==================== block 1
Block 1, metal 3:
Bar = 20 µm.
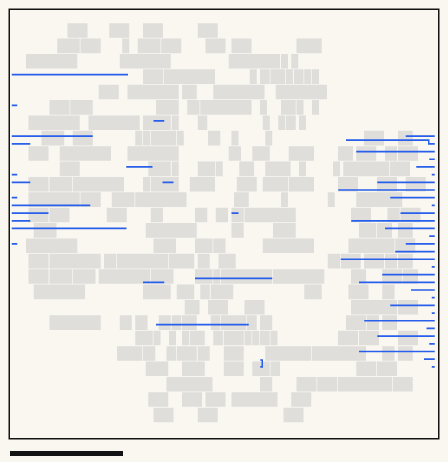

[src/rtl/event_filter_scheduler.sv]
// rtl/event_filter_scheduler.sv - round-robin scheduler sharing one moving-average event filter
//
// Grants whole contiguous bursts from NUM_REQ event sources to a single external
// W-deep moving-average filter, returns filter results only for windows that hold
// events of one owner, and flushes the filter window between owners.
//
// Optional feature macro: BURST_LIMIT_EN
//   defined   : a burst ends after MAX_BURST accepted events
//   undefined : the owner keeps the filter until its req_valid drops
//
// Ports:
//   clk        clock, rising edge
//   rst_n      asynchronous reset, active HIGH (legacy name)
//   ena        new grants allowed
//   req_valid  per-requester event valid
//   req_data   per-requester event {t,y,x}, slice i = [6i+5:6i]
//   req_ready  one-hot ready toward the current owner
//   flt_ui     filter input {p[1:0],t,y,x}, driven every cycle
//   flt_uo     filter output, [5:0] = {sum_t,sum_y,sum_x}
//   res_valid  one-cycle result strobe
//   res_data   captured filter sums
//   res_owner  requester index that owns res_data
//   busy       scheduler not idle

module event_filter_scheduler #(
  parameter int NUM_REQ     = 4,
  parameter int WINDOW_SIZE = 4,
  parameter int MAX_BURST   = 8
) (
  input  logic                 clk,
  input  logic                 rst_n,
  input  logic                 ena,
  input  logic [NUM_REQ-1:0]   req_valid,
  input  logic [6*NUM_REQ-1:0] req_data,
  output logic [NUM_REQ-1:0]   req_ready,
  output logic [7:0]           flt_ui,
  input  logic [7:0]           flt_uo,
  output logic                 res_valid,
  output logic [5:0]           res_data,
  output logic [2:0]           res_owner,
  output logic                 busy
);

  localparam int CW = $clog2(MAX_BURST) + 1;
  localparam int FW = $clog2(WINDOW_SIZE + 1);

`ifdef BURST_LIMIT_EN
  localparam bit LIMIT = 1'b1;
`else
  localparam bit LIMIT = 1'b0;
`endif

  localparam logic [1:0] S_IDLE   = 2'd0;
  localparam logic [1:0] S_STREAM = 2'd1;
  localparam logic [1:0] S_DRAIN  = 2'd2;
  localparam logic [1:0] S_FLUSH  = 2'd3;

  logic [1:0]    state;
  logic [2:0]    rr_ptr;
  logic [2:0]    owner;
  logic [CW-1:0] fill;
  logic [CW-1:0] burst;
  logic [FW-1:0] cnt;
  logic          pend;

  logic [7:0]    valid_pad;
  logic [47:0]   data_pad;
  logic [5:0]    ev [8];
  logic          accept;
  logic          grant_found;
  logic [2:0]    grant_idx;
  logic [3:0]    cand;

  // Top filter output bits carry nothing for this block.
  logic          unused_flt_hi;
  assign unused_flt_hi = ^flt_uo[7:6];

  // Pad requester vectors to 8 entries so a 3-bit owner can index them directly.
  assign valid_pad = 8'(req_valid);
  assign data_pad  = 48'(req_data);

  always_comb begin
    for (int i = 0; i < 8; i++) begin
      ev[i] = data_pad[6*i +: 6];
    end
  end

  assign accept = (state == S_STREAM) && valid_pad[owner];
  assign busy   = (state != S_IDLE);

  // First valid requester at or after rr_ptr, wrapping at NUM_REQ.
  always_comb begin
    grant_found = 1'b0;
    grant_idx   = 3'd0;
    cand        = 4'd0;
    for (int k = 0; k < NUM_REQ; k++) begin
      cand = {1'b0, rr_ptr} + 4'(k);
      if (cand >= 4'(NUM_REQ)) begin
        cand = cand - 4'(NUM_REQ);
      end
      if (!grant_found && valid_pad[cand[2:0]]) begin
        grant_found = 1'b1;
        grant_idx   = cand[2:0];
      end
    end
  end

  always_comb begin
    for (int i = 0; i < NUM_REQ; i++) begin
      req_ready[i] = (state == S_STREAM) && (owner == 3'(i));
    end
  end

  // The filter shifts every clock, so something is presented every cycle.
  // p=2'b11 is kept for the cycle after the last accept so its sums are captured.
  always_comb begin
    flt_ui = 8'h00;
    case (state)
      S_STREAM: flt_ui = accept ? {2'b11, ev[owner]} : 8'hC0;
      S_DRAIN:  flt_ui = 8'hC0;
      default:  flt_ui = 8'h00;
    endcase
  end

  always_ff @(posedge clk or posedge rst_n) begin
    if (rst_n) begin
      state     <= S_IDLE;
      rr_ptr    <= 3'd0;
      owner     <= 3'd0;
      fill      <= '0;
      burst     <= '0;
      cnt       <= '0;
      pend      <= 1'b0;
      res_valid <= 1'b0;
      res_data  <= 6'd0;
      res_owner <= 3'd0;
    end else begin
      // Sums for an event accepted last cycle are visible on flt_uo this cycle.
      pend      <= accept;
      res_valid <= pend && (fill >= CW'(WINDOW_SIZE));
      if (pend) begin
        res_data  <= flt_uo[5:0];
        res_owner <= owner;
      end

      case (state)
        S_IDLE: begin
          if (ena && grant_found) begin
            owner  <= grant_idx;
            rr_ptr <= (grant_idx == 3'(NUM_REQ - 1)) ? 3'd0 : grant_idx + 3'd1;
            fill   <= '0;
            burst  <= '0;
            state  <= S_STREAM;
          end
        end
        S_STREAM: begin
          if (accept) begin
            if (fill < CW'(WINDOW_SIZE)) begin
              fill <= fill + 1'b1;
            end
            if (burst != '1) begin
              burst <= burst + 1'b1;
            end
            if (LIMIT && (burst == CW'(MAX_BURST - 1))) begin
              state <= S_DRAIN;
            end
          end else begin
            // Bursts are contiguous: the first gap ends the grant.
            state <= S_DRAIN;
          end
        end
        S_DRAIN: begin
          state <= S_FLUSH;
          cnt   <= FW'(WINDOW_SIZE);
        end
        default: begin
          if (cnt <= FW'(1)) begin
            state <= S_IDLE;
          end else begin
            cnt <= cnt - 1'b1;
          end
        end
      endcase
    end
  end

endmodule

[config.mk]
export PLATFORM = sky130hd
export DESIGN_NAME = event_filter_scheduler
export DESIGN_NICKNAME = d
export VERILOG_FILES = /design/src/rtl/event_filter_scheduler.sv
export SDC_FILE = /design/constraint.sdc
export NUM_CORES = 1
export LEC_CHECK = 0
export CORE_MARGIN = 2
export CORE_UTILIZATION = 35
export CTS_BUF_LIST = sky130_fd_sc_hd__clkbuf_8 sky130_fd_sc_hd__clkbuf_16
export CTS_CLUSTER_DIAMETER = 50
export CTS_CLUSTER_SIZE = 10
export DETAILED_ROUTE_END_ITERATION = 12
export SYNTH_ARGS = -nofsm -noshare
export SYNTH_HDL_FRONTEND = slang
export SYNTH_SLANG_ARGS = --single-unit
[constraint.sdc]
create_clock -name clk -period 4 [get_ports clk]
set_input_delay 0.4 -clock clk [delete_from_list [all_inputs] [get_ports clk]]
set_output_delay 0.4 -clock clk [all_outputs]
set_load 0.1 [all_outputs]
==================== block 2
==> config.mk <==
export PLATFORM = sky130hd
export DESIGN_NAME = instr_mem_loader_flat
export DESIGN_NICKNAME = d
export VERILOG_FILES = /design/src/rtl/instr_mem_loader_if.sv /design/src/rtl/instr_mem_loader.sv /design/src/flat_wrapper.sv
export SDC_FILE = /design/constraint.sdc
export NUM_CORES = 1
export LEC_CHECK = 0
export ABC_AREA = 1
export CAP_MARGIN = 20
export CORE_ASPECT_RATIO = 1.4
export CORE_MARGIN = 2
export CORE_UTILIZATION = 45
export DETAILED_ROUTE_END_ITERATION = 8
export PLACE_DENSITY = 0.79
export REMOVE_ABC_BUFFERS = 1
export SLEW_MARGIN = 20
export SYNTH_ARGS = -nofsm -noshare
export SYNTH_HDL_FRONTEND = slang
export SYNTH_SLANG_ARGS = --single-unit
==> constraint.sdc <==
create_clock -name clk -period 1.7 [get_ports clk]
set_clock_uncertainty 0.2 [all_clocks]
set_input_delay 0.425 -clock clk [delete_from_list [all_inputs] [get_ports clk]]
set_output_delay 0.425 -clock clk [all_outputs]
set_load 0.005 [all_outputs]
==> src/rtl/instr_mem_loader_if.sv <==
// Byte-stream and instruction-memory signals of the program loader.
// Handshake: a byte transfers on a rising edge where ByteValid and ByteReady are both high;
// the source holds ByteData stable while ByteValid is high, and ByteReady never depends on ByteValid.
interface instr_mem_loader_if #(
    parameter int ADDR_W = 5
);
    logic              Start;
    logic [ADDR_W:0]   Length;
    logic [7:0]        ByteData;
    logic              ByteValid;
    logic              ByteReady;
    logic              MemWe;
    logic [ADDR_W-1:0] MemAddr;
    logic [31:0]       MemWdata;
    logic              Busy;
    logic              Done;

    modport master (
        output Start, Length, ByteData, ByteValid,
        input  ByteReady, MemWe, MemAddr, MemWdata, Busy, Done
    );

    modport slave (
        input  Start, Length, ByteData, ByteValid,
        output ByteReady, MemWe, MemAddr, MemWdata, Busy, Done
    );
endinterface

==> src/rtl/instr_mem_loader.sv <==
// Loads a program into instruction memory from a byte stream: four bytes little-endian
// per word, one write cycle per word, then a one-cycle Done pulse.
module instr_mem_loader #(
    parameter int DEPTH  = 32,
    parameter int ADDR_W = 5
) (
    input  logic               clk,
    input  logic               rst_n,
    instr_mem_loader_if.slave  bus,
    output logic [1:0]         dbg_state
);
    typedef enum logic [1:0] {
        IDLE  = 2'd0,
        RECV  = 2'd1,
        WRITE = 2'd2,
        DONE  = 2'd3
    } state_t;

    localparam logic [ADDR_W:0] DEPTH_L = (ADDR_W+1)'(DEPTH);

    state_t            state, state_nxt;
    logic [ADDR_W:0]   len_q;
    logic [ADDR_W-1:0] word_idx;
    logic [1:0]        byte_cnt;
    logic [23:0]       asm_q;
    logic [ADDR_W-1:0] mem_addr_q;
    logic [31:0]       mem_wdata_q;
    logic [ADDR_W:0]   len_start;
    logic              accept;
    logic              last_word;

    // Clamp the requested length so the address can never run past the memory.
    assign len_start = (bus.Length > DEPTH_L) ? DEPTH_L : bus.Length;
    assign accept    = (state == RECV) && bus.ByteValid;
    assign last_word = (({1'b0, word_idx} + (ADDR_W+1)'(1)) == len_q);

    assign bus.ByteReady = (state == RECV);
    assign bus.MemWe     = (state == WRITE);
    assign bus.Busy      = (state == RECV) || (state == WRITE);
    assign bus.Done      = (state == DONE);
    assign bus.MemAddr   = mem_addr_q;
    assign bus.MemWdata  = mem_wdata_q;
    assign dbg_state     = state;

    always_ff @(posedge clk) begin
        if (!rst_n) state <= IDLE;
        else        state <= state_nxt;
    end

    always_comb begin
        state_nxt = state;
        case (state)
            IDLE:    if (bus.Start) state_nxt = (len_start == '0) ? DONE : RECV;
            RECV:    if (accept && (byte_cnt == 2'd3)) state_nxt = WRITE;
            WRITE:   state_nxt = last_word ? DONE : RECV;
            DONE:    state_nxt = IDLE;
            default: state_nxt = IDLE;
        endcase
    end

    // The write address/data registers load when byte 3 arrives, so they are
    // valid during WRITE and keep the last written values afterwards.
    always_ff @(posedge clk) begin
        if (!rst_n) begin
            len_q       <= '0;
            word_idx    <= '0;
            byte_cnt    <= '0;
            asm_q       <= '0;
            mem_addr_q  <= '0;
            mem_wdata_q <= '0;
        end else begin
            case (state)
                IDLE: begin
                    if (bus.Start) begin
                        len_q    <= len_start;
                        word_idx <= '0;
                        byte_cnt <= '0;
                    end
                end
                RECV: begin
                    if (accept) begin
                        byte_cnt <= byte_cnt + 2'd1;
                        case (byte_cnt)
                            2'd0: asm_q[7:0]   <= bus.ByteData;
                            2'd1: asm_q[15:8]  <= bus.ByteData;
                            2'd2: asm_q[23:16] <= bus.ByteData;
                            default: begin
                                mem_addr_q  <= word_idx;
                                mem_wdata_q <= {bus.ByteData, asm_q};
                            end
                        endcase
                    end
                end
                WRITE: begin
                    if (!last_word) begin
                        word_idx <= word_idx + ADDR_W'(1);
                        byte_cnt <= '0;
                    end
                end
                default: ;
            endcase
        end
    end
endmodule
==> src/flat_wrapper.sv <==
// flat-port wrapper written by rule: the top's interface ports become plain ports
module instr_mem_loader_flat 
#(
    parameter int DEPTH  = 32,
    parameter int ADDR_W = 5
)
  (clk, rst_n, dbg_state, bus_Start, bus_Length, bus_ByteData, bus_ByteValid, bus_ByteReady, bus_MemWe, bus_MemAddr, bus_MemWdata, bus_Busy, bus_Done);
  instr_mem_loader_if #(.ADDR_W(ADDR_W)) bus_i ();
  input  logic clk;
  input  logic rst_n;
  output logic [1:0] dbg_state;
  input wire logic [$bits(bus_i.Start)-1:0] bus_Start;
  input wire logic [$bits(bus_i.Length)-1:0] bus_Length;
  input wire logic [$bits(bus_i.ByteData)-1:0] bus_ByteData;
  input wire logic [$bits(bus_i.ByteValid)-1:0] bus_ByteValid;
  output wire logic [$bits(bus_i.ByteReady)-1:0] bus_ByteReady;
  output wire logic [$bits(bus_i.MemWe)-1:0] bus_MemWe;
  output wire logic [$bits(bus_i.MemAddr)-1:0] bus_MemAddr;
  output wire logic [$bits(bus_i.MemWdata)-1:0] bus_MemWdata;
  output wire logic [$bits(bus_i.Busy)-1:0] bus_Busy;
  output wire logic [$bits(bus_i.Done)-1:0] bus_Done;
  assign bus_i.Start = bus_Start;
  assign bus_i.Length = bus_Length;
  assign bus_i.ByteData = bus_ByteData;
  assign bus_i.ByteValid = bus_ByteValid;
  assign bus_ByteReady = bus_i.ByteReady;
  assign bus_MemWe = bus_i.MemWe;
  assign bus_MemAddr = bus_i.MemAddr;
  assign bus_MemWdata = bus_i.MemWdata;
  assign bus_Busy = bus_i.Busy;
  assign bus_Done = bus_i.Done;
  instr_mem_loader #(.DEPTH(DEPTH), .ADDR_W(ADDR_W)) u_core (.clk(clk), .rst_n(rst_n), .bus(bus_i), .dbg_state(dbg_state));
endmodule
Block 2, metal 3:
Bar = 20 µm.
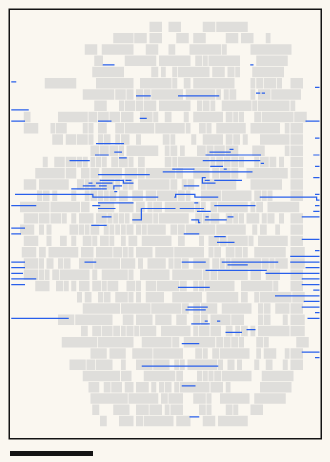
wire length on this layer = 516 µm
share of all routed wire = 5.7%
main direction = horizontal
vias: 3293
met3 GRT Util: 5.62%
DRT Wirelength: 8.99 mm

==> metrics.yaml, block 2 <==
outcome:
  status: "complete, but fails checks"
  violations: "negative setup slack"
synth:
  syn-cell-area_um2: 3170
  netlist.area_leader.share_pct: 47.9
  yosys.cell_count.top_type: "nand2_1"
  netlist_top_cells_count: "132 x nand2_1, 76 x dfxtp_1, 70 x a21oi_1, 35 x nand3_1, 21 x inv_1"
final_layout:
  comb_share_pct: 35.5
  buffers: 101
hold_path:
  min_to: "u_core.bus.MemWdata[1]"
  hp-start: "u_core.asm_q[1]"
drt:
  remaining_drc_errors: 0
  drt_pass1_iterations: 5
  wl_per_cell_um: 14.6
timing:
  worst_slack_ps: -62.6
  whs_ps: 259
  setup_viol: 11
  hold_viol: 0
cts:
  cts_hold_buffers: 0
  clkSinkCount: 76
  clock_path_buffers: 2
critical_path:
  path_cells: "inv_4, ha_4, buf_6"
  crit_family: "flip-flops"
  critPathKind: "reg -> out"
  r2r-start: "u_core.word_idx[1]"
floorplan:
  tap_cells: 95
place:
  io_buffers: 60
[block 2: flip-flops by register name, indices dropped and copies added (netlist names)]
signal	cells
u_core.bus.MemWdata	32
u_core.bus.MemAddr	5
u_core.byte_cnt	2
u_core.word_idx	5
u_core.asm_q	24
u_core.dbg_state	2
u_core.len_q	6
[block 2: routing by layer]
layer  GRT usage, %  share of wire (%)  vias to the layer above
met5              0                  0                        -
met4           13.5                4.7                        0
met3           5.62                5.7                       47
met2           43.3                 54                      147
met1           23.7                 36                     1532
li1               -                  -                     1567
Block 1, congestion heat map:
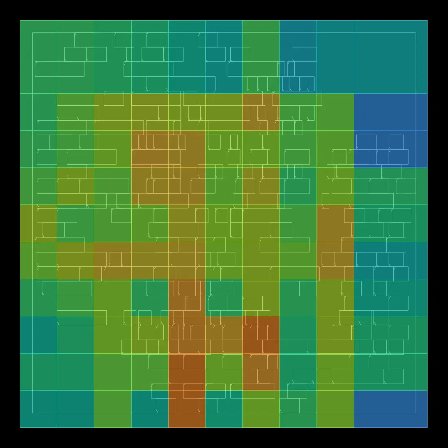
GRT busiest layer: met2
met1 GRT Util: 18.5%

About 'metal 3' of block 1:
main direction = horizontal
nets with wire on the layer = 48
share of all routed wire = 8.6%
wire length on this layer = 332 µm

==> metrics.yaml, block 1 <==
outcome:
  status: "finished, final reports clean"
synth:
  top_area_cell: "dfrtp_1"
  yosys.cell_count.top_type: "dfrtp_1"
  syn_inst: 167
cts:
  postCtsResizedCells: 0
place:
  post_dp_cell_area_um2: 2410
final_layout:
  fill_cells: 493
  nets: 271
  comb_share_pct: 43.5
global_routing:
  grt_util_met3_pct: 3.31
  grt_max_degree: 27
drt:
  wl_met2_mm: 1.68
  ant_nets: 0
floorplan:
  die_h_um: 75.7
block 1: worst min-delay path by stage:
stage | from | endpoint | slack, ps | cells past startpoint
after CTS | cnt[0] | cnt[0] | 480 | 1
after global placement | cnt[0] | cnt[0] | 470 | 1
after detailed placement | cnt[0] | cnt[0] | 470 | 1
final | cnt[0] | cnt[0] | 480 | 1
after global routing | cnt[0] | cnt[0] | 520 | 1
after floorplan | rst_n | cnt[0] | 440 | 1
block 1: state kept, by name, summed over array words and instances, names as in the netlist:
signal	count
res_data	6
fill	4
cnt	3
owner	3
res_owner	3
rr_ptr	3
state	2
pend	1
res_valid	1

## Gallery

Selected gate families.
Bar = 20 µm.
panel A
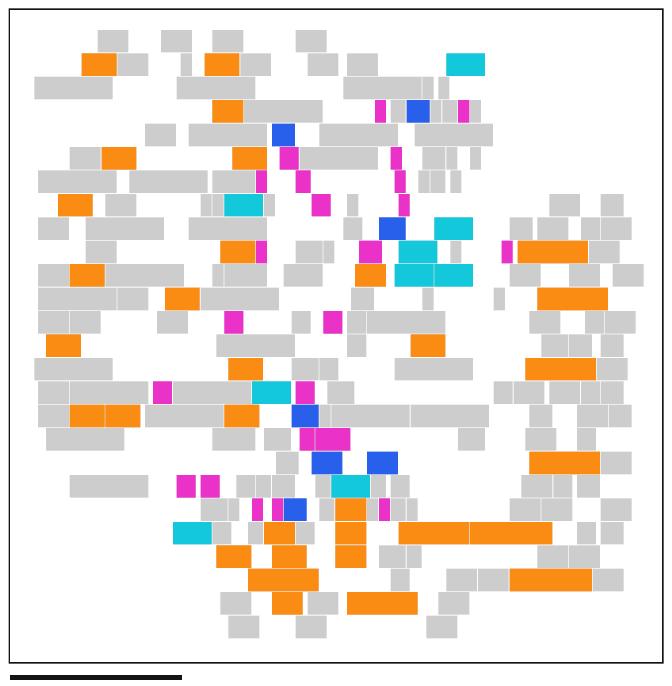
panel B
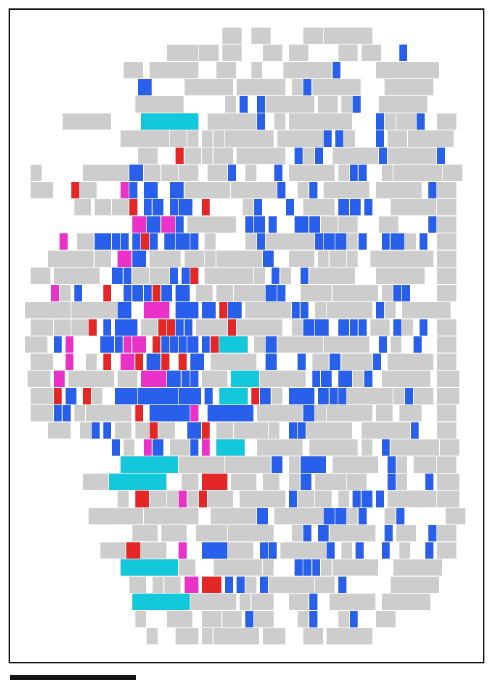
| from | picture |
|---|---|
| block 1 | panel A |
| block 2 | panel B |
Of these, most cells: panel B

Key to panel B:
magenta -> NOR gates  # cells 20
blue -> NAND gates  # cells 184
red -> inverters  # cells 30
cyan -> adder and majority cells  # cells 9


==================== block 3
Block 3, selected gate families:
Bar = 20 µm.
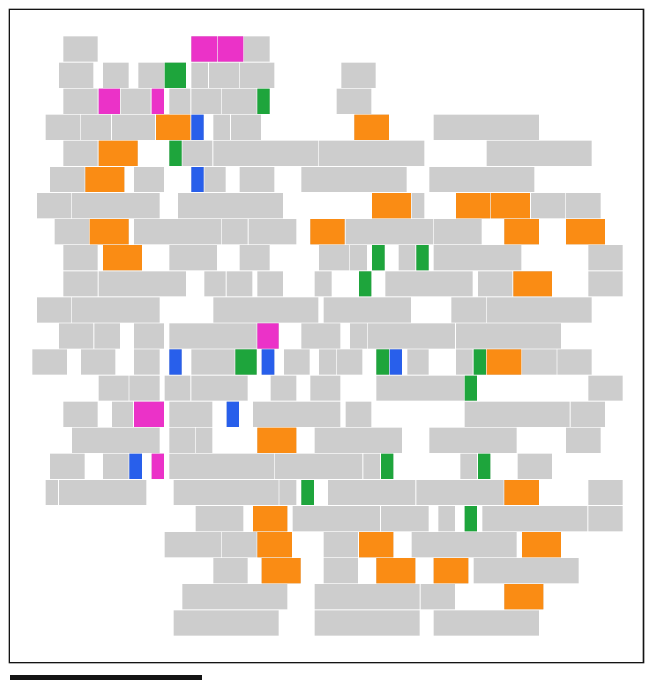

## config.mk

```make
export PLATFORM = sky130hd
export DESIGN_NAME = alu_wb_stage
export DESIGN_NICKNAME = d
export VERILOG_FILES = /design/src/rtl/alu_wb_stage.sv
export SDC_FILE = /design/constraint.sdc
export NUM_CORES = 1
export LEC_CHECK = 0
export CORE_AREA = 2 2 64 66
export CTS_CLUSTER_SIZE = 20
export DETAILED_ROUTE_END_ITERATION = 7
export DIE_AREA = 0 0 66 68
export PLACE_DENSITY = 0.76
export SLEW_MARGIN = 20
export SYNTH_ARGS = -nofsm -noshare
export SYNTH_HDL_FRONTEND = slang
export SYNTH_SLANG_ARGS = --single-unit
```

## constraint.sdc

```tcl
create_clock -name clk -period 2.35 [get_ports clk]
set_input_delay 0.235 -clock clk [delete_from_list [all_inputs] [get_ports clk]]
set_output_delay 0.235 -clock clk [all_outputs]
set_load 0.005 [all_outputs]
```

## src/rtl/alu_wb_stage.sv

```systemverilog
// ---------------------------------------------------------------------------
// alu_wb_stage
//
// Downstream stage of the ALU. Each accepted ALU op has its condition code
// evaluated against the architectural NZCV status register. The status
// register is updated only when the condition passes. Every op, pass or
// fail, is then queued in order in a DEPTH-entry FIFO on its way to
// register-file write-back.
//
// Handshake (both sides): a transfer happens on a rising clk edge where
// valid and ready are both high. A producer holds valid and its payload
// stable until that edge. in_ready comes only from registered state, so it
// never depends combinationally on in_valid or out_ready.
//
// Ports
//   clk, rst_n     clock (rising edge), asynchronous active-low reset
//   in_valid       upstream op valid
//   in_ready       stage can accept an op this cycle
//   in_result      ALU result
//   in_flags       ALU flags {N,Z,C,V}
//   in_cond        condition code (EQ..AL, 4'hF behaves as AL)
//   in_flag_wr     [1] update N,Z  [0] update C,V (only when condition passes)
//   in_reg_wr      op writes a register
//   in_rd          destination register index
//   out_valid      head entry valid
//   out_ready      downstream accepts head entry
//   out_result     head result
//   out_rd         head destination index
//   out_exec       head condition passed
//   out_we         out_valid & out_exec & stored reg_wr
//   status_flags   architectural {N,Z,C,V}
//   dbg_count      FIFO occupancy, exposed so checkers can bind to it
// ---------------------------------------------------------------------------
module alu_wb_stage #(
    parameter int WIDTH = 5,
    parameter int RD_W  = 3,
    parameter int DEPTH = 2
) (
    input  logic                         clk,
    input  logic                         rst_n,
    input  logic                         in_valid,
    output logic                         in_ready,
    input  logic [WIDTH-1:0]             in_result,
    input  logic [3:0]                   in_flags,
    input  logic [3:0]                   in_cond,
    input  logic [1:0]                   in_flag_wr,
    input  logic                         in_reg_wr,
    input  logic [RD_W-1:0]              in_rd,
    output logic                         out_valid,
    input  logic                         out_ready,
    output logic [WIDTH-1:0]             out_result,
    output logic [RD_W-1:0]              out_rd,
    output logic                         out_exec,
    output logic                         out_we,
    output logic [3:0]                   status_flags,
    output logic [$clog2(DEPTH+1)-1:0]   dbg_count
);

    localparam int CNT_W = $clog2(DEPTH + 1);
    localparam int PTR_W = (DEPTH > 1) ? $clog2(DEPTH) : 1;

    typedef struct packed {
        logic [WIDTH-1:0] result;
        logic [RD_W-1:0]  rd;
        logic             exec;
        logic             reg_wr;
    } entry_t;

    entry_t           mem [DEPTH];
    logic [PTR_W-1:0] wr_ptr;
    logic [PTR_W-1:0] rd_ptr;
    logic [PTR_W-1:0] rd_ptr_nxt;
    logic [CNT_W-1:0] count;
    logic [CNT_W-1:0] count_nxt;
    logic [CNT_W-1:0] remain;
    logic             ready_en;
    logic             out_reg_wr;
    logic             push;
    logic             pop;
    logic             cond_pass;
    entry_t           in_entry;
    entry_t           head_nxt;

    function automatic logic [PTR_W-1:0] ptr_inc(input logic [PTR_W-1:0] p);
        return (p == PTR_W'(DEPTH - 1)) ? '0 : p + PTR_W'(1);
    endfunction

    // ready_en is low throughout reset and rises on the first edge after
    // release, so ops offered during or around reset are never taken.
    assign in_ready  = ready_en & (count < CNT_W'(DEPTH));
    assign push      = in_valid & in_ready;
    assign pop       = out_valid & out_ready;
    assign out_we    = out_valid & out_exec & out_reg_wr;
    assign dbg_count = count;

    // Condition check against the status as it stands this cycle, which
    // already includes every earlier accepted op.
    always_comb begin
        logic n, z, c, v;
        n = status_flags[3];
        z = status_flags[2];
        c = status_flags[1];
        v = status_flags[0];
        cond_pass = 1'b1;
        case (in_cond)
            4'h0:    cond_pass = z;
            4'h1:    cond_pass = !z;
            4'h2:    cond_pass = c;
            4'h3:    cond_pass = !c;
            4'h4:    cond_pass = n;
            4'h5:    cond_pass = !n;
            4'h6:    cond_pass = v;
            4'h7:    cond_pass = !v;
            4'h8:    cond_pass = c & !z;
            4'h9:    cond_pass = !c | z;
            4'hA:    cond_pass = (n == v);
            4'hB:    cond_pass = (n != v);
            4'hC:    cond_pass = !z & (n == v);
            4'hD:    cond_pass = z | (n != v);
            default: cond_pass = 1'b1;
        endcase
    end

    always_comb begin
        in_entry.result = in_result;
        in_entry.rd     = in_rd;
        in_entry.exec   = cond_pass;
        in_entry.reg_wr = in_reg_wr;
    end

    // Next head: when nothing remains in storage after a pop, the only
    // possible head is the op being pushed this cycle; otherwise it is the
    // entry at the (possibly advanced) read pointer.
    always_comb begin
        count_nxt  = count + CNT_W'(push) - CNT_W'(pop);
        remain     = count - CNT_W'(pop);
        rd_ptr_nxt = pop ? ptr_inc(rd_ptr) : rd_ptr;
        head_nxt   = (remain == '0) ? in_entry : mem[rd_ptr_nxt];
    end

    always_ff @(posedge clk) begin
        if (push) begin
            mem[wr_ptr] <= in_entry;
        end
    end

    always_ff @(posedge clk or negedge rst_n) begin
        if (!rst_n) begin
            wr_ptr   <= '0;
            rd_ptr   <= '0;
            count    <= '0;
            ready_en <= 1'b0;
        end else begin
            ready_en <= 1'b1;
            count    <= count_nxt;
            rd_ptr   <= rd_ptr_nxt;
            if (push) begin
                wr_ptr <= ptr_inc(wr_ptr);
            end
        end
    end

    // Head register: reloaded whenever the FIFO will be non-empty, and left
    // alone when it drains so out_* keep their last value.
    always_ff @(posedge clk or negedge rst_n) begin
        if (!rst_n) begin
            out_valid  <= 1'b0;
            out_result <= '0;
            out_rd     <= '0;
            out_exec   <= 1'b0;
            out_reg_wr <= 1'b0;
        end else begin
            out_valid <= (count_nxt != '0);
            if (count_nxt != '0) begin
                out_result <= head_nxt.result;
                out_rd     <= head_nxt.rd;
                out_exec   <= head_nxt.exec;
                out_reg_wr <= head_nxt.reg_wr;
            end
        end
    end

    // A failed op leaves the flags untouched.
    always_ff @(posedge clk or negedge rst_n) begin
        if (!rst_n) begin
            status_flags <= 4'b0000;
        end else if (push && cond_pass) begin
            if (in_flag_wr[1]) begin
                status_flags[3:2] <= in_flags[3:2];
            end
            if (in_flag_wr[0]) begin
                status_flags[1:0] <= in_flags[1:0];
            end
        end
    end

endmodule
```

==================== block 4
`src/rtl/setup_controller_pkg.sv`:
```
// Shared types, key codes and FSM states for the keypad-driven setup controller.
package setup_controller_pkg;

  localparam int SENHA_LEN = 20;

  localparam logic [3:0] KEY_CLEAR = 4'hA;
  localparam logic [3:0] KEY_ENTER = 4'hB;
  localparam logic [3:0] BLANK     = 4'hF;

  typedef struct packed {
    logic [SENHA_LEN-1:0][3:0] digits;
  } senhaPac_t;

  typedef struct packed {
    logic [3:0] BCD5;
    logic [3:0] BCD4;
    logic [3:0] BCD3;
    logic [3:0] BCD2;
    logic [3:0] BCD1;
    logic [3:0] BCD0;
  } bcdPac_t;

  typedef struct packed {
    logic       bip_status;
    logic [5:0] bip_time;
    logic [5:0] tranca_aut_time;
    senhaPac_t  senha_master;
    senhaPac_t  senha_1;
    senhaPac_t  senha_2;
    senhaPac_t  senha_3;
    senhaPac_t  senha_4;
  } setupPac_t;

  typedef enum logic [2:0] {
    IDLE,
    BIP_ON,
    BIP_TIME,
    TRANCA_TIME,
    SENHA,
    DONE
  } state_t;

  // Numeric value of a short (0-2 digit) entry; a lone digit counts as units.
  function automatic logic [6:0] buffer_value(input logic [3:0] tens,
                                              input logic [3:0] units,
                                              input logic [4:0] len);
    logic [6:0] v;
    v = '0;
    if (len == 5'd1)
      v = {3'b000, units};
    else if (len >= 5'd2)
      v = 7'(tens) * 7'd10 + 7'(units);
    return v;
  endfunction

endpackage

```
`src/rtl/setup_controller_if.sv`:
```
// Keypad, configuration and display bundle between the setup controller and its user.
interface setup_controller_if;
  import setup_controller_pkg::*;

  logic       setup_on;
  logic [3:0] digito;
  logic       digito_valido;
  setupPac_t  data_setup_old;
  setupPac_t  data_setup_new;
  bcdPac_t    bcd_out;
  logic       bcd_enable;
  logic       setup_end;

  modport master (
    output setup_on, digito, digito_valido, data_setup_old,
    input  data_setup_new, bcd_out, bcd_enable, setup_end
  );

  modport slave (
    input  setup_on, digito, digito_valido, data_setup_old,
    output data_setup_new, bcd_out, bcd_enable, setup_end
  );

endinterface

```
`src/rtl/setup_controller_senha_buffer.sv`:
```
// Entry buffer: newest digit enters at index 0, older digits shift up, unused slots stay blank.
module senha_buffer
  import setup_controller_pkg::*;
(
  input  logic       clk,
  input  logic       rst,
  input  logic       clear,
  input  logic       shift_in,
  input  logic [3:0] digit_in,
  output senhaPac_t  digits,
  output logic [4:0] length
);

  always_ff @(posedge clk) begin
    if (rst || clear) begin
      digits <= {SENHA_LEN{BLANK}};
      length <= '0;
    end else if (shift_in && (length < 5'(SENHA_LEN))) begin
      digits.digits <= {digits.digits[SENHA_LEN-2:0], digit_in};
      length        <= length + 5'd1;
    end
  end

endmodule

```
`src/rtl/setup_controller.sv`:
```
// Setup session FSM: walks bip, times and five passwords, editing a copy of the live config.
module setup_controller
  import setup_controller_pkg::*;
#(
  parameter int TIME_MIN  = 5,
  parameter int TIME_MAX  = 60,
  parameter int SENHA_MIN = 4
) (
  input logic               clk,
  input logic               rst,
  setup_controller_if.slave bus
);

  localparam logic [6:0] T_MIN   = 7'(TIME_MIN);
  localparam logic [6:0] T_MAX   = 7'(TIME_MAX);
  localparam logic [4:0] PSW_MIN = 5'(SENHA_MIN);

  state_t     state, state_nxt;
  logic [2:0] k, k_nxt;
  setupPac_t  cfg, cfg_nxt;
  logic       buf_clear, buf_shift;
  senhaPac_t  buf_digits;
  logic [4:0] buf_len, buf_cap;
  logic [6:0] buf_val, time_val, disp_val;
  logic       active;

  senha_buffer u_buf (
    .clk      (clk),
    .rst      (rst),
    .clear    (buf_clear),
    .shift_in (buf_shift),
    .digit_in (bus.digito),
    .digits   (buf_digits),
    .length   (buf_len)
  );

  always_ff @(posedge clk) begin
    if (rst) begin
      state <= IDLE;
      k     <= '0;
      cfg   <= '0;
    end else begin
      state <= state_nxt;
      k     <= k_nxt;
      cfg   <= cfg_nxt;
    end
  end

  assign active   = (state != IDLE) && (state != DONE);
  assign buf_val  = buffer_value(buf_digits.digits[1], buf_digits.digits[0], buf_len);
  assign time_val = (buf_val < T_MIN) ? T_MIN : ((buf_val > T_MAX) ? T_MAX : buf_val);

  always_comb begin
    case (state)
      BIP_ON:                buf_cap = 5'd1;
      BIP_TIME, TRANCA_TIME: buf_cap = 5'd2;
      default:               buf_cap = 5'(SENHA_LEN);
    endcase
  end

  always_comb begin
    state_nxt = state;
    k_nxt     = k;
    cfg_nxt   = cfg;
    buf_clear = 1'b0;
    buf_shift = 1'b0;
    case (state)
      IDLE: begin
        if (bus.setup_on) begin
          cfg_nxt   = bus.data_setup_old;
          buf_clear = 1'b1;
          k_nxt     = '0;
          state_nxt = BIP_ON;
        end
      end
      DONE: state_nxt = IDLE;
      default: begin
        if (bus.digito_valido) begin
          if (bus.digito <= 4'd9) begin
            buf_shift = (buf_len < buf_cap);
          end else if (bus.digito == KEY_CLEAR) begin
            buf_clear = 1'b1;
            if (buf_len == 5'd0) begin
              cfg_nxt   = bus.data_setup_old;
              state_nxt = DONE;
            end
          end else if (bus.digito == KEY_ENTER) begin
            buf_clear = 1'b1;
            // A too-short password is rejected in place: buffer wiped, field kept.
            if (!(state == SENHA && buf_len != 5'd0 && buf_len < PSW_MIN)) begin
              case (state)
                BIP_ON: begin
                  if (buf_len != 5'd0) cfg_nxt.bip_status = (buf_val != 7'd0);
                  state_nxt = BIP_TIME;
                end
                BIP_TIME: begin
                  if (buf_len != 5'd0) cfg_nxt.bip_time = time_val[5:0];
                  state_nxt = TRANCA_TIME;
                end
                TRANCA_TIME: begin
                  if (buf_len != 5'd0) cfg_nxt.tranca_aut_time = time_val[5:0];
                  k_nxt     = '0;
                  state_nxt = SENHA;
                end
                default: begin
                  if (buf_len != 5'd0) begin
                    case (k)
                      3'd0:    cfg_nxt.senha_master = buf_digits;
                      3'd1:    cfg_nxt.senha_1      = buf_digits;
                      3'd2:    cfg_nxt.senha_2      = buf_digits;
                      3'd3:    cfg_nxt.senha_3      = buf_digits;
                      default: cfg_nxt.senha_4      = buf_digits;
                    endcase
                  end
                  if (k == 3'd4) state_nxt = DONE;
                  else           k_nxt     = k + 3'd1;
                end
              endcase
            end
          end
        end
      end
    endcase
  end

  always_comb begin
    bus.bcd_out = {6{BLANK}};
    disp_val    = (state == SENHA) ? {2'b00, buf_len} : buf_val;
    if (active) begin
      case (state)
        BIP_ON:      bus.bcd_out.BCD5 = 4'd1;
        BIP_TIME:    bus.bcd_out.BCD5 = 4'd2;
        TRANCA_TIME: bus.bcd_out.BCD5 = 4'd3;
        default:     bus.bcd_out.BCD5 = 4'd4 + {1'b0, k};
      endcase
      bus.bcd_out.BCD1 = 4'(disp_val / 7'd10);
      bus.bcd_out.BCD0 = 4'(disp_val % 7'd10);
    end
  end

  assign bus.bcd_enable     = active;
  assign bus.setup_end      = (state == DONE);
  assign bus.data_setup_new = cfg;

endmodule

```
`src/flat_wrapper.sv`:
```
// flat-port wrapper written by rule: the top's interface ports become plain ports
module setup_controller_flat import setup_controller_pkg::*;
#(
  parameter int TIME_MIN  = 5,
  parameter int TIME_MAX  = 60,
  parameter int SENHA_MIN = 4
)
  (clk, rst, bus_setup_on, bus_digito, bus_digito_valido, bus_data_setup_old, bus_data_setup_new, bus_bcd_out, bus_bcd_enable, bus_setup_end);
  setup_controller_if bus_i ();
  input logic clk;
  input logic rst;
  input wire logic [$bits(bus_i.setup_on)-1:0] bus_setup_on;
  input wire logic [$bits(bus_i.digito)-1:0] bus_digito;
  input wire logic [$bits(bus_i.digito_valido)-1:0] bus_digito_valido;
  input wire logic [$bits(bus_i.data_setup_old)-1:0] bus_data_setup_old;
  output wire logic [$bits(bus_i.data_setup_new)-1:0] bus_data_setup_new;
  output wire logic [$bits(bus_i.bcd_out)-1:0] bus_bcd_out;
  output wire logic [$bits(bus_i.bcd_enable)-1:0] bus_bcd_enable;
  output wire logic [$bits(bus_i.setup_end)-1:0] bus_setup_end;
  assign bus_i.setup_on = bus_setup_on;
  assign bus_i.digito = bus_digito;
  assign bus_i.digito_valido = bus_digito_valido;
  assign bus_i.data_setup_old = bus_data_setup_old;
  assign bus_data_setup_new = bus_i.data_setup_new;
  assign bus_bcd_out = bus_i.bcd_out;
  assign bus_bcd_enable = bus_i.bcd_enable;
  assign bus_setup_end = bus_i.setup_end;
  setup_controller #(.TIME_MIN(TIME_MIN), .TIME_MAX(TIME_MAX), .SENHA_MIN(SENHA_MIN)) u_core (.clk(clk), .rst(rst), .bus(bus_i));
endmodule
```
`config.mk`:
```
export PLATFORM = sky130hd
export DESIGN_NAME = setup_controller_flat
export DESIGN_NICKNAME = d
export VERILOG_FILES = /design/src/rtl/setup_controller_pkg.sv /design/src/rtl/setup_controller_if.sv /design/src/rtl/setup_controller_senha_buffer.sv /design/src/rtl/setup_controller.sv /design/src/flat_wrapper.sv
export SDC_FILE = /design/constraint.sdc
export NUM_CORES = 1
export LEC_CHECK = 0
export CAP_MARGIN = 20
export CORE_AREA = 8 8 332 334
export DETAILED_ROUTE_END_ITERATION = 16
export DIE_AREA = 0 0 340 342
export HOLD_SLACK_MARGIN = 0.06
export SYNTH_ARGS = -nofsm -noshare
export SYNTH_HDL_FRONTEND = slang
export SYNTH_SLANG_ARGS = --single-unit
export TNS_END_PERCENT = 20
```
`constraint.sdc`:
```
create_clock -name clk -period 4.51 [get_ports clk]
set_clock_uncertainty 0.2 [all_clocks]
set_input_delay 0.902 -clock clk [delete_from_list [all_inputs] [get_ports clk]]
set_output_delay 0.902 -clock clk [all_outputs]
set_load 0.02 [all_outputs]
```
==================== block 5
File: config.mk
export PLATFORM = sky130hd
export DESIGN_NAME = stopwatch_ctrl_flat
export DESIGN_NICKNAME = d
export VERILOG_FILES = /design/src/rtl/stopwatch_ctrl_if.sv /design/src/rtl/stopwatch_ctrl.sv /design/src/flat_wrapper.sv
export SDC_FILE = /design/constraint.sdc
export NUM_CORES = 1
export LEC_CHECK = 0
export CAP_MARGIN = 30
export CORE_MARGIN = 2
export CORE_UTILIZATION = 41
export DETAILED_ROUTE_END_ITERATION = 7
export GPL_ROUTABILITY_DRIVEN = 0
export PLACE_DENSITY = 0.7
export SLEW_MARGIN = 0
export SYNTH_ARGS = -nofsm -noshare
export SYNTH_HDL_FRONTEND = slang
export SYNTH_SLANG_ARGS = --single-unit
File: constraint.sdc
create_clock -name clk -period 1.64 [get_ports clk]
set_input_delay 0.492 -clock clk [delete_from_list [all_inputs] [get_ports clk]]
set_output_delay 0.492 -clock clk [all_outputs]
set_load 0.02 [all_outputs]
File: src/rtl/stopwatch_ctrl_if.sv
// rtl/stopwatch_ctrl_if.sv - button/strobe inputs and display outputs of the stopwatch controller
interface stopwatch_ctrl_if;
    logic       pause_p;
    logic       adj;
    logic       sel;
    logic       tick_1hz;
    logic       tick_2hz;
    logic [2:0] min1;
    logic [3:0] min2;
    logic [2:0] sec1;
    logic [3:0] sec2;
    logic       blank_min;
    logic       blank_sec;
    logic [1:0] mode;

    modport master (
        output pause_p, adj, sel, tick_1hz, tick_2hz,
        input  min1, min2, sec1, sec2, blank_min, blank_sec, mode
    );

    modport slave (
        input  pause_p, adj, sel, tick_1hz, tick_2hz,
        output min1, min2, sec1, sec2, blank_min, blank_sec, mode
    );
endinterface

File: src/rtl/stopwatch_ctrl.sv
// rtl/stopwatch_ctrl.sv - RUN/PAUSE/ADJUST mode controller and MM:SS BCD time-keeping core
module stopwatch_ctrl #(
    parameter bit START_PAUSED = 1'b0,
    parameter bit BLINK_EN     = 1'b1
) (
    input  logic              clk,
    input  logic              reset,
    stopwatch_ctrl_if.slave   bus
);
    typedef enum logic [1:0] {
        ST_RUN    = 2'b00,
        ST_PAUSE  = 2'b01,
        ST_ADJUST = 2'b10
    } state_t;

    state_t     state_q, state_d;
    logic       pause_q, pause_d;
    logic       phase_q, phase_d;
    logic [2:0] min1_q, min1_d, sec1_q, sec1_d;
    logic [3:0] min2_q, min2_d, sec2_q, sec2_d;
    logic       blank_min_q, blank_min_d;
    logic       blank_sec_q, blank_sec_d;
    logic [7:0] sec_inc, min_inc;

    // Returns {carry_out, tens, ones} for a 00-59 BCD field advanced by one.
    function automatic logic [7:0] inc59(input logic [2:0] tens, input logic [3:0] ones);
        if (ones != 4'd9)
            inc59 = {1'b0, tens, ones + 4'd1};
        else if (tens != 3'd5)
            inc59 = {1'b0, tens + 3'd1, 4'd0};
        else
            inc59 = {1'b1, 3'd0, 4'd0};
    endfunction

    always_comb begin
        sec_inc = inc59(sec1_q, sec2_q);
        min_inc = inc59(min1_q, min2_q);
        min1_d  = min1_q;
        min2_d  = min2_q;
        sec1_d  = sec1_q;
        sec2_d  = sec2_q;
        phase_d = phase_q;
        pause_d = pause_q ^ bus.pause_p;

        // Actions are decided by the state registered before this edge.
        case (state_q)
            ST_RUN: begin
                if (bus.tick_1hz) begin
                    {sec1_d, sec2_d} = sec_inc[6:0];
                    if (sec_inc[7])
                        {min1_d, min2_d} = min_inc[6:0];
                end
            end
            ST_ADJUST: begin
                if (bus.tick_2hz) begin
                    phase_d = ~phase_q;
                    if (bus.sel)
                        {sec1_d, sec2_d} = sec_inc[6:0];
                    else
                        {min1_d, min2_d} = min_inc[6:0];
                end
            end
            default: ;
        endcase

        if (bus.adj)
            state_d = ST_ADJUST;
        else if (pause_d)
            state_d = ST_PAUSE;
        else
            state_d = ST_RUN;

        if (state_d != ST_ADJUST)
            phase_d = 1'b0;

        blank_min_d = BLINK_EN && (state_d == ST_ADJUST) && !bus.sel && phase_d;
        blank_sec_d = BLINK_EN && (state_d == ST_ADJUST) &&  bus.sel && phase_d;
    end

    always_ff @(posedge clk) begin
        if (reset) begin
            state_q     <= START_PAUSED ? ST_PAUSE : ST_RUN;
            pause_q     <= START_PAUSED;
            phase_q     <= 1'b0;
            min1_q      <= 3'd0;
            min2_q      <= 4'd0;
            sec1_q      <= 3'd0;
            sec2_q      <= 4'd0;
            blank_min_q <= 1'b0;
            blank_sec_q <= 1'b0;
        end else begin
            state_q     <= state_d;
            pause_q     <= pause_d;
            phase_q     <= phase_d;
            min1_q      <= min1_d;
            min2_q      <= min2_d;
            sec1_q      <= sec1_d;
            sec2_q      <= sec2_d;
            blank_min_q <= blank_min_d;
            blank_sec_q <= blank_sec_d;
        end
    end

    assign bus.min1      = min1_q;
    assign bus.min2      = min2_q;
    assign bus.sec1      = sec1_q;
    assign bus.sec2      = sec2_q;
    assign bus.blank_min = blank_min_q;
    assign bus.blank_sec = blank_sec_q;
    assign bus.mode      = state_q;
endmodule

File: src/flat_wrapper.sv
// flat-port wrapper written by rule: the top's interface ports become plain ports
module stopwatch_ctrl_flat 
#(
    parameter bit START_PAUSED = 1'b0,
    parameter bit BLINK_EN     = 1'b1
)
  (clk, reset, bus_pause_p, bus_adj, bus_sel, bus_tick_1hz, bus_tick_2hz, bus_min1, bus_min2, bus_sec1, bus_sec2, bus_blank_min, bus_blank_sec, bus_mode);
  stopwatch_ctrl_if bus_i ();
  input  logic clk;
  input  logic reset;
  input wire logic [$bits(bus_i.pause_p)-1:0] bus_pause_p;
  input wire logic [$bits(bus_i.adj)-1:0] bus_adj;
  input wire logic [$bits(bus_i.sel)-1:0] bus_sel;
  input wire logic [$bits(bus_i.tick_1hz)-1:0] bus_tick_1hz;
  input wire logic [$bits(bus_i.tick_2hz)-1:0] bus_tick_2hz;
  output wire logic [$bits(bus_i.min1)-1:0] bus_min1;
  output wire logic [$bits(bus_i.min2)-1:0] bus_min2;
  output wire logic [$bits(bus_i.sec1)-1:0] bus_sec1;
  output wire logic [$bits(bus_i.sec2)-1:0] bus_sec2;
  output wire logic [$bits(bus_i.blank_min)-1:0] bus_blank_min;
  output wire logic [$bits(bus_i.blank_sec)-1:0] bus_blank_sec;
  output wire logic [$bits(bus_i.mode)-1:0] bus_mode;
  assign bus_i.pause_p = bus_pause_p;
  assign bus_i.adj = bus_adj;
  assign bus_i.sel = bus_sel;
  assign bus_i.tick_1hz = bus_tick_1hz;
  assign bus_i.tick_2hz = bus_tick_2hz;
  assign bus_min1 = bus_i.min1;
  assign bus_min2 = bus_i.min2;
  assign bus_sec1 = bus_i.sec1;
  assign bus_sec2 = bus_i.sec2;
  assign bus_blank_min = bus_i.blank_min;
  assign bus_blank_sec = bus_i.blank_sec;
  assign bus_mode = bus_i.mode;
  stopwatch_ctrl #(.START_PAUSED(START_PAUSED), .BLINK_EN(BLINK_EN)) u_core (.clk(clk), .reset(reset), .bus(bus_i));
endmodule
==================== block 6
### src/rtl/cpu_types_pkg.sv
// Shared CPU-side enums: RAM handshake state and the memory arbiter grant state.
package cpu_types_pkg;

    typedef enum logic [1:0] {FREE, BUSY, ACCESS, ERROR} ramstate_t;
    typedef enum logic [1:0] {IDLE, IGNT, DGNT, ERR} arb_state_t;

endpackage

### src/rtl/mem_types_pkg.sv
// Memory-subsystem defaults and sizing helper shared by the arbiter and its counters.
package mem_types_pkg;

    localparam int STARVE_MAX_DEFAULT = 4;
    localparam int TIMEOUT_DEFAULT    = 255;

    function automatic int cntWidth(input int maxVal);
        return (maxVal < 1) ? 1 : $clog2(maxVal + 1);
    endfunction

endpackage

### src/rtl/arb_timeout_counter.sv
// Grant-age counter: load clears, enable advances, tc flags the cycle that would reach LIMIT.
module arb_timeout_counter #(
    parameter int LIMIT = 255,
    parameter int W     = 8
) (
    input  logic CLK,
    input  logic nRST,
    input  logic load,
    input  logic en,
    output logic tc
);
    logic [W-1:0] count;

    always_ff @(posedge CLK or negedge nRST) begin
        if (!nRST)
            count <= '0;
        else if (load)
            count <= '0;
        else if (en)
            count <= count + 1'b1;
    end

    assign tc = en && (count == W'(LIMIT - 1));

endmodule

### src/rtl/mem_arbiter.sv
// Single-port RAM arbiter between fetch and data paths; data wins, fetch is protected from
// starvation. Optional MEM_ARB_PERF_EN adds completion and stall counters.
module mem_arbiter
    import cpu_types_pkg::*;
    import mem_types_pkg::*;
#(
    parameter int TIMEOUT    = TIMEOUT_DEFAULT,
    parameter int STARVE_MAX = STARVE_MAX_DEFAULT
) (
    input  logic        CLK,
    input  logic        nRST,
    input  logic        iREN,
    input  logic [31:0] iaddr,
    input  logic        dREN,
    input  logic        dWEN,
    input  logic [31:0] daddr,
    input  logic [31:0] dstore,
    input  ramstate_t   ramstate,
    input  logic [31:0] ramload,
    output logic        iwait,
    output logic        dwait,
    output logic [31:0] iload,
    output logic [31:0] dload,
    output logic        ramREN,
    output logic        ramWEN,
    output logic [31:0] ramaddr,
    output logic [31:0] ramstore,
    output logic        err
`ifdef MEM_ARB_PERF_EN
   ,output logic [31:0] icount,
    output logic [31:0] dcount,
    output logic [31:0] stall_cycles
`endif
);
    localparam int TW = cntWidth(TIMEOUT);
    localparam int SW = cntWidth(STARVE_MAX);

    arb_state_t    state;
    logic [SW-1:0] starveCnt;
    logic          dReq, access, grant, held, iDone, dDone, tmoTc;

    assign dReq   = dREN | dWEN;
    assign access = (ramstate == ACCESS);
    assign grant  = (state == IGNT) || (state == DGNT);
    assign held   = ((state == IGNT) && iREN) || ((state == DGNT) && dReq);
    assign iDone  = (state == IGNT) && access;
    assign dDone  = (state == DGNT) && access;

    arb_timeout_counter #(.LIMIT(TIMEOUT), .W(TW)) uTmo (
        .CLK  (CLK),
        .nRST (nRST),
        .load (!grant),
        .en   (grant && !access),
        .tc   (tmoTc)
    );

    always_ff @(posedge CLK or negedge nRST) begin
        if (!nRST) begin
            state     <= IDLE;
            starveCnt <= '0;
        end else begin
            case (state)
                IDLE: begin
                    if (dReq && !(iREN && starveCnt == SW'(STARVE_MAX)))
                        state <= DGNT;
                    else if (iREN)
                        state <= IGNT;
                end
                IGNT, DGNT: begin
                    if (ramstate == ERROR) begin
                        state <= ERR;
                    end else if (access) begin
                        // Always return through IDLE so a request held one cycle too long is not re-served.
                        state <= IDLE;
                        if (state == IGNT || !iREN)
                            starveCnt <= '0;
                        else if (starveCnt != SW'(STARVE_MAX))
                            starveCnt <= starveCnt + 1'b1;
                    end else if (!held) begin
                        state <= IDLE;
                    end else if (tmoTc) begin
                        state <= ERR;
                    end
                end
                default: state <= ERR;
            endcase
        end
    end

    always_comb begin
        ramREN   = 1'b0;
        ramWEN   = 1'b0;
        ramaddr  = '0;
        ramstore = '0;
        case (state)
            IGNT: begin
                ramREN  = 1'b1;
                ramaddr = iaddr;
            end
            DGNT: begin
                ramWEN   = dWEN;
                ramREN   = dREN & ~dWEN;
                ramaddr  = daddr;
                ramstore = dstore;
            end
            default: ;
        endcase
    end

    assign iwait = !iDone;
    assign dwait = !dDone;
    assign iload = iDone ? ramload : '0;
    assign dload = dDone ? ramload : '0;
    assign err   = (state == ERR);

`ifdef MEM_ARB_PERF_EN
    always_ff @(posedge CLK or negedge nRST) begin
        if (!nRST) begin
            icount       <= '0;
            dcount       <= '0;
            stall_cycles <= '0;
        end else begin
            if (iDone) icount <= icount + 1'b1;
            if (dDone) dcount <= dcount + 1'b1;
            if ((iwait && iREN) || (dwait && dReq))
                stall_cycles <= stall_cycles + 1'b1;
        end
    end
`endif

endmodule
### config.mk
export PLATFORM = sky130hd
export DESIGN_NAME = mem_arbiter
export DESIGN_NICKNAME = d
export VERILOG_FILES = /design/src/rtl/cpu_types_pkg.sv /design/src/rtl/mem_types_pkg.sv /design/src/rtl/arb_timeout_counter.sv /design/src/rtl/mem_arbiter.sv
export SDC_FILE = /design/constraint.sdc
export NUM_CORES = 1
export LEC_CHECK = 0
export CAP_MARGIN = 20
export CORE_AREA = 5 5 100 102
export DETAILED_ROUTE_END_ITERATION = 7
export DIE_AREA = 0 0 105 107
export PLACE_DENSITY = 0.75
export SYNTH_ARGS = -nofsm -noshare
export SYNTH_HDL_FRONTEND = slang
export SYNTH_SLANG_ARGS = --single-unit
export TNS_END_PERCENT = 100
### constraint.sdc
create_clock -name CLK -period 3.5 [get_ports CLK]
set_input_delay 0.7 -clock CLK [delete_from_list [all_inputs] [get_ports CLK]]
set_output_delay 0.7 -clock CLK [all_outputs]
set_load 0.01 [all_outputs]
Block 3, zoomed window:
Bar = 10 µm. Window x 26 to 66, y 0 to 40 µm. Cells in grey, sequential cells in the stronger grey; small squares are vias.
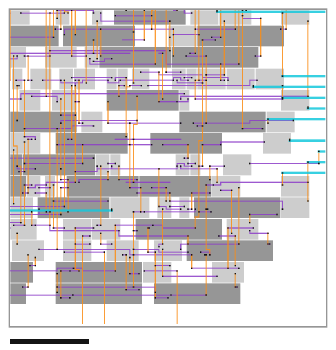
purple -> metal 1
cyan -> metal 3
orange -> metal 2
most frequent = clkdlybuf4s50_1 (14), dfrtp_1 (11), edfxtp_1 (10)
sequential cells in the window = 21
cells with their middle in the window = 75
netlist names of flops here include = mem (10), out_result (4), out_rd (2)

Block 3, metal 3:
Bar = 20 µm.
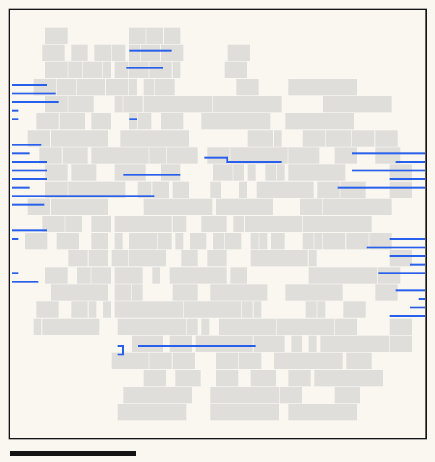
longest straight run = 22.3 µm
share of all routed wire = 6.3%
main direction = horizontal
wire length on this layer = 226 µm

Notes on 'selected gate families' of block 3 above:
magenta -> NOR gates  # cells 7
green -> NAND gates  # cells 14
orange -> multiplexers  # cells 24, where spread over the die
blue -> inverters  # cells 7
multi-input combinational area share: 27.1%
most numerous logic cell after layout: clkdlybuf4s50_1
final cell count without fillers: 242

==> metrics.yaml, block 3 <==
outcome:
  status: "finished, final reports clean"
drt:
  dr.max_layer_used: "met3"
  vias: 1253
  drtIter0Drc: 64
final_layout:
  inv_count: 7
  reg_top3: "mem x20, out_result x5, status_flags x4"
  nClkBuffers: 6
  diodes: 0
  drive_above_1_share_pct: 20.8
  nets: 216
  layout_top_cells: "40 x clkdlybuf4s50_1, 20 x dfrtp_1, 20 x edfxtp_1"
floorplan:
  tap_cells: 50
  io_pins: 41
  die_x_um: 66
synth:
  syn_inst: 138
  netlist_top_cells_count: "20 x dfrtp_1, 20 x edfxtp_1, 13 x mux2_2, 12 x nand2_1, 11 x mux2i_1"
  synth_cell_type_count: 32
  adder_share_pct: 1.39
  synth_chip_area_um2: 1800
global_routing:
  grt-ovfl-total: 0
pwr:
  power.share.clock_pct: 17.4
  p_leak_nw: 1.01
  power_density_nw_per_um2: 1270
  p_switching_mw: 1.00
critical_path:
  crit_path_end_kind: "register"
  ff2ff_setup_slack_ps: 140
place:
  io_buffers: 40
hold_path:
  hp-class: "in -> async"
timing:
  finalCritPeriodShare_pct: 94.2
  tightest_slew_ps: 572
==> block 3: critical path: cells and delay by family, from the launching register on <==
| kind | cells | cell delay, ps |
|---|---|---|
| AND-OR/OR-AND | 2 | 240 |
| XOR/XNOR | 2 | 320 |
| adder cells (fa/ha/maj) | 2 | 460 |
| buffers and inverters | 3 | 220 |
| flip-flops | 1 | 410 |
| AND/OR/NAND/NOR | 3 | 460 |
==> block 3: per-stage QoR <==
stage                     instances  total power, mW
after floorplan                 138             1.87
after global placement          233             2.47
after detailed placement        233             2.52
after CTS                       241             3.07
after global routing            242             3.34
final                           242             3.11
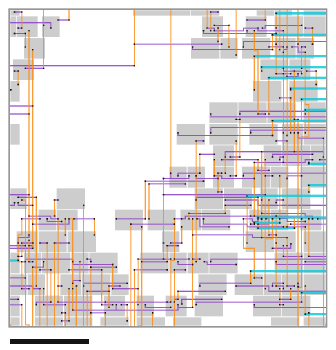
Block 6: zoomed window
Bar = 10 µm. Window x 59 to 99, y 7 to 47 µm. Cells in grey, sequential cells in the stronger grey; small squares are vias.
orange -> metal 2
cyan -> metal 3
purple -> metal 1
sequential cells in the window = 0
most frequent = clkdlybuf4s50_1 (45), a22oi_1 (20), nor2b_1 (17)
cells with their middle in the window = 86

Block 6, selected gate families:
Bar = 20 µm.
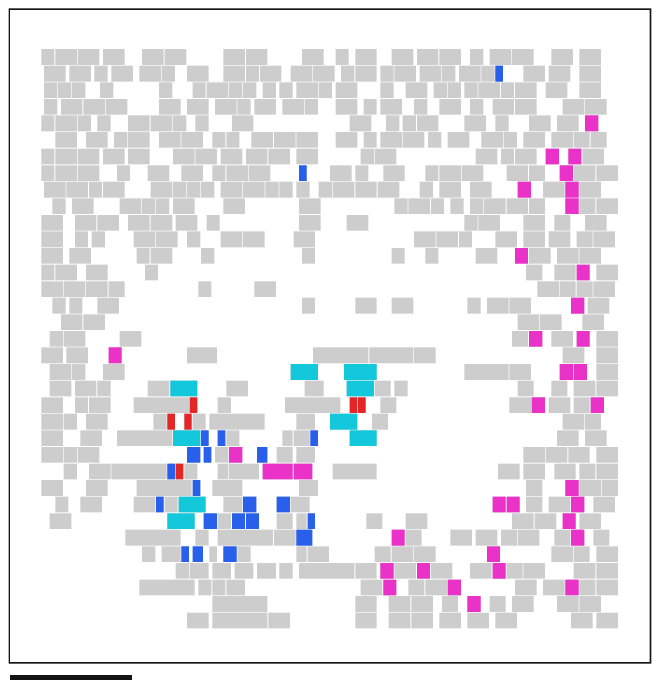
red -> inverters  # cells 6
cyan -> adder and majority cells  # cells 9
magenta -> NOR gates  # cells 35
blue -> NAND gates  # cells 21
final cell count without fillers: 637
multi-input combinational area share: 32.1%
most numerous logic cell after layout: clkdlybuf4s50_1

==> metrics.yaml, block 6 <==
outcome:
  status: "finished, final reports clean"
synth:
  ys_sh_aoi_pct: 16.9
  ff_type: "dfrtp_1"
  netlist.area_leader.share_pct: 20.5
  synth_flops: 13
global_routing:
  track_usage_pct: 19.7
  top_usage_layer: "met2"
floorplan:
  die_x_um: 105
  rows: 35
  core_util_floorplan_pct: 22.6
cts:
  clkSinkCount: 13
  postCtsResizedCells: 0
  cts_setup_buffers: 0
final_layout:
  postLayoutCellArea_um2: 4840
  comb_area_um2: 1560
pwr:
  peakVddDrop_mv: 0.274
  powerClk_mw: 0.138
  power_leader: "combinational cells"
  power_density_nw_per_um2: 542
  total_power_mw: 2.62
  swShare_pct: 43.3
drt:
  drtIter0Drc: 172
  dr.max_layer_used: "met4"
  remaining_drc_errors: 0
  ant_nets: 0
place:
  dp_cells: 633
hold_path:
  hp-class: "reg -> reg"
critical_path:
  crit_top_cell: "clkdlybuf4s50_1"
  ff2ff_setup_slack_ps: 1440
  rr_endpoint: "state[1]"
  cp-start-kind: "input port"
  slowest_stage: "clkdlybuf4s50_1"
timing:
  tightest_slew_ps: 618
block 6: sequential cells by signal (all words and copies together) (netlist names):
name / count
starveCnt: 3
state: 2
uTmo.count: 8
block 6: cell families (layout without fill, tap and decap cells):
logic type	Yosys count	in the layout
XOR/XNOR	6	6
buffers and inverters	38	283
flip-flops	13	13
adder cells (fa/ha/maj)	9	9
AND-OR/OR-AND	47	47
multiplexers	1	1
AND/OR/NAND/NOR	167	167
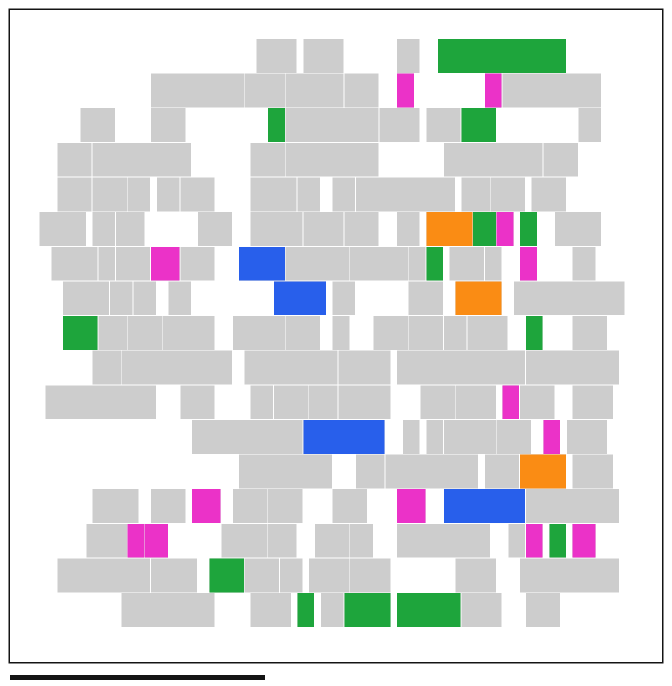
Block 5: selected gate families
Bar = 20 µm.
magenta -> NOR gates  # cells 13
blue -> AND-OR and OR-AND gates  # cells 4, where centre
orange -> multiplexers  # cells 3
green -> NAND gates  # cells 13

==> metrics.yaml, block 5 <==
critical_path:
  slowest_delay_ps: 490
  path_cells: "or3b_4, a2111o_1, or4_4, a21oi_2"
drt:
  wl_met2_mm: 1.31
  ant_nets: 0
final_layout:
  comb_area_um2: 558
  layout_top_cells: "23 x buf_4, 11 x dlygate4sd2_1, 11 x dfxtp_1"
  drive_above_1_share_pct: 36.1
timing:
  worst_slack_ps: -199
  tightest_slew_ps: 271
  setup_viol: 3
synth:
  ys_sh_aoi_pct: 19.9
  synth-edff-count: 0
  synth.logic.top_family: "simple AND/OR/NAND/NOR gates"
  fp_nets: 112
  mux_share_pct: 3.29
floorplan:
  die_x_um: 51.2
  rows: 17
global_routing:
  grt_antenna_before_repair: 0
  met2_usage_pct: 39.8
  track_usage_pct: 21.8
  grt_pass1_wl_mm: 4.24
outcome:
  status: "complete, but fails checks"
  violations: "negative setup slack"
pwr:
  pwr-share-seq_pct: 53.2
  p_comb_share_pct: 16.4
  swShare_pct: 25.6
place:
  io_buffers: 24
[block 5: final cells by class]
cell class | instances | share of cell area [%]
inverter | 7 | 1.77
multi-input combinational | 74 | 37.5
timing repair buffer | 50 | 27.6
tap | 28 | 2.35
sequential | 20 | 28.3
clock buffer | 4 | 2.44
[block 5: sequential cells by signal (all words and copies together), names as in the netlist]
register	cells
u_core.bus.min2	4
u_core.bus.sec2	4
u_core.bus.min1	3
u_core.bus.sec1	3
u_core.bus.mode	2
u_core.bus.blank_min	1
u_core.bus.blank_sec	1
u_core.pause_q	1
u_core.phase_q	1
Block 4, congestion heat map:
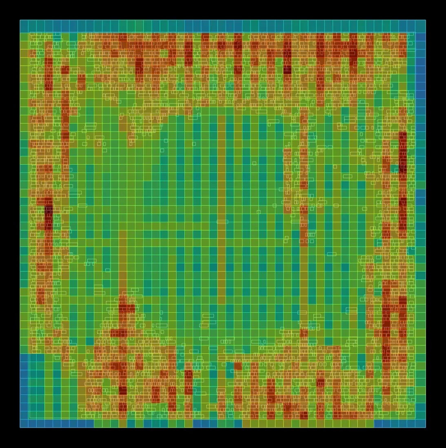
grt met2 use: 30.2%
Layout Utilization: 32.7%
met1 GRT Util: 23.7%
WL/cell: 23.9 µm

Block 4, zoomed window:
Bar = 10 µm. Window x 235 to 275, y 66 to 106 µm. Cells in grey, sequential cells in the stronger grey; small squares are vias.
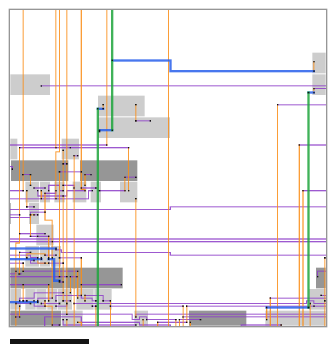
orange -> metal 2
blue -> metal 3
green -> metal 4
purple -> metal 1
sequential cells in the window = 6
cells with their middle in the window = 32
netlist names of flops here include = u_core.u_buf.digits (5), u_core.bus.data_setup_new (1)
most frequent = nand2_1 (9), dfxtp_1 (6)

==> metrics.yaml, block 4 <==
pwr:
  pwr-share-seq_pct: 23.3
  swShare_pct: 47.0
floorplan:
  rows: 119
  die_x_um: 340
drt:
  remaining_drc_errors: 0
critical_path:
  r2r-start: "u_core.u_buf.digits[5]"
global_routing:
  grt_antenna_before_repair: 19
final_layout:
  largest_reg_flops: 413
  nets: 3837
cts:
  clkSinkCount: 504
  clock_path_buffers: 3
place:
  gp_congestion: 0.843
timing:
  worst_slack_ps: -610
  setup_viol: 5
  max_slew_margin_pct: 38.4
outcome:
  violations: "negative setup slack"
  status: "complete, but fails checks"
synth:
  synth_chip_area_um2: 21100
  ys_seq_share_pct: 47.8
-- block 4: metal layers --
metal,global-route usage [%],vias up,share of wire (%)
met2,30.2,859,46
li1,-,10800,-
met5,0,-,0.023
met3,5.98,133,8.2
met4,5.44,4,2.7
met1,23.7,10600,43
-- block 4: metrics by stage --
stage	setup TNS [ps]	setup WS [ps]	utilization, %	instances
2_1_floorplan	-22.1	-19.2	-	2578
3_3_place_gp	-2280	-640	30.4	4714
3_5_place_dp	-2250	-614	30.4	4714
4_1_cts	-2640	-659	32.7	4832
5_1_grt	-3400	-826	32.7	4836
6_report	-2350	-610	32.7	4841

==> gallery <==
Met1 routing.
shot_01.png
Bar = 20 µm. Supply wires on this layer in grey.
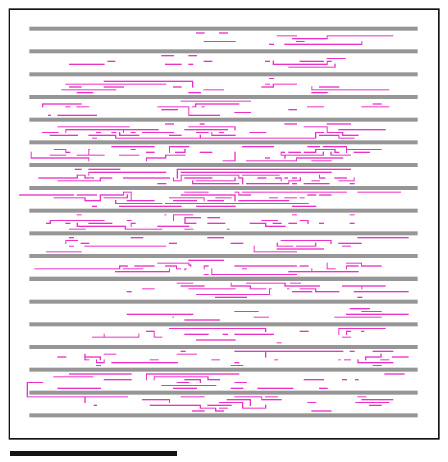
shot_02.png
Bar = 20 µm. Supply wires on this layer in grey.
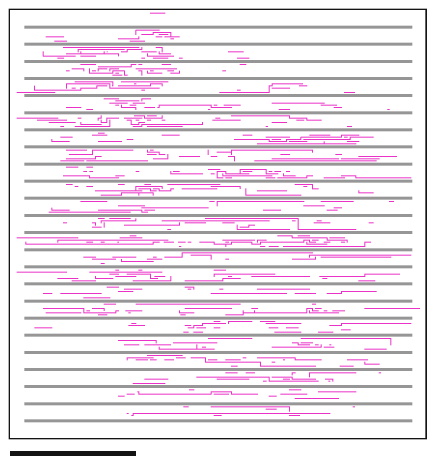
shot_03.png
Bar = 20 µm. Supply wires on this layer in grey.
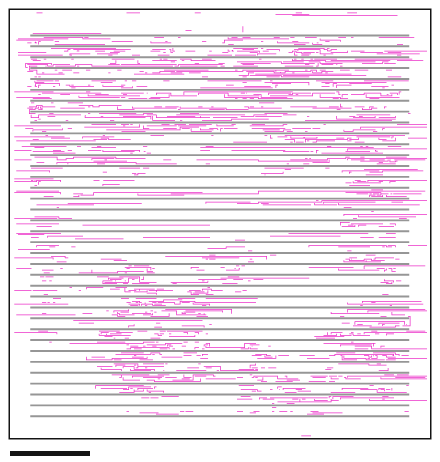
shot_04.png
Bar = 100 µm. Supply wires on this layer in grey.
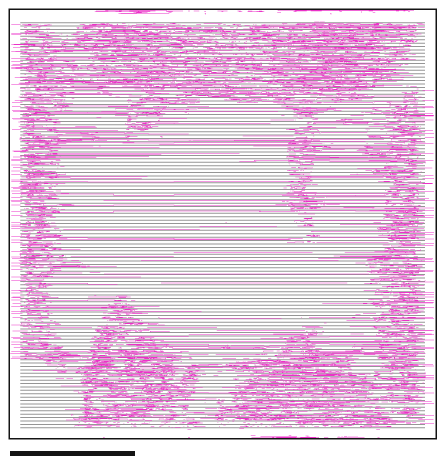
shot_01.png -> block 5
shot_04.png -> block 4
shot_02.png -> block 3
shot_03.png -> block 6
Of these, smallest die: shot_01.png
Of these, largest die: shot_04.png


==================== block 7
Block 7, metal 3:
Bar = 100 µm.
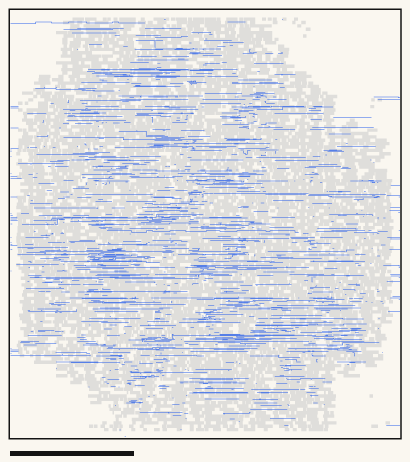

===== src/rtl/regfile_param_if.sv =====
// Register-file access bundle: read ports, write port and scoreboard set port.
// The master drives addresses/enables; the slave (register file) returns read results.
interface regfile_param_if #(
  parameter int DATA_W = 32,
  parameter int ADDR_W = 5,
  parameter int NRD    = 2
);
  logic [NRD-1:0]        rd_en;
  logic [NRD*ADDR_W-1:0] rd_addr;
  logic [NRD*DATA_W-1:0] rd_data;
  logic [NRD-1:0]        rd_valid;
  logic [NRD-1:0]        rd_pend;
  logic                  wr_en;
  logic [ADDR_W-1:0]     wr_addr;
  logic [DATA_W-1:0]     wr_data;
  logic                  sb_set;
  logic [ADDR_W-1:0]     sb_addr;

  modport master (
    output rd_en, rd_addr, wr_en, wr_addr, wr_data, sb_set, sb_addr,
    input  rd_data, rd_valid, rd_pend
  );

  modport slave (
    input  rd_en, rd_addr, wr_en, wr_addr, wr_data, sb_set, sb_addr,
    output rd_data, rd_valid, rd_pend
  );
endinterface


===== src/rtl/regfile_param.sv =====
// Parametrised synchronous-read register file with optional write bypass,
// optional hardwired-zero register and a per-register pending-write scoreboard.
module regfile_param #(
  parameter int DATA_W   = 32,
  parameter int ADDR_W   = 5,
  parameter int NRD      = 2,
  parameter int ZERO_REG = 1,
  parameter int BYPASS   = 1
) (
  input  logic            clk,
  input  logic            rst_n,
  regfile_param_if.slave  bus
);
  localparam int DEPTH = 2 ** ADDR_W;

  logic [DATA_W-1:0]     mem [DEPTH];
  logic [DEPTH-1:0]      pend;
  logic [DEPTH-1:0]      pend_nxt;
  logic [ADDR_W-1:0]     ra [NRD];
  logic [NRD*DATA_W-1:0] rd_data_q;
  logic [NRD*DATA_W-1:0] rd_data_nxt;
  logic [NRD-1:0]        rd_valid_q;
  logic [NRD-1:0]        rd_pend_q;
  logic [NRD-1:0]        rd_pend_nxt;
  logic                  wr_ok;
  logic                  sb_ok;

  assign wr_ok = bus.wr_en  & ~((ZERO_REG != 0) & (bus.wr_addr == '0));
  assign sb_ok = bus.sb_set & ~((ZERO_REG != 0) & (bus.sb_addr == '0));

  always_ff @(posedge clk or negedge rst_n) begin
    if (!rst_n) begin
      for (int unsigned i = 0; i < DEPTH; i++) mem[i] <= '0;
    end else if (wr_ok) begin
      mem[bus.wr_addr] <= bus.wr_data;
    end
  end

  // Set is applied after clear so a same-edge set/write leaves the bit pending.
  always_comb begin
    pend_nxt = pend;
    if (wr_ok) pend_nxt[bus.wr_addr] = 1'b0;
    if (sb_ok) pend_nxt[bus.sb_addr] = 1'b1;
  end

  always_ff @(posedge clk or negedge rst_n) begin
    if (!rst_n) pend <= '0;
    else        pend <= pend_nxt;
  end

  always_comb begin
    for (int unsigned k = 0; k < NRD; k++) ra[k] = bus.rd_addr[k*ADDR_W +: ADDR_W];
  end

  // Zero register takes priority over bypass; disabled ports hold data and pend.
  always_comb begin
    rd_data_nxt = rd_data_q;
    rd_pend_nxt = rd_pend_q;
    for (int unsigned k = 0; k < NRD; k++) begin
      if (bus.rd_en[k]) begin
        if ((ZERO_REG != 0) && (ra[k] == '0)) begin
          rd_data_nxt[k*DATA_W +: DATA_W] = '0;
          rd_pend_nxt[k]                  = 1'b0;
        end else if ((BYPASS != 0) && bus.wr_en && (bus.wr_addr == ra[k])) begin
          rd_data_nxt[k*DATA_W +: DATA_W] = bus.wr_data;
          rd_pend_nxt[k]                  = 1'b0;
        end else begin
          rd_data_nxt[k*DATA_W +: DATA_W] = mem[ra[k]];
          rd_pend_nxt[k]                  = pend[ra[k]];
        end
      end
    end
  end

  always_ff @(posedge clk or negedge rst_n) begin
    if (!rst_n) begin
      rd_data_q  <= '0;
      rd_valid_q <= '0;
      rd_pend_q  <= '0;
    end else begin
      rd_data_q  <= rd_data_nxt;
      rd_valid_q <= bus.rd_en;
      rd_pend_q  <= rd_pend_nxt;
    end
  end

  assign bus.rd_data  = rd_data_q;
  assign bus.rd_valid = rd_valid_q;
  assign bus.rd_pend  = rd_pend_q;
endmodule


===== src/flat_wrapper.sv =====
// flat-port wrapper written by rule: the top's interface ports become plain ports
module regfile_param_flat 
#(
  parameter int DATA_W   = 32,
  parameter int ADDR_W   = 5,
  parameter int NRD      = 2,
  parameter int ZERO_REG = 1,
  parameter int BYPASS   = 1
)
  (clk, rst_n, bus_rd_en, bus_rd_addr, bus_wr_en, bus_wr_addr, bus_wr_data, bus_sb_set, bus_sb_addr, bus_rd_data, bus_rd_valid, bus_rd_pend);
  regfile_param_if #(.DATA_W(DATA_W), .ADDR_W(ADDR_W), .NRD(NRD)) bus_i ();
  input  logic clk;
  input  logic rst_n;
  input wire logic [$bits(bus_i.rd_en)-1:0] bus_rd_en;
  input wire logic [$bits(bus_i.rd_addr)-1:0] bus_rd_addr;
  input wire logic [$bits(bus_i.wr_en)-1:0] bus_wr_en;
  input wire logic [$bits(bus_i.wr_addr)-1:0] bus_wr_addr;
  input wire logic [$bits(bus_i.wr_data)-1:0] bus_wr_data;
  input wire logic [$bits(bus_i.sb_set)-1:0] bus_sb_set;
  input wire logic [$bits(bus_i.sb_addr)-1:0] bus_sb_addr;
  output wire logic [$bits(bus_i.rd_data)-1:0] bus_rd_data;
  output wire logic [$bits(bus_i.rd_valid)-1:0] bus_rd_valid;
  output wire logic [$bits(bus_i.rd_pend)-1:0] bus_rd_pend;
  assign bus_i.rd_en = bus_rd_en;
  assign bus_i.rd_addr = bus_rd_addr;
  assign bus_i.wr_en = bus_wr_en;
  assign bus_i.wr_addr = bus_wr_addr;
  assign bus_i.wr_data = bus_wr_data;
  assign bus_i.sb_set = bus_sb_set;
  assign bus_i.sb_addr = bus_sb_addr;
  assign bus_rd_data = bus_i.rd_data;
  assign bus_rd_valid = bus_i.rd_valid;
  assign bus_rd_pend = bus_i.rd_pend;
  regfile_param #(.DATA_W(DATA_W), .ADDR_W(ADDR_W), .NRD(NRD), .ZERO_REG(ZERO_REG), .BYPASS(BYPASS)) u_core (.clk(clk), .rst_n(rst_n), .bus(bus_i));
endmodule

===== config.mk =====
export PLATFORM = sky130hd
export DESIGN_NAME = regfile_param_flat
export DESIGN_NICKNAME = d
export VERILOG_FILES = /design/src/rtl/regfile_param_if.sv /design/src/rtl/regfile_param.sv /design/src/flat_wrapper.sv
export SDC_FILE = /design/constraint.sdc
export NUM_CORES = 2
export LEC_CHECK = 0
export CORE_ASPECT_RATIO = 1.1
export CORE_MARGIN = 5
export CORE_UTILIZATION = 57
export CTS_CLUSTER_DIAMETER = 100
export DETAILED_ROUTE_END_ITERATION = 6
export MAX_ROUTING_LAYER = met4
export PLACE_DENSITY = 0.77
export SETUP_SLACK_MARGIN = 0.1
export SYNTH_ARGS = -nofsm -noshare
export SYNTH_HDL_FRONTEND = slang
export SYNTH_SLANG_ARGS = --single-unit

===== constraint.sdc =====
create_clock -name clk -period 2 [get_ports clk]
set_input_delay 0.4 -clock clk [delete_from_list [all_inputs] [get_ports clk]]
set_output_delay 0.4 -clock clk [all_outputs]
set_load 0.005 [all_outputs]

==================== block 8
<file path="src/rtl/gf2m_pkg.sv">
// Shared definitions for the GF(2^m) digit-serial multiplier slice:
// default geometry, feeder state encoding and the NIST B-163 polynomial.
package gf2m_pkg;

  // Digit width seen by the multiplier core and the field size m.
  localparam int DIGITAL    = 32;
  localparam int DATA_WIDTH = 163;

  // Number of digits needed to cover m bits, rounding up.
  function automatic int digits_for(input int width, input int digit);
    return (width + digit - 1) / digit;
  endfunction

  localparam int NUM_DIGITS = digits_for(DATA_WIDTH, DIGITAL);
  localparam int PAD_WIDTH  = NUM_DIGITS * DIGITAL;

  // Feeder sequencer states.
  typedef enum logic [2:0] {
    ST_IDLE  = 3'd0,
    ST_START = 3'd1,
    ST_FEED  = 3'd2,
    ST_WAIT  = 3'd3,
    ST_HOLD  = 3'd4
  } feeder_state_e;

  // Low terms of x^163 + x^7 + x^6 + x^3 + 1 (the x^m term is implicit).
  localparam logic [162:0] GF_POLY_163 = 163'hC9;

endpackage

</file>
<file path="src/rtl/gf2m_digit_shifter.sv">
// Operand-b serialiser: loads a zero-extended operand and shifts it left by
// one digit per enable, exposing the most-significant digit.
module gf2m_digit_shifter #(
  parameter int DIGITAL    = gf2m_pkg::DIGITAL,
  parameter int DATA_WIDTH = gf2m_pkg::DATA_WIDTH
) (
  input  logic                  clk,
  input  logic                  rst,
  input  logic                  load,
  input  logic [DATA_WIDTH-1:0] load_data,
  input  logic                  shift_en,
  output logic [DIGITAL-1:0]    digit
);
  import gf2m_pkg::*;

  localparam int NUM_DIGITS = digits_for(DATA_WIDTH, DIGITAL);
  localparam int PAD_WIDTH  = NUM_DIGITS * DIGITAL;

  logic [PAD_WIDTH-1:0] padded;
  logic [PAD_WIDTH-1:0] shreg_reg;
  logic [PAD_WIDTH-1:0] shreg_next;

  // Zero-extend only when m is not a whole number of digits.
  generate
    if (PAD_WIDTH > DATA_WIDTH) begin : g_pad
      assign padded = {{(PAD_WIDTH - DATA_WIDTH){1'b0}}, load_data};
    end else begin : g_nopad
      assign padded = load_data;
    end
  endgenerate

  // Each digit lane either loads, takes the lane below it, or holds.
  genvar gi;
  generate
    for (gi = 0; gi < NUM_DIGITS; gi++) begin : g_lane
      if (gi == 0) begin : g_bottom
        assign shreg_next[DIGITAL-1:0] =
          load     ? padded[DIGITAL-1:0] :
          shift_en ? {DIGITAL{1'b0}}     :
                     shreg_reg[DIGITAL-1:0];
      end else begin : g_upper
        assign shreg_next[gi*DIGITAL +: DIGITAL] =
          load     ? padded[gi*DIGITAL +: DIGITAL]        :
          shift_en ? shreg_reg[(gi-1)*DIGITAL +: DIGITAL] :
                     shreg_reg[gi*DIGITAL +: DIGITAL];
      end
    end
  endgenerate

  // Shift register state.
  always_ff @(posedge clk or posedge rst) begin
    if (rst) begin
      shreg_reg <= '0;
    end else begin
      shreg_reg <= shreg_next;
    end
  end

  assign digit = shreg_reg[PAD_WIDTH-1 -: DIGITAL];

endmodule

</file>
<file path="src/rtl/gf2m_digit_feeder.sv">
// Initiator-side sequencer for the digit-serial gf2m core: accepts one operand
// set, pulses start, streams b MSD-first, captures the result on done and
// offers it downstream, with a watchdog for a core that never finishes.
module gf2m_digit_feeder #(
  parameter int DIGITAL    = gf2m_pkg::DIGITAL,
  parameter int DATA_WIDTH = gf2m_pkg::DATA_WIDTH,
  parameter int TIMEOUT    = 16
) (
  input  logic                  clk,
  input  logic                  rst,
  input  logic                  in_valid,
  output logic                  in_ready,
  input  logic [DATA_WIDTH-1:0] in_a,
  input  logic [DATA_WIDTH-1:0] in_b,
  input  logic [DATA_WIDTH-1:0] in_g,
  output logic                  out_valid,
  input  logic                  out_ready,
  output logic [DATA_WIDTH-1:0] out_t,
  output logic                  out_err,
  output logic                  mul_start,
  output logic [DATA_WIDTH-1:0] mul_a,
  output logic [DATA_WIDTH-1:0] mul_g,
  output logic [DIGITAL-1:0]    mul_b,
  input  logic [DATA_WIDTH-1:0] mul_t,
  input  logic                  mul_done
);
  import gf2m_pkg::*;

  localparam int NUM_DIGITS = digits_for(DATA_WIDTH, DIGITAL);
  localparam int IDX_W      = (NUM_DIGITS > 1) ? $clog2(NUM_DIGITS) : 1;
  localparam int TMO_W      = $clog2(TIMEOUT + 1);
  localparam logic [IDX_W-1:0] LAST_IDX = IDX_W'(NUM_DIGITS - 1);
  localparam logic [TMO_W-1:0] TMO_LAST = TMO_W'(TIMEOUT - 1);

  feeder_state_e state_reg, state_next;

  logic [IDX_W-1:0]      idx_reg, idx_next;
  logic [TMO_W-1:0]      tmo_reg, tmo_next;
  logic                  in_ready_reg, in_ready_next;
  logic                  out_valid_reg, out_valid_next;
  logic                  out_err_reg, out_err_next;
  logic [DATA_WIDTH-1:0] out_t_reg, out_t_next;
  logic                  mul_start_reg, mul_start_next;
  logic [DATA_WIDTH-1:0] mul_a_reg, mul_a_next;
  logic [DATA_WIDTH-1:0] mul_g_reg, mul_g_next;
  logic [DIGITAL-1:0]    mul_b_reg, mul_b_next;

  logic                  shf_load;
  logic                  shf_shift;
  logic [DIGITAL-1:0]    shf_digit;

  gf2m_digit_shifter #(
    .DIGITAL    (DIGITAL),
    .DATA_WIDTH (DATA_WIDTH)
  ) u_shifter (
    .clk       (clk),
    .rst       (rst),
    .load      (shf_load),
    .load_data (in_b),
    .shift_en  (shf_shift),
    .digit     (shf_digit)
  );

  // State register.
  always_ff @(posedge clk or posedge rst) begin
    if (rst) begin
      state_reg <= ST_IDLE;
    end else begin
      state_reg <= state_next;
    end
  end

  // Next-state decode; the FEED phase runs a fixed NUM_DIGITS cycles with no stalls.
  always_comb begin
    state_next = state_reg;
    case (state_reg)
      ST_IDLE:  if (in_valid) state_next = ST_START;
      ST_START: state_next = ST_FEED;
      ST_FEED:  if (idx_reg == LAST_IDX) state_next = ST_WAIT;
      ST_WAIT:  if (mul_done || (tmo_reg == TMO_LAST)) state_next = ST_HOLD;
      ST_HOLD:  if (out_ready) state_next = ST_IDLE;
      default:  state_next = ST_IDLE;
    endcase
  end

  // Next values for the registered outputs and datapath; handshake flags
  // follow the state being entered so they are valid from its first cycle.
  always_comb begin
    shf_load       = 1'b0;
    shf_shift      = 1'b0;
    idx_next       = idx_reg;
    tmo_next       = tmo_reg;
    mul_a_next     = mul_a_reg;
    mul_g_next     = mul_g_reg;
    mul_b_next     = '0;
    out_t_next     = out_t_reg;
    out_err_next   = out_err_reg;
    in_ready_next  = (state_next == ST_IDLE);
    out_valid_next = (state_next == ST_HOLD);
    mul_start_next = (state_next == ST_START);
    case (state_reg)
      ST_IDLE: begin
        if (in_valid) begin
          mul_a_next = in_a;
          mul_g_next = in_g;
          shf_load   = 1'b1;
        end
      end
      ST_START: begin
        // Digit 0 goes out on the cycle after the start pulse.
        idx_next   = '0;
        tmo_next   = '0;
        mul_b_next = shf_digit;
        shf_shift  = 1'b1;
      end
      ST_FEED: begin
        if (idx_reg != LAST_IDX) begin
          idx_next   = idx_reg + 1'b1;
          mul_b_next = shf_digit;
          shf_shift  = 1'b1;
        end
      end
      ST_WAIT: begin
        // The core clears t the cycle after done, so capture on the pulse itself.
        if (mul_done) begin
          out_t_next   = mul_t;
          out_err_next = 1'b0;
        end else if (tmo_reg == TMO_LAST) begin
          out_t_next   = '0;
          out_err_next = 1'b1;
        end else begin
          tmo_next = tmo_reg + 1'b1;
        end
      end
      default: ;
    endcase
  end

  // Output and datapath registers.
  always_ff @(posedge clk or posedge rst) begin
    if (rst) begin
      idx_reg       <= '0;
      tmo_reg       <= '0;
      in_ready_reg  <= 1'b1;
      out_valid_reg <= 1'b0;
      out_err_reg   <= 1'b0;
      out_t_reg     <= '0;
      mul_start_reg <= 1'b0;
      mul_a_reg     <= '0;
      mul_g_reg     <= '0;
      mul_b_reg     <= '0;
    end else begin
      idx_reg       <= idx_next;
      tmo_reg       <= tmo_next;
      in_ready_reg  <= in_ready_next;
      out_valid_reg <= out_valid_next;
      out_err_reg   <= out_err_next;
      out_t_reg     <= out_t_next;
      mul_start_reg <= mul_start_next;
      mul_a_reg     <= mul_a_next;
      mul_g_reg     <= mul_g_next;
      mul_b_reg     <= mul_b_next;
    end
  end

  assign in_ready  = in_ready_reg;
  assign out_valid = out_valid_reg;
  assign out_err   = out_err_reg;
  assign out_t     = out_t_reg;
  assign mul_start = mul_start_reg;
  assign mul_a     = mul_a_reg;
  assign mul_g     = mul_g_reg;
  assign mul_b     = mul_b_reg;

endmodule

</file>
<file path="config.mk">
export PLATFORM = sky130hd
export DESIGN_NAME = gf2m_digit_feeder
export DESIGN_NICKNAME = d
export VERILOG_FILES = /design/src/rtl/gf2m_pkg.sv /design/src/rtl/gf2m_digit_shifter.sv /design/src/rtl/gf2m_digit_feeder.sv
export SDC_FILE = /design/constraint.sdc
export NUM_CORES = 1
export LEC_CHECK = 0
export CAP_MARGIN = 20
export CORE_AREA = 10 10 446 448
export DETAILED_ROUTE_END_ITERATION = 8
export DIE_AREA = 0 0 456 458
export PLACE_DENSITY_LB_ADDON = 0.3
export REMOVE_ABC_BUFFERS = 1
export SETUP_SLACK_MARGIN = 0.2
export SYNTH_ARGS = -nofsm -noshare
export SYNTH_HDL_FRONTEND = slang
export SYNTH_SLANG_ARGS = --single-unit
</file>
<file path="constraint.sdc">
create_clock -name clk -period 60.9 [get_ports clk]
set_clock_uncertainty 0.2 [all_clocks]
set_input_delay 12.18 -clock clk [delete_from_list [all_inputs] [get_ports clk]]
set_output_delay 12.18 -clock clk [all_outputs]
set_load 0.05 [all_outputs]
</file>
Block 8, congestion heat map:
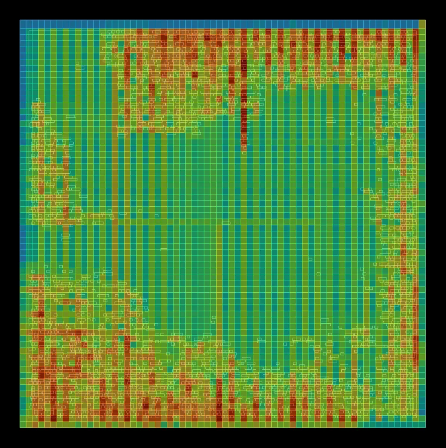
met3 GRT Util: 4.60%
GRT busiest layer: met2
WL/cell: 23.6 µm
Tot GR Track Use: 12.1%

==> metrics.yaml, block 8 <==
outcome:
  status: "finished, final reports clean"
final_layout:
  lay_top_count: "clkdlybuf4s50_1"
  nClkBuffers: 136
  ff_count: 728
  regArea_um2: 18200
pwr:
  pwr-share-seq_pct: 27.9
  p_switching_mw: 1.35
cts:
  cts_setup_buffers: 0
  clock_path_buffers: 3
critical_path:
  critPathKind: "in -> reg"
  endpoint: "mul_g[87]"
  crit_arrival_ps: 16850
drt:
  wl_met2_mm: 67.9
  drtIter0Drc: 997
global_routing:
  grt_max_degree: 144
  met2_usage_pct: 21.4
floorplan:
  io_pins: 1182
synth:
  avgSynthCellArea_um2: 16.0
==> block 8: kinds of logic after synthesis <==
group                      count (synthesis)  synth area share (%)
adders and majority gates                  4                 0.177
buffers and inverters                    127                  2.98
DFF                                      728                  64.5
AOI/OAI and AO/OA                        247                  7.46
muxes                                    591                  23.5
and+or+nand+nor                           68                  1.37
Block 7, zoomed window:
Bar = 10 µm. Window x 217 to 257, y 67 to 107 µm. Cells in grey, sequential cells in the stronger grey; small squares are vias.
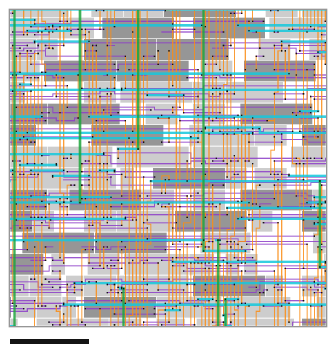
orange -> metal 2
cyan -> metal 3
green -> metal 4
purple -> metal 1
cells with their middle in the window = 74
netlist names of flops here include = u_core.mem (18), u_core.bus.rd_data (2)
sequential cells in the window = 20
most frequent = dfrtp_1 (20), mux2_2 (17), mux4_2 (10)

About 'metal 3' of block 7:
share of all routed wire = 8.7%
main direction = horizontal
longest straight run = 117 µm
met3 GRT Util: 6.82%
vias: 40700
DRT Wirelength: 186 mm

==> metrics.yaml, block 7 <==
timing:
  worst_slack_ps: -8.00
  whs_ps: 158
  setup_viol: 1
synth:
  avgSynthCellArea_um2: 14.9
  synth-edff-count: 0
  synth_flops: 1124
  ff_type: "dfrtp_1"
  synth_chip_area_um2: 58500
  ys_async_sr_fraction_pct: 100
critical_path:
  crit_arrival_ps: 2600
pwr:
  p_seq_mw: 30.5
  p_switching_mw: 18.8
  total_power_mw: 69.7
global_routing:
  grt_antenna_before_repair: 3
  grt-ovfl-total: 0
outcome:
  status: "complete, but fails checks"
  violations: "negative setup slack"
drt:
  dr_wl_met3_mm: 16.2
  remaining_drc_errors: 0
  dr.max_layer_used: "met4"
final_layout:
  drive_above_1_share_pct: 54.4
  diodes: 2
  regMostFlops: "u_core.mem"
floorplan:
  core_area_um2: 102000
cts:
  cts_tree: "yes"
-- block 7: Yosys cell counts, types with 3 or more instances --
library cell and count:
buf_12 4, nand4_1 6, buf_1 54, and3_1 3, nand2b_1 3, mux4_2 484, nor3b_1 3, clkbuf_1 311
buf_4 9, mux2i_1 150, dfrtp_1 1124, nand3_1 13, nor2b_1 102, o211ai_1 3, nand2_1 55, a22oi_1 159
o21ai_0 69, a2111o_1 62, buf_6 5, mux2_2 993, a21oi_1 100, nor3_1 5, a221oi_1 66, buf_2 58
a311oi_1 4, a22o_1 5, nand3b_1 5, nor2_1 24, xnor2_1 9, inv_1 8

==> notes/layouts.md <==
Pictures saved along the way, in no particular order.

Selected gate families.
Bar = 100 µm.
(a)
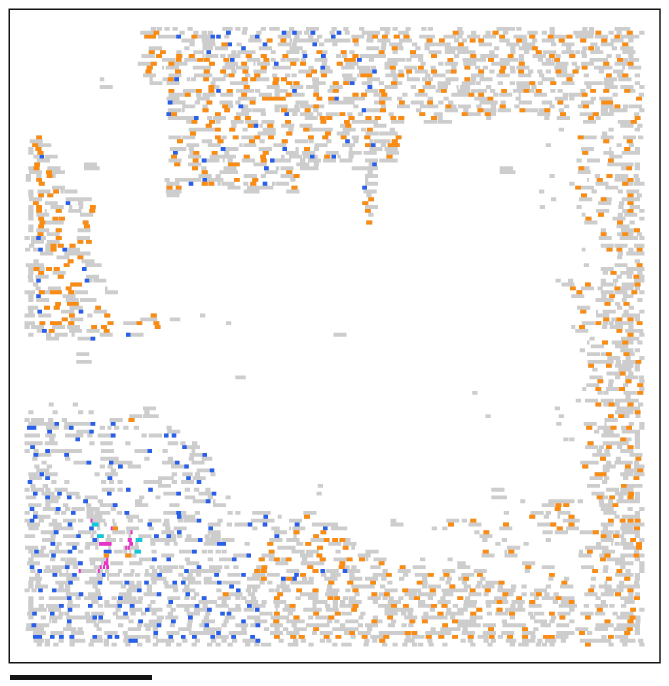
(b)
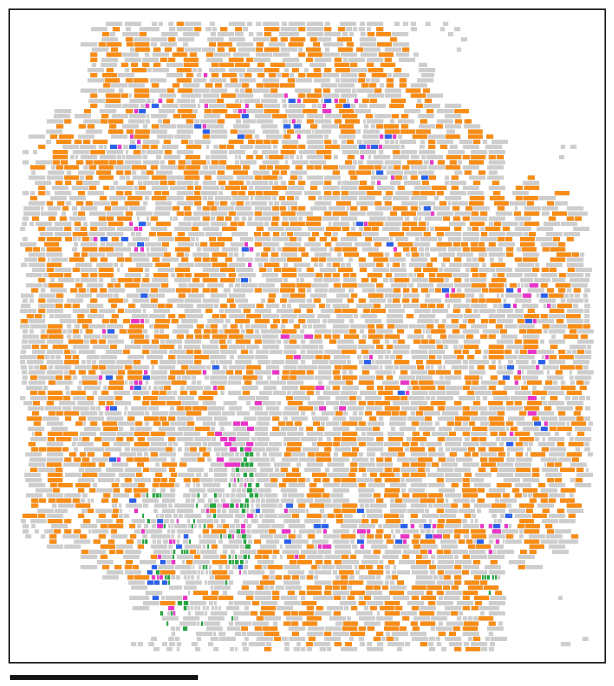
Of these, largest die: (a)
(b) -> block 7
(a) -> block 8


==================== block 9
<file path="src/rtl/pipelined_prefix_subtractor.sv">
// pipelined_prefix_subtractor
//   Two-stage pipelined N-bit subtractor, d = a - b - bin, built on a
//   Kogge-Stone borrow tree. Stage 1 holds the operands and the first half
//   of the prefix levels. Stage 2 finishes the tree and forms the difference.
//   Both sides use valid/ready handshakes, and a stall at the output backs up
//   into the input.
//   Optional feature: define OVF_FLAG_EN to add the signed-overflow output ovf
//   together with the sign-bit registers that feed it.
module pipelined_prefix_subtractor #(
  parameter int N = 8
) (
  input  logic         clk,
  input  logic         rst,
  input  logic         in_valid,
  output logic         in_ready,
  input  logic [N-1:0] a,
  input  logic [N-1:0] b,
  input  logic         bin,
  output logic         out_valid,
  input  logic         out_ready,
  output logic [N-1:0] d,
  output logic         bout
`ifdef OVF_FLAG_EN
  ,output logic        ovf
`endif
);

  // Prefix tree depth and the number of its levels done in stage 1
  localparam int LV   = $clog2(N);
  localparam int S1LV = (LV + 1) / 2;

  // One Kogge-Stone level. Bits below span keep their G/P unchanged.
  function automatic logic [2*N-1:0] ks_level(input logic [N-1:0] g,
                                              input logic [N-1:0] p,
                                              input int           span);
    logic [N-1:0] gn;
    logic [N-1:0] pn;
    gn = g | (p & (g << span));
    pn = p & ((p << span) | ~({N{1'b1}} << span));
    return {gn, pn};
  endfunction

  logic         s1_valid;
  logic         s2_valid;
  logic         s1_en;
  logic         s2_en;

  logic [N-1:0] s1_a;
  logic [N-1:0] s1_nb;
  logic         s1_cin;
  logic [N-1:0] s1_g;
  logic [N-1:0] s1_p;
`ifdef OVF_FLAG_EN
  logic         s1_sa;
  logic         s1_sb;
  logic         ovf_next;
`endif

  logic [N-1:0] g_s1;
  logic [N-1:0] p_s1;
  logic [N-1:0] g_s2;
  logic [N-1:0] p_s2;
  logic [N:0]   carry;
  logic [N-1:0] d_next;
  logic         bout_next;

  // Ready chain: a stage may load when it is empty or when its content moves on
  always_comb begin
    s2_en    = !s2_valid || out_ready;
    s1_en    = !s1_valid || s2_en;
    in_ready = s1_en;
  end

  assign out_valid = s2_valid;

  // Stage 1 logic: level-0 generate/propagate, then the first prefix levels
  always_comb begin
    g_s1 = a & ~b;
    p_s1 = a | ~b;
    for (int l = 1; l <= S1LV; l++) begin
      {g_s1, p_s1} = ks_level(g_s1, p_s1, 1 << (l - 1));
    end
  end

  // Stage 1 registers. They load on an accepted operation; s1_valid follows in_valid
  always_ff @(posedge clk or posedge rst) begin
    if (rst) begin
      s1_valid <= 1'b0;
      s1_a     <= '0;
      s1_nb    <= '0;
      s1_cin   <= 1'b0;
      s1_g     <= '0;
      s1_p     <= '0;
`ifdef OVF_FLAG_EN
      s1_sa    <= 1'b0;
      s1_sb    <= 1'b0;
`endif
    end else if (s1_en) begin
      s1_valid <= in_valid;
      if (in_valid) begin
        s1_a   <= a;
        s1_nb  <= ~b;
        s1_cin <= ~bin;
        s1_g   <= g_s1;
        s1_p   <= p_s1;
`ifdef OVF_FLAG_EN
        s1_sa  <= a[N-1];
        s1_sb  <= b[N-1];
`endif
      end
    end
  end

  // Stage 2 logic: remaining prefix levels, carries, difference and borrow
  always_comb begin
    g_s2 = s1_g;
    p_s2 = s1_p;
    for (int l = S1LV + 1; l <= LV; l++) begin
      {g_s2, p_s2} = ks_level(g_s2, p_s2, 1 << (l - 1));
    end
    carry     = {g_s2 | (p_s2 & {N{s1_cin}}), s1_cin};
    d_next    = s1_a ^ s1_nb ^ carry[N-1:0];
    bout_next = ~carry[N];
  end

`ifdef OVF_FLAG_EN
  // Signed overflow: the operand signs differ and the result sign differs from a
  assign ovf_next = (s1_sa ^ s1_sb) & (d_next[N-1] ^ s1_sa);
`endif

  // Stage 2 / output registers. They hold while the output is stalled
  always_ff @(posedge clk or posedge rst) begin
    if (rst) begin
      s2_valid <= 1'b0;
      d        <= '0;
      bout     <= 1'b0;
`ifdef OVF_FLAG_EN
      ovf      <= 1'b0;
`endif
    end else if (s2_en) begin
      s2_valid <= s1_valid;
      if (s1_valid) begin
        d    <= d_next;
        bout <= bout_next;
`ifdef OVF_FLAG_EN
        ovf  <= ovf_next;
`endif
      end
    end
  end

endmodule

</file>
<file path="config.mk">
export PLATFORM = sky130hd
export DESIGN_NAME = pipelined_prefix_subtractor
export DESIGN_NICKNAME = d
export VERILOG_FILES = /design/src/rtl/pipelined_prefix_subtractor.sv
export SDC_FILE = /design/constraint.sdc
export NUM_CORES = 1
export LEC_CHECK = 0
export ABC_AREA = 1
export CAP_MARGIN = 20
export CORE_AREA = 8 8 77 72
export DETAILED_ROUTE_END_ITERATION = 7
export DIE_AREA = 0 0 85 80
export HOLD_SLACK_MARGIN = 0.03
export PLACE_DENSITY_LB_ADDON = 0.15
export SLEW_MARGIN = 0
export SYNTH_ARGS = -nofsm -noshare
export SYNTH_HDL_FRONTEND = slang
export SYNTH_SLANG_ARGS = --single-unit
export TNS_END_PERCENT = 30
</file>
<file path="constraint.sdc">
create_clock -name clk -period 2.8 [get_ports clk]
set_input_delay 0.42 -clock clk [delete_from_list [all_inputs] [get_ports clk]]
set_output_delay 0.42 -clock clk [all_outputs]
set_load 0.005 [all_outputs]
</file>
==================== block 10
## src/rtl/debounce_multi.sv

```systemverilog
// debounce_multi: N-channel push-button conditioner.
//   Each channel synchronises its raw input, rejects bounce shorter than
//   HOLD_CYCLES consecutive samples, and produces a clean level plus
//   one-cycle press/release pulses. With REPEAT_CYCLES > 0, a held button
//   re-fires press_pulse every REPEAT_CYCLES cycles.
// Ports:
//   clk           system clock
//   rst_n         asynchronous active-low reset
//   button[N_CH]  raw asynchronous inputs, 1 = pressed
//   level[N_CH]   debounced level
//   press_pulse   1-cycle pulse on accepted press and on each repeat
//   release_pulse 1-cycle pulse on accepted release
//   any_press     OR of press_pulse, registered

// debounce_ch: one channel of the conditioner (sync + 2-state filter + repeat).
// Ports: clk, rst_n, button (raw), level/press_pulse/release_pulse (registered),
//   press_d (next-cycle press_pulse, used to build a registered any_press).
module debounce_ch #(
  parameter int HOLD_CYCLES   = 25000000,
  parameter int SYNC_STAGES   = 2,
  parameter int REPEAT_CYCLES = 0
) (
  input  logic clk,
  input  logic rst_n,
  input  logic button,
  output logic level,
  output logic press_pulse,
  output logic release_pulse,
  output logic press_d
);
  localparam int MAXC  = (HOLD_CYCLES > REPEAT_CYCLES) ? HOLD_CYCLES : REPEAT_CYCLES;
  localparam int CNT_W = $clog2(MAXC + 1);
  localparam logic [CNT_W-1:0] HOLD_M1 = CNT_W'(HOLD_CYCLES - 1);
  localparam logic [CNT_W-1:0] REP_M1  = (REPEAT_CYCLES > 0) ? CNT_W'(REPEAT_CYCLES - 1) : '0;

  typedef enum logic {ST_STABLE, ST_COUNT} state_t;

  logic [SYNC_STAGES-1:0] sync;
  logic                   s;
  state_t                 state, state_d;
  logic [CNT_W-1:0]       cnt, cnt_d, rcnt, rcnt_d;
  logic                   level_d, rel_d;

  assign s = sync[SYNC_STAGES-1];

  always_comb begin
    state_d = state;
    cnt_d   = cnt;
    level_d = level;
    press_d = 1'b0;
    rel_d   = 1'b0;
    rcnt_d  = '0;
    case (state)
      ST_STABLE: begin
        cnt_d = '0;
        if (s != level) begin
          state_d = ST_COUNT;
          cnt_d   = CNT_W'(1);  // this sample is the first of HOLD_CYCLES
        end
      end
      default: begin
        if (s == level) begin
          // reverting sample: candidate dropped, count restarts from scratch
          state_d = ST_STABLE;
          cnt_d   = '0;
        end else if (cnt == HOLD_M1) begin
          state_d = ST_STABLE;
          cnt_d   = '0;
          level_d = s;
          press_d = s;
          rel_d   = ~s;
        end else begin
          cnt_d = cnt + CNT_W'(1);
        end
      end
    endcase
    // Repeat counter runs only while held and not debouncing a release;
    // the acceptance cycle itself is in ST_COUNT, so it starts from zero.
    if (REPEAT_CYCLES > 0 && level && state == ST_STABLE) begin
      if (rcnt == REP_M1) begin
        press_d = 1'b1;
        rcnt_d  = '0;
      end else begin
        rcnt_d = rcnt + CNT_W'(1);
      end
    end
  end

  always_ff @(posedge clk or negedge rst_n) begin
    if (!rst_n) begin
      sync          <= '0;
      state         <= ST_STABLE;
      cnt           <= '0;
      rcnt          <= '0;
      level         <= 1'b0;
      press_pulse   <= 1'b0;
      release_pulse <= 1'b0;
    end else begin
      sync          <= {sync[SYNC_STAGES-2:0], button};
      state         <= state_d;
      cnt           <= cnt_d;
      rcnt          <= rcnt_d;
      level         <= level_d;
      press_pulse   <= press_d;
      release_pulse <= rel_d;
    end
  end
endmodule

module debounce_multi #(
  parameter int N_CH          = 4,
  parameter int HOLD_CYCLES   = 25000000,
  parameter int SYNC_STAGES   = 2,
  parameter int REPEAT_CYCLES = 0
) (
  input  logic            clk,
  input  logic            rst_n,
  input  logic [N_CH-1:0] button,
  output logic [N_CH-1:0] level,
  output logic [N_CH-1:0] press_pulse,
  output logic [N_CH-1:0] release_pulse,
  output logic            any_press
);
  logic [N_CH-1:0] press_d;

  for (genvar i = 0; i < N_CH; i++) begin : g_ch
    debounce_ch #(
      .HOLD_CYCLES  (HOLD_CYCLES),
      .SYNC_STAGES  (SYNC_STAGES),
      .REPEAT_CYCLES(REPEAT_CYCLES)
    ) u_ch (
      .clk          (clk),
      .rst_n        (rst_n),
      .button       (button[i]),
      .level        (level[i]),
      .press_pulse  (press_pulse[i]),
      .release_pulse(release_pulse[i]),
      .press_d      (press_d[i])
    );
  end

  // Registered from the same next-state terms as press_pulse, so it lines
  // up with them cycle-for-cycle without a combinational OR on the output.
  always_ff @(posedge clk or negedge rst_n) begin
    if (!rst_n) any_press <= 1'b0;
    else        any_press <= |press_d;
  end
endmodule

```

## config.mk

```make
export PLATFORM = sky130hd
export DESIGN_NAME = debounce_multi
export DESIGN_NICKNAME = d
export VERILOG_FILES = /design/src/rtl/debounce_multi.sv
export SDC_FILE = /design/constraint.sdc
export NUM_CORES = 1
export LEC_CHECK = 0
export CORE_AREA = 2 2 139 87
export DETAILED_ROUTE_END_ITERATION = 8
export DIE_AREA = 0 0 141 89
export PLACE_DENSITY = 0.76
export REMOVE_ABC_BUFFERS = 1
export SYNTH_ARGS = -nofsm -noshare
export SYNTH_HDL_FRONTEND = slang
export SYNTH_SLANG_ARGS = --single-unit
```

## constraint.sdc

```tcl
create_clock -name clk -period 2.27 [get_ports clk]
set_clock_uncertainty 0.1 [all_clocks]
set_input_delay 0.5675 -clock clk [delete_from_list [all_inputs] [get_ports clk]]
set_output_delay 0.5675 -clock clk [all_outputs]
set_load 0.005 [all_outputs]
```

==================== block 11
$ cat src/rtl/uart_mem_loader.sv
// uart_mem_loader: parses framed write packets arriving byte-by-byte from the
// UART receiver, buffers the payload words, verifies a CRC-8 over the frame
// and commits clean frames to the 16-bit data memory one word per cycle.
module uart_mem_loader #(
  parameter int unsigned MAX_WORDS   = 8,
  parameter int unsigned MEM_DEPTH   = 512,
  parameter int unsigned TIMEOUT_CYC = 50000,
  parameter logic [7:0]  HEADER      = 8'hA5
) (
  input  logic        clk,
  input  logic        reset,
  input  logic        rx_valid,
  input  logic [7:0]  rx_byte,
  output logic        mem_we,
  output logic [15:0] mem_addr,
  output logic [15:0] mem_wdata,
  output logic        busy,
  output logic        done,
  output logic        crc_err,
  output logic        frame_err,
  output logic        overrun
);

  localparam int unsigned IW = (MAX_WORDS > 1) ? $clog2(MAX_WORDS) : 1;
  localparam int unsigned TW = (TIMEOUT_CYC > 1) ? $clog2(TIMEOUT_CYC) : 1;

  typedef enum logic [2:0] {
    ST_IDLE    = 3'd0,
    ST_ADDR_HI = 3'd1,
    ST_ADDR_LO = 3'd2,
    ST_LEN     = 3'd3,
    ST_DATA_HI = 3'd4,
    ST_DATA_LO = 3'd5,
    ST_CRC     = 3'd6,
    ST_COMMIT  = 3'd7
  } state_t;

  state_t        state_r;
  logic [15:0]   start_r;
  logic [7:0]    len_r;
  logic [7:0]    idx_r;
  logic [7:0]    data_hi_r;
  logic [7:0]    crc_r;
  logic [TW-1:0] tmo_r;
  logic [15:0]   buf_r [MAX_WORDS];

  logic [7:0]    crc_next_s;
  logic [16:0]   end_addr_s;
  logic [7:0]    idx_inc_s;
  logic          len_bad_s;

  // CRC-8 (poly 0x07, MSB first) advanced by one byte
  function automatic logic [7:0] crc8_update(input logic [7:0] crc_in, input logic [7:0] data);
    logic [7:0] c;
    c = crc_in ^ data;
    for (int i = 0; i < 8; i++) begin
      if (c[7]) begin
        c = {c[6:0], 1'b0} ^ 8'h07;
      end else begin
        c = {c[6:0], 1'b0};
      end
    end
    return c;
  endfunction

  // Byte-derived helpers: running CRC, frame end address and LEN validity
  always_comb begin
    crc_next_s = crc8_update(crc_r, rx_byte);
    end_addr_s = {1'b0, start_r} + {9'd0, rx_byte};
    idx_inc_s  = idx_r + 8'd1;
    if ((rx_byte == 8'd0) || (rx_byte > 8'(MAX_WORDS)) || (end_addr_s > 17'(MEM_DEPTH))) begin
      len_bad_s = 1'b1;
    end else begin
      len_bad_s = 1'b0;
    end
  end

  // Frame parser, inter-byte timeout and commit sequencer with registered outputs
  always_ff @(posedge clk) begin
    if (!reset) begin
      state_r   <= ST_IDLE;
      start_r   <= 16'd0;
      len_r     <= 8'd0;
      idx_r     <= 8'd0;
      data_hi_r <= 8'd0;
      crc_r     <= 8'd0;
      tmo_r     <= '0;
      mem_we    <= 1'b0;
      mem_addr  <= 16'd0;
      mem_wdata <= 16'd0;
      busy      <= 1'b0;
      done      <= 1'b0;
      crc_err   <= 1'b0;
      frame_err <= 1'b0;
      overrun   <= 1'b0;
    end else begin
      done      <= 1'b0;
      crc_err   <= 1'b0;
      frame_err <= 1'b0;
      overrun   <= 1'b0;
      mem_we    <= 1'b0;
      case (state_r)
        ST_IDLE: begin
          tmo_r <= '0;
          if (rx_valid && (rx_byte == HEADER)) begin
            state_r <= ST_ADDR_HI;
            crc_r   <= 8'd0;
            idx_r   <= 8'd0;
            busy    <= 1'b1;
          end
        end
        ST_COMMIT: begin
          // Incoming bytes cannot be buffered while draining; flag and drop them
          tmo_r <= '0;
          if (rx_valid) begin
            overrun <= 1'b1;
          end
          if (idx_r == len_r) begin
            done    <= 1'b1;
            busy    <= 1'b0;
            state_r <= ST_IDLE;
          end else begin
            mem_we    <= 1'b1;
            mem_addr  <= start_r + {8'd0, idx_r};
            mem_wdata <= buf_r[idx_r[IW-1:0]];
            idx_r     <= idx_inc_s;
          end
        end
        default: begin
          // In-frame states: advance on each byte, abort on a silent link
          if (!rx_valid) begin
            if (tmo_r == TW'(TIMEOUT_CYC - 1)) begin
              frame_err <= 1'b1;
              busy      <= 1'b0;
              state_r   <= ST_IDLE;
              tmo_r     <= '0;
            end else begin
              tmo_r <= tmo_r + TW'(1);
            end
          end else begin
            tmo_r <= '0;
            case (state_r)
              ST_ADDR_HI: begin
                start_r[15:8] <= rx_byte;
                crc_r         <= crc_next_s;
                state_r       <= ST_ADDR_LO;
              end
              ST_ADDR_LO: begin
                start_r[7:0] <= rx_byte;
                crc_r        <= crc_next_s;
                state_r      <= ST_LEN;
              end
              ST_LEN: begin
                if (len_bad_s) begin
                  frame_err <= 1'b1;
                  busy      <= 1'b0;
                  state_r   <= ST_IDLE;
                end else begin
                  len_r   <= rx_byte;
                  crc_r   <= crc_next_s;
                  state_r <= ST_DATA_HI;
                end
              end
              ST_DATA_HI: begin
                data_hi_r <= rx_byte;
                crc_r     <= crc_next_s;
                state_r   <= ST_DATA_LO;
              end
              ST_DATA_LO: begin
                buf_r[idx_r[IW-1:0]] <= {data_hi_r, rx_byte};
                idx_r                <= idx_inc_s;
                crc_r                <= crc_next_s;
                if (idx_inc_s == len_r) begin
                  state_r <= ST_CRC;
                end else begin
                  state_r <= ST_DATA_HI;
                end
              end
              ST_CRC: begin
                if (rx_byte == crc_r) begin
                  // First word goes out on this edge so writes start one cycle after the CRC byte
                  mem_we    <= 1'b1;
                  mem_addr  <= start_r;
                  mem_wdata <= buf_r[0];
                  idx_r     <= 8'd1;
                  state_r   <= ST_COMMIT;
                end else begin
                  crc_err <= 1'b1;
                  busy    <= 1'b0;
                  state_r <= ST_IDLE;
                end
              end
              default: begin
                busy    <= 1'b0;
                state_r <= ST_IDLE;
              end
            endcase
          end
        end
      endcase
    end
  end

endmodule

$ cat config.mk
export PLATFORM = sky130hd
export DESIGN_NAME = uart_mem_loader
export DESIGN_NICKNAME = d
export VERILOG_FILES = /design/src/rtl/uart_mem_loader.sv
export SDC_FILE = /design/constraint.sdc
export NUM_CORES = 1
export LEC_CHECK = 0
export CAP_MARGIN = 20
export CORE_AREA = 2 2 194 196
export DETAILED_ROUTE_END_ITERATION = 6
export DIE_AREA = 0 0 196 198
export HOLD_SLACK_MARGIN = 0.1
export PLACE_DENSITY_LB_ADDON = 0.25
export SLEW_MARGIN = 25
export SYNTH_ARGS = -nofsm -noshare
export SYNTH_HDL_FRONTEND = slang
export SYNTH_SLANG_ARGS = --single-unit
$ cat constraint.sdc
create_clock -name clk -period 3.9 [get_ports clk]
set_input_delay 0.975 -clock clk [delete_from_list [all_inputs] [get_ports clk]]
set_output_delay 0.975 -clock clk [all_outputs]
set_load 0.02 [all_outputs]
==================== block 12
## config.mk

```make
export PLATFORM = sky130hd
export DESIGN_NAME = conv3x3_frame_sequencer
export DESIGN_NICKNAME = d
export VERILOG_FILES = /design/src/rtl/conv3x3_frame_sequencer.sv
export SDC_FILE = /design/constraint.sdc
export NUM_CORES = 1
export LEC_CHECK = 0
export CAP_MARGIN = 5
export CORE_ASPECT_RATIO = 0.8
export CORE_MARGIN = 5
export CORE_UTILIZATION = 30
export DETAILED_ROUTE_END_ITERATION = 6
export PLACE_DENSITY = 0.51
export SYNTH_ARGS = -nofsm -noshare
export SYNTH_HDL_FRONTEND = slang
export SYNTH_SLANG_ARGS = --single-unit
```

## constraint.sdc

```tcl
create_clock -name clk -period 3.87 [get_ports clk]
set_clock_uncertainty 0.05 [all_clocks]
set_input_delay 1.161 -clock clk [delete_from_list [all_inputs] [get_ports clk]]
set_output_delay 1.161 -clock clk [all_outputs]
set_load 0.005 [all_outputs]
```

## src/rtl/conv3x3_frame_sequencer.sv

```systemverilog
// Walks a 3x3 window over an IMG_H x IMG_W feature map (valid convolution), feeds one serial
// conv engine and streams results out in raster order. Optional macro SEQ_RELU_EN clamps negative results to 0.
`timescale 1ns/1ps
module conv3x3_frame_sequencer #(
    parameter int DATA_WIDTH = 8,
    parameter int ACC_WIDTH  = 32,
    parameter int IMG_W      = 8,
    parameter int IMG_H      = 8,
    parameter int ADDR_WIDTH = 16
) (
    input  logic                    clk,
    input  logic                    rst_n,
    input  logic                    start,
    output logic                    busy,
    output logic                    done,
    output logic                    mem_rd_en,
    output logic [ADDR_WIDTH-1:0]   mem_addr,
    input  logic [DATA_WIDTH-1:0]   mem_rd_data,
    output logic [9*DATA_WIDTH-1:0] win_flat,
    output logic                    conv_start,
    input  logic                    conv_done,
    input  logic [ACC_WIDTH-1:0]    conv_result,
    output logic                    out_valid,
    input  logic                    out_ready,
    output logic [ACC_WIDTH-1:0]    out_data,
    output logic [ADDR_WIDTH-1:0]   out_row,
    output logic [ADDR_WIDTH-1:0]   out_col
);

    typedef enum logic [2:0] {IDLE, FETCH, LAST, KICK, WAIT, OUT, FIN} state_t;

    localparam logic [ADDR_WIDTH-1:0] W_A     = ADDR_WIDTH'(IMG_W);
    localparam logic [ADDR_WIDTH-1:0] COL_END = ADDR_WIDTH'(IMG_W - 3);
    localparam logic [ADDR_WIDTH-1:0] ROW_END = ADDR_WIDTH'(IMG_H - 3);

    state_t                       state;
    logic [3:0]                   idx;
    logic [3:0]                   rd_idx;
    logic                         rd_valid;
    logic [ADDR_WIDTH-1:0]        row;
    logic [ADDR_WIDTH-1:0]        col;
    logic [8:0][DATA_WIDTH-1:0]   win;

    assign win_flat = win;

    // Address of window element k (k = dr*3+dc) for the output at (r, c); wraps at ADDR_WIDTH.
    function automatic logic [ADDR_WIDTH-1:0] pix_addr(input logic [ADDR_WIDTH-1:0] r,
                                                       input logic [ADDR_WIDTH-1:0] c,
                                                       input logic [3:0]            k);
        logic [1:0] dr;
        logic [1:0] dc;
        case (k)
            4'd0, 4'd1, 4'd2: dr = 2'd0;
            4'd3, 4'd4, 4'd5: dr = 2'd1;
            default:          dr = 2'd2;
        endcase
        case (k)
            4'd0, 4'd3, 4'd6: dc = 2'd0;
            4'd1, 4'd4, 4'd7: dc = 2'd1;
            default:          dc = 2'd2;
        endcase
        return (r + ADDR_WIDTH'(dr)) * W_A + c + ADDR_WIDTH'(dc);
    endfunction

    // NOTE: all state below is updated with non-blocking assignments so every register
    // sees the pre-edge values of the others, independent of statement order.
    always_ff @(posedge clk or negedge rst_n) begin
        if (!rst_n) begin
            state       <= IDLE;
            idx         <= '0;
            rd_idx      <= '0;
            rd_valid    <= 1'b0;
            row         <= '0;
            col         <= '0;
            // NOTE: the window is only nine registers and is visible on a port, so it is
            // reset along with everything else instead of being left as uninitialised storage.
            win         <= '0;
            busy        <= 1'b0;
            done        <= 1'b0;
            mem_rd_en   <= 1'b0;
            mem_addr    <= '0;
            conv_start  <= 1'b0;
            out_valid   <= 1'b0;
            out_data    <= '0;
            out_row     <= '0;
            out_col     <= '0;
        end else begin
            // Read data lags the strobe by one cycle, so its window slot lags idx by one.
            rd_valid   <= mem_rd_en;
            rd_idx     <= idx;
            if (rd_valid) win[rd_idx] <= mem_rd_data;
            done       <= 1'b0;
            conv_start <= 1'b0;

            case (state)
                IDLE: begin
                    if (start) begin
                        row       <= '0;
                        col       <= '0;
                        idx       <= '0;
                        busy      <= 1'b1;
                        mem_rd_en <= 1'b1;
                        mem_addr  <= pix_addr('0, '0, 4'd0);
                        state     <= FETCH;
                    end
                end
                FETCH: begin
                    if (idx == 4'd8) begin
                        mem_rd_en <= 1'b0;
                        state     <= LAST;
                    end else begin
                        idx      <= idx + 4'd1;
                        mem_addr <= pix_addr(row, col, idx + 4'd1);
                    end
                end
                LAST: begin
                    conv_start <= 1'b1;
                    state      <= KICK;
                end
                KICK: state <= WAIT;
                WAIT: begin
                    if (conv_done) begin
`ifdef SEQ_RELU_EN
                        out_data <= conv_result[ACC_WIDTH-1] ? '0 : conv_result;
`else
                        out_data <= conv_result;
`endif
                        out_row   <= row;
                        out_col   <= col;
                        out_valid <= 1'b1;
                        state     <= OUT;
                    end
                end
                OUT: begin
                    if (out_ready) begin
                        out_valid <= 1'b0;
                        if (col < COL_END) begin
                            col       <= col + 1'b1;
                            idx       <= '0;
                            mem_rd_en <= 1'b1;
                            mem_addr  <= pix_addr(row, col + 1'b1, 4'd0);
                            state     <= FETCH;
                        end else if (row < ROW_END) begin
                            col       <= '0;
                            row       <= row + 1'b1;
                            idx       <= '0;
                            mem_rd_en <= 1'b1;
                            mem_addr  <= pix_addr(row + 1'b1, '0, 4'd0);
                            state     <= FETCH;
                        end else begin
                            busy  <= 1'b0;
                            done  <= 1'b1;
                            state <= FIN;
                        end
                    end
                end
                FIN:     state <= IDLE;
                default: state <= IDLE;
            endcase
        end
    end

endmodule

```

Block 10, zoomed window:
Bar = 10 µm. Window x 86 to 126, y 2 to 42 µm. Cells in grey, sequential cells in the stronger grey; small squares are vias.
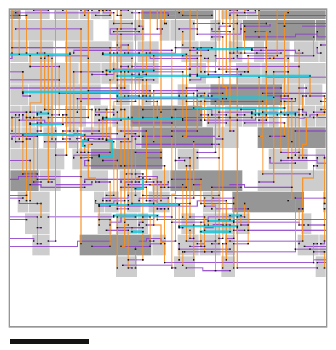
orange -> metal 2
purple -> metal 1
cyan -> metal 3
sequential cells in the window = 9
netlist names of flops here include = g_ch.u_ch.cnt (9)
cells with their middle in the window = 102
most frequent = a21oi_1 (9), dfrtp_1 (9), buf_4 (7)

==> metrics.yaml, block 10 <==
final_layout:
  drive_above_1_share_pct: 13.4
  comb_share_pct: 39.2
  reg_top3: "g_ch.u_ch.cnt x100, g_ch.u_ch.sync x8"
  regArea_um2: 3130
timing:
  whs_ps: 4.73
  fmax_mhz: 455
cts:
  clk_pin_slew_ps: 60
  clock_path_buffers: 2
  clock-root-buffer: "clkbuf_16"
  cts_hold_buffers: 0
  cts_setup_buffers: 0
flow_run:
  warnings: 25
global_routing:
  top_usage_layer: "met2"
  grt_pass1_wl_mm: 22.8
drt:
  remaining_drc_errors: 0
  ant_nets: 0
  wl_mm: 13.6
  dr.max_layer_used: "met4"
synth:
  syn_inst: 624
  netlist.area_leader.share_pct: 50.4
  netlist_top_cells_count: "125 x dfrtp_1, 65 x nor2_1, 39 x xnor2_1, 38 x a21oi_1, 37 x nand3_1"
  mux_share_pct: 0.726
  simple_gate_share_pct: 26.8
outcome:
  status: "finished, final reports clean"
pwr:
  power.share.clock_pct: 52.2
  peakVddDrop_mv: 0.513
place:
  dp_slack_ps: 75.9
  io_buffers: 18
critical_path:
  crit_arrival_ps: 2380
==> block 10: path summary, 6_finish.rpt <==
check                           slack, ps  depth (start not counted)                         end
worst max register to register         70                          5        g_ch[3].u_ch.cnt[22]
min in group clk                      250                          0        g_ch[3].u_ch.sync[1]
worst min register to register        250                          0        g_ch[3].u_ch.sync[1]
max in group asynchronous            1400                          2         g_ch[3].u_ch.cnt[4]
worst min-delay path                    5                          1  g_ch[0].u_ch.release_pulse
worst max-delay path                   70                          5        g_ch[3].u_ch.cnt[22]
Block 12, metal 3:
Bar = 50 µm.
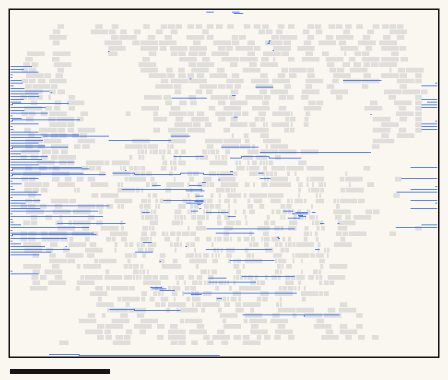
nets with wire on the layer = 140
share of all routed wire = 7.4%
DRT Wirelength: 30.5 mm
met3 GRT Util: 5.20%

==> metrics.yaml, block 12 <==
critical_path:
  path_max_fanout: 6
  crit_path_end_kind: "register"
  crit_buf_inv: 1
  slowest_stage: "dfrtp_1"
timing:
  worst_slack_ps: 194
  setup_viol: 0
  period_minus_slack_ps: 3680
synth:
  ys_sh_aoi_pct: 9.53
  ys_seq_share_pct: 50.6
  synth_cell_type_count: 64
  mux_share_pct: 15.5
  synth_flops: 201
  syn-cell-area_um2: 9940
final_layout:
  inv_count: 23
  ff_count: 201
  comb_area_um2: 4760
  area_dominant_class: "flip-flops and latches"
  nClkBuffers: 33
  area_growth_pct: 36.2
flow_run:
  cap_violations: 0
outcome:
  status: "finished, final reports clean"
drt:
  wl_per_cell_um: 19.8
  wl_met1_mm: 14.5
  remaining_drc_errors: 0
  dr_wl_met3_mm: 2.26
cts:
  cts_hold_buffers: 0
  clock_path_buffers: 3
  postCtsResizedCells: 4
global_routing:
  use_met1_pct: 23.8
[block 12: final timing paths]
check                                from           end  slack [ps]  depth (start not counted)
min in group asynchronous           rst_n   out_col[12]         670                          1
max in group asynchronous           rst_n        col[1]        2240                          2
worst max register to register     idx[0]  mem_addr[14]         190                         17
worst max-delay path               idx[0]  mem_addr[14]         190                         17
worst min register to register  mem_rd_en      rd_valid         400                          0
worst min-delay path            mem_rd_en      rd_valid         400                          0
[block 12: where the power goes]
group	switching (mW)	internal, mW
clock	0.868	1.38
combinational	1.52	2.03
sequential	0.401	2.76
total	2.79	6.18
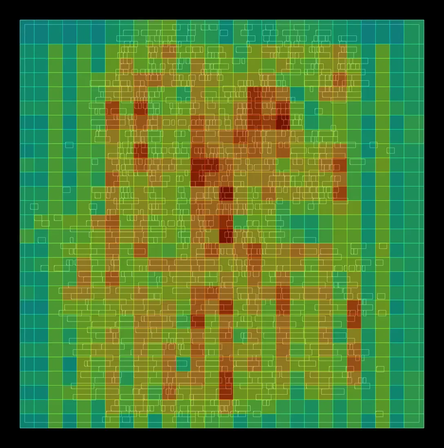
Block 11: congestion heat map
Tot GR Track Use: 15.0%
GRT busiest layer: met2
WL/cell: 19.0 µm
Layout Utilization: 36.1%

Block 11, zoomed window:
Bar = 10 µm. Window x 127 to 167, y 30 to 70 µm. Cells in grey, sequential cells in the stronger grey; small squares are vias.
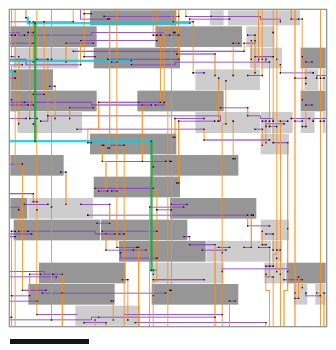
purple -> metal 1
cyan -> metal 3
orange -> metal 2
green -> metal 4
sequential cells in the window = 18
netlist names of flops here include = buf_r (17), mem_wdata (1)
cells with their middle in the window = 41
most frequent = edfxtp_1 (17), mux4_2 (7), nand2_1 (4)

==> metrics.yaml, block 11 <==
floorplan:
  io_pins: 49
  die_h_um: 198
pwr:
  pwr-share-seq_pct: 49.5
  peakVddDrop_mv: 0.352
  powerComb_mw: 0.292
  p_seq_mw: 2.64
  power_density_nw_per_um2: 401
  p_leak_nw: 4.45
critical_path:
  ff2ff_setup_slack_ps: 840
  r2r-start: "idx_r[2]"
  critPathKind: "in -> reg"
final_layout:
  layout_top_cells: "128 x edfxtp_1, 106 x dfxtp_1, 90 x nand2_1"
  buffer_area_share_pct: 8.99
  area_dominant_class: "flip-flops and latches"
  fill_cells: 3603
  clockNetworkAreaShare_pct: 6.29
cts:
  clk_latency_ps: 550
  cts_setup_buffers: 0
  cts_tree: "yes"
  clock-root-buffer: "clkbuf_16"
  clk_pin_slew_ps: 60
timing:
  max_slew_margin_pct: 47.9
  hold_viol: 0
  tightest_slew_ps: 781
synth:
  ff_type: "edfxtp_1"
  top_area_cell: "edfxtp_1"
  netlist_top_cells_count: "128 x edfxtp_1, 108 x dfxtp_1, 90 x nand2_1, 83 x nor2_1, 63 x a21oi_1"
  syn-cell-area_um2: 10900
  ys_seq_share_pct: 55.1
  syn_inst: 947
  yosys.cell_count.top_type: "edfxtp_1"
drt:
  dr.max_layer_used: "met4"
  vias: 7719
  wl_met1_mm: 13.6
  remaining_drc_errors: 0
place:
  dp_cells: 1495
global_routing:
  grt_pass1_wl_mm: 44.7
  grt-ovfl-total: 0
  met2_usage_pct: 25.2
outcome:
  status: "finished, final reports clean"
hold_path:
  hp-start: "mem_wdata[14]"
## block 11: cells by family (layout without fill, tap and decap cells)
| group | count (synthesis) | in the layout | share of synthesized area [%] |
|---|---|---|---|
| buf+inv | 74 | 193 | 2.71 |
| simple gates | 298 | 298 | 13.2 |
| xor+xnor | 54 | 54 | 4.54 |
| flops | 236 | 236 | 55.1 |
| fa+ha+maj | 23 | 23 | 2.78 |
| mux | 73 | 73 | 10.4 |
| compound gates | 189 | 189 | 11.2 |
Block 9, metal 3:
Bar = 20 µm.
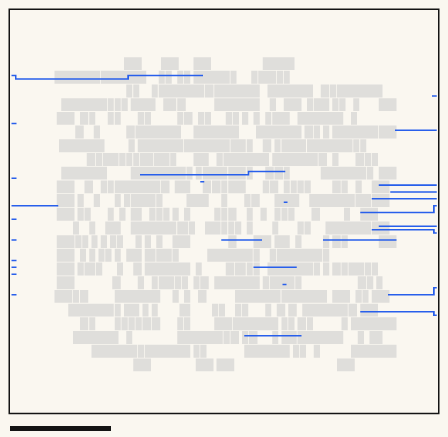
main direction = horizontal
longest straight run = 22.3 µm
nets with wire on the layer = 25
share of all routed wire = 5.1%
wire length on this layer = 233 µm

==> metrics.yaml, block 9 <==
outcome:
  status: "finished, final reports clean"
cts:
  clk_latency_ps: 300
  cts_tree: "yes"
  cts_hold_buffers: 0
  h-tree-depth: 2
drt:
  vias: 1832
  drt_pass1_iterations: 4
synth:
  ys_sh_aoi_pct: 8.38
  netlist.area_leader.share_pct: 47.6
  simple_gate_share_pct: 30.9
  synth_chip_area_um2: 2310
critical_path:
  crit_path_start: "out_ready"
  cp-start-kind: "input port"
pwr:
  p_leak_nw: 1.44
  power_density_nw_per_um2: 694
  powerClk_mw: 0.506
final_layout:
  area_growth_pct: 18.7
  lay_top_count: "nand2_1"
  fill_cells: 374
  diodes: 0
  fin_cells: 382
timing:
  hold_viol: 0
floorplan:
  rows: 23
  chip_area_um2: 6800
global_routing:
  grt_pass1_wl_mm: 8.11
hold_path:
  min_to: "d[5]"
flow_run:
  warnings: 26
-- block 9: routing by layer --
layer / share of wire (%) / wire (µm) / GRT usage (%)
met1: 50 / 2270 / 18.9
met2: 44 / 2020 / 24.4
met5: 0 / 0 / 0
met3: 5.1 / 233 / 3.70
met4: 0.81 / 37 / 4.26
-- block 9: final cells by class --
class	count	area, µm²	share of cell area [%]
tap	50	62.6	2.28
clock inverter	2	38.8	1.41
inverter	43	166	6.06
sequential	44	1100	40.1
multi-input combinational	204	971	35.3
clock buffer	6	82.6	3.01
timing repair buffer	33	325	11.8

==> screenshots <==
Selected gate families.
image #1
Bar = 20 µm.
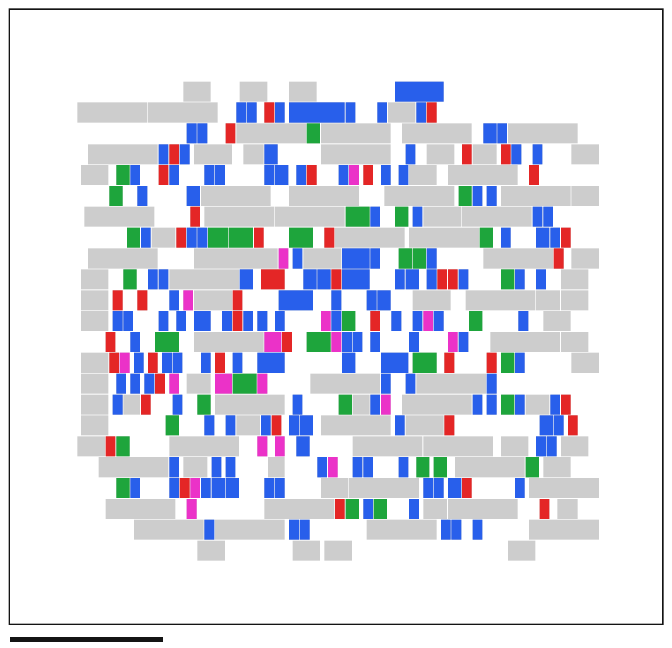
image #2
Bar = 50 µm.
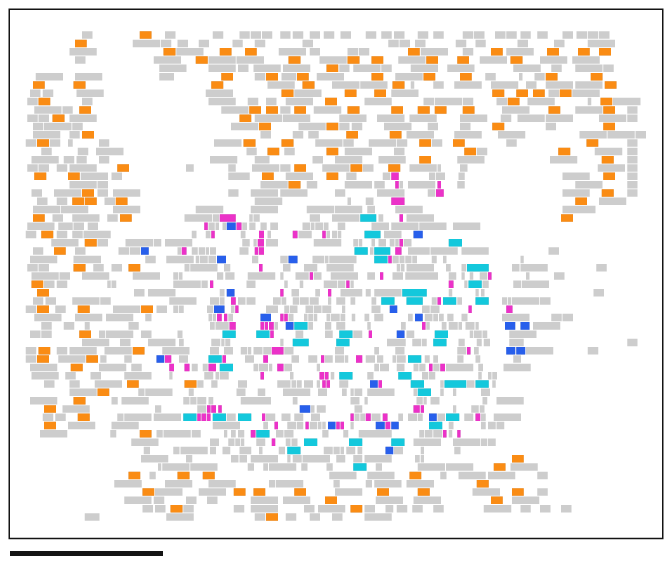
image #3
Bar = 50 µm.
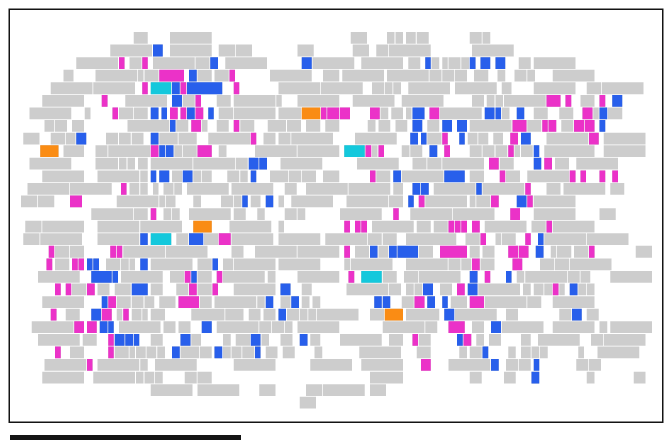
image #4
Bar = 50 µm.
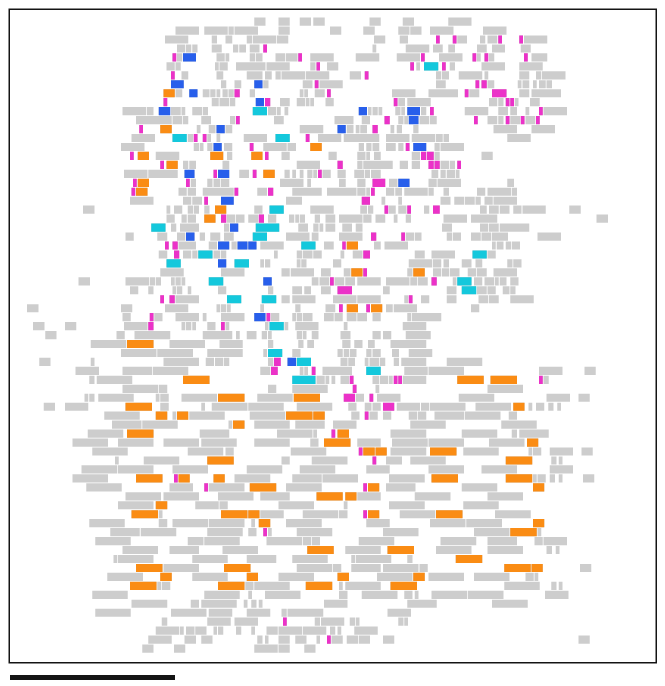
Image #1 is block 9.
Image #2 is block 12.
Image #3 is block 10.
Image #4 is block 11.


==================== block 13
`src/rtl/blit_ctl_regs_if.sv`:
```
// Bus bundle between the CPU/IO decode and fetch logic and the blitter control register file.
// The master modport drives the strobes and write data; the slave modport is the register file.
interface blit_ctl_regs_if #(
   parameter int unsigned DW     = 8,
   parameter int unsigned NPULSE = 2
);
   logic [DW-1:0]     ID;
   logic              CMDWR;
   logic              LDCMD;
   logic              LDMOD;
   logic              CONWR;
   logic              STRD;
   logic              STOP;
   logic              DONE;
   logic              ICNT_8;
   logic [DW-1:0]     CMD;
   logic [DW-1:0]     MODE;
   logic [NPULSE-1:0] PULSE;
   logic              RUN;
   logic              PAUSED;
   logic [DW-1:0]     DOUT;
   logic              DOE;

   modport master (
      output ID, CMDWR, LDCMD, LDMOD, CONWR, STRD, STOP, DONE, ICNT_8,
      input  CMD, MODE, PULSE, RUN, PAUSED, DOUT, DOE
   );

   modport slave (
      input  ID, CMDWR, LDCMD, LDMOD, CONWR, STRD, STOP, DONE, ICNT_8,
      output CMD, MODE, PULSE, RUN, PAUSED, DOUT, DOE
   );
endinterface

```
`src/rtl/blit_ctl_regs.sv`:
```
// Blitter command/mode registers, RESUME/SRESET pulse generator and run-state FSM.
// All state is clocked on CCLK; the status read-back byte is combinational.
module blit_ctl_regs #(
   parameter int unsigned      DW       = 8,
   parameter int unsigned      NPULSE   = 2,
   parameter logic [DW-1:0]    MODE_RST = {DW{1'b0}}
) (
   input  logic             CCLK,
   input  logic             RESETL,
   blit_ctl_regs_if.slave   bus
);

   typedef enum logic [1:0] {
      ST_IDLE    = 2'd0,
      ST_RUNNING = 2'd1,
      ST_PAUSED  = 2'd2
   } state_t;

   state_t            r_state;
   logic [DW-1:0]     r_cmd;
   logic [DW-1:0]     r_mode;
   logic [NPULSE-1:0] r_pulse;
   logic              r_run;
   logic              r_paused;

   logic              w_cmd_ld;
   logic              w_srst;
   logic              w_resume;
   logic [NPULSE-1:0] w_pend_set;

   assign w_cmd_ld   = bus.CMDWR | bus.LDCMD;
   assign w_srst     = r_pulse[1];
   assign w_resume   = r_pulse[0];
   assign w_pend_set = bus.CONWR ? bus.ID[NPULSE:1] : {NPULSE{1'b0}};

   // A live SRESET pulse drops any RESUME requested in the same cycle.
   always_ff @(posedge CCLK or negedge RESETL) begin
      if (!RESETL) begin
         r_pulse <= {NPULSE{1'b0}};
      end else begin
         r_pulse    <= w_pend_set;
         r_pulse[0] <= w_pend_set[0] & ~w_srst;
      end
   end

   // Command register; SRESET and DONE only ever touch the RUN request bit.
   always_ff @(posedge CCLK or negedge RESETL) begin
      if (!RESETL) begin
         r_cmd <= {DW{1'b0}};
      end else if (w_cmd_ld) begin
         r_cmd <= {bus.ID[DW-1:1], bus.ID[0] & ~w_srst};
      end else if (w_srst | bus.DONE) begin
         r_cmd[0] <= 1'b0;
      end
   end

   always_ff @(posedge CCLK or negedge RESETL) begin
      if (!RESETL) begin
         r_mode <= MODE_RST;
      end else if (bus.LDMOD) begin
         r_mode <= bus.ID;
      end
   end

   // Run-state FSM with RUN/PAUSED registered alongside the state.
   always_ff @(posedge CCLK or negedge RESETL) begin
      if (!RESETL) begin
         r_state  <= ST_IDLE;
         r_run    <= 1'b0;
         r_paused <= 1'b0;
      end else if (w_srst) begin
         r_state  <= ST_IDLE;
         r_run    <= 1'b0;
         r_paused <= 1'b0;
      end else begin
         case (r_state)
            ST_IDLE: begin
               if (w_cmd_ld && bus.ID[0]) begin
                  r_state  <= ST_RUNNING;
                  r_run    <= 1'b1;
                  r_paused <= 1'b0;
               end
            end
            ST_RUNNING: begin
               if (bus.DONE) begin
                  r_state  <= ST_IDLE;
                  r_run    <= 1'b0;
                  r_paused <= 1'b0;
               end else if (bus.STOP) begin
                  r_state  <= ST_PAUSED;
                  r_run    <= 1'b1;
                  r_paused <= 1'b1;
               end
            end
            ST_PAUSED: begin
               if (w_resume) begin
                  r_state  <= ST_RUNNING;
                  r_run    <= 1'b1;
                  r_paused <= 1'b0;
               end
            end
            default: begin
               r_state  <= ST_IDLE;
               r_run    <= 1'b0;
               r_paused <= 1'b0;
            end
         endcase
      end
   end

   assign bus.CMD    = r_cmd;
   assign bus.MODE   = r_mode;
   assign bus.PULSE  = r_pulse;
   assign bus.RUN    = r_run;
   assign bus.PAUSED = r_paused;
   assign bus.DOE    = bus.STRD;
   assign bus.DOUT   = bus.STRD ? {{(DW-3){1'b0}}, bus.ICNT_8, bus.STOP, r_run}
                                : {DW{1'b0}};

endmodule

```
`src/flat_wrapper.sv`:
```
// flat-port wrapper written by rule: the top's interface ports become plain ports
module blit_ctl_regs_flat 
#(
   parameter int unsigned      DW       = 8,
   parameter int unsigned      NPULSE   = 2,
   parameter logic [DW-1:0]    MODE_RST = {DW{1'b0}}
)
  (CCLK, RESETL, bus_ID, bus_CMDWR, bus_LDCMD, bus_LDMOD, bus_CONWR, bus_STRD, bus_STOP, bus_DONE, bus_ICNT_8, bus_CMD, bus_MODE, bus_PULSE, bus_RUN, bus_PAUSED, bus_DOUT, bus_DOE);
  blit_ctl_regs_if #(.DW(DW), .NPULSE(NPULSE)) bus_i ();
  input  logic CCLK;
  input  logic RESETL;
  input wire logic [$bits(bus_i.ID)-1:0] bus_ID;
  input wire logic [$bits(bus_i.CMDWR)-1:0] bus_CMDWR;
  input wire logic [$bits(bus_i.LDCMD)-1:0] bus_LDCMD;
  input wire logic [$bits(bus_i.LDMOD)-1:0] bus_LDMOD;
  input wire logic [$bits(bus_i.CONWR)-1:0] bus_CONWR;
  input wire logic [$bits(bus_i.STRD)-1:0] bus_STRD;
  input wire logic [$bits(bus_i.STOP)-1:0] bus_STOP;
  input wire logic [$bits(bus_i.DONE)-1:0] bus_DONE;
  input wire logic [$bits(bus_i.ICNT_8)-1:0] bus_ICNT_8;
  output wire logic [$bits(bus_i.CMD)-1:0] bus_CMD;
  output wire logic [$bits(bus_i.MODE)-1:0] bus_MODE;
  output wire logic [$bits(bus_i.PULSE)-1:0] bus_PULSE;
  output wire logic [$bits(bus_i.RUN)-1:0] bus_RUN;
  output wire logic [$bits(bus_i.PAUSED)-1:0] bus_PAUSED;
  output wire logic [$bits(bus_i.DOUT)-1:0] bus_DOUT;
  output wire logic [$bits(bus_i.DOE)-1:0] bus_DOE;
  assign bus_i.ID = bus_ID;
  assign bus_i.CMDWR = bus_CMDWR;
  assign bus_i.LDCMD = bus_LDCMD;
  assign bus_i.LDMOD = bus_LDMOD;
  assign bus_i.CONWR = bus_CONWR;
  assign bus_i.STRD = bus_STRD;
  assign bus_i.STOP = bus_STOP;
  assign bus_i.DONE = bus_DONE;
  assign bus_i.ICNT_8 = bus_ICNT_8;
  assign bus_CMD = bus_i.CMD;
  assign bus_MODE = bus_i.MODE;
  assign bus_PULSE = bus_i.PULSE;
  assign bus_RUN = bus_i.RUN;
  assign bus_PAUSED = bus_i.PAUSED;
  assign bus_DOUT = bus_i.DOUT;
  assign bus_DOE = bus_i.DOE;
  blit_ctl_regs #(.DW(DW), .NPULSE(NPULSE), .MODE_RST(MODE_RST)) u_core (.CCLK(CCLK), .RESETL(RESETL), .bus(bus_i));
endmodule
```
`config.mk`:
```
export PLATFORM = sky130hd
export DESIGN_NAME = blit_ctl_regs_flat
export DESIGN_NICKNAME = d
export VERILOG_FILES = /design/src/rtl/blit_ctl_regs_if.sv /design/src/rtl/blit_ctl_regs.sv /design/src/flat_wrapper.sv
export SDC_FILE = /design/constraint.sdc
export NUM_CORES = 1
export LEC_CHECK = 0
export ABC_AREA = 1
export CORE_ASPECT_RATIO = 0.9
export CORE_MARGIN = 2
export CORE_UTILIZATION = 42
export CTS_CLUSTER_SIZE = 8
export DETAILED_ROUTE_END_ITERATION = 10
export PLACE_DENSITY = 0.83
export SLEW_MARGIN = 0
export SYNTH_ARGS = -nofsm -noshare
export SYNTH_HDL_FRONTEND = slang
export SYNTH_SLANG_ARGS = --single-unit
```
`constraint.sdc`:
```
create_clock -name CCLK -period 1.8 [get_ports CCLK]
set_input_delay 0.36 -clock CCLK [delete_from_list [all_inputs] [get_ports CCLK]]
set_output_delay 0.36 -clock CCLK [all_outputs]
set_load 0.05 [all_outputs]
```
==================== block 14
**config.mk**
```make
export PLATFORM = sky130hd
export DESIGN_NAME = control_unit
export DESIGN_NICKNAME = d
export VERILOG_FILES = /design/src/rtl/cpu_pkg.sv /design/src/rtl/control_decoder.sv /design/src/rtl/control_unit.sv
export SDC_FILE = /design/constraint.sdc
export NUM_CORES = 1
export LEC_CHECK = 0
export CAP_MARGIN = 10
export CORE_UTILIZATION = 36
export DETAILED_ROUTE_END_ITERATION = 12
export GPL_ROUTABILITY_DRIVEN = 1
export GPL_TIMING_DRIVEN = 0
export PLACE_DENSITY = 0.84
export SLEW_MARGIN = 0
export SYNTH_ARGS = -nofsm -noshare
export SYNTH_HDL_FRONTEND = slang
export SYNTH_SLANG_ARGS = --single-unit
```
**constraint.sdc**
```tcl
create_clock -name clk -period 2.1 [get_ports clk]
set_input_delay 0.42 -clock clk [delete_from_list [all_inputs] [get_ports clk]]
set_output_delay 0.42 -clock clk [all_outputs]
set_load 0.02 [all_outputs]
```
**src/rtl/cpu_pkg.sv**
```systemverilog
// Shared ELEC374 CPU definitions: instruction field positions, opcodes, ALU codes,
// the control-unit state encoding and the decoded instruction classes.
package cpu_pkg;

   localparam int OPC_MSB = 31;
   localparam int OPC_LSB = 27;
   localparam int RA_MSB  = 26;
   localparam int RA_LSB  = 23;
   localparam int RB_MSB  = 22;
   localparam int RB_LSB  = 19;
   localparam int RC_MSB  = 18;
   localparam int RC_LSB  = 15;

   localparam logic [4:0] OP_LD   = 5'b00000;
   localparam logic [4:0] OP_ST   = 5'b00010;
   localparam logic [4:0] OP_ADD  = 5'b00011;
   localparam logic [4:0] OP_SUB  = 5'b00100;
   localparam logic [4:0] OP_AND  = 5'b00101;
   localparam logic [4:0] OP_OR   = 5'b00110;
   localparam logic [4:0] OP_SHR  = 5'b00111;
   localparam logic [4:0] OP_SHRA = 5'b01000;
   localparam logic [4:0] OP_SHL  = 5'b01001;
   localparam logic [4:0] OP_ROR  = 5'b01010;
   localparam logic [4:0] OP_ROL  = 5'b01011;
   localparam logic [4:0] OP_ADDI = 5'b01100;
   localparam logic [4:0] OP_ANDI = 5'b01101;
   localparam logic [4:0] OP_ORI  = 5'b01110;
   localparam logic [4:0] OP_MUL  = 5'b01111;
   localparam logic [4:0] OP_DIV  = 5'b10000;
   localparam logic [4:0] OP_NEG  = 5'b10001;
   localparam logic [4:0] OP_NOT  = 5'b10010;
   localparam logic [4:0] OP_NOP  = 5'b11010;
   localparam logic [4:0] OP_HALT = 5'b11011;

   // ALU codes deliberately coincide with the register-form opcodes.
   localparam logic [4:0] ALU_NONE = 5'b00000;
   localparam logic [4:0] ALU_ADD  = OP_ADD;
   localparam logic [4:0] ALU_AND  = OP_AND;
   localparam logic [4:0] ALU_OR   = OP_OR;

   typedef enum logic [3:0] {
      RST, T0, T1, T2, T3, T4, T5, T6, T7, PAUSE, HALT
   } state_t;

   typedef enum logic [2:0] {
      CLS_RTYPE, CLS_IMM, CLS_UNARY, CLS_MULDIV, CLS_LD, CLS_ST, CLS_HALT, CLS_NOP
   } instr_class_t;

endpackage

```
**src/rtl/control_decoder.sv**
```systemverilog
// Combinational opcode decode: instruction class plus the ALU code used in T4.
module control_decoder
   import cpu_pkg::*;
(
   input  logic [4:0]   opcode,
   output instr_class_t iclass,
   output logic [4:0]   alu_op
);

   always_comb begin
      iclass = CLS_NOP;
      alu_op = ALU_NONE;
      case (opcode)
         OP_ADD, OP_SUB, OP_AND, OP_OR, OP_SHR, OP_SHRA, OP_SHL, OP_ROR, OP_ROL: begin
            iclass = CLS_RTYPE;
            alu_op = opcode;
         end
         OP_ADDI: begin
            iclass = CLS_IMM;
            alu_op = ALU_ADD;
         end
         OP_ANDI: begin
            iclass = CLS_IMM;
            alu_op = ALU_AND;
         end
         OP_ORI: begin
            iclass = CLS_IMM;
            alu_op = ALU_OR;
         end
         OP_NEG, OP_NOT: begin
            iclass = CLS_UNARY;
            alu_op = opcode;
         end
         OP_MUL, OP_DIV: begin
            iclass = CLS_MULDIV;
            alu_op = opcode;
         end
         // Address generation for memory ops is rb + C, so both use the adder.
         OP_LD: begin
            iclass = CLS_LD;
            alu_op = ALU_ADD;
         end
         OP_ST: begin
            iclass = CLS_ST;
            alu_op = ALU_ADD;
         end
         OP_HALT: iclass = CLS_HALT;
         default: iclass = CLS_NOP;
      endcase
   end

endmodule

```
**src/rtl/control_unit.sv**
```systemverilog
// T-state sequencer for the ELEC374 datapath: fetch, decode of the fed-back IR,
// and Moore decode of every datapath strobe from the registered state.
module control_unit
   import cpu_pkg::*;
(
   input  logic        clk,
   input  logic        clr,
   input  logic [31:0] ir,
   input  logic        mem_ready,
   input  logic        stop,
   output logic        PCout,
   output logic        PCin,
   output logic        IncPC,
   output logic        MARin,
   output logic        MDRin,
   output logic        MDRout,
   output logic        IRin,
   output logic        Yin,
   output logic        ZLOin,
   output logic        ZHIin,
   output logic        Zlowout,
   output logic        ZHighout,
   output logic        HIin,
   output logic        LOin,
   output logic        Cout,
   output logic        BAout,
   output logic        Read,
   output logic        Write,
   output logic        Gra,
   output logic        Grb,
   output logic        Grc,
   output logic        Rin,
   output logic        Rout,
   output logic [4:0]  operation,
   output logic        run
);

   state_t       state;
   state_t       next_state;
   state_t       done_state;
   instr_class_t iclass;
   logic [4:0]   alu_op;

   // Register fields are consumed by the datapath's select/encode logic, not here.
   logic unused_ir_fields;
   assign unused_ir_fields = ^ir[RA_MSB:0];

   control_decoder u_decoder (
      .opcode (ir[OPC_MSB:OPC_LSB]),
      .iclass (iclass),
      .alu_op (alu_op)
   );

   always_ff @(posedge clk) begin
      if (!clr) state <= RST;
      else      state <= next_state;
   end

   assign done_state = stop ? PAUSE : T0;

   always_comb begin
      next_state = state;
      case (state)
         RST: next_state = T0;
         T0:  next_state = T1;
         T1:  next_state = mem_ready ? T2 : T1;
         T2:  next_state = T3;
         T3: begin
            case (iclass)
               CLS_HALT: next_state = HALT;
               CLS_NOP:  next_state = done_state;
               default:  next_state = T4;
            endcase
         end
         T4: next_state = T5;
         T5: begin
            case (iclass)
               CLS_MULDIV, CLS_LD, CLS_ST: next_state = T6;
               default:                    next_state = done_state;
            endcase
         end
         T6: begin
            case (iclass)
               CLS_LD:  next_state = mem_ready ? T7 : T6;
               CLS_ST:  next_state = T7;
               default: next_state = done_state;
            endcase
         end
         T7: begin
            if (iclass == CLS_ST && !mem_ready) next_state = T7;
            else                                next_state = done_state;
         end
         PAUSE:   next_state = stop ? PAUSE : T0;
         HALT:    next_state = HALT;
         default: next_state = RST;
      endcase
   end

   always_comb begin
      {PCout, PCin, IncPC, MARin, MDRin, MDRout, IRin, Yin, ZLOin, ZHIin} = '0;
      {Zlowout, ZHighout, HIin, LOin, Cout, BAout, Read, Write} = '0;
      {Gra, Grb, Grc, Rin, Rout} = '0;
      operation = ALU_NONE;
      run = 1'b0;
      case (state)
         T0: begin
            run = 1'b1;
            {PCout, MARin, IncPC, ZLOin} = '1;
         end
         T1: begin
            run = 1'b1;
            {Zlowout, PCin, Read, MDRin} = '1;
         end
         T2: begin
            run = 1'b1;
            {MDRout, IRin} = '1;
         end
         T3: begin
            run = 1'b1;
            case (iclass)
               CLS_RTYPE, CLS_IMM, CLS_UNARY: {Grb, Rout, Yin} = '1;
               CLS_MULDIV:                    {Gra, Rout, Yin} = '1;
               CLS_LD, CLS_ST:                {Grb, BAout, Yin} = '1;
               default: ;
            endcase
         end
         T4: begin
            run = 1'b1;
            case (iclass)
               CLS_RTYPE:              {Grc, Rout, ZLOin} = '1;
               CLS_UNARY:              {Grb, Rout, ZLOin} = '1;
               CLS_MULDIV:             {Grb, Rout, ZLOin, ZHIin} = '1;
               CLS_IMM, CLS_LD, CLS_ST: {Cout, ZLOin} = '1;
               default: ;
            endcase
            if (iclass != CLS_NOP && iclass != CLS_HALT) operation = alu_op;
         end
         T5: begin
            run = 1'b1;
            case (iclass)
               CLS_RTYPE, CLS_IMM, CLS_UNARY: {Zlowout, Gra, Rin} = '1;
               CLS_MULDIV:                    {Zlowout, LOin} = '1;
               CLS_LD, CLS_ST:                {Zlowout, MARin} = '1;
               default: ;
            endcase
         end
         T6: begin
            run = 1'b1;
            case (iclass)
               CLS_MULDIV: {ZHighout, HIin} = '1;
               CLS_LD:     {Read, MDRin} = '1;
               CLS_ST:     {Gra, Rout, MDRin} = '1;
               default: ;
            endcase
         end
         T7: begin
            run = 1'b1;
            case (iclass)
               CLS_LD:  {MDRout, Gra, Rin} = '1;
               CLS_ST:  Write = 1'b1;
               default: ;
            endcase
         end
         default: ;
      endcase
   end

endmodule

```
==================== block 15
<file path="config.mk">
export PLATFORM = sky130hd
export DESIGN_NAME = continuous_bus_buffer
export DESIGN_NICKNAME = d
export VERILOG_FILES = /design/src/rtl/continuous_bus_buffer.sv
export SDC_FILE = /design/constraint.sdc
export NUM_CORES = 1
export LEC_CHECK = 0
export CAP_MARGIN = 10
export CORE_ASPECT_RATIO = 1.4
export CORE_MARGIN = 2
export CORE_UTILIZATION = 40
export DETAILED_ROUTE_END_ITERATION = 6
export HOLD_SLACK_MARGIN = 0.05
export PLACE_DENSITY = 0.68
export SYNTH_ARGS = -nofsm -noshare
export SYNTH_HDL_FRONTEND = slang
export SYNTH_SLANG_ARGS = --single-unit
</file>
<file path="constraint.sdc">
create_clock -name clk -period 4.5 [get_ports clk]
set_input_delay 0.45 -clock clk [delete_from_list [all_inputs] [get_ports clk]]
set_output_delay 0.45 -clock clk [all_outputs]
set_load 0.05 [all_outputs]
</file>
<file path="src/rtl/continuous_bus_buffer.sv">
// Lossy in-order bus buffer: DEPTH-entry circular store feeding a registered valid/ready output.
// Loss statistics (drop_cnt, hwm) exist only when CONTINUOUS_BUS_BUFFER_STATS_EN is defined.
module continuous_bus_buffer #(
   parameter int BUS_WIDTH = 32,
   parameter int DEPTH     = 4,
   parameter int OVERWRITE = 0,
   parameter int CNT_W     = 16
) (
   input  logic                     clk,
   input  logic                     rst,
   input  logic                     up_valid,
   input  logic [BUS_WIDTH-1:0]     up_bus,
   output logic                     dn_valid,
   input  logic                     dn_ready,
   output logic [BUS_WIDTH-1:0]     dn_bus,
   output logic [CNT_W-1:0]         drop_cnt,
   output logic [$clog2(DEPTH):0]   hwm,
   input  logic                     stats_clr
);

   localparam int AW = $clog2(DEPTH);
   localparam int PW = AW + 1;

   logic [BUS_WIDTH-1:0] r_mem [DEPTH];
   logic [PW-1:0]        r_wr_ptr;
   logic [PW-1:0]        r_rd_ptr;
   logic                 r_dn_valid;
   logic [BUS_WIDTH-1:0] r_dn_bus;

   logic [PW-1:0] w_count;
   logic [PW-1:0] w_count_nxt;
   logic          w_full;
   logic          w_empty;
   logic          w_free;
   logic          w_load;
   logic          w_drop;
   logic          w_wr;
   logic          w_ovr_pop;

   assign w_count   = r_wr_ptr - r_rd_ptr;
   assign w_full    = (w_count == PW'(DEPTH));
   assign w_empty   = (w_count == '0);
   assign w_free    = !r_dn_valid || dn_ready;
   assign w_load    = w_free && !w_empty;
   // A same-cycle load frees a slot, so a full store only loses data when nothing is loaded.
   assign w_drop    = up_valid && w_full && !w_load;
   assign w_ovr_pop = w_drop && (OVERWRITE != 0);
   assign w_wr      = up_valid && (!w_drop || (OVERWRITE != 0));
   assign w_count_nxt = w_count + PW'(w_wr) - PW'(w_load) - PW'(w_ovr_pop);

   always_ff @(posedge clk) begin
      if (w_wr) begin
         r_mem[r_wr_ptr[AW-1:0]] <= up_bus;
      end
   end

   always_ff @(posedge clk) begin
      if (rst) begin
         r_wr_ptr   <= '0;
         r_rd_ptr   <= '0;
         r_dn_valid <= 1'b0;
         r_dn_bus   <= '0;
      end else begin
         if (w_wr) begin
            r_wr_ptr <= r_wr_ptr + 1'b1;
         end
         r_rd_ptr <= r_rd_ptr + PW'(w_load) + PW'(w_ovr_pop);
         if (w_free) begin
            r_dn_valid <= w_load;
            if (w_load) begin
               r_dn_bus <= r_mem[r_rd_ptr[AW-1:0]];
            end
         end
      end
   end

   assign dn_valid = r_dn_valid;
   assign dn_bus   = r_dn_bus;

`ifdef CONTINUOUS_BUS_BUFFER_STATS_EN
   logic [CNT_W-1:0] r_drop_cnt;
   logic [PW-1:0]    r_hwm;

   always_ff @(posedge clk) begin
      if (rst) begin
         r_drop_cnt <= '0;
         r_hwm      <= '0;
      end else if (stats_clr) begin
         r_drop_cnt <= CNT_W'(w_drop);
         r_hwm      <= w_count_nxt;
      end else begin
         if (w_drop && (r_drop_cnt != {CNT_W{1'b1}})) begin
            r_drop_cnt <= r_drop_cnt + 1'b1;
         end
         if (w_count_nxt > r_hwm) begin
            r_hwm <= w_count_nxt;
         end
      end
   end

   assign drop_cnt = r_drop_cnt;
   assign hwm      = r_hwm;
`else
   logic w_unused_stats;
   assign w_unused_stats = stats_clr ^ (|w_count_nxt);
   assign drop_cnt = '0;
   assign hwm      = '0;
`endif

endmodule
</file>
Block 15, congestion heat map:
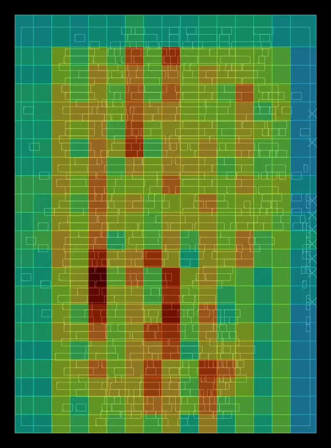
Layout Utilization: 49.6%
met1 GRT Util: 14.3%
WL/cell: 17.2 µm

==> metrics.yaml, block 15 <==
pwr:
  powerComb_mw: 2.11
  power.share.clock_pct: 24.7
  cell_internal_pwr_mw: 3.68
  p_switching_mw: 2.01
  power_leader: "registers"
floorplan:
  die_h_um: 157
  die_x_um: 113
  io_pins: 89
  core_util_floorplan_pct: 41.1
flow_run:
  cap_violations: 0
synth:
  synth.logic.top_family: "multiplexers"
  adder_share_pct: 1.50
  simple_gate_share_pct: 7.89
  xor_share_pct: 0.750
  area_leaders: "edfxtp_1 58%, dfxtp_1 12%, mux4_2 11%"
  ys_sh_aoi_pct: 0.937
final_layout:
  buffer_area_share_pct: 8.85
  fin_cells: 666
  drive_above_1_share_pct: 16.5
  area_growth_pct: 20.7
  area_dominant_class: "flip-flops and latches"
  logic_gates: 191
  nClkBuffers: 18
drt:
  vias: 3267
  drt_pass1_iterations: 6
  wl_mm: 11.5
  remaining_drc_errors: 9
timing:
  worst_slack_ps: 1750
  finalCritPeriodShare_pct: 61.2
  rsz0062_at_grt: "false"
  skew_ps: 11.4
global_routing:
  first_global_vias: 3575
  grt_util_met3_pct: 3.80
  grt_max_degree: 47
critical_path:
  critPathKind: "reg -> reg"
  crit_family: "simple AND/OR/NAND/NOR gates"
  crit_path_start: "r_wr_ptr[0]"
  required_ps: 4540
cts:
  h-tree-depth: 4
  clock-root-buffer: "clkbuf_16"
  clk_pin_slew_ps: 60
  cts_buffers: 17
outcome:
  violations: "design-rule violations"
  status: "complete, but fails checks"
hold_path:
  hp-start: "dn_bus[1]"
block 15: Yosys cell counts:
library cell  instances
conb_1                1
buf_4                19
xnor2_1               1
ha_1                  8
nor3b_1               1
mux4_2               32
nor2b_1               2
or3_1                 2
edfxtp_1            128
and2b_1               1
buf_2                 4
o311ai_0              2
nor3_1                2
a21oi_1               3
nand4b_1              2
buf_6                 3
nand2_1               5
inv_1                 4
o21ai_4               1
nand2b_1             65
mux2i_1              33
and2_1                3
nor2_1                4
xnor2_2               2
clkbuf_1             12
a31oi_1               1
xor2_1                1
dfxtp_1              39
a21boi_0              1
Block 14, congestion heat map:
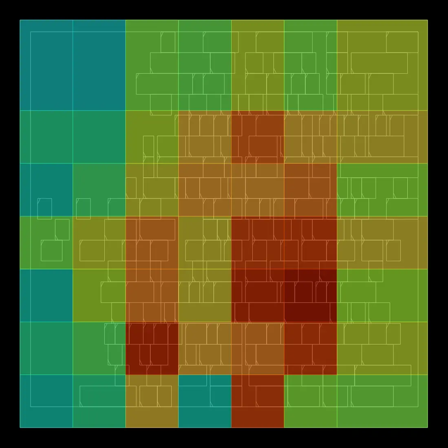
met1 GRT Util: 31.2%
WL/cell: 15.2 µm
Tot GR Track Use: 25.2%

Block 14, metal 3:
Bar = 20 µm.
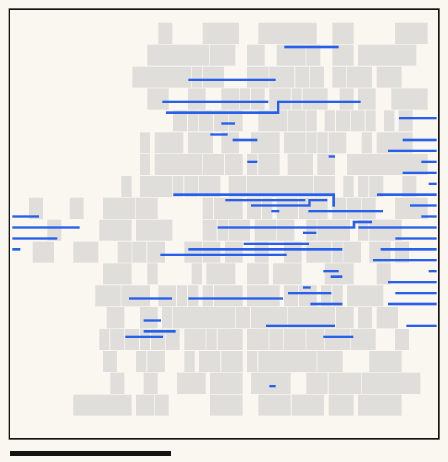
longest straight run = 19.8 µm
nets with wire on the layer = 45
vias: 1299
met3 GRT Util: 5.17%
DRT Wirelength: 3.38 mm

==> metrics.yaml, block 14 <==
pwr:
  cell_internal_pwr_mw: 0.332
  powerComb_mw: 0.421
  power_density_nw_per_um2: 407
  power_leader: "combinational cells"
  power.share.clock_pct: 15.6
  p_switching_mw: 0.282
  p_seq_mw: 0.0975
  p_leak_nw: 0.733
outcome:
  status: "complete, but fails checks"
  violations: "negative setup slack"
hold_path:
  hp-class: "reg -> reg"
cts:
  postCtsResizedCells: 110
  clkSinkCount: 4
  clk_pin_slew_ps: 40
  h-tree-depth: 1
critical_path:
  slowest_delay_ps: 440
  crit_arrival_ps: 1740
  required_ps: 1680
  slowest_stage: "or3_4"
  endpoint: "Rout"
synth:
  ff_type: "dfxtp_1"
  synth_cell_type_count: 43
  simple_gate_share_pct: 46.1
  ys_cells: 144
final_layout:
  largest_reg_flops: 4
  ff_count: 4
  nets: 231
global_routing:
  met2_usage_pct: 42.7
  grt_antenna_before_repair: 0
drt:
  dr_wl_met3_um: 324
  ant_nets: 0
timing:
  fmax_mhz: 463
  period_minus_slack_ps: 2160
  worst_slack_ps: -59.7
  setup_viol: 4
place:
  hpwl_mm: 2.27
  dp_slack_ps: -1050
floorplan:
  chip_area_um2: 2830
  die_h_um: 53.2
[block 14: cell usage after synthesis, types with 2 or more instances]
cell type and instances:
a21oi_1 5, mux2i_1 2, nand2b_1 7, nor2_1 15, a21o_1 2, and3_1 6, buf_6 4, nor3_2 3
o21ai_0 10, buf_4 5, a31oi_1 5, xnor2_1 3, nor2b_1 2, o22ai_1 2, inv_1 7, nor3_1 7
clkbuf_1 2, buf_2 2, and2_1 2, nand2_1 20, nand3_1 8, dfxtp_1 4
Block 13, metal 3:
Bar = 20 µm.
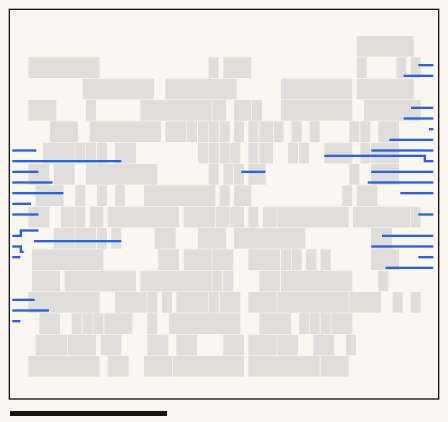
wire length on this layer = 144 µm
share of all routed wire = 7.4%
nets with wire on the layer = 30
longest straight run = 13.6 µm

==> metrics.yaml, block 13 <==
outcome:
  status: "finished, final reports clean"
synth:
  ys_seq_share_pct: 56.9
  adder_share_pct: 0
  ys_warn_count: 0
  xor_share_pct: 0
  ff_type: "dfrtp_1"
  synth_cell_type_count: 17
  simple_gate_share_pct: 22.5
drt:
  vias: 797
critical_path:
  crit_family: "buffers and inverters"
  slowest_delay_ps: 570
  ff2ff_setup_slack_ps: 750
  critPathKind: "in -> out"
floorplan:
  die_h_um: 49.5
  core_area_um2: 2180
timing:
  hold_viol: 0
global_routing:
  grt-ovfl-total: 0
cts:
  clkSinkCount: 22
pwr:
  swShare_pct: 39.3
  peakVddDrop_mv: 0.686
  power_leader: "registers"
place:
  dp_cells: 172
  gp_congestion: 0.788
final_layout:
  clockNetworkAreaShare_pct: 1.61
  nets: 168
block 13: layer usage:
metal | share of wire [%] | up-vias | global-route usage, %
met5 | 0 | - | 0
met4 | 0.56 | 0 | 5.83
met3 | 7.3 | 2 | 3.03
met2 | 50 | 31 | 25.6
met1 | 42 | 366 | 20.8
li1 | - | 398 | -
block 13: sequential cells by signal, summed over array words and instances (netlist names):
signal / flops
u_core.bus.PAUSED: 1
u_core.bus.PULSE: 2
u_core.bus.CMD: 8
u_core.bus.MODE: 8
u_core.bus.RUN: 1
u_core.r_state: 2

==================== block 16
### src/rtl/tff_pkg.sv
// rtl/tff_pkg.sv - shared types and defaults for the T flip-flop count sequencer
package tff_pkg;

    typedef enum logic [1:0] {
        ST_IDLE,
        ST_RUN,
        ST_PAUSE,
        ST_DONE
    } tff_ctrl_state_t;

    localparam int TFF_DEFAULT_WIDTH = 4;

endpackage

### src/rtl/tff_cell.sv
// rtl/tff_cell.sv - single T flip-flop with synchronous clear
module tff_cell (
    input  logic clk,
    input  logic reset,
    input  logic clr,
    input  logic t,
    output logic q,
    output logic qbar
);

    always_ff @(posedge clk) begin
        if (reset || clr) begin
            q <= 1'b0;
        end else if (t) begin
            q <= ~q;
        end
    end

    assign qbar = ~q;

endmodule

### src/rtl/tff_count_ctrl.sv
// rtl/tff_count_ctrl.sv - run/pause/done sequencer driving a bank of toggle cells as an up-counter
module tff_count_ctrl
    import tff_pkg::*;
#(
    parameter int WIDTH = TFF_DEFAULT_WIDTH
) (
    input  logic             clk,
    input  logic             reset,
    input  logic             start,
    input  logic             stop,
    input  logic [WIDTH-1:0] limit,
    output logic [WIDTH-1:0] count,
    output logic             busy,
    output logic             done
);

    tff_ctrl_state_t  state_q;
    tff_ctrl_state_t  state_d;
    logic [WIDTH-1:0] limit_q;
    logic [WIDTH-1:0] t;
    logic [WIDTH-1:0] inc_t;
    logic [WIDTH-1:0] qbar_unused;
    logic             clr;
    logic             load_limit;
    logic             carry;

    always_ff @(posedge clk) begin
        if (reset) begin
            state_q <= ST_IDLE;
            limit_q <= '0;
        end else begin
            state_q <= state_d;
            if (load_limit) begin
                limit_q <= limit;
            end
        end
    end

    // Ripple-carry toggle enables: a cell toggles when every lower cell is 1
    always_comb begin
        inc_t = '0;
        carry = 1'b1;
        for (int i = 0; i < WIDTH; i++) begin
            inc_t[i] = carry;
            carry    = carry & count[i];
        end
    end

    always_comb begin
        state_d    = state_q;
        t          = '0;
        clr        = 1'b0;
        load_limit = 1'b0;
        case (state_q)
            ST_IDLE: begin
                if (start && !stop) begin
                    state_d    = ST_RUN;
                    load_limit = 1'b1;
                    clr        = 1'b1;
                end
            end
            ST_RUN: begin
                if (stop) begin
                    state_d = ST_PAUSE;
                end else if (count == limit_q) begin
                    state_d = ST_DONE;
                end else begin
                    t = inc_t;
                end
            end
            ST_PAUSE: begin
                // Resume edge only changes state; counting restarts next cycle
                if (start && !stop) begin
                    state_d = ST_RUN;
                end
            end
            ST_DONE: begin
                state_d = ST_IDLE;
            end
            default: begin
                state_d = ST_IDLE;
            end
        endcase
    end

    assign busy = (state_q == ST_RUN) || (state_q == ST_PAUSE);
    assign done = (state_q == ST_DONE);

    for (genvar g = 0; g < WIDTH; g++) begin : g_cell
        tff_cell u_cell (
            .clk   (clk),
            .reset (reset),
            .clr   (clr),
            .t     (t[g]),
            .q     (count[g]),
            .qbar  (qbar_unused[g])
        );
    end

endmodule

### config.mk
export PLATFORM = sky130hd
export DESIGN_NAME = tff_count_ctrl
export DESIGN_NICKNAME = d
export VERILOG_FILES = /design/src/rtl/tff_pkg.sv /design/src/rtl/tff_cell.sv /design/src/rtl/tff_count_ctrl.sv
export SDC_FILE = /design/constraint.sdc
export NUM_CORES = 1
export LEC_CHECK = 0
export ABC_AREA = 1
export CAP_MARGIN = 25
export CORE_AREA = 4 4 42 44
export DETAILED_ROUTE_END_ITERATION = 6
export DIE_AREA = 0 0 46 48
export PLACE_DENSITY = 0.68
export SLEW_MARGIN = 30
export SYNTH_ARGS = -nofsm -noshare
export SYNTH_HDL_FRONTEND = slang
export SYNTH_SLANG_ARGS = --single-unit
### constraint.sdc
create_clock -name clk -period 1.6 [get_ports clk]
set_input_delay 0.24 -clock clk [delete_from_list [all_inputs] [get_ports clk]]
set_output_delay 0.24 -clock clk [all_outputs]
set_load 0.03 [all_outputs]
==================== block 17
<file path="src/rtl/if_id_buffer.sv">
// Fetch-to-decode show-ahead queue of {instr, pc} with valid/ready handshakes and single-cycle flush.
// Optional bubble/flush statistics counters when IF_ID_BUFFER_STATS_EN is defined.
module if_id_buffer #(
    parameter int unsigned    XLEN      = 32,
    parameter int unsigned    DEPTH     = 2,
    parameter logic [XLEN-1:0] NOP_INSTR = XLEN'(32'h0000_0013),
    parameter int unsigned    CNT_W     = $clog2(DEPTH + 1)
) (
    input  logic             clk,
    input  logic             reset,
    input  logic             in_valid_i,
    output logic             in_ready_o,
    input  logic [XLEN-1:0]  in_instr_i,
    input  logic [XLEN-1:0]  in_pc_i,
    input  logic             flush_i,
    output logic             out_valid_o,
    input  logic             out_ready_i,
    output logic [XLEN-1:0]  out_instr_o,
    output logic [XLEN-1:0]  out_pc_o,
    output logic [CNT_W-1:0] occupancy_o
`ifdef IF_ID_BUFFER_STATS_EN
    ,
    output logic [31:0]      bubble_cnt_o,
    output logic [31:0]      flush_cnt_o
`endif
);

    localparam int unsigned      PtrW     = (DEPTH > 1) ? $clog2(DEPTH) : 1;
    localparam logic [PtrW-1:0]  LastPtr  = PtrW'(DEPTH - 1);
    localparam logic [CNT_W-1:0] DepthCnt = CNT_W'(DEPTH);

    logic [XLEN-1:0]  instr_q [DEPTH];
    logic [XLEN-1:0]  pc_q    [DEPTH];
    logic [PtrW-1:0]  wr_ptr_q, wr_ptr_d;
    logic [PtrW-1:0]  rd_ptr_q, rd_ptr_d;
    logic [CNT_W-1:0] count_q, count_d;
    logic             push, pop;
    logic [XLEN-1:0]  store_instr;

    // Explicit compare keeps wrap correct for non-power-of-2 depths.
    function automatic logic [PtrW-1:0] ptr_inc(input logic [PtrW-1:0] p);
        return (p == LastPtr) ? '0 : p + PtrW'(1);
    endfunction

    assign in_ready_o  = (count_q < DepthCnt);
    assign out_valid_o = (count_q != '0);
    assign occupancy_o = count_q;
    assign push        = in_valid_i & in_ready_o & ~flush_i;
    assign pop         = out_valid_o & out_ready_i & ~flush_i;
    assign store_instr = (in_instr_i == '0) ? NOP_INSTR : in_instr_i;
    assign out_instr_o = out_valid_o ? instr_q[rd_ptr_q] : NOP_INSTR;
    assign out_pc_o    = out_valid_o ? pc_q[rd_ptr_q] : '0;

    always_comb begin
        wr_ptr_d = wr_ptr_q;
        rd_ptr_d = rd_ptr_q;
        count_d  = count_q;
        if (flush_i) begin
            wr_ptr_d = '0;
            rd_ptr_d = '0;
            count_d  = '0;
        end else begin
            if (push) wr_ptr_d = ptr_inc(wr_ptr_q);
            if (pop)  rd_ptr_d = ptr_inc(rd_ptr_q);
            case ({push, pop})
                2'b10:   count_d = count_q + CNT_W'(1);
                2'b01:   count_d = count_q - CNT_W'(1);
                default: count_d = count_q;
            endcase
        end
    end

    always_ff @(posedge clk) begin
        if (reset) begin
            wr_ptr_q <= '0;
            rd_ptr_q <= '0;
            count_q  <= '0;
        end else begin
            wr_ptr_q <= wr_ptr_d;
            rd_ptr_q <= rd_ptr_d;
            count_q  <= count_d;
        end
    end

    // Payload needs no reset; count gates visibility.
    always_ff @(posedge clk) begin
        if (push) begin
            instr_q[wr_ptr_q] <= store_instr;
            pc_q[wr_ptr_q]    <= in_pc_i;
        end
    end

`ifdef IF_ID_BUFFER_STATS_EN
    logic [31:0] bubble_cnt_q, flush_cnt_q;

    always_ff @(posedge clk) begin
        if (reset) begin
            bubble_cnt_q <= '0;
            flush_cnt_q  <= '0;
        end else begin
            if (out_ready_i && !out_valid_o) bubble_cnt_q <= bubble_cnt_q + 32'd1;
            if (flush_i)                     flush_cnt_q  <= flush_cnt_q + 32'd1;
        end
    end

    assign bubble_cnt_o = bubble_cnt_q;
    assign flush_cnt_o  = flush_cnt_q;
`endif

endmodule

</file>
<file path="config.mk">
export PLATFORM = sky130hd
export DESIGN_NAME = if_id_buffer
export DESIGN_NICKNAME = d
export VERILOG_FILES = /design/src/rtl/if_id_buffer.sv
export SDC_FILE = /design/constraint.sdc
export NUM_CORES = 1
export LEC_CHECK = 0
export CAP_MARGIN = 10
export CORE_MARGIN = 3
export CORE_UTILIZATION = 45
export CTS_BUF_LIST = sky130_fd_sc_hd__clkbuf_8
export CTS_CLUSTER_DIAMETER = 150
export DETAILED_ROUTE_END_ITERATION = 7
export GPL_ROUTABILITY_DRIVEN = 0
export GPL_TIMING_DRIVEN = 0
export PLACE_DENSITY = 0.89
export RECOVER_POWER = 100
export REMOVE_ABC_BUFFERS = 1
export SLEW_MARGIN = 20
export SYNTH_ARGS = -nofsm -noshare
export SYNTH_HDL_FRONTEND = slang
export SYNTH_SLANG_ARGS = --single-unit
</file>
<file path="constraint.sdc">
create_clock -name clk -period 4.7 [get_ports clk]
set_clock_uncertainty 0.1 [all_clocks]
set_input_delay 0.94 -clock clk [delete_from_list [all_inputs] [get_ports clk]]
set_output_delay 0.94 -clock clk [all_outputs]
set_load 0.05 [all_outputs]
</file>
==================== block 18
--- src/rtl/adder_tree_acc_ctrl_pkg.sv ---
// Shared types and helpers for the adder-tree accumulation controller:
// FSM state encoding, default widths and the accumulator-to-output clamp.
package adder_tree_acc_ctrl_pkg;

  localparam int DATA_WID_DEF  = 16;
  localparam int INPUT_NUM_DEF = 8;
  localparam int ACC_WID_DEF   = 24;
  localparam int MAX_BEATS_DEF = 64;
  localparam int CNT_WID_DEF   = $clog2(MAX_BEATS_DEF + 1);

  typedef enum logic [1:0] {
    IDLE  = 2'd0,
    ACCUM = 2'd1,
    DONE  = 2'd2
  } state_t;

  typedef struct packed {
    logic               ovf;
    logic signed [63:0] val;
  } sat_t;

  // Clamps a sign-extended value into a dw-bit signed range and flags overflow.
  function automatic sat_t sat_clamp(input logic signed [63:0] v, input int dw);
    logic signed [63:0] hi;
    logic signed [63:0] lo;
    sat_t               r;
    hi = (64'sd1 <<< (dw - 32'sd1)) - 64'sd1;
    lo = -(64'sd1 <<< (dw - 32'sd1));
    if (v > hi) begin
      r.ovf = 1'b1;
      r.val = hi;
    end else if (v < lo) begin
      r.ovf = 1'b1;
      r.val = lo;
    end else begin
      r.ovf = 1'b0;
      r.val = v;
    end
    return r;
  endfunction

endpackage

--- src/rtl/adder_tree_acc_ctrl_if.sv ---
// Control, input-beat and result handshakes of the adder-tree accumulation controller.
interface adder_tree_acc_ctrl_if
  import adder_tree_acc_ctrl_pkg::*;
#(
  parameter int DATA_WID  = DATA_WID_DEF,
  parameter int INPUT_NUM = INPUT_NUM_DEF,
  parameter int ACC_WID   = ACC_WID_DEF,
  parameter int CNT_WID   = CNT_WID_DEF
);

  logic                                start;
  logic [CNT_WID-1:0]                  cfg_beats;
  logic                                abort;
  logic                                busy;
  logic                                in_valid;
  logic                                in_ready;
  logic [INPUT_NUM-1:0][DATA_WID-1:0]  in_data;
  logic                                out_valid;
  logic                                out_ready;
  logic [ACC_WID-1:0]                  out_sum;
  logic [DATA_WID-1:0]                 out_sat;
  logic                                out_ovf;

  modport master (
    output start, cfg_beats, abort, in_valid, in_data, out_ready,
    input  busy, in_ready, out_valid, out_sum, out_sat, out_ovf
  );

  modport slave (
    input  start, cfg_beats, abort, in_valid, in_data, out_ready,
    output busy, in_ready, out_valid, out_sum, out_sat, out_ovf
  );

endinterface

--- src/rtl/adder_tree_acc_ctrl_adder_tree.sv ---
// Combinational pairwise adder tree; two's complement wrap at DATA_WID.
module adder_tree #(
  parameter int INPUT_NUM = 8,
  parameter int DATA_WID  = 24
) (
  input  logic [INPUT_NUM-1:0][DATA_WID-1:0] in_data,
  output logic [DATA_WID-1:0]                sum
);

  // Heap layout: leaves at [INPUT_NUM +: INPUT_NUM], node k sums children 2k and 2k+1.
  logic [DATA_WID-1:0] node_s [1:2*INPUT_NUM-1];

  // Reduce leaves towards the root, deepest level first.
  always_comb begin
    for (int k = 1; k < 2 * INPUT_NUM; k++) begin
      node_s[k] = '0;
    end
    for (int k = 0; k < INPUT_NUM; k++) begin
      node_s[INPUT_NUM + k] = in_data[k];
    end
    for (int k = INPUT_NUM - 1; k >= 1; k--) begin
      node_s[k] = node_s[2 * k] + node_s[2 * k + 1];
    end
  end

  assign sum = node_s[1];

endmodule

--- src/rtl/adder_tree_acc_ctrl_chk.sv ---
// Protocol checks for the accumulation controller: legal beat count and result hold.
module adder_tree_acc_ctrl_chk #(
  parameter int MAX_BEATS = 64,
  parameter int CNT_WID   = 7,
  parameter int ACC_WID   = 24
) (
  input logic               clk,
  input logic               rst_n,
  input logic               idle,
  input logic               start,
  input logic [CNT_WID-1:0] cfg_beats,
  input logic               abort,
  input logic               out_valid,
  input logic               out_ready,
  input logic [ACC_WID-1:0] out_sum
);

  ap_cfg_beats: assert property (@(posedge clk) disable iff (!rst_n)
    (start && idle) |-> (int'(cfg_beats) <= MAX_BEATS))
    else $error("cfg_beats above MAX_BEATS at start");

  ap_result_hold: assert property (@(posedge clk) disable iff (!rst_n)
    (out_valid && !out_ready && !abort) |=> (out_valid && $stable(out_sum)))
    else $error("result dropped or changed while stalled");

endmodule

--- src/rtl/adder_tree_acc_ctrl.sv ---
// Sequences adder_tree over cfg_beats input beats, accumulating one signed sum that is
// presented full-width and saturated over a valid/ready result port.
module adder_tree_acc_ctrl
  import adder_tree_acc_ctrl_pkg::*;
#(
  parameter int DATA_WID  = DATA_WID_DEF,
  parameter int INPUT_NUM = INPUT_NUM_DEF,
  parameter int ACC_WID   = ACC_WID_DEF,
  parameter int MAX_BEATS = MAX_BEATS_DEF,
  parameter int CNT_WID   = $clog2(MAX_BEATS + 1)
) (
  input logic                 clk,
  input logic                 rst_n,
  adder_tree_acc_ctrl_if.slave bus
);

  state_t                            state_r, next_state_s;
  logic [ACC_WID-1:0]                acc_r, acc_next_s;
  logic [CNT_WID-1:0]                cnt_r, cnt_next_s;
  logic [CNT_WID-1:0]                beats_r, beats_next_s;
  logic [INPUT_NUM-1:0][ACC_WID-1:0] tree_in_s;
  logic [ACC_WID-1:0]                tree_sum_s;
  logic                              in_ready_s, beat_fire_s, last_beat_s;
  sat_t                              sat_s;
  logic                              busy_r, out_valid_r, out_ovf_r;
  logic [ACC_WID-1:0]                out_sum_r;
  logic [DATA_WID-1:0]               out_sat_r;

  // Sign-extend each element of the beat to accumulator width.
  always_comb begin
    tree_in_s = '0;
    for (int k = 0; k < INPUT_NUM; k++) begin
      tree_in_s[k] = {{(ACC_WID - DATA_WID){bus.in_data[k][DATA_WID-1]}}, bus.in_data[k]};
    end
  end

  adder_tree #(
    .INPUT_NUM (INPUT_NUM),
    .DATA_WID  (ACC_WID)
  ) u_tree (
    .in_data (tree_in_s),
    .sum     (tree_sum_s)
  );

  assign in_ready_s  = (state_r == ACCUM) && !bus.abort;
  assign beat_fire_s = bus.in_valid && in_ready_s;
  assign last_beat_s = beat_fire_s && (cnt_r == (beats_r - CNT_WID'(1)));

  // Next-state, accumulator and counter update.
  always_comb begin
    next_state_s = state_r;
    acc_next_s   = acc_r;
    cnt_next_s   = cnt_r;
    beats_next_s = beats_r;
    case (state_r)
      IDLE: begin
        if (bus.start) begin
          acc_next_s = '0;
          if (bus.cfg_beats == '0) begin
            next_state_s = DONE;
          end else begin
            next_state_s = ACCUM;
            beats_next_s = bus.cfg_beats;
            cnt_next_s   = '0;
          end
        end else begin
          next_state_s = IDLE;
        end
      end
      ACCUM: begin
        if (bus.abort) begin
          next_state_s = IDLE;
        end else if (beat_fire_s) begin
          acc_next_s   = acc_r + tree_sum_s;
          cnt_next_s   = cnt_r + CNT_WID'(1);
          next_state_s = last_beat_s ? DONE : ACCUM;
        end else begin
          next_state_s = ACCUM;
        end
      end
      DONE: begin
        if (bus.abort || bus.out_ready) begin
          next_state_s = IDLE;
        end else begin
          next_state_s = DONE;
        end
      end
      default: begin
        next_state_s = IDLE;
      end
    endcase
  end

  // Saturation is taken on the value that will be held while in DONE.
  always_comb begin
    sat_s = sat_clamp(64'($signed(acc_next_s)), DATA_WID);
  end

  // State, datapath and registered result outputs.
  always_ff @(posedge clk or negedge rst_n) begin
    if (!rst_n) begin
      state_r     <= IDLE;
      acc_r       <= '0;
      cnt_r       <= '0;
      beats_r     <= '0;
      busy_r      <= 1'b0;
      out_valid_r <= 1'b0;
      out_sum_r   <= '0;
      out_sat_r   <= '0;
      out_ovf_r   <= 1'b0;
    end else begin
      state_r     <= next_state_s;
      acc_r       <= acc_next_s;
      cnt_r       <= cnt_next_s;
      beats_r     <= beats_next_s;
      busy_r      <= (next_state_s != IDLE);
      out_valid_r <= (next_state_s == DONE);
      if (next_state_s == DONE) begin
        out_sum_r <= acc_next_s;
        out_sat_r <= DATA_WID'(sat_s.val);
        out_ovf_r <= sat_s.ovf;
      end else begin
        out_sum_r <= '0;
        out_sat_r <= '0;
        out_ovf_r <= 1'b0;
      end
    end
  end

  assign bus.in_ready  = in_ready_s;
  assign bus.busy      = busy_r;
  assign bus.out_valid = out_valid_r;
  assign bus.out_sum   = out_sum_r;
  assign bus.out_sat   = out_sat_r;
  assign bus.out_ovf   = out_ovf_r;

  adder_tree_acc_ctrl_chk #(
    .MAX_BEATS (MAX_BEATS),
    .CNT_WID   (CNT_WID),
    .ACC_WID   (ACC_WID)
  ) u_chk (
    .clk       (clk),
    .rst_n     (rst_n),
    .idle      (state_r == IDLE),
    .start     (bus.start),
    .cfg_beats (bus.cfg_beats),
    .abort     (bus.abort),
    .out_valid (out_valid_r),
    .out_ready (bus.out_ready),
    .out_sum   (out_sum_r)
  );

endmodule

--- src/flat_wrapper.sv ---
// flat-port wrapper written by rule: the top's interface ports become plain ports
module adder_tree_acc_ctrl_flat import adder_tree_acc_ctrl_pkg::*;
#(
  parameter int DATA_WID  = DATA_WID_DEF,
  parameter int INPUT_NUM = INPUT_NUM_DEF,
  parameter int ACC_WID   = ACC_WID_DEF,
  parameter int MAX_BEATS = MAX_BEATS_DEF,
  parameter int CNT_WID   = $clog2(MAX_BEATS + 1)
)
  (clk, rst_n, bus_start, bus_cfg_beats, bus_abort, bus_in_valid, bus_in_data, bus_out_ready, bus_busy, bus_in_ready, bus_out_valid, bus_out_sum, bus_out_sat, bus_out_ovf);
  adder_tree_acc_ctrl_if #(.DATA_WID(DATA_WID), .INPUT_NUM(INPUT_NUM), .ACC_WID(ACC_WID), .CNT_WID(CNT_WID)) bus_i ();
  input logic clk;
  input logic rst_n;
  input wire logic [$bits(bus_i.start)-1:0] bus_start;
  input wire logic [$bits(bus_i.cfg_beats)-1:0] bus_cfg_beats;
  input wire logic [$bits(bus_i.abort)-1:0] bus_abort;
  input wire logic [$bits(bus_i.in_valid)-1:0] bus_in_valid;
  input wire logic [$bits(bus_i.in_data)-1:0] bus_in_data;
  input wire logic [$bits(bus_i.out_ready)-1:0] bus_out_ready;
  output wire logic [$bits(bus_i.busy)-1:0] bus_busy;
  output wire logic [$bits(bus_i.in_ready)-1:0] bus_in_ready;
  output wire logic [$bits(bus_i.out_valid)-1:0] bus_out_valid;
  output wire logic [$bits(bus_i.out_sum)-1:0] bus_out_sum;
  output wire logic [$bits(bus_i.out_sat)-1:0] bus_out_sat;
  output wire logic [$bits(bus_i.out_ovf)-1:0] bus_out_ovf;
  assign bus_i.start = bus_start;
  assign bus_i.cfg_beats = bus_cfg_beats;
  assign bus_i.abort = bus_abort;
  assign bus_i.in_valid = bus_in_valid;
  assign bus_i.in_data = bus_in_data;
  assign bus_i.out_ready = bus_out_ready;
  assign bus_busy = bus_i.busy;
  assign bus_in_ready = bus_i.in_ready;
  assign bus_out_valid = bus_i.out_valid;
  assign bus_out_sum = bus_i.out_sum;
  assign bus_out_sat = bus_i.out_sat;
  assign bus_out_ovf = bus_i.out_ovf;
  adder_tree_acc_ctrl #(.DATA_WID(DATA_WID), .INPUT_NUM(INPUT_NUM), .ACC_WID(ACC_WID), .MAX_BEATS(MAX_BEATS), .CNT_WID(CNT_WID)) u_core (.clk(clk), .rst_n(rst_n), .bus(bus_i));
endmodule
--- config.mk ---
export PLATFORM = sky130hd
export DESIGN_NAME = adder_tree_acc_ctrl_flat
export DESIGN_NICKNAME = d
export VERILOG_FILES = /design/src/rtl/adder_tree_acc_ctrl_pkg.sv /design/src/rtl/adder_tree_acc_ctrl_if.sv /design/src/rtl/adder_tree_acc_ctrl_adder_tree.sv /design/src/rtl/adder_tree_acc_ctrl_chk.sv /design/src/rtl/adder_tree_acc_ctrl.sv /design/src/flat_wrapper.sv
export SDC_FILE = /design/constraint.sdc
export NUM_CORES = 1
export LEC_CHECK = 0
export CORE_MARGIN = 5
export CORE_UTILIZATION = 45
export CTS_CLUSTER_DIAMETER = 50
export CTS_CLUSTER_SIZE = 25
export DETAILED_ROUTE_END_ITERATION = 12
export PLACE_DENSITY = 0.77
export SLEW_MARGIN = 20
export SYNTH_ARGS = -nofsm -noshare
export SYNTH_HDL_FRONTEND = slang
export SYNTH_HIERARCHICAL = 1
export SYNTH_SLANG_ARGS = --single-unit
--- constraint.sdc ---
create_clock -name clk -period 6.3 [get_ports clk]
set_input_delay 1.89 -clock clk [delete_from_list [all_inputs] [get_ports clk]]
set_output_delay 1.89 -clock clk [all_outputs]
set_load 0.05 [all_outputs]
==================== block 19
### config.mk
export PLATFORM = sky130hd
export DESIGN_NAME = credit_screen_ctrl_flat
export DESIGN_NICKNAME = d
export VERILOG_FILES = /design/src/rtl/credit_screen_ctrl_pkg.sv /design/src/rtl/credit_screen_ctrl_if.sv /design/src/rtl/credit_screen_ctrl_frame_divider.sv /design/src/rtl/credit_screen_ctrl.sv /design/src/flat_wrapper.sv
export SDC_FILE = /design/constraint.sdc
export NUM_CORES = 1
export LEC_CHECK = 0
export ABC_AREA = 1
export CORE_MARGIN = 2
export CORE_UTILIZATION = 51
export DETAILED_ROUTE_END_ITERATION = 12
export GPL_TIMING_DRIVEN = 0
export PLACE_DENSITY = 0.8
export SETUP_SLACK_MARGIN = 0.3
export SLEW_MARGIN = 20
export SYNTH_ARGS = -nofsm -noshare
export SYNTH_HDL_FRONTEND = slang
export SYNTH_HIERARCHICAL = 1
export SYNTH_SLANG_ARGS = --single-unit
### constraint.sdc
create_clock -name clk -period 3 [get_ports clk]
set_clock_uncertainty 0.15 [all_clocks]
set_input_delay 0.6 -clock clk [delete_from_list [all_inputs] [get_ports clk]]
set_output_delay 0.6 -clock clk [all_outputs]
set_load 0.005 [all_outputs]
### src/rtl/credit_screen_ctrl_pkg.sv
// rtl/credit_screen_ctrl_pkg.sv - shared screen geometry, colours and mode encodings
package credit_screen_ctrl_pkg;

    localparam int SCREEN_WIDTH  = 640;
    localparam int SCREEN_HEIGHT = 480;

    localparam logic [4:0] COLOR_BLACK = 5'h00;
    localparam logic [4:0] COLOR_WHITE = 5'h1F;

    typedef enum logic [1:0] {
        MODE_TITLE   = 2'd0,
        MODE_PLAY    = 2'd1,
        MODE_CREDITS = 2'd2,
        MODE_HOLD    = 2'd3
    } mode_e;

endpackage

### src/rtl/credit_screen_ctrl_if.sv
// rtl/credit_screen_ctrl_if.sv - frame/pixel bus between video timing, layers and the overlay sequencer
interface credit_screen_ctrl_if;

    logic        frame_tick;
    logic        start_sw;
    logic        game_over;
    logic        video_on;
    logic [4:0]  title_rgb;
    logic [4:0]  credit_rgb;
    logic [4:0]  game_rgb;
    logic [10:0] credit_y;
    logic [1:0]  mode;
    logic [4:0]  rgb_out;

    modport master (
        output frame_tick, start_sw, game_over, video_on, title_rgb, credit_rgb, game_rgb,
        input  credit_y, mode, rgb_out
    );

    modport slave (
        input  frame_tick, start_sw, game_over, video_on, title_rgb, credit_rgb, game_rgb,
        output credit_y, mode, rgb_out
    );

endinterface

### src/rtl/credit_screen_ctrl_frame_divider.sv
// rtl/credit_screen_ctrl_frame_divider.sv - frame_tick-gated modulo counter with terminal pulse
module credit_screen_ctrl_frame_divider (
    input  logic       clk,
    input  logic       reset,
    input  logic       tick_i,
    input  logic       clear_i,
    input  logic [7:0] limit_i,
    output logic       terminal_o
);

    logic [7:0] count_q;
    logic [7:0] count_d;

    assign terminal_o = tick_i && (count_q == limit_i);

    always_comb begin
        count_d = count_q;
        if (clear_i || terminal_o) begin
            count_d = 8'd0;
        end else if (tick_i) begin
            count_d = count_q + 8'd1;
        end
    end

    always_ff @(posedge clk) begin
        if (reset) begin
            count_q <= 8'd0;
        end else begin
            count_q <= count_d;
        end
    end

endmodule

### src/rtl/credit_screen_ctrl.sv
// rtl/credit_screen_ctrl.sv - title/play/credits/hold sequencer and registered overlay pixel arbiter
module credit_screen_ctrl
    import credit_screen_ctrl_pkg::*;
#(
    parameter int SCREEN_HEIGHT = credit_screen_ctrl_pkg::SCREEN_HEIGHT,
    parameter int CREDIT_Y_HOME = 440,
    parameter int SCROLL_DIV    = 2,
    parameter int HOLD_FRAMES   = 180,
    parameter int BLINK_FRAMES  = 30
) (
    input  logic                 clk,
    input  logic                 reset,
    credit_screen_ctrl_if.slave  bus
);

    localparam logic [10:0] Y_START   = 11'(SCREEN_HEIGHT);
    localparam logic [10:0] Y_HOME    = 11'(CREDIT_Y_HOME);
    localparam logic [10:0] Y_HOME_P1 = 11'(CREDIT_Y_HOME + 1);
    localparam logic [7:0]  BLINK_LIM  = 8'(BLINK_FRAMES - 1);
    localparam logic [7:0]  SCROLL_LIM = 8'(SCROLL_DIV - 1);
    localparam logic [7:0]  HOLD_LIM   = 8'(HOLD_FRAMES - 1);

    mode_e       mode_q;
    logic [10:0] credit_y_q;
    logic        blink_on_q;
    logic        start_prev_q;
    logic        start_pend_q;
    logic        start_pend_d;
    logic [4:0]  rgb_q;
    logic [4:0]  rgb_d;
    logic [7:0]  div_limit;
    logic        div_clear;
    logic        div_term;

    // A rise landing on a tick cycle survives into the next frame.
    assign start_pend_d = (start_pend_q & ~bus.frame_tick) | (bus.start_sw & ~start_prev_q);

    // Terminal wraps the counter itself; only early exits need an explicit clear.
    assign div_clear = bus.frame_tick && ((mode_q == MODE_PLAY) ? bus.game_over : start_pend_q);

    always_comb begin
        div_limit = 8'd0;
        case (mode_q)
            MODE_TITLE:   div_limit = BLINK_LIM;
            MODE_CREDITS: div_limit = SCROLL_LIM;
            MODE_HOLD:    div_limit = HOLD_LIM;
            default:      div_limit = 8'd0;
        endcase
    end

    credit_screen_ctrl_frame_divider u_div (
        .clk        (clk),
        .reset      (reset),
        .tick_i     (bus.frame_tick),
        .clear_i    (div_clear),
        .limit_i    (div_limit),
        .terminal_o (div_term)
    );

    always_comb begin
        rgb_d = COLOR_BLACK;
        if (bus.video_on) begin
            case (mode_q)
                MODE_TITLE: rgb_d = ((bus.credit_rgb != 5'd0) && blink_on_q) ? bus.credit_rgb : bus.title_rgb;
                MODE_PLAY:  rgb_d = bus.game_rgb;
                default:    rgb_d = bus.credit_rgb;
            endcase
        end
    end

    always_ff @(posedge clk) begin
        if (reset) begin
            mode_q       <= MODE_TITLE;
            credit_y_q   <= Y_HOME;
            blink_on_q   <= 1'b1;
            start_prev_q <= 1'b1;
            start_pend_q <= 1'b0;
            rgb_q        <= COLOR_BLACK;
        end else begin
            start_prev_q <= bus.start_sw;
            start_pend_q <= start_pend_d;
            rgb_q        <= rgb_d;
            if (bus.frame_tick) begin
                case (mode_q)
                    MODE_TITLE: begin
                        if (start_pend_q) begin
                            mode_q <= MODE_PLAY;
                        end else if (div_term) begin
                            blink_on_q <= ~blink_on_q;
                        end
                    end
                    MODE_PLAY: begin
                        if (bus.game_over) begin
                            mode_q     <= MODE_CREDITS;
                            credit_y_q <= Y_START;
                        end
                    end
                    MODE_CREDITS: begin
                        if (start_pend_q) begin
                            mode_q     <= MODE_TITLE;
                            credit_y_q <= Y_HOME;
                            blink_on_q <= 1'b1;
                        end else if (div_term) begin
                            if (credit_y_q <= Y_HOME_P1) begin
                                mode_q     <= MODE_HOLD;
                                credit_y_q <= Y_HOME;
                            end else begin
                                credit_y_q <= credit_y_q - 11'd1;
                            end
                        end
                    end
                    default: begin
                        if (start_pend_q || div_term) begin
                            mode_q     <= MODE_TITLE;
                            blink_on_q <= 1'b1;
                        end
                    end
                endcase
            end
        end
    end

    assign bus.credit_y = credit_y_q;
    assign bus.mode     = mode_q;
    assign bus.rgb_out  = rgb_q;

endmodule

### src/flat_wrapper.sv
// flat-port wrapper written by rule: the top's interface ports become plain ports
module credit_screen_ctrl_flat import credit_screen_ctrl_pkg::*;
#(
    parameter int SCREEN_HEIGHT = credit_screen_ctrl_pkg::SCREEN_HEIGHT,
    parameter int CREDIT_Y_HOME = 440,
    parameter int SCROLL_DIV    = 2,
    parameter int HOLD_FRAMES   = 180,
    parameter int BLINK_FRAMES  = 30
)
  (clk, reset, bus_frame_tick, bus_start_sw, bus_game_over, bus_video_on, bus_title_rgb, bus_credit_rgb, bus_game_rgb, bus_credit_y, bus_mode, bus_rgb_out);
  credit_screen_ctrl_if bus_i ();
  input  logic clk;
  input  logic reset;
  input wire logic [$bits(bus_i.frame_tick)-1:0] bus_frame_tick;
  input wire logic [$bits(bus_i.start_sw)-1:0] bus_start_sw;
  input wire logic [$bits(bus_i.game_over)-1:0] bus_game_over;
  input wire logic [$bits(bus_i.video_on)-1:0] bus_video_on;
  input wire logic [$bits(bus_i.title_rgb)-1:0] bus_title_rgb;
  input wire logic [$bits(bus_i.credit_rgb)-1:0] bus_credit_rgb;
  input wire logic [$bits(bus_i.game_rgb)-1:0] bus_game_rgb;
  output wire logic [$bits(bus_i.credit_y)-1:0] bus_credit_y;
  output wire logic [$bits(bus_i.mode)-1:0] bus_mode;
  output wire logic [$bits(bus_i.rgb_out)-1:0] bus_rgb_out;
  assign bus_i.frame_tick = bus_frame_tick;
  assign bus_i.start_sw = bus_start_sw;
  assign bus_i.game_over = bus_game_over;
  assign bus_i.video_on = bus_video_on;
  assign bus_i.title_rgb = bus_title_rgb;
  assign bus_i.credit_rgb = bus_credit_rgb;
  assign bus_i.game_rgb = bus_game_rgb;
  assign bus_credit_y = bus_i.credit_y;
  assign bus_mode = bus_i.mode;
  assign bus_rgb_out = bus_i.rgb_out;
  credit_screen_ctrl #(.SCREEN_HEIGHT(SCREEN_HEIGHT), .CREDIT_Y_HOME(CREDIT_Y_HOME), .SCROLL_DIV(SCROLL_DIV), .HOLD_FRAMES(HOLD_FRAMES), .BLINK_FRAMES(BLINK_FRAMES)) u_core (.clk(clk), .reset(reset), .bus(bus_i));
endmodule
Block 17, metal 3:
Bar = 20 µm.
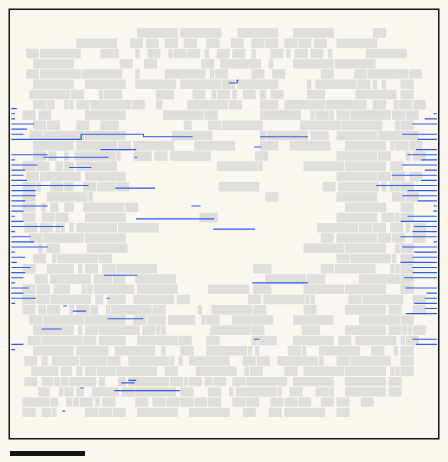
nets with wire on the layer = 88
share of all routed wire = 5.9%
main direction = horizontal

Block 17, congestion heat map:
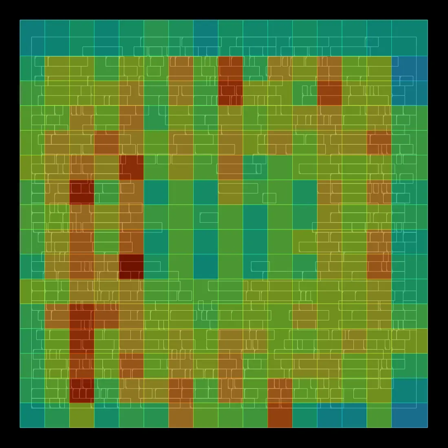
met3 GRT Util: 4.51%
GRT busiest layer: met2

==> metrics.yaml, block 17 <==
outcome:
  status: "complete, but fails checks"
  violations: "max-capacitance violations, max-slew violations"
global_routing:
  grt_max_degree: 37
  grt_pass1_wl_mm: 16.3
floorplan:
  chip_area_um2: 12900
  rows: 38
  tap_cells: 140
  core_util_floorplan_pct: 47.0
flow_run:
  cap_violations: 1
cts:
  clock-root-buffer: "clkbuf_8"
final_layout:
  area_growth_pct: 35.0
  nets: 525
  diodes: 0
  comb_share_pct: 15.4
  inv_count: 3
critical_path:
  path_cells: "dlygate4sd3_1, nor3b_1, and2_0, buf_12"
  crit_path_start: "flush_i"
  r2r-start: "occupancy_o[1]"
timing:
  setup_tns_ps: 0
  slew_violations: 32
synth:
  area_leaders: "edfxtp_1 74%, mux2i_1 12%, nor2_1 4.6%"
  ys_warn_count: 0
  adder_share_pct: 0.240
  synth_cell_type_count: 20
  top_area_cell: "edfxtp_1"
  synth.logic.top_family: "multiplexers"
place:
  dp_cells: 576
  dp_slack_ps: 1490
  hpwl_mm: 7.39
==> block 17: synthesized netlist by cell type <==
master      n
and2_1      1
nand4_1     2
xnor2_1     2
ha_1        1
nor3b_1     1
mux2i_1    64
xor2_1      2
a211oi_1    1
o21ai_0     2
o21bai_1    3
buf_2       7
nor3_1      4
dfxtp_1     5
clkbuf_1   35
nand2_1     3
inv_1       3
nor2_1     64
nor4_1      8
edfxtp_1  128
or3_1       1
==> block 17: state kept, by name (all words and copies together), names as in the netlist, named ones only <==
signal / count
instr_q: 64
pc_q: 64
occupancy_o: 2
rd_ptr_q: 1
wr_ptr_q: 1
Block 18, selected gate families:
Bar = 50 µm.
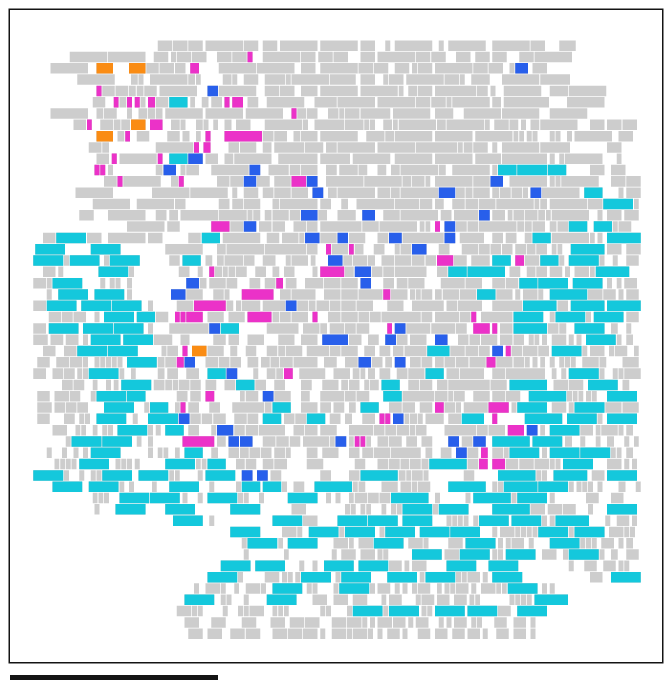
blue -> AND-OR and OR-AND gates  # cells 50
magenta -> NOR gates  # cells 64
cyan -> adder and majority cells  # cells 185
orange -> multiplexers  # cells 5, where upper left
most numerous logic cell after layout: inv_1
multi-input combinational area share: 49.8%
final cell count without fillers: 1741

==> metrics.yaml, block 18 <==
cts:
  postCtsResizedCells: 321
  cts_setup_buffers: 39
  cts_tree: "yes"
critical_path:
  required_ps: 6530
  crit_family: "adder cells"
  crit_cells: 28
  ff2ff_setup_slack_ps: 2700
  crit_path_start: "bus_in_data[67]"
  path_max_fanout: 8
final_layout:
  fill_cells: 1502
  buffers: 394
  buffer_area_share_pct: 23.7
  logic_gates: 649
  layout_top_cells: "275 x inv_1, 159 x buf_4, 125 x fa_1"
synth:
  area_leaders: "fa_1 28%, dfrtp_1 21%, inv_1 13%"
  avgSynthCellArea_um2: 8.97
  ys_sh_aoi_pct: 14.4
  top_area_cell: "fa_1"
  ys_warn_count: 6
  synth_chip_area_um2: 9700
  synth-edff-count: 0
floorplan:
  die_h_um: 157
  die_x_um: 157
  rows: 53
  core_area_um2: 21200
global_routing:
  grt_max_degree: 84
  met2_usage_pct: 42.4
  grt-ovfl-total: 0
drt:
  ant_nets: 0
timing:
  worst_slack_ps: -1940
  setup_viol: 50
  hold_viol: 0
outcome:
  status: "complete, but fails checks"
  violations: "negative setup slack"
place:
  dp_cells: 1673
  dp_slack_ps: -2660
hold_path:
  hp-class: "reg -> reg"
==> block 18: cell usage after synthesis (4+ instances only) <==
library cell and count:
o21ai_0 43, xnor2_1 33, nand3b_1 4, a22o_1 7, nand2_1 65, a21o_1 17, and3_1 6, o21a_1 12
nand2b_1 8, fa_1 136, or3_1 4, and2_1 7, clkbuf_1 10, inv_1 324, a21oi_1 39, nor2_1 42
buf_2 10, a31oi_1 11, o22ai_1 16, nor2b_1 4, xor2_1 24, a21oi_2 4, ha_1 49, dfrtp_1 83
nor3_1 9, nand4_1 4, a211oi_1 6, nand3_1 24
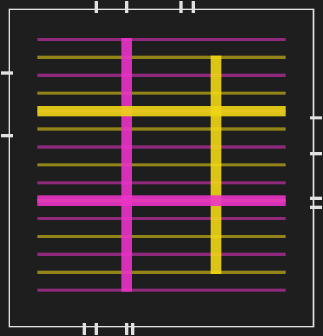
Block 16: floorplan with the power grid
Pins as bars on the die edge.
magenta -> VSS
yellow -> VDD
rows = 14
met4 straps = 2
met5 straps = 2

==> metrics.yaml, block 16 <==
outcome:
  status: "finished, final reports clean"
critical_path:
  cp-start-kind: "register"
  path_max_fanout: 3
  crit_buf_inv: 1
  crit_cells: 1
  critPathKind: "reg -> out"
  rr_endpoint: "state_q[0]"
synth:
  syn_inst: 88
  avgSynthCellArea_um2: 6.80
  top_area_cell: "dfxtp_1"
  netlist.area_leader.share_pct: 33.5
  synth_cell_type_count: 17
  synth_flops: 10
global_routing:
  grt_util_met3_pct: 5.64
  grt_pass1_wl_mm: 1.90
  met2_usage_pct: 21.2
  grt_max_degree: 11
  use_met1_pct: 13.4
timing:
  tightest_slew_ps: 340
  fmax_mhz: 658
  period_minus_slack_ps: 1520
  whs_ps: 468
  slew_violations: 0
final_layout:
  fin_util_pct: 52.5
  fill_cells: 161
  area_dominant_class: "multi-input combinational cells"
  nClkBuffers: 4
floorplan:
  die_x_um: 46
  io_pins: 14
place:
  dp_cells: 113
  gp_congestion: 0.747
cts:
  clk_pin_slew_ps: 70
  clock-root-buffer: "clkbuf_4"
drt:
  wl_per_cell_um: 10.2
  drtIter0Drc: 2
  vias_per_cell: 4.74
hold_path:
  min_path_cells: 2
flow_run:
  cap_violations: 0
## block 16: cell usage after synthesis (all sizes together)
cell    number
nor2         8
dfxtp       10
nand2       28
nand3        5
a21oi        8
or2          1
o21ai        4
inv         14
nand4        1
ha           4
nand3b       1
buf          4
## block 16: metal layers
layer  routed length [µm]  part of all wire (%)
met5                    0                     0
met4                   12                   1.0
met1                  520                    44
met2                  594                    50
met3                   68                   5.7
## block 16: registers in the layout, indices dropped and copies added, names as in the netlist
| register | flops |
|---|---|
| limit_q | 4 |
| state_q | 2 |
| g_cell.u_cell.q | 4 |
Block 19, metal 3:
Bar = 20 µm.
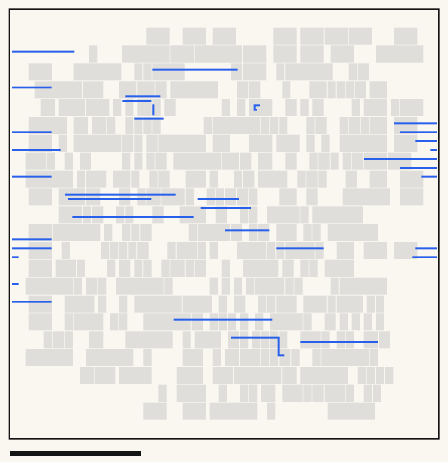
wire length on this layer = 232 µm
nets with wire on the layer = 31
share of all routed wire = 5.7%
longest straight run = 18.2 µm
met3 GRT Util: 5.99%
DRT Wirelength: 4.07 mm
vias: 1839

==> metrics.yaml, block 19 <==
outcome:
  status: "finished, final reports clean"
timing:
  setup_tns_ps: 0
  finalCritPeriodShare_pct: 80.8
  period_minus_slack_ps: 2420
  whs_ps: 337
  setup_viol: 0
synth:
  ys_seq_share_pct: 30.4
  netlist_top_cells_count: "62 x nand2_1, 47 x inv_1, 30 x nor2_1, 29 x dfxtp_1, 20 x nand3_1"
  ys_cells: 280
  avgSynthCellArea_um2: 6.82
  ys_sh_aoi_pct: 12.3
  netlist.area_leader.share_pct: 30.4
cts:
  clock-root-buffer: "clkbuf_8"
  cts_setup_buffers: 0
  postCtsResizedCells: 0
drt:
  wl_per_cell_um: 10.9
final_layout:
  comb_share_pct: 44.8
  comb_area_um2: 1090
  nets: 356
  buffer_area_share_pct: 17.5
  ff_count: 29
critical_path:
  r2r-start: "u_core/bus.mode[1]"
  cp-start-kind: "register"
  crit_path_end_kind: "register"
  crit_cells: 15
  path_max_fanout: 10
hold_path:
  hp-start: "u_core/start_prev_q"
  hp-class: "reg -> reg"
global_routing:
  grt_max_degree: 11
  first_global_vias: 1590
  met2_usage_pct: 34.6
floorplan:
  rows: 22
place:
  hpwl_mm: 3.09
[block 19: flip-flops by register name (all words and copies together) (netlist names)]
register              cells
u_core/blink_on_q         1
u_core/u_div/count_q      8
u_core/bus.rgb_out        5
u_core/bus.credit_y      11
u_core/start_prev_q       1
u_core/bus.mode           2
u_core/start_pend_q       1

==> notes/layouts.md <==
Pictures saved along the way, in no particular order.

Met1 routing.
Plate I
Bar = 10 µm. Supply wires on this layer in grey.
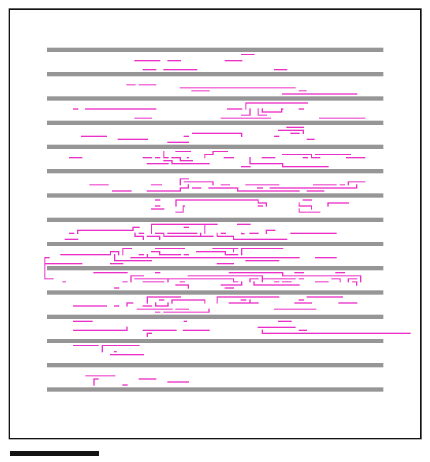
Plate II
Bar = 20 µm. Supply wires on this layer in grey.
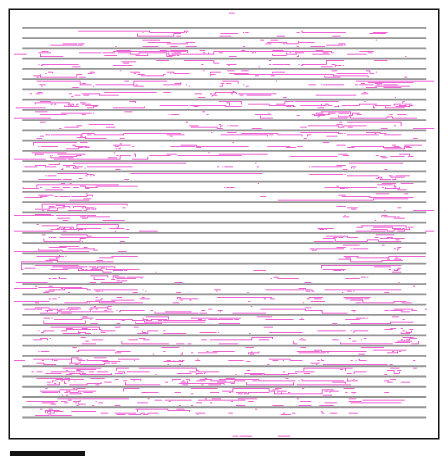
Plate III
Bar = 50 µm. Supply wires on this layer in grey.
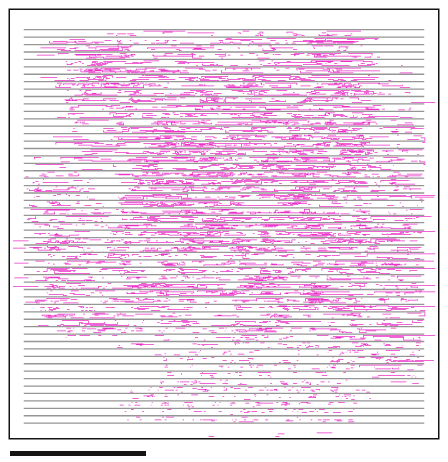
Plate IV
Bar = 20 µm. Supply wires on this layer in grey.
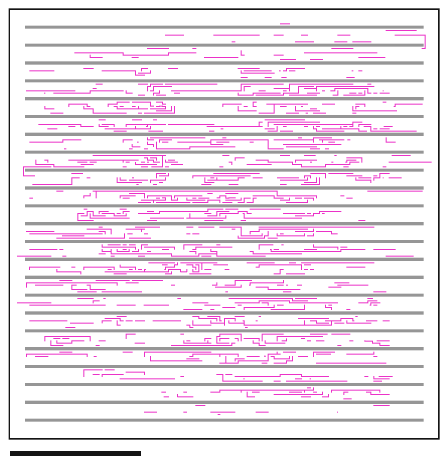
block 16 -> Plate I
block 18 -> Plate III
block 19 -> Plate IV
block 17 -> Plate II

Key to Plate I:
nets with wire on the layer = 96
wire length on this layer = 520 µm
share of all routed wire = 44%
longest straight run = 18.9 µm
main direction = horizontal


==================== block 20
Block 20, zoomed window:
Bar = 10 µm. Window x 48 to 88, y 3 to 43 µm. Cells in grey, sequential cells in the stronger grey; small squares are vias.
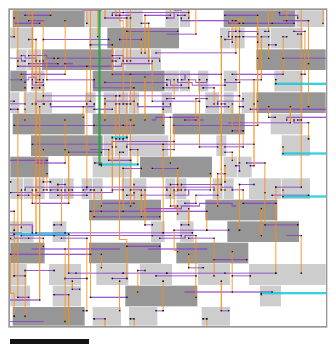

File: config.mk
export PLATFORM = sky130hd
export DESIGN_NAME = sh_chain_loader
export DESIGN_NICKNAME = d
export VERILOG_FILES = /design/src/rtl/sh_chain_loader.sv
export SDC_FILE = /design/constraint.sdc
export NUM_CORES = 1
export LEC_CHECK = 0
export CAP_MARGIN = 20
export CELL_PAD_IN_SITES_DETAIL_PLACEMENT = 0
export CELL_PAD_IN_SITES_GLOBAL_PLACEMENT = 1
export CORE_MARGIN = 2
export CORE_UTILIZATION = 47
export DETAILED_ROUTE_END_ITERATION = 7
export GPL_TIMING_DRIVEN = 0
export HOLD_SLACK_MARGIN = 0.12
export PLACE_DENSITY_LB_ADDON = 0.3
export SYNTH_ARGS = -nofsm -noshare
export SYNTH_HDL_FRONTEND = slang
export SYNTH_SLANG_ARGS = --single-unit
File: constraint.sdc
create_clock -name C -period 4.9 [get_ports C]
set_clock_uncertainty 0.05 [all_clocks]
set_input_delay 1.225 -clock C [delete_from_list [all_inputs] [get_ports C]]
set_output_delay 1.225 -clock C [all_outputs]
set_load 0.02 [all_outputs]
File: src/rtl/sh_chain_loader.sv
// Word-to-serial loader for an sh_dff configuration chain; emits se/sd LSB-first and an ld strobe per frame.
// Latency: word accepted in cycle t -> first se in cycle t+2; one word of buffering; din_ready = hold register empty.
// Optional SH_CHAIN_LOADER_PARITY_EN adds one parity bit (se=1) after each frame, before ld.
module sh_chain_loader #(
    parameter int WORD_W    = 32,
    parameter int CHAIN_LEN = 64
) (
    input  logic              C,
    input  logic              R,
    input  logic [WORD_W-1:0] din,
    input  logic              din_valid,
    output logic              din_ready,
    output logic              sd,
    output logic              se,
    output logic              ld,
    output logic              busy
);

    localparam int BW = $clog2(WORD_W);
    localparam int FW = $clog2(CHAIN_LEN);
    localparam logic [BW-1:0] BLAST = BW'(WORD_W - 1);
    localparam logic [FW-1:0] FLAST = FW'(CHAIN_LEN - 1);

`ifdef SH_CHAIN_LOADER_PARITY_EN
    typedef enum logic [1:0] {IDLE, SHIFT, LOAD, PARITY} state_t;
`else
    typedef enum logic [1:0] {IDLE, SHIFT, LOAD} state_t;
`endif

    state_t              state;
    logic [WORD_W-1:0]   hold;
    logic                hold_valid;
    logic [WORD_W-1:0]   shreg;
    logic [BW-1:0]       bitcnt;
    logic [FW-1:0]       framecnt;
    logic                last_bit;
    logic                last_frame;
    logic                take;
`ifdef SH_CHAIN_LOADER_PARITY_EN
    logic                par;
`endif

    assign last_bit   = (bitcnt == BLAST);
    assign last_frame = (framecnt == FLAST);
    assign din_ready  = !hold_valid;
    assign busy       = (state != IDLE);

`ifdef SH_CHAIN_LOADER_PARITY_EN
    assign sd = se & ((state == PARITY) ? par : shreg[0]);
`else
    assign sd = se & shreg[0];
`endif

    // Hold register drains into shreg at frame start, at a word boundary, or to end a stall.
    always_comb begin
        take = 1'b0;
        if (hold_valid) begin
            case (state)
                IDLE, LOAD: take = 1'b1;
                SHIFT:      take = !se || (last_bit && !last_frame);
                default:    take = 1'b0;
            endcase
        end
    end

    always_ff @(posedge C or negedge R) begin
        if (!R) begin
            state      <= IDLE;
            hold       <= '0;
            hold_valid <= 1'b0;
            shreg      <= '0;
            bitcnt     <= '0;
            framecnt   <= '0;
            se         <= 1'b0;
            ld         <= 1'b0;
`ifdef SH_CHAIN_LOADER_PARITY_EN
            par        <= 1'b0;
`endif
        end else begin
            ld <= 1'b0;

            // No bypass: din_ready is low the whole cycle the hold register drains.
            if (take) begin
                hold_valid <= 1'b0;
            end else if (din_valid && !hold_valid) begin
                hold       <= din;
                hold_valid <= 1'b1;
            end

            case (state)
                IDLE: begin
                    if (hold_valid) begin
                        state    <= SHIFT;
                        framecnt <= '0;
`ifdef SH_CHAIN_LOADER_PARITY_EN
                        par      <= 1'b0;
`endif
                    end
                end
                SHIFT: begin
                    if (se) begin
                        shreg    <= shreg >> 1;
                        bitcnt   <= bitcnt + 1'b1;
                        framecnt <= framecnt + 1'b1;
`ifdef SH_CHAIN_LOADER_PARITY_EN
                        par      <= par ^ shreg[0];
`endif
                        if (last_frame) begin
                            bitcnt   <= '0;
                            framecnt <= '0;
`ifdef SH_CHAIN_LOADER_PARITY_EN
                            state    <= PARITY;
                            se       <= 1'b1;
`else
                            state    <= LOAD;
                            se       <= 1'b0;
                            ld       <= 1'b1;
`endif
                        end else if (last_bit) begin
                            // Word exhausted mid-frame: continue if a word waits, else stall.
                            bitcnt <= '0;
                            se     <= hold_valid;
                        end
                    end
                end
`ifdef SH_CHAIN_LOADER_PARITY_EN
                PARITY: begin
                    state <= LOAD;
                    se    <= 1'b0;
                    ld    <= 1'b1;
                end
`endif
                LOAD: begin
                    se <= 1'b0;
                    if (hold_valid) begin
                        state    <= SHIFT;
                        framecnt <= '0;
`ifdef SH_CHAIN_LOADER_PARITY_EN
                        par      <= 1'b0;
`endif
                    end else begin
                        state <= IDLE;
                    end
                end
                default: begin
                    state <= IDLE;
                    se    <= 1'b0;
                end
            endcase

            // Reloads override the shift above; they always start a fresh word with se high.
            if (take) begin
                shreg  <= hold;
                bitcnt <= '0;
                se     <= 1'b1;
            end
        end
    end

endmodule

==================== block 21
$ cat src/rtl/lights_seq.sv
// lights_seq: multi-channel LED colour sequencer with hold/step/auto modes.
// Optional LIGHTS_SYNC_EN adds a 2-flop button synchroniser per channel.
//
// Ports:
//   clk     system clock, rising edge
//   rst_n   asynchronous active-low reset
//   button  per-channel button level
//   mode    00 HOLD, 01 STEP, 10 AUTO, 11 FREEZE
//   dir     0 = count up, 1 = count down
//   colour  registered colour codes, channel i at [i*WIDTH +: WIDTH]
//   wrap    registered one-cycle pulse when a channel wraps
module lights_seq #(
    parameter int CHANNELS = 2,
    parameter int WIDTH    = 3,
    parameter int FIRST    = 1,
    parameter int LAST     = 6,
    parameter int PRESCALE = 1
) (
    input  logic                      clk,
    input  logic                      rst_n,
    input  logic [CHANNELS-1:0]       button,
    input  logic [1:0]                mode,
    input  logic                      dir,
    output logic [CHANNELS*WIDTH-1:0] colour,
    output logic [CHANNELS-1:0]       wrap
);

    typedef enum logic [1:0] {
        HOLD   = 2'b00,
        STEP   = 2'b01,
        AUTO   = 2'b10,
        FREEZE = 2'b11
    } mode_t;

    localparam int PW = (PRESCALE > 1) ? $clog2(PRESCALE) : 1;
    localparam logic [PW-1:0]    P_MAX   = PW'(PRESCALE - 1);
    localparam logic [WIDTH-1:0] C_FIRST = WIDTH'(FIRST);
    localparam logic [WIDTH-1:0] C_LAST  = WIDTH'(LAST);

    mode_t               mode_e;
    logic [PW-1:0]       cnt;
    logic                tick;
    logic [CHANNELS-1:0] btn;
    logic [CHANNELS-1:0] btn_q;
    logic [CHANNELS-1:0] adv;
    logic [WIDTH-1:0]    col_q [CHANNELS];
    logic [WIDTH-1:0]    col_d [CHANNELS];
    logic [CHANNELS-1:0] wrap_d;

    assign mode_e = mode_t'(mode);

    // With PRESCALE=1 the counter is stuck at 0 and tick is always high.
    assign tick = (cnt == P_MAX);

    always_ff @(posedge clk or negedge rst_n) begin
        if (!rst_n) begin
            cnt <= '0;
        end else if (tick) begin
            cnt <= '0;
        end else begin
            cnt <= cnt + 1'b1;
        end
    end

`ifdef LIGHTS_SYNC_EN
    logic [CHANNELS-1:0] sync1;
    logic [CHANNELS-1:0] sync2;

    always_ff @(posedge clk or negedge rst_n) begin
        if (!rst_n) begin
            sync1 <= '0;
            sync2 <= '0;
        end else begin
            sync1 <= button;
            sync2 <= sync1;
        end
    end

    assign btn = sync2;
`else
    assign btn = button;
`endif

    // Previous button level, tracked in every mode so that entering
    // STEP with a button already held does not count as a press.
    always_ff @(posedge clk or negedge rst_n) begin
        if (!rst_n) begin
            btn_q <= '0;
        end else begin
            btn_q <= btn;
        end
    end

    always_comb begin
        adv = '0;
        unique case (mode_e)
            HOLD:    adv = {CHANNELS{tick}} & btn;
            STEP:    adv = btn & ~btn_q;
            AUTO:    adv = {CHANNELS{tick}} & ~btn;
            FREEZE:  adv = '0;
            default: adv = '0;
        endcase
    end

    // Out-of-range codes are scrubbed back to FIRST before anything else.
    always_comb begin
        wrap_d = '0;
        for (int i = 0; i < CHANNELS; i++) begin
            col_d[i] = col_q[i];
            if (col_q[i] < C_FIRST || col_q[i] > C_LAST) begin
                col_d[i] = C_FIRST;
            end else if (adv[i] && !dir) begin
                if (col_q[i] == C_LAST) begin
                    col_d[i]  = C_FIRST;
                    wrap_d[i] = 1'b1;
                end else begin
                    col_d[i] = col_q[i] + 1'b1;
                end
            end else if (adv[i] && dir) begin
                if (col_q[i] == C_FIRST) begin
                    col_d[i]  = C_LAST;
                    wrap_d[i] = 1'b1;
                end else begin
                    col_d[i] = col_q[i] - 1'b1;
                end
            end
        end
    end

    always_ff @(posedge clk or negedge rst_n) begin
        if (!rst_n) begin
            for (int i = 0; i < CHANNELS; i++) begin
                col_q[i] <= C_FIRST;
            end
            wrap <= '0;
        end else begin
            for (int i = 0; i < CHANNELS; i++) begin
                col_q[i] <= col_d[i];
            end
            wrap <= wrap_d;
        end
    end

    always_comb begin
        colour = '0;
        for (int i = 0; i < CHANNELS; i++) begin
            colour[i*WIDTH +: WIDTH] = col_q[i];
        end
    end

endmodule
$ cat config.mk
export PLATFORM = sky130hd
export DESIGN_NAME = lights_seq
export DESIGN_NICKNAME = d
export VERILOG_FILES = /design/src/rtl/lights_seq.sv
export SDC_FILE = /design/constraint.sdc
export NUM_CORES = 1
export LEC_CHECK = 0
export CAP_MARGIN = 40
export CORE_AREA = 2 2 46 48
export CTS_CLUSTER_SIZE = 8
export DETAILED_ROUTE_END_ITERATION = 12
export DIE_AREA = 0 0 48 50
export PLACE_DENSITY = 0.66
export SKIP_LAST_GASP = 1
export SLEW_MARGIN = 20
export SYNTH_ARGS = -nofsm -noshare
export SYNTH_HDL_FRONTEND = slang
export SYNTH_SLANG_ARGS = --single-unit
$ cat constraint.sdc
create_clock -name clk -period 1.5 [get_ports clk]
set_clock_uncertainty 0.15 [all_clocks]
set_input_delay 0.3 -clock clk [delete_from_list [all_inputs] [get_ports clk]]
set_output_delay 0.3 -clock clk [all_outputs]
set_load 0.03 [all_outputs]
==================== block 22
$ cat src/rtl/sw_seq_writer_pkg.sv
// Shared constants and FSM encoding for the Smith-Waterman SRAM sequence writer.
package sw_seq_writer_pkg;
  localparam int SYM_BIT         = 2;
  localparam int SW_WDOG         = 4;
  localparam int SRAM_WORD_WIDTH = 8;
  localparam int SRAM_ADDR_BIT   = 4;

  typedef enum logic [2:0] {
    ST_IDLE, ST_LOAD, ST_FLUSH, ST_HDR, ST_START, ST_WAIT_HI, ST_WAIT_LO, ST_DONE
  } sw_state_e;
endpackage

$ cat src/rtl/sw_sym_packer.sv
// Packs 2-bit symbols LSB-first into SRAM words; emits a registered word when full or on flush.
module sw_sym_packer
  import sw_seq_writer_pkg::*;
#(
  parameter int WORD_W = SRAM_WORD_WIDTH
) (
  input  logic               clk,
  input  logic               rst_n,
  input  logic               i_push,
  input  logic [SYM_BIT-1:0] i_sym,
  input  logic               i_flush,
  output logic               o_vld,
  output logic [WORD_W-1:0]  o_word
);
  localparam int SPW   = WORD_W / SYM_BIT;
  localparam int CNT_W = $clog2(SPW);

  logic [WORD_W-1:0] r_buf, r_word, w_nbuf;
  logic [CNT_W-1:0]  r_cnt;
  logic              r_vld;

  always_comb begin
    w_nbuf = r_buf;
    w_nbuf[int'(r_cnt)*SYM_BIT +: SYM_BIT] = i_sym;
  end

  always_ff @(posedge clk) begin
    if (!rst_n) begin
      r_buf  <= '0;
      r_word <= '0;
      r_cnt  <= '0;
      r_vld  <= 1'b0;
    end else begin
      r_vld <= 1'b0;
      if (i_push) begin
        if (r_cnt == CNT_W'(SPW-1)) begin
          r_word <= w_nbuf;
          r_vld  <= 1'b1;
          r_buf  <= '0;
          r_cnt  <= '0;
        end else begin
          r_buf <= w_nbuf;
          r_cnt <= r_cnt + 1'b1;
        end
      end else if (i_flush && r_cnt != '0) begin
        // unused upper symbol slots are already zero
        r_word <= r_buf;
        r_vld  <= 1'b1;
        r_buf  <= '0;
        r_cnt  <= '0;
      end
    end
  end

  assign o_vld  = r_vld;
  assign o_word = r_word;
endmodule

$ cat src/rtl/sw_seq_writer.sv
// Host-side writer: loads T/Q banks with packed symbols plus a length header, then runs the engine.
module sw_seq_writer
  import sw_seq_writer_pkg::*;
#(
  parameter int WORD_W = SRAM_WORD_WIDTH,
  parameter int ADDR_W = SRAM_ADDR_BIT,
  parameter int WDOG   = SW_WDOG,
  parameter int LEN_W  = ADDR_W + $clog2(WORD_W/SYM_BIT)
) (
  input  logic               clk,
  input  logic               rst_n,
  input  logic               s_valid_i,
  output logic               s_ready_o,
  input  logic [SYM_BIT-1:0] s_sym_i,
  input  logic               s_last_i,
  input  logic               s_sel_T_i,
  input  logic               go_i,
  output logic               wr_en_o,
  output logic               wr_sel_T_o,
  output logic [ADDR_W-1:0]  wr_addr_o,
  output logic [WORD_W-1:0]  wr_data_o,
  output logic               sw_start_o,
  input  logic               sw_busy_i,
  output logic [LEN_W-1:0]   t_len_o,
  output logic [LEN_W-1:0]   q_len_o,
  output logic               done_o,
  output logic               err_o
);
  localparam int              SPW  = WORD_W / SYM_BIT;
  localparam logic [LEN_W-1:0] CAP = LEN_W'(((1 << ADDR_W) - 1) * SPW);
  localparam int              WD_W = $clog2(WDOG + 1);

  sw_state_e         r_state;
  logic              r_ready, r_sel, r_start, r_done, r_err, r_hdr_wr;
  logic              r_t_loaded, r_q_loaded;
  logic [LEN_W-1:0]  r_cnt, r_t_len, r_q_len;
  logic [ADDR_W-1:0] r_waddr;
  logic [WORD_W-1:0] r_hdr_data;
  logic [WD_W-1:0]   r_wd;

  logic              w_acc, w_push, w_pk_vld;
  logic [WORD_W-1:0] w_pk_word;

  assign w_acc  = s_valid_i & r_ready;
  // the first symbol of a sequence always fits; later ones only below capacity
  assign w_push = w_acc & ((r_state == ST_IDLE) | (r_cnt != CAP));

  sw_sym_packer #(.WORD_W(WORD_W)) u_packer (
    .clk     (clk),
    .rst_n   (rst_n),
    .i_push  (w_push),
    .i_sym   (s_sym_i),
    .i_flush (r_state == ST_FLUSH),
    .o_vld   (w_pk_vld),
    .o_word  (w_pk_word)
  );

  always_ff @(posedge clk) begin
    if (!rst_n) begin
      r_state    <= ST_IDLE;
      r_ready    <= 1'b0;
      r_sel      <= 1'b0;
      r_start    <= 1'b0;
      r_done     <= 1'b0;
      r_err      <= 1'b0;
      r_hdr_wr   <= 1'b0;
      r_t_loaded <= 1'b0;
      r_q_loaded <= 1'b0;
      r_cnt      <= '0;
      r_t_len    <= '0;
      r_q_len    <= '0;
      r_waddr    <= '0;
      r_hdr_data <= '0;
      r_wd       <= '0;
    end else begin
      r_start  <= 1'b0;
      r_done   <= 1'b0;
      r_hdr_wr <= 1'b0;
      if (w_pk_vld) r_waddr <= r_waddr + 1'b1;
      case (r_state)
        ST_IDLE: begin
          r_ready <= 1'b1;
          if (w_acc) begin
            r_sel   <= s_sel_T_i;
            r_waddr <= ADDR_W'(1);
            r_cnt   <= LEN_W'(1);
            if (s_sel_T_i) begin
              r_t_loaded <= 1'b0;
              r_t_len    <= '0;
            end else begin
              r_q_loaded <= 1'b0;
              r_q_len    <= '0;
            end
            if (s_last_i) begin
              r_state <= ST_FLUSH;
              r_ready <= 1'b0;
            end else begin
              r_state <= ST_LOAD;
            end
          end else if (!s_valid_i && go_i) begin
            if (r_t_loaded && r_q_loaded) begin
              r_err   <= 1'b0;
              r_start <= 1'b1;
              r_ready <= 1'b0;
              r_state <= ST_START;
            end else begin
              r_err <= 1'b1;
            end
          end
        end
        ST_LOAD: begin
          if (w_acc) begin
            if (r_cnt != CAP) r_cnt <= r_cnt + 1'b1;
            else              r_err <= 1'b1;
            if (s_last_i) begin
              r_state <= ST_FLUSH;
              r_ready <= 1'b0;
            end
          end
        end
        ST_FLUSH: r_state <= ST_HDR;
        ST_HDR: begin
          // header lands one cycle later, after any partial-word write has drained
          r_hdr_wr   <= 1'b1;
          r_hdr_data <= WORD_W'(r_cnt);
          if (r_sel) begin
            r_t_loaded <= 1'b1;
            r_t_len    <= r_cnt;
          end else begin
            r_q_loaded <= 1'b1;
            r_q_len    <= r_cnt;
          end
          r_ready <= 1'b1;
          r_state <= ST_IDLE;
        end
        ST_START: begin
          r_wd    <= '0;
          r_state <= ST_WAIT_HI;
        end
        ST_WAIT_HI: begin
          if (sw_busy_i) begin
            r_state <= ST_WAIT_LO;
          end else if (r_wd == WD_W'(WDOG-1)) begin
            r_err   <= 1'b1;
            r_ready <= 1'b1;
            r_state <= ST_IDLE;
          end else begin
            r_wd <= r_wd + 1'b1;
          end
        end
        ST_WAIT_LO: begin
          if (!sw_busy_i) begin
            r_done  <= 1'b1;
            r_state <= ST_DONE;
          end
        end
        ST_DONE: begin
          r_ready <= 1'b1;
          r_state <= ST_IDLE;
        end
        default: r_state <= ST_IDLE;
      endcase
    end
  end

  assign s_ready_o  = r_ready;
  assign wr_en_o    = w_pk_vld | r_hdr_wr;
  assign wr_sel_T_o = r_sel;
  assign wr_addr_o  = w_pk_vld ? r_waddr : '0;
  assign wr_data_o  = r_hdr_wr ? r_hdr_data : (w_pk_vld ? w_pk_word : '0);
  assign sw_start_o = r_start;
  assign done_o     = r_done;
  assign err_o      = r_err;
  assign t_len_o    = r_t_len;
  assign q_len_o    = r_q_len;
endmodule

$ cat config.mk
export PLATFORM = sky130hd
export DESIGN_NAME = sw_seq_writer
export DESIGN_NICKNAME = d
export VERILOG_FILES = /design/src/rtl/sw_seq_writer_pkg.sv /design/src/rtl/sw_sym_packer.sv /design/src/rtl/sw_seq_writer.sv
export SDC_FILE = /design/constraint.sdc
export NUM_CORES = 1
export LEC_CHECK = 0
export CAP_MARGIN = 20
export CORE_UTILIZATION = 40
export DETAILED_ROUTE_END_ITERATION = 6
export GPL_ROUTABILITY_DRIVEN = 0
export PLACE_DENSITY = 0.69
export RECOVER_POWER = 50
export SLEW_MARGIN = 20
export SYNTH_ARGS = -nofsm -noshare
export SYNTH_HDL_FRONTEND = slang
export SYNTH_HIERARCHICAL = 1
export SYNTH_SLANG_ARGS = --single-unit
export TNS_END_PERCENT = 50
$ cat constraint.sdc
create_clock -name clk -period 2.6 [get_ports clk]
set_clock_uncertainty 0.05 [all_clocks]
set_input_delay 0.26 -clock clk [delete_from_list [all_inputs] [get_ports clk]]
set_output_delay 0.26 -clock clk [all_outputs]
set_load 0.1 [all_outputs]
Block 22, metal 3:
Bar = 20 µm.
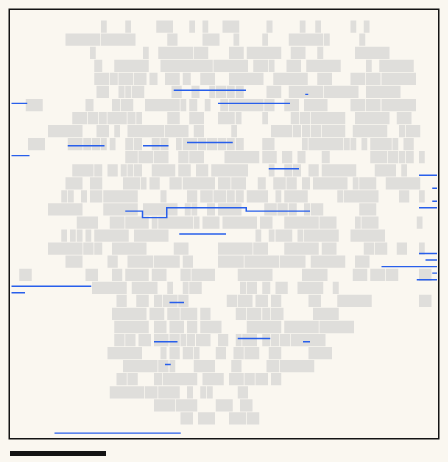
longest straight run = 26.0 µm
share of all routed wire = 3.0%
main direction = horizontal
wire length on this layer = 206 µm
nets with wire on the layer = 24

==> metrics.yaml, block 22 <==
cts:
  postCtsResizedCells: 0
floorplan:
  chip_area_um2: 7950
  core_util_floorplan_pct: 41.7
critical_path:
  cp-start-kind: "register"
  worst_r2r_path_depth: 7
  crit_buf_inv: 2
  crit_arrival_ps: 2420
  crit_path_end_kind: "register"
final_layout:
  layout_top_cells: "60 x dfxtp_1, 25 x clkbuf_1, 23 x nor2_1"
  nClkBuffers: 9
  fin_cells: 478
  fin_util_pct: 49.3
  clockNetworkAreaShare_pct: 5.57
  logic_gates: 235
global_routing:
  first_global_vias: 2320
  met2_usage_pct: 28.0
timing:
  period_minus_slack_ps: 2200
  slew_violations: 0
  worst_slack_ps: 403
synth:
  adder_share_pct: 4.94
  avgSynthCellArea_um2: 9.26
  yosys.cell_count.top_type: "dfxtp_1"
outcome:
  status: "finished, final reports clean"
drt:
  wl_met2_mm: 3.16
place:
  io_buffers: 38
-- block 22: sequential cells by signal (all words and copies together), names as in the netlist, 2 cells and up --
register,flops
u_packer/o_word,8
u_packer/r_buf,8
q_len_o,6
r_cnt,6
r_hdr_data,6
t_len_o,6
r_waddr,4
r_state,3
r_wd,3
u_packer/r_cnt,2
-- block 22: report_power, final --
| part | internal [mW] | switching [mW] |
|---|---|---|
| Clock | 0.445 | 0.393 |
| Combinational | 0.303 | 0.627 |
| Sequential | 0.999 | 0.0591 |
| Total | 1.75 | 1.08 |
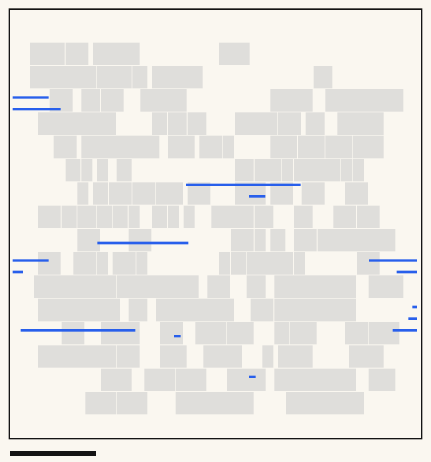
Block 21: metal 3
Bar = 10 µm.
wire length on this layer = 63.5 µm
share of all routed wire = 3.3%

==> metrics.yaml, block 21 <==
synth:
  top_area_cell: "dfrtp_1"
  syn_inst: 85
  adder_share_pct: 13.6
  netlist.area_leader.share_pct: 27.2
  synth_cell_type_count: 26
  simple_gate_share_pct: 18.7
  area_leaders: "dfrtp_1 27%, ha_1 14%, dfstp_2 7.1%"
  fp_nets: 100
cts:
  clkSinkCount: 10
  clock-root-buffer: "clkbuf_4"
  clock_path_buffers: 2
  h-tree-depth: 1
  postCtsResizedCells: 16
  clk_pin_slew_ps: 60
drt:
  vias_per_cell: 5.03
  ant_nets: 0
  drtIter0Drc: 13
pwr:
  cell_internal_pwr_mw: 1.35
  power.share.clock_pct: 7.5
  peakVddDrop_mv: 1.41
  power_density_nw_per_um2: 2010
  p_switching_mw: 1.13
final_layout:
  drive_above_1_share_pct: 59.2
  lay_top_count: "buf_4"
  layout_top_cells: "23 x buf_4, 6 x clkdlybuf4s50_1, 5 x nor2_1, 5 x nand2_1, 5 x o21ai_0"
  comb_share_pct: 48.3
global_routing:
  use_met1_pct: 21.3
  met2_usage_pct: 29.6
  grt_antenna_before_repair: 0
critical_path:
  ff2ff_setup_slack_ps: -70
  slowest_stage: "dfstp_2"
  path_max_fanout: 4
  critPathKind: "reg -> out"
floorplan:
  rows: 16
  die_h_um: 50
timing:
  max_slew_margin_pct: 71.0
  worst_slack_ps: -76.2
  rsz0062_at_grt: "true"
  setup_viol: 8
hold_path:
  hp-class: "in -> async"
outcome:
  status: "complete, but fails checks"
  violations: "negative setup slack"
place:
  hpwl_mm: 1.33
## block 21: through the flow
stage          hold slack [ps]  area, µm²  power [mW]  worst slack (ps)  instances
6_report                   182       1230        2.48             -76.2        147
5_1_grt                    209       1230        2.66              -134        147
4_1_cts                    199       1180        2.30             -82.5        146
3_5_place_dp               486       1090        1.92              -314        140
3_3_place_gp               485       1090        1.89              -262        140
2_1_floorplan             -146        817        1.44             -92.5         85
## block 21: state kept, by name, indices dropped and copies added, names as in the netlist
register	cells
colour	6
btn_q	2
wrap	2
Block 20, selected gate families:
Bar = 20 µm.
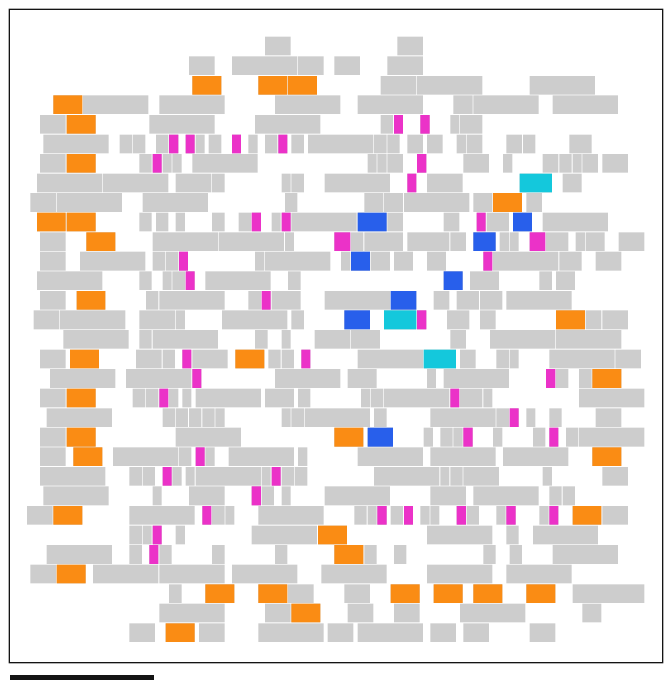
blue -> AND-OR and OR-AND gates  # cells 8, where centre
orange -> multiplexers  # cells 33, where spread over the die
cyan -> adder and majority cells  # cells 3
magenta -> NOR gates  # cells 40
final cell count without fillers: 483
multi-input combinational area share: 33.2%
most numerous logic cell after layout: dfrtp_1

Notes on 'zoomed window' of block 20 above:
orange -> metal 2
purple -> metal 1
cyan -> metal 3
green -> metal 4
cells with their middle in the window = 92
sequential cells in the window = 20
most frequent = a21oi_1 (20), dfrtp_1 (20), nand2_1 (11)
netlist names of flops here include = shreg (11), hold (7), bitcnt (2)

==> metrics.yaml, block 20 <==
outcome:
  status: "finished, final reports clean"
synth:
  synth_cell_type_count: 39
  netlist_top_cells_count: "80 x dfrtp_1, 65 x a21oi_1, 39 x nand2_1, 38 x nor2_1, 33 x mux2_2"
  simple_gate_share_pct: 12.7
floorplan:
  core_util_floorplan_pct: 48.7
  die_h_um: 90.7
drt:
  wl_per_cell_um: 13.7
  drt_pass1_iterations: 4
  wl_mm: 6.60
timing:
  finalCritPeriodShare_pct: 65.9
  tightest_slew_ps: 480
  fmax_mhz: 310
  setup_tns_ps: 0
final_layout:
  comb_area_um2: 1410
  buffers: 60
  postLayoutCellArea_um2: 4240
  nets: 417
place:
  dp_slack_ps: 1870
critical_path:
  rr_endpoint: "shreg[15]"
  r2r-start: "bitcnt[0]"
hold_path:
  hp-class: "reg -> reg"
cts:
  cts_buffers: 9
==> block 20: power by group <==
| group | total [mW] | leakage [nW] | switching (mW) | internal, mW |
|---|---|---|---|---|
| registers | 1.15 | 0.969 | 0.177 | 0.971 |
| logic | 0.899 | 0.791 | 0.437 | 0.462 |
| clock network | 0.426 | 0.0834 | 0.229 | 0.197 |
| total | 2.47 | 1.84 | 0.843 | 1.63 |

==> layout pictures side by side <==
Congestion heat map.
picture 1
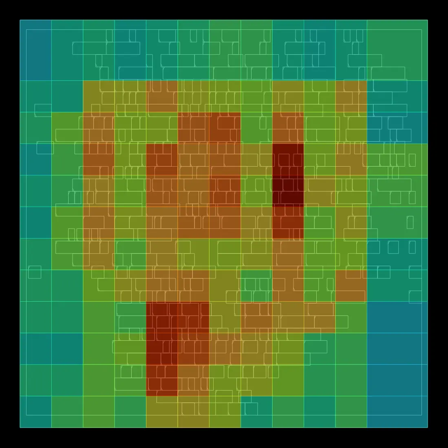
picture 2
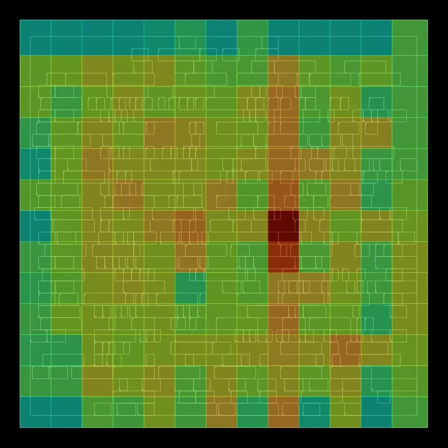
picture 3
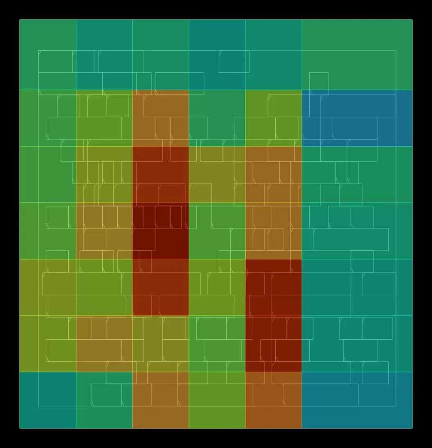
block 20 -> picture 2
block 22 -> picture 1
block 21 -> picture 3
Of these, lowest utilization: picture 1


==================== block 23
**src/rtl/fetch_sequencer.sv**
```systemverilog
// fetch_sequencer: program counter and fetch controller for the 256x9 instruction ROM.
// Selects one of four program segments on Start, then steps the PC each cycle,
// honouring halt, stall and absolute/relative branch requests from the decoder.
// Optional feature: define CYCLE_COUNT_EN to add the 16-bit saturating RUN-cycle
// counter on the CycleCount port.
module fetch_sequencer #(
  parameter int A_W        = 8,
  parameter int PROG0_BASE = 0,
  parameter int PROG1_BASE = 64,
  parameter int PROG2_BASE = 128,
  parameter int PROG3_BASE = 192
) (
  input  logic           CLK,
  input  logic           Reset,
  input  logic           Start,
  input  logic [1:0]     ProgSel,
  input  logic           Halt,
  input  logic           StallReq,
  input  logic           BranchEn,
  input  logic           BranchRel,
  input  logic [A_W-1:0] BranchTarget,
  input  logic [A_W-1:0] BranchOffset,
  output logic [A_W-1:0] InstrAddress,
  output logic           Running,
  output logic           Done,
  output logic           Fault
`ifdef CYCLE_COUNT_EN
  ,
  output logic [15:0]    CycleCount
`endif
);

  typedef enum logic [1:0] {
    ST_IDLE,
    ST_RUN,
    ST_DONE
  } state_t;

  state_t state;

  // Segment start address for the selected program.
  function automatic logic [A_W-1:0] base_addr(input logic [1:0] sel);
    case (sel)
      2'd0:    base_addr = A_W'(PROG0_BASE);
      2'd1:    base_addr = A_W'(PROG1_BASE);
      2'd2:    base_addr = A_W'(PROG2_BASE);
      default: base_addr = A_W'(PROG3_BASE);
    endcase
  endfunction

`ifdef CYCLE_COUNT_EN
  // Counter increment that sticks at all-ones instead of wrapping.
  function automatic logic [15:0] sat_inc(input logic [15:0] v);
    sat_inc = (v == 16'hFFFF) ? v : v + 16'd1;
  endfunction
`endif

  // Relative branch target in A_W+1 bits; the top bit is set exactly when the
  // result falls outside 0..2**A_W-1 (negative or past the top of the ROM).
  logic signed [A_W:0] rel_sum;
  logic                rel_oor;
  logic                pc_at_max;

  assign rel_sum   = $signed({1'b0, InstrAddress}) + $signed({BranchOffset[A_W-1], BranchOffset});
  assign rel_oor   = rel_sum[A_W];
  assign pc_at_max = (InstrAddress == {A_W{1'b1}});

  // Sequencer FSM with all outputs registered alongside the state.
  always_ff @(posedge CLK or posedge Reset) begin
    if (Reset) begin
      state        <= ST_IDLE;
      InstrAddress <= '0;
      Running      <= 1'b0;
      Done         <= 1'b0;
      Fault        <= 1'b0;
`ifdef CYCLE_COUNT_EN
      CycleCount   <= '0;
`endif
    end else begin
      case (state)
        ST_IDLE, ST_DONE: begin
          if (Start) begin
            state        <= ST_RUN;
            InstrAddress <= base_addr(ProgSel);
            Running      <= 1'b1;
            Done         <= 1'b0;
            Fault        <= 1'b0;
`ifdef CYCLE_COUNT_EN
            CycleCount   <= '0;
`endif
          end
        end
        ST_RUN: begin
`ifdef CYCLE_COUNT_EN
          CycleCount <= sat_inc(CycleCount);
`endif
          if (Halt) begin
            state   <= ST_DONE;
            Running <= 1'b0;
            Done    <= 1'b1;
          end else if (StallReq) begin
            // PC holds; a coincident branch request is dropped.
          end else if (BranchEn) begin
            if (!BranchRel) begin
              InstrAddress <= BranchTarget;
            end else if (rel_oor) begin
              state   <= ST_DONE;
              Running <= 1'b0;
              Done    <= 1'b1;
              Fault   <= 1'b1;
            end else begin
              InstrAddress <= rel_sum[A_W-1:0];
            end
          end else if (pc_at_max) begin
            state   <= ST_DONE;
            Running <= 1'b0;
            Done    <= 1'b1;
            Fault   <= 1'b1;
          end else begin
            InstrAddress <= InstrAddress + A_W'(1);
          end
        end
        default: begin
          state        <= ST_IDLE;
          InstrAddress <= '0;
          Running      <= 1'b0;
          Done         <= 1'b0;
          Fault        <= 1'b0;
        end
      endcase
    end
  end

endmodule
```
**config.mk**
```make
export PLATFORM = sky130hd
export DESIGN_NAME = fetch_sequencer
export DESIGN_NICKNAME = d
export VERILOG_FILES = /design/src/rtl/fetch_sequencer.sv
export SDC_FILE = /design/constraint.sdc
export NUM_CORES = 1
export LEC_CHECK = 0
export ABC_AREA = 1
export CORE_MARGIN = 8
export CORE_UTILIZATION = 30
export CTS_BUF_LIST = sky130_fd_sc_hd__clkbuf_4 sky130_fd_sc_hd__clkbuf_8
export DETAILED_ROUTE_END_ITERATION = 6
export PLACE_DENSITY = 0.61
export SLEW_MARGIN = 20
export SYNTH_ARGS = -nofsm -noshare
export SYNTH_HDL_FRONTEND = slang
export SYNTH_SLANG_ARGS = --single-unit
```
**constraint.sdc**
```tcl
create_clock -name CLK -period 1.9 [get_ports CLK]
set_input_delay 0.38 -clock CLK [delete_from_list [all_inputs] [get_ports CLK]]
set_output_delay 0.38 -clock CLK [all_outputs]
set_load 0.05 [all_outputs]
```
==================== block 24
### config.mk
export PLATFORM = sky130hd
export DESIGN_NAME = multicycle_control
export DESIGN_NICKNAME = d
export VERILOG_FILES = /design/src/rtl/multicycle_control.sv
export SDC_FILE = /design/constraint.sdc
export NUM_CORES = 1
export LEC_CHECK = 0
export ABC_AREA = 1
export CAP_MARGIN = 40
export CELL_PAD_IN_SITES_DETAIL_PLACEMENT = 1
export CELL_PAD_IN_SITES_GLOBAL_PLACEMENT = 1
export CORE_MARGIN = 10
export CORE_UTILIZATION = 33
export DETAILED_ROUTE_END_ITERATION = 10
export PLACE_DENSITY = 0.76
export SYNTH_ARGS = -nofsm -noshare
export SYNTH_HDL_FRONTEND = slang
export SYNTH_SLANG_ARGS = --single-unit
### constraint.sdc
create_clock -name clk -period 2.1 [get_ports clk]
set_input_delay 0.21 -clock clk [delete_from_list [all_inputs] [get_ports clk]]
set_output_delay 0.21 -clock clk [all_outputs]
set_load 0.01 [all_outputs]
### src/rtl/multicycle_control.sv
// Control FSM for the multi-cycle datapath: decodes opcode/funct, sequences
// fetch/decode/execute/memory/writeback, owns the memory handshake and counts retired instructions.
module multicycle_control #(
  parameter int unsigned CNT_W = 32
) (
  input  logic             clk,
  input  logic             rst_n,
  input  logic [5:0]       opcode,
  input  logic [5:0]       funct,
  input  logic             mem_ready,
  output logic             PCWrite,
  output logic             PCWriteCond,
  output logic             IorD,
  output logic             MemRead,
  output logic             MemWrite,
  output logic             IRWrite,
  output logic             RegDst,
  output logic             MemtoReg,
  output logic             RegWrite,
  output logic             ALUSrcA,
  output logic [1:0]       ALUSrcB,
  output logic [1:0]       PCSource,
  output logic [3:0]       ALUSel,
  output logic             illegal,
  output logic [CNT_W-1:0] instr_count
);

  localparam logic [5:0] OP_RTYPE = 6'b000000;
  localparam logic [5:0] OP_ADDI  = 6'b001000;
  localparam logic [5:0] OP_LW    = 6'b100011;
  localparam logic [5:0] OP_SW    = 6'b101011;
  localparam logic [5:0] OP_BEQ   = 6'b000100;
  localparam logic [5:0] OP_J     = 6'b000010;

  localparam logic [5:0] FN_ADD  = 6'b100000;
  localparam logic [5:0] FN_SUB  = 6'b100010;
  localparam logic [5:0] FN_SLL  = 6'b000000;
  localparam logic [5:0] FN_SLLV = 6'b000100;
  localparam logic [5:0] FN_SRAV = 6'b000111;

  localparam logic [3:0] ALU_ADD  = 4'b0000;
  localparam logic [3:0] ALU_SUB  = 4'b0001;
  localparam logic [3:0] ALU_SLL  = 4'b0010;
  localparam logic [3:0] ALU_SLLV = 4'b0011;
  localparam logic [3:0] ALU_SRAV = 4'b0100;

  typedef enum logic [3:0] {
    S_IDLE, S_FETCH, S_DECODE, S_EXEC_R, S_WB_R, S_EXEC_I, S_WB_I,
    S_MEM_ADDR, S_MEM_RD, S_MEM_WB, S_MEM_WR, S_BRANCH, S_JUMP, S_TRAP
  } state_e;

  state_e           state_q, state_d;
  logic             is_sw_q, is_sw_d;
  logic [CNT_W-1:0] instr_count_q, instr_count_d;
  logic             retire_c;
  logic             r_legal_c;
  logic [3:0]       r_sel_c;

  always_ff @(posedge clk) begin
    if (!rst_n) begin
      state_q       <= S_IDLE;
      is_sw_q       <= 1'b0;
      instr_count_q <= '0;
    end else begin
      state_q       <= state_d;
      is_sw_q       <= is_sw_d;
      instr_count_q <= instr_count_d;
    end
  end

  // R-type funct decode: ALU operation and legality
  always_comb begin
    r_legal_c = 1'b1;
    r_sel_c   = ALU_ADD;
    case (funct)
      FN_ADD:  r_sel_c = ALU_ADD;
      FN_SUB:  r_sel_c = ALU_SUB;
      FN_SLL:  r_sel_c = ALU_SLL;
      FN_SLLV: r_sel_c = ALU_SLLV;
      FN_SRAV: r_sel_c = ALU_SRAV;
      default: r_legal_c = 1'b0;
    endcase
  end

  always_comb begin
    state_d     = state_q;
    is_sw_d     = is_sw_q;
    retire_c    = 1'b0;
    PCWrite     = 1'b0;
    PCWriteCond = 1'b0;
    IorD        = 1'b0;
    MemRead     = 1'b0;
    MemWrite    = 1'b0;
    IRWrite     = 1'b0;
    RegDst      = 1'b0;
    MemtoReg    = 1'b0;
    RegWrite    = 1'b0;
    ALUSrcA     = 1'b0;
    ALUSrcB     = 2'b00;
    PCSource    = 2'b00;
    ALUSel      = ALU_ADD;
    illegal     = 1'b0;
    unique case (state_q)
      S_IDLE: state_d = S_FETCH;
      S_FETCH: begin
        MemRead = 1'b1;
        ALUSrcB = 2'b01;
        if (mem_ready) begin
          IRWrite = 1'b1;
          PCWrite = 1'b1;
          state_d = S_DECODE;
        end
      end
      S_DECODE: begin
        ALUSrcB = 2'b11;
        // lw/sw distinction is remembered so MEM_ADDR need not look at opcode
        is_sw_d = (opcode == OP_SW);
        case (opcode)
          OP_RTYPE:     state_d = r_legal_c ? S_EXEC_R : S_TRAP;
          OP_ADDI:      state_d = S_EXEC_I;
          OP_LW, OP_SW: state_d = S_MEM_ADDR;
          OP_BEQ:       state_d = S_BRANCH;
          OP_J:         state_d = S_JUMP;
          default:      state_d = S_TRAP;
        endcase
      end
      S_EXEC_R: begin
        ALUSrcA = 1'b1;
        ALUSel  = r_sel_c;
        state_d = S_WB_R;
      end
      S_WB_R: begin
        RegDst   = 1'b1;
        RegWrite = 1'b1;
        retire_c = 1'b1;
        state_d  = S_FETCH;
      end
      S_EXEC_I, S_MEM_ADDR: begin
        ALUSrcA = 1'b1;
        ALUSrcB = 2'b10;
        if (state_q == S_EXEC_I) state_d = S_WB_I;
        else                     state_d = is_sw_q ? S_MEM_WR : S_MEM_RD;
      end
      S_WB_I: begin
        RegWrite = 1'b1;
        retire_c = 1'b1;
        state_d  = S_FETCH;
      end
      S_MEM_RD: begin
        MemRead = 1'b1;
        IorD    = 1'b1;
        if (mem_ready) state_d = S_MEM_WB;
      end
      S_MEM_WB: begin
        MemtoReg = 1'b1;
        RegWrite = 1'b1;
        retire_c = 1'b1;
        state_d  = S_FETCH;
      end
      S_MEM_WR: begin
        MemWrite = 1'b1;
        IorD     = 1'b1;
        if (mem_ready) begin
          retire_c = 1'b1;
          state_d  = S_FETCH;
        end
      end
      S_BRANCH: begin
        ALUSrcA     = 1'b1;
        ALUSel      = ALU_SUB;
        PCWriteCond = 1'b1;
        PCSource    = 2'b01;
        retire_c    = 1'b1;
        state_d     = S_FETCH;
      end
      S_JUMP: begin
        PCWrite  = 1'b1;
        PCSource = 2'b10;
        retire_c = 1'b1;
        state_d  = S_FETCH;
      end
      S_TRAP:  illegal = 1'b1;
      default: state_d = S_IDLE;
    endcase
    instr_count_d = retire_c ? instr_count_q + CNT_W'(1) : instr_count_q;
  end

  assign instr_count = instr_count_q;

endmodule

Block 23, met1 routing:
Bar = 20 µm. Supply wires on this layer in grey.
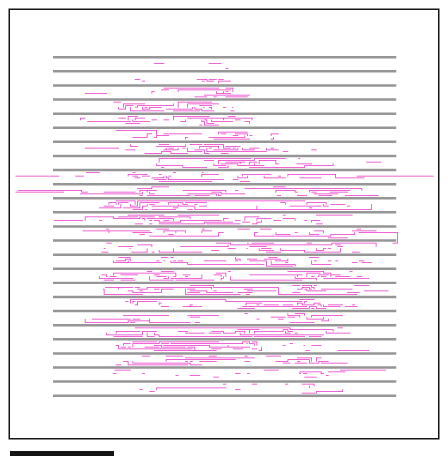
longest straight run = 34.0 µm
main direction = horizontal

==> metrics.yaml, block 23 <==
cts:
  clk_latency_ps: 250
  clkSinkCount: 12
  clock-root-buffer: "clkbuf_8"
timing:
  finalCritPeriodShare_pct: 98.8
  tightest_slew_ps: 460
  setup_tns_ps: 0
  fmax_mhz: 533
  setup_viol: 0
synth:
  xor_share_pct: 1.98
  area_leaders: "dfrtp_1 23%, nand2_1 15%, ha_1 8.5%"
  synth_cell_type_count: 34
  synth.logic.top_family: "simple AND/OR/NAND/NOR gates"
  avgSynthCellArea_um2: 6.68
  netlist.area_leader.share_pct: 22.6
  syn-cell-area_um2: 1330
  netlist_top_cells_count: "54 x nand2_1, 26 x inv_1, 17 x nand3_1, 12 x dfrtp_1, 11 x nor2_1"
  ff_type: "dfrtp_1"
floorplan:
  io_pins: 36
  rows: 24
  die_x_um: 82.6
critical_path:
  slowest_stage: "dfrtp_2"
  path_cells: "ha_4, inv_2, fa_2, inv_2, nand2_2, nand2_4, nand3_4, nand2_4, nand2_4, nand4_4, nand2_4, buf_12, nand2_4, o21ai_2"
  critPathKind: "reg -> reg"
  crit_arrival_ps: 2010
  crit_family: "simple AND/OR/NAND/NOR gates"
  ff2ff_setup_slack_ps: 20
drt:
  ant_nets: 0
  vias_per_cell: 4.62
  dr_wl_met3_um: 172
final_layout:
  drive_above_1_share_pct: 42.8
  buffer_area_share_pct: 27.8
  area_dominant_class: "multi-input combinational cells"
  regArea_um2: 308
  area_growth_pct: 71.5
  clockNetworkAreaShare_pct: 2.14
  buffers: 71
  fin_cells: 323
pwr:
  total_power_mw: 3.34
  p_leak_nw: 1.16
  peakVddDrop_mv: 0.782
outcome:
  status: "finished, final reports clean"
global_routing:
  grt_util_met3_pct: 2.49
  grt-ovfl-total: 0
block 23: metrics by stage:
stage,hold WS (ps),setup slack [ps],cell area [µm²]
2_1_floorplan,244,-118,1360
3_3_place_gp,480,-477,1950
3_5_place_dp,478,-538,1950
4_1_cts,470,-5.00,2070
5_1_grt,507,-89.6,2280
6_report,441,23.5,2280
block 23: report_power, final:
part,internal [mW],switching [mW]
Combinational,1.10,1.49
Clock,0.162,0.0981
Sequential,0.378,0.115
Total,1.64,1.70
block 23: repair_timing:
item	in CTS	in global routing
gates cloned	0	0
pin swaps	5	21
buffers inserted	3	1
setup endpoints to repair	12	12
gates resized	7	45
Block 24, selected gate families:
Bar = 20 µm.
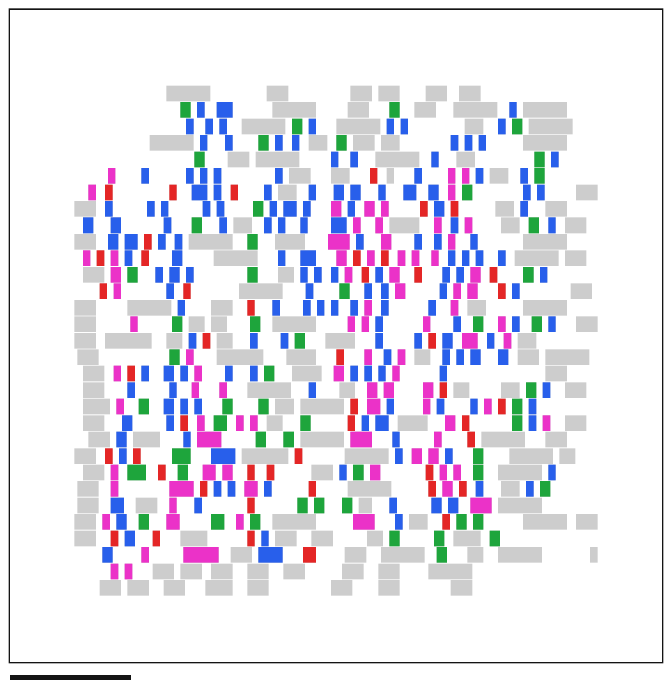
blue -> NAND gates  # cells 167
green -> inverting AOI/OAI gates  # cells 54
magenta -> NOR gates  # cells 85
red -> inverters  # cells 46
multi-input combinational area share: 45.5%
final cell count without fillers: 590
most numerous logic cell after layout: nand2_1

==> metrics.yaml, block 24 <==
global_routing:
  grt-ovfl-total: 0
  first_global_vias: 3101
  top_usage_layer: "met2"
  use_met1_pct: 17.5
hold_path:
  min_path_cells: 2
  min_to: "instr_count[17]"
drt:
  ant_nets: 0
  vias_per_cell: 4.94
  wl_mm: 9.15
  vias: 2914
critical_path:
  path_max_fanout: 7
  endpoint: "illegal"
  rr_endpoint: "instr_count[20]"
  worst_r2r_path_depth: 8
  cp-start-kind: "register"
  r2r-start: "instr_count[1]"
synth:
  yosys.cell_count.top_type: "nand2_1"
  xor_share_pct: 5.53
  adder_share_pct: 0.494
  netlist_top_cells_count: "135 x nand2_1, 56 x nor2_1, 41 x inv_1, 37 x a21oi_1, 37 x dfxtp_1"
  ys_warn_count: 0
final_layout:
  postLayoutCellArea_um2: 3420
  layout_top_cells: "135 x nand2_1, 60 x clkdlybuf4s50_1, 54 x nor2_1"
  nClkBuffers: 7
  regArea_um2: 744
  diodes: 0
pwr:
  p_switching_mw: 0.820
  p_seq_mw: 0.814
  powerClk_mw: 0.520
  power_leader: "registers"
  power.share.clock_pct: 24.2
cts:
  clock-root-buffer: "clkbuf_8"
  cts_buffers: 5
timing:
  whs_ps: 508
  setup_viol: 0
  finalCritPeriodShare_pct: 94.0
  rsz0062_at_grt: "false"
  period_minus_slack_ps: 1970
floorplan:
  core_area_um2: 7370
  core_util_floorplan_pct: 34.4
  rows: 31
flow_run:
  cap_violations: 0
place:
  io_buffers: 64
outcome:
  status: "finished, final reports clean"
-- block 24: kinds of logic (layout without fill, tap and decap cells) --
family / after synthesis / in the layout
AOI/OAI and AO/OA: 55 / 55
xor gates and xnor gates: 16 / 16
adders and majority gates: 1 / 1
buffers and inverters: 55 / 128
DFF: 37 / 37
other: 1 / 1
and+or+nand+nor: 253 / 253
-- block 24: sequential cells by signal, summed over array words and instances (netlist names) --
name and flops:
is_sw_q 1, instr_count 32, state_q 4
-- block 24: worst max-delay path: stages, from the launching register on --
cell	delay, ps
dfxtp_2	410
inv_2	110
nor3_1	340
clkdlybuf4s50_1	620


==> gallery <==
Zoomed window.
picture 1
Bar = 10 µm. Window x 25 to 65, y 0 to 40 µm. Cells in grey, sequential cells in the stronger grey; small squares are vias.
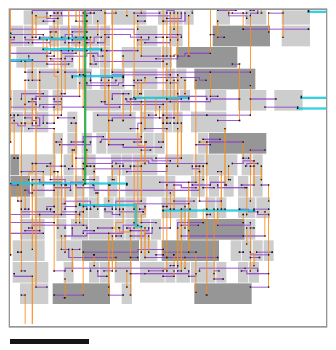
picture 2
Bar = 10 µm. Window x 35 to 75, y 6 to 46 µm. Cells in grey, sequential cells in the stronger grey; small squares are vias.
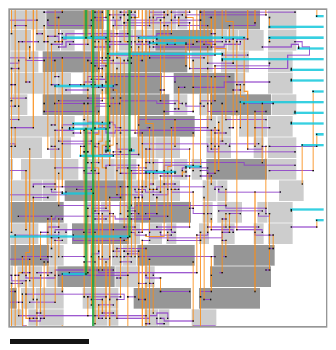
picture 3
Bar = 10 µm. Window x 98 to 138, y 19 to 59 µm. Cells in grey, sequential cells in the stronger grey; small squares are vias.
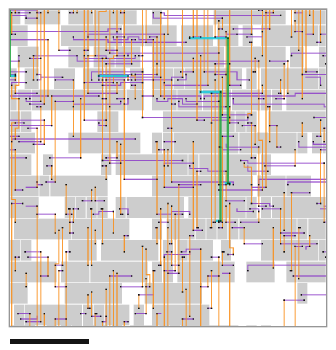
picture 4
Bar = 10 µm. Window x 36 to 76, y 0 to 40 µm. Cells in grey, sequential cells in the stronger grey; small squares are vias.
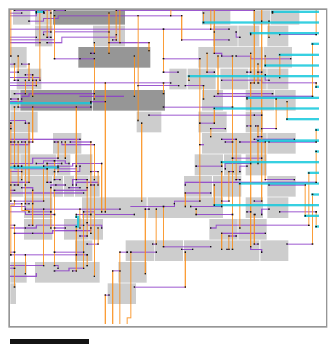
picture 5
Bar = 10 µm. Window x 42 to 82, y 1 to 41 µm. Cells in grey, sequential cells in the stronger grey; small squares are vias.
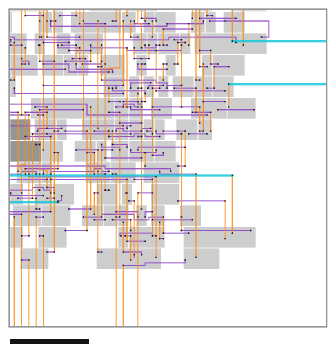
picture 6
Bar = 10 µm. Window x 44 to 84, y 0 to 40 µm. Cells in grey, sequential cells in the stronger grey; small squares are vias.
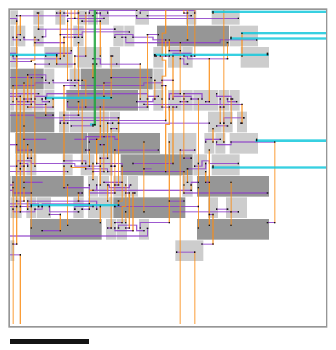
- block 23 = picture 5
- block 19 = picture 1
- block 1 = picture 4
- block 9 = picture 6
- block 2 = picture 2
- block 18 = picture 3
- largest die: picture 3

Key to picture 4:
cyan -> metal 3
orange -> metal 2
purple -> metal 1
most frequent = clkdlybuf4s50_1 (20), buf_4 (7), and3_1 (6)
netlist names of flops here include = state (2)
cells with their middle in the window = 70
sequential cells in the window = 4


==> screenshots <==
Metal 3.
panel A
Bar = 20 µm.
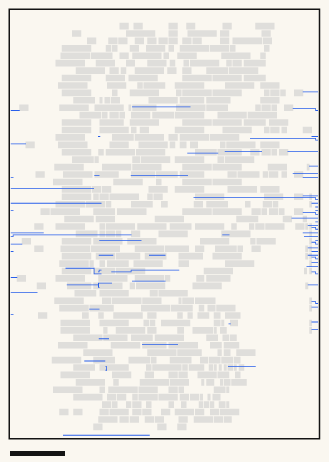
panel B
Bar = 20 µm.
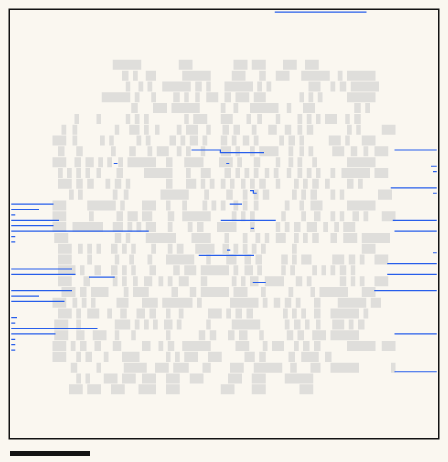
panel C
Bar = 20 µm.
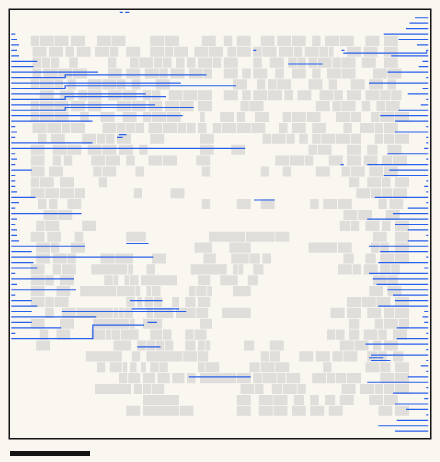
panel D
Bar = 50 µm.
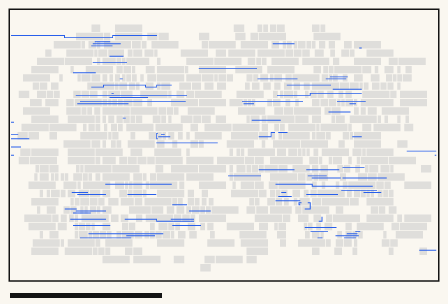
panel E
Bar = 20 µm.
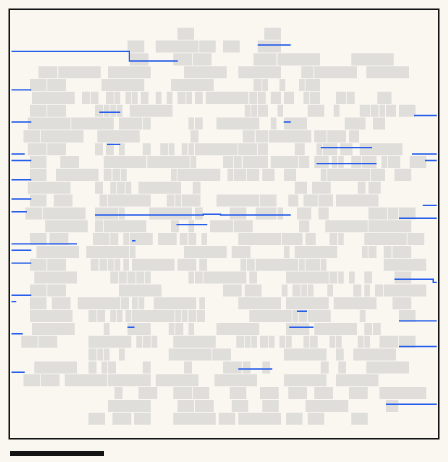
panel F
Bar = 50 µm.
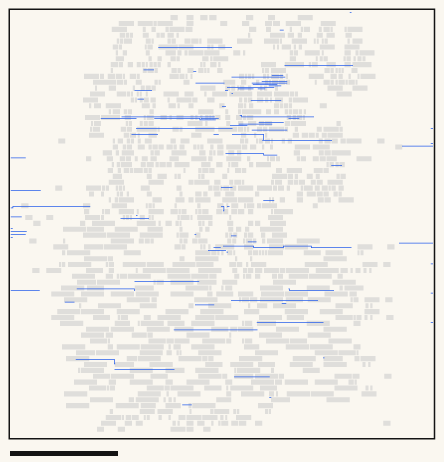
Panel B is block 24.
Panel A is block 15.
Panel E is block 20.
Panel F is block 11.
Panel C is block 6.
Panel D is block 10.
- smallest die: panel E
- largest die: panel F

Power figures rest on the tool's default switching activity, not on a simulated workload.
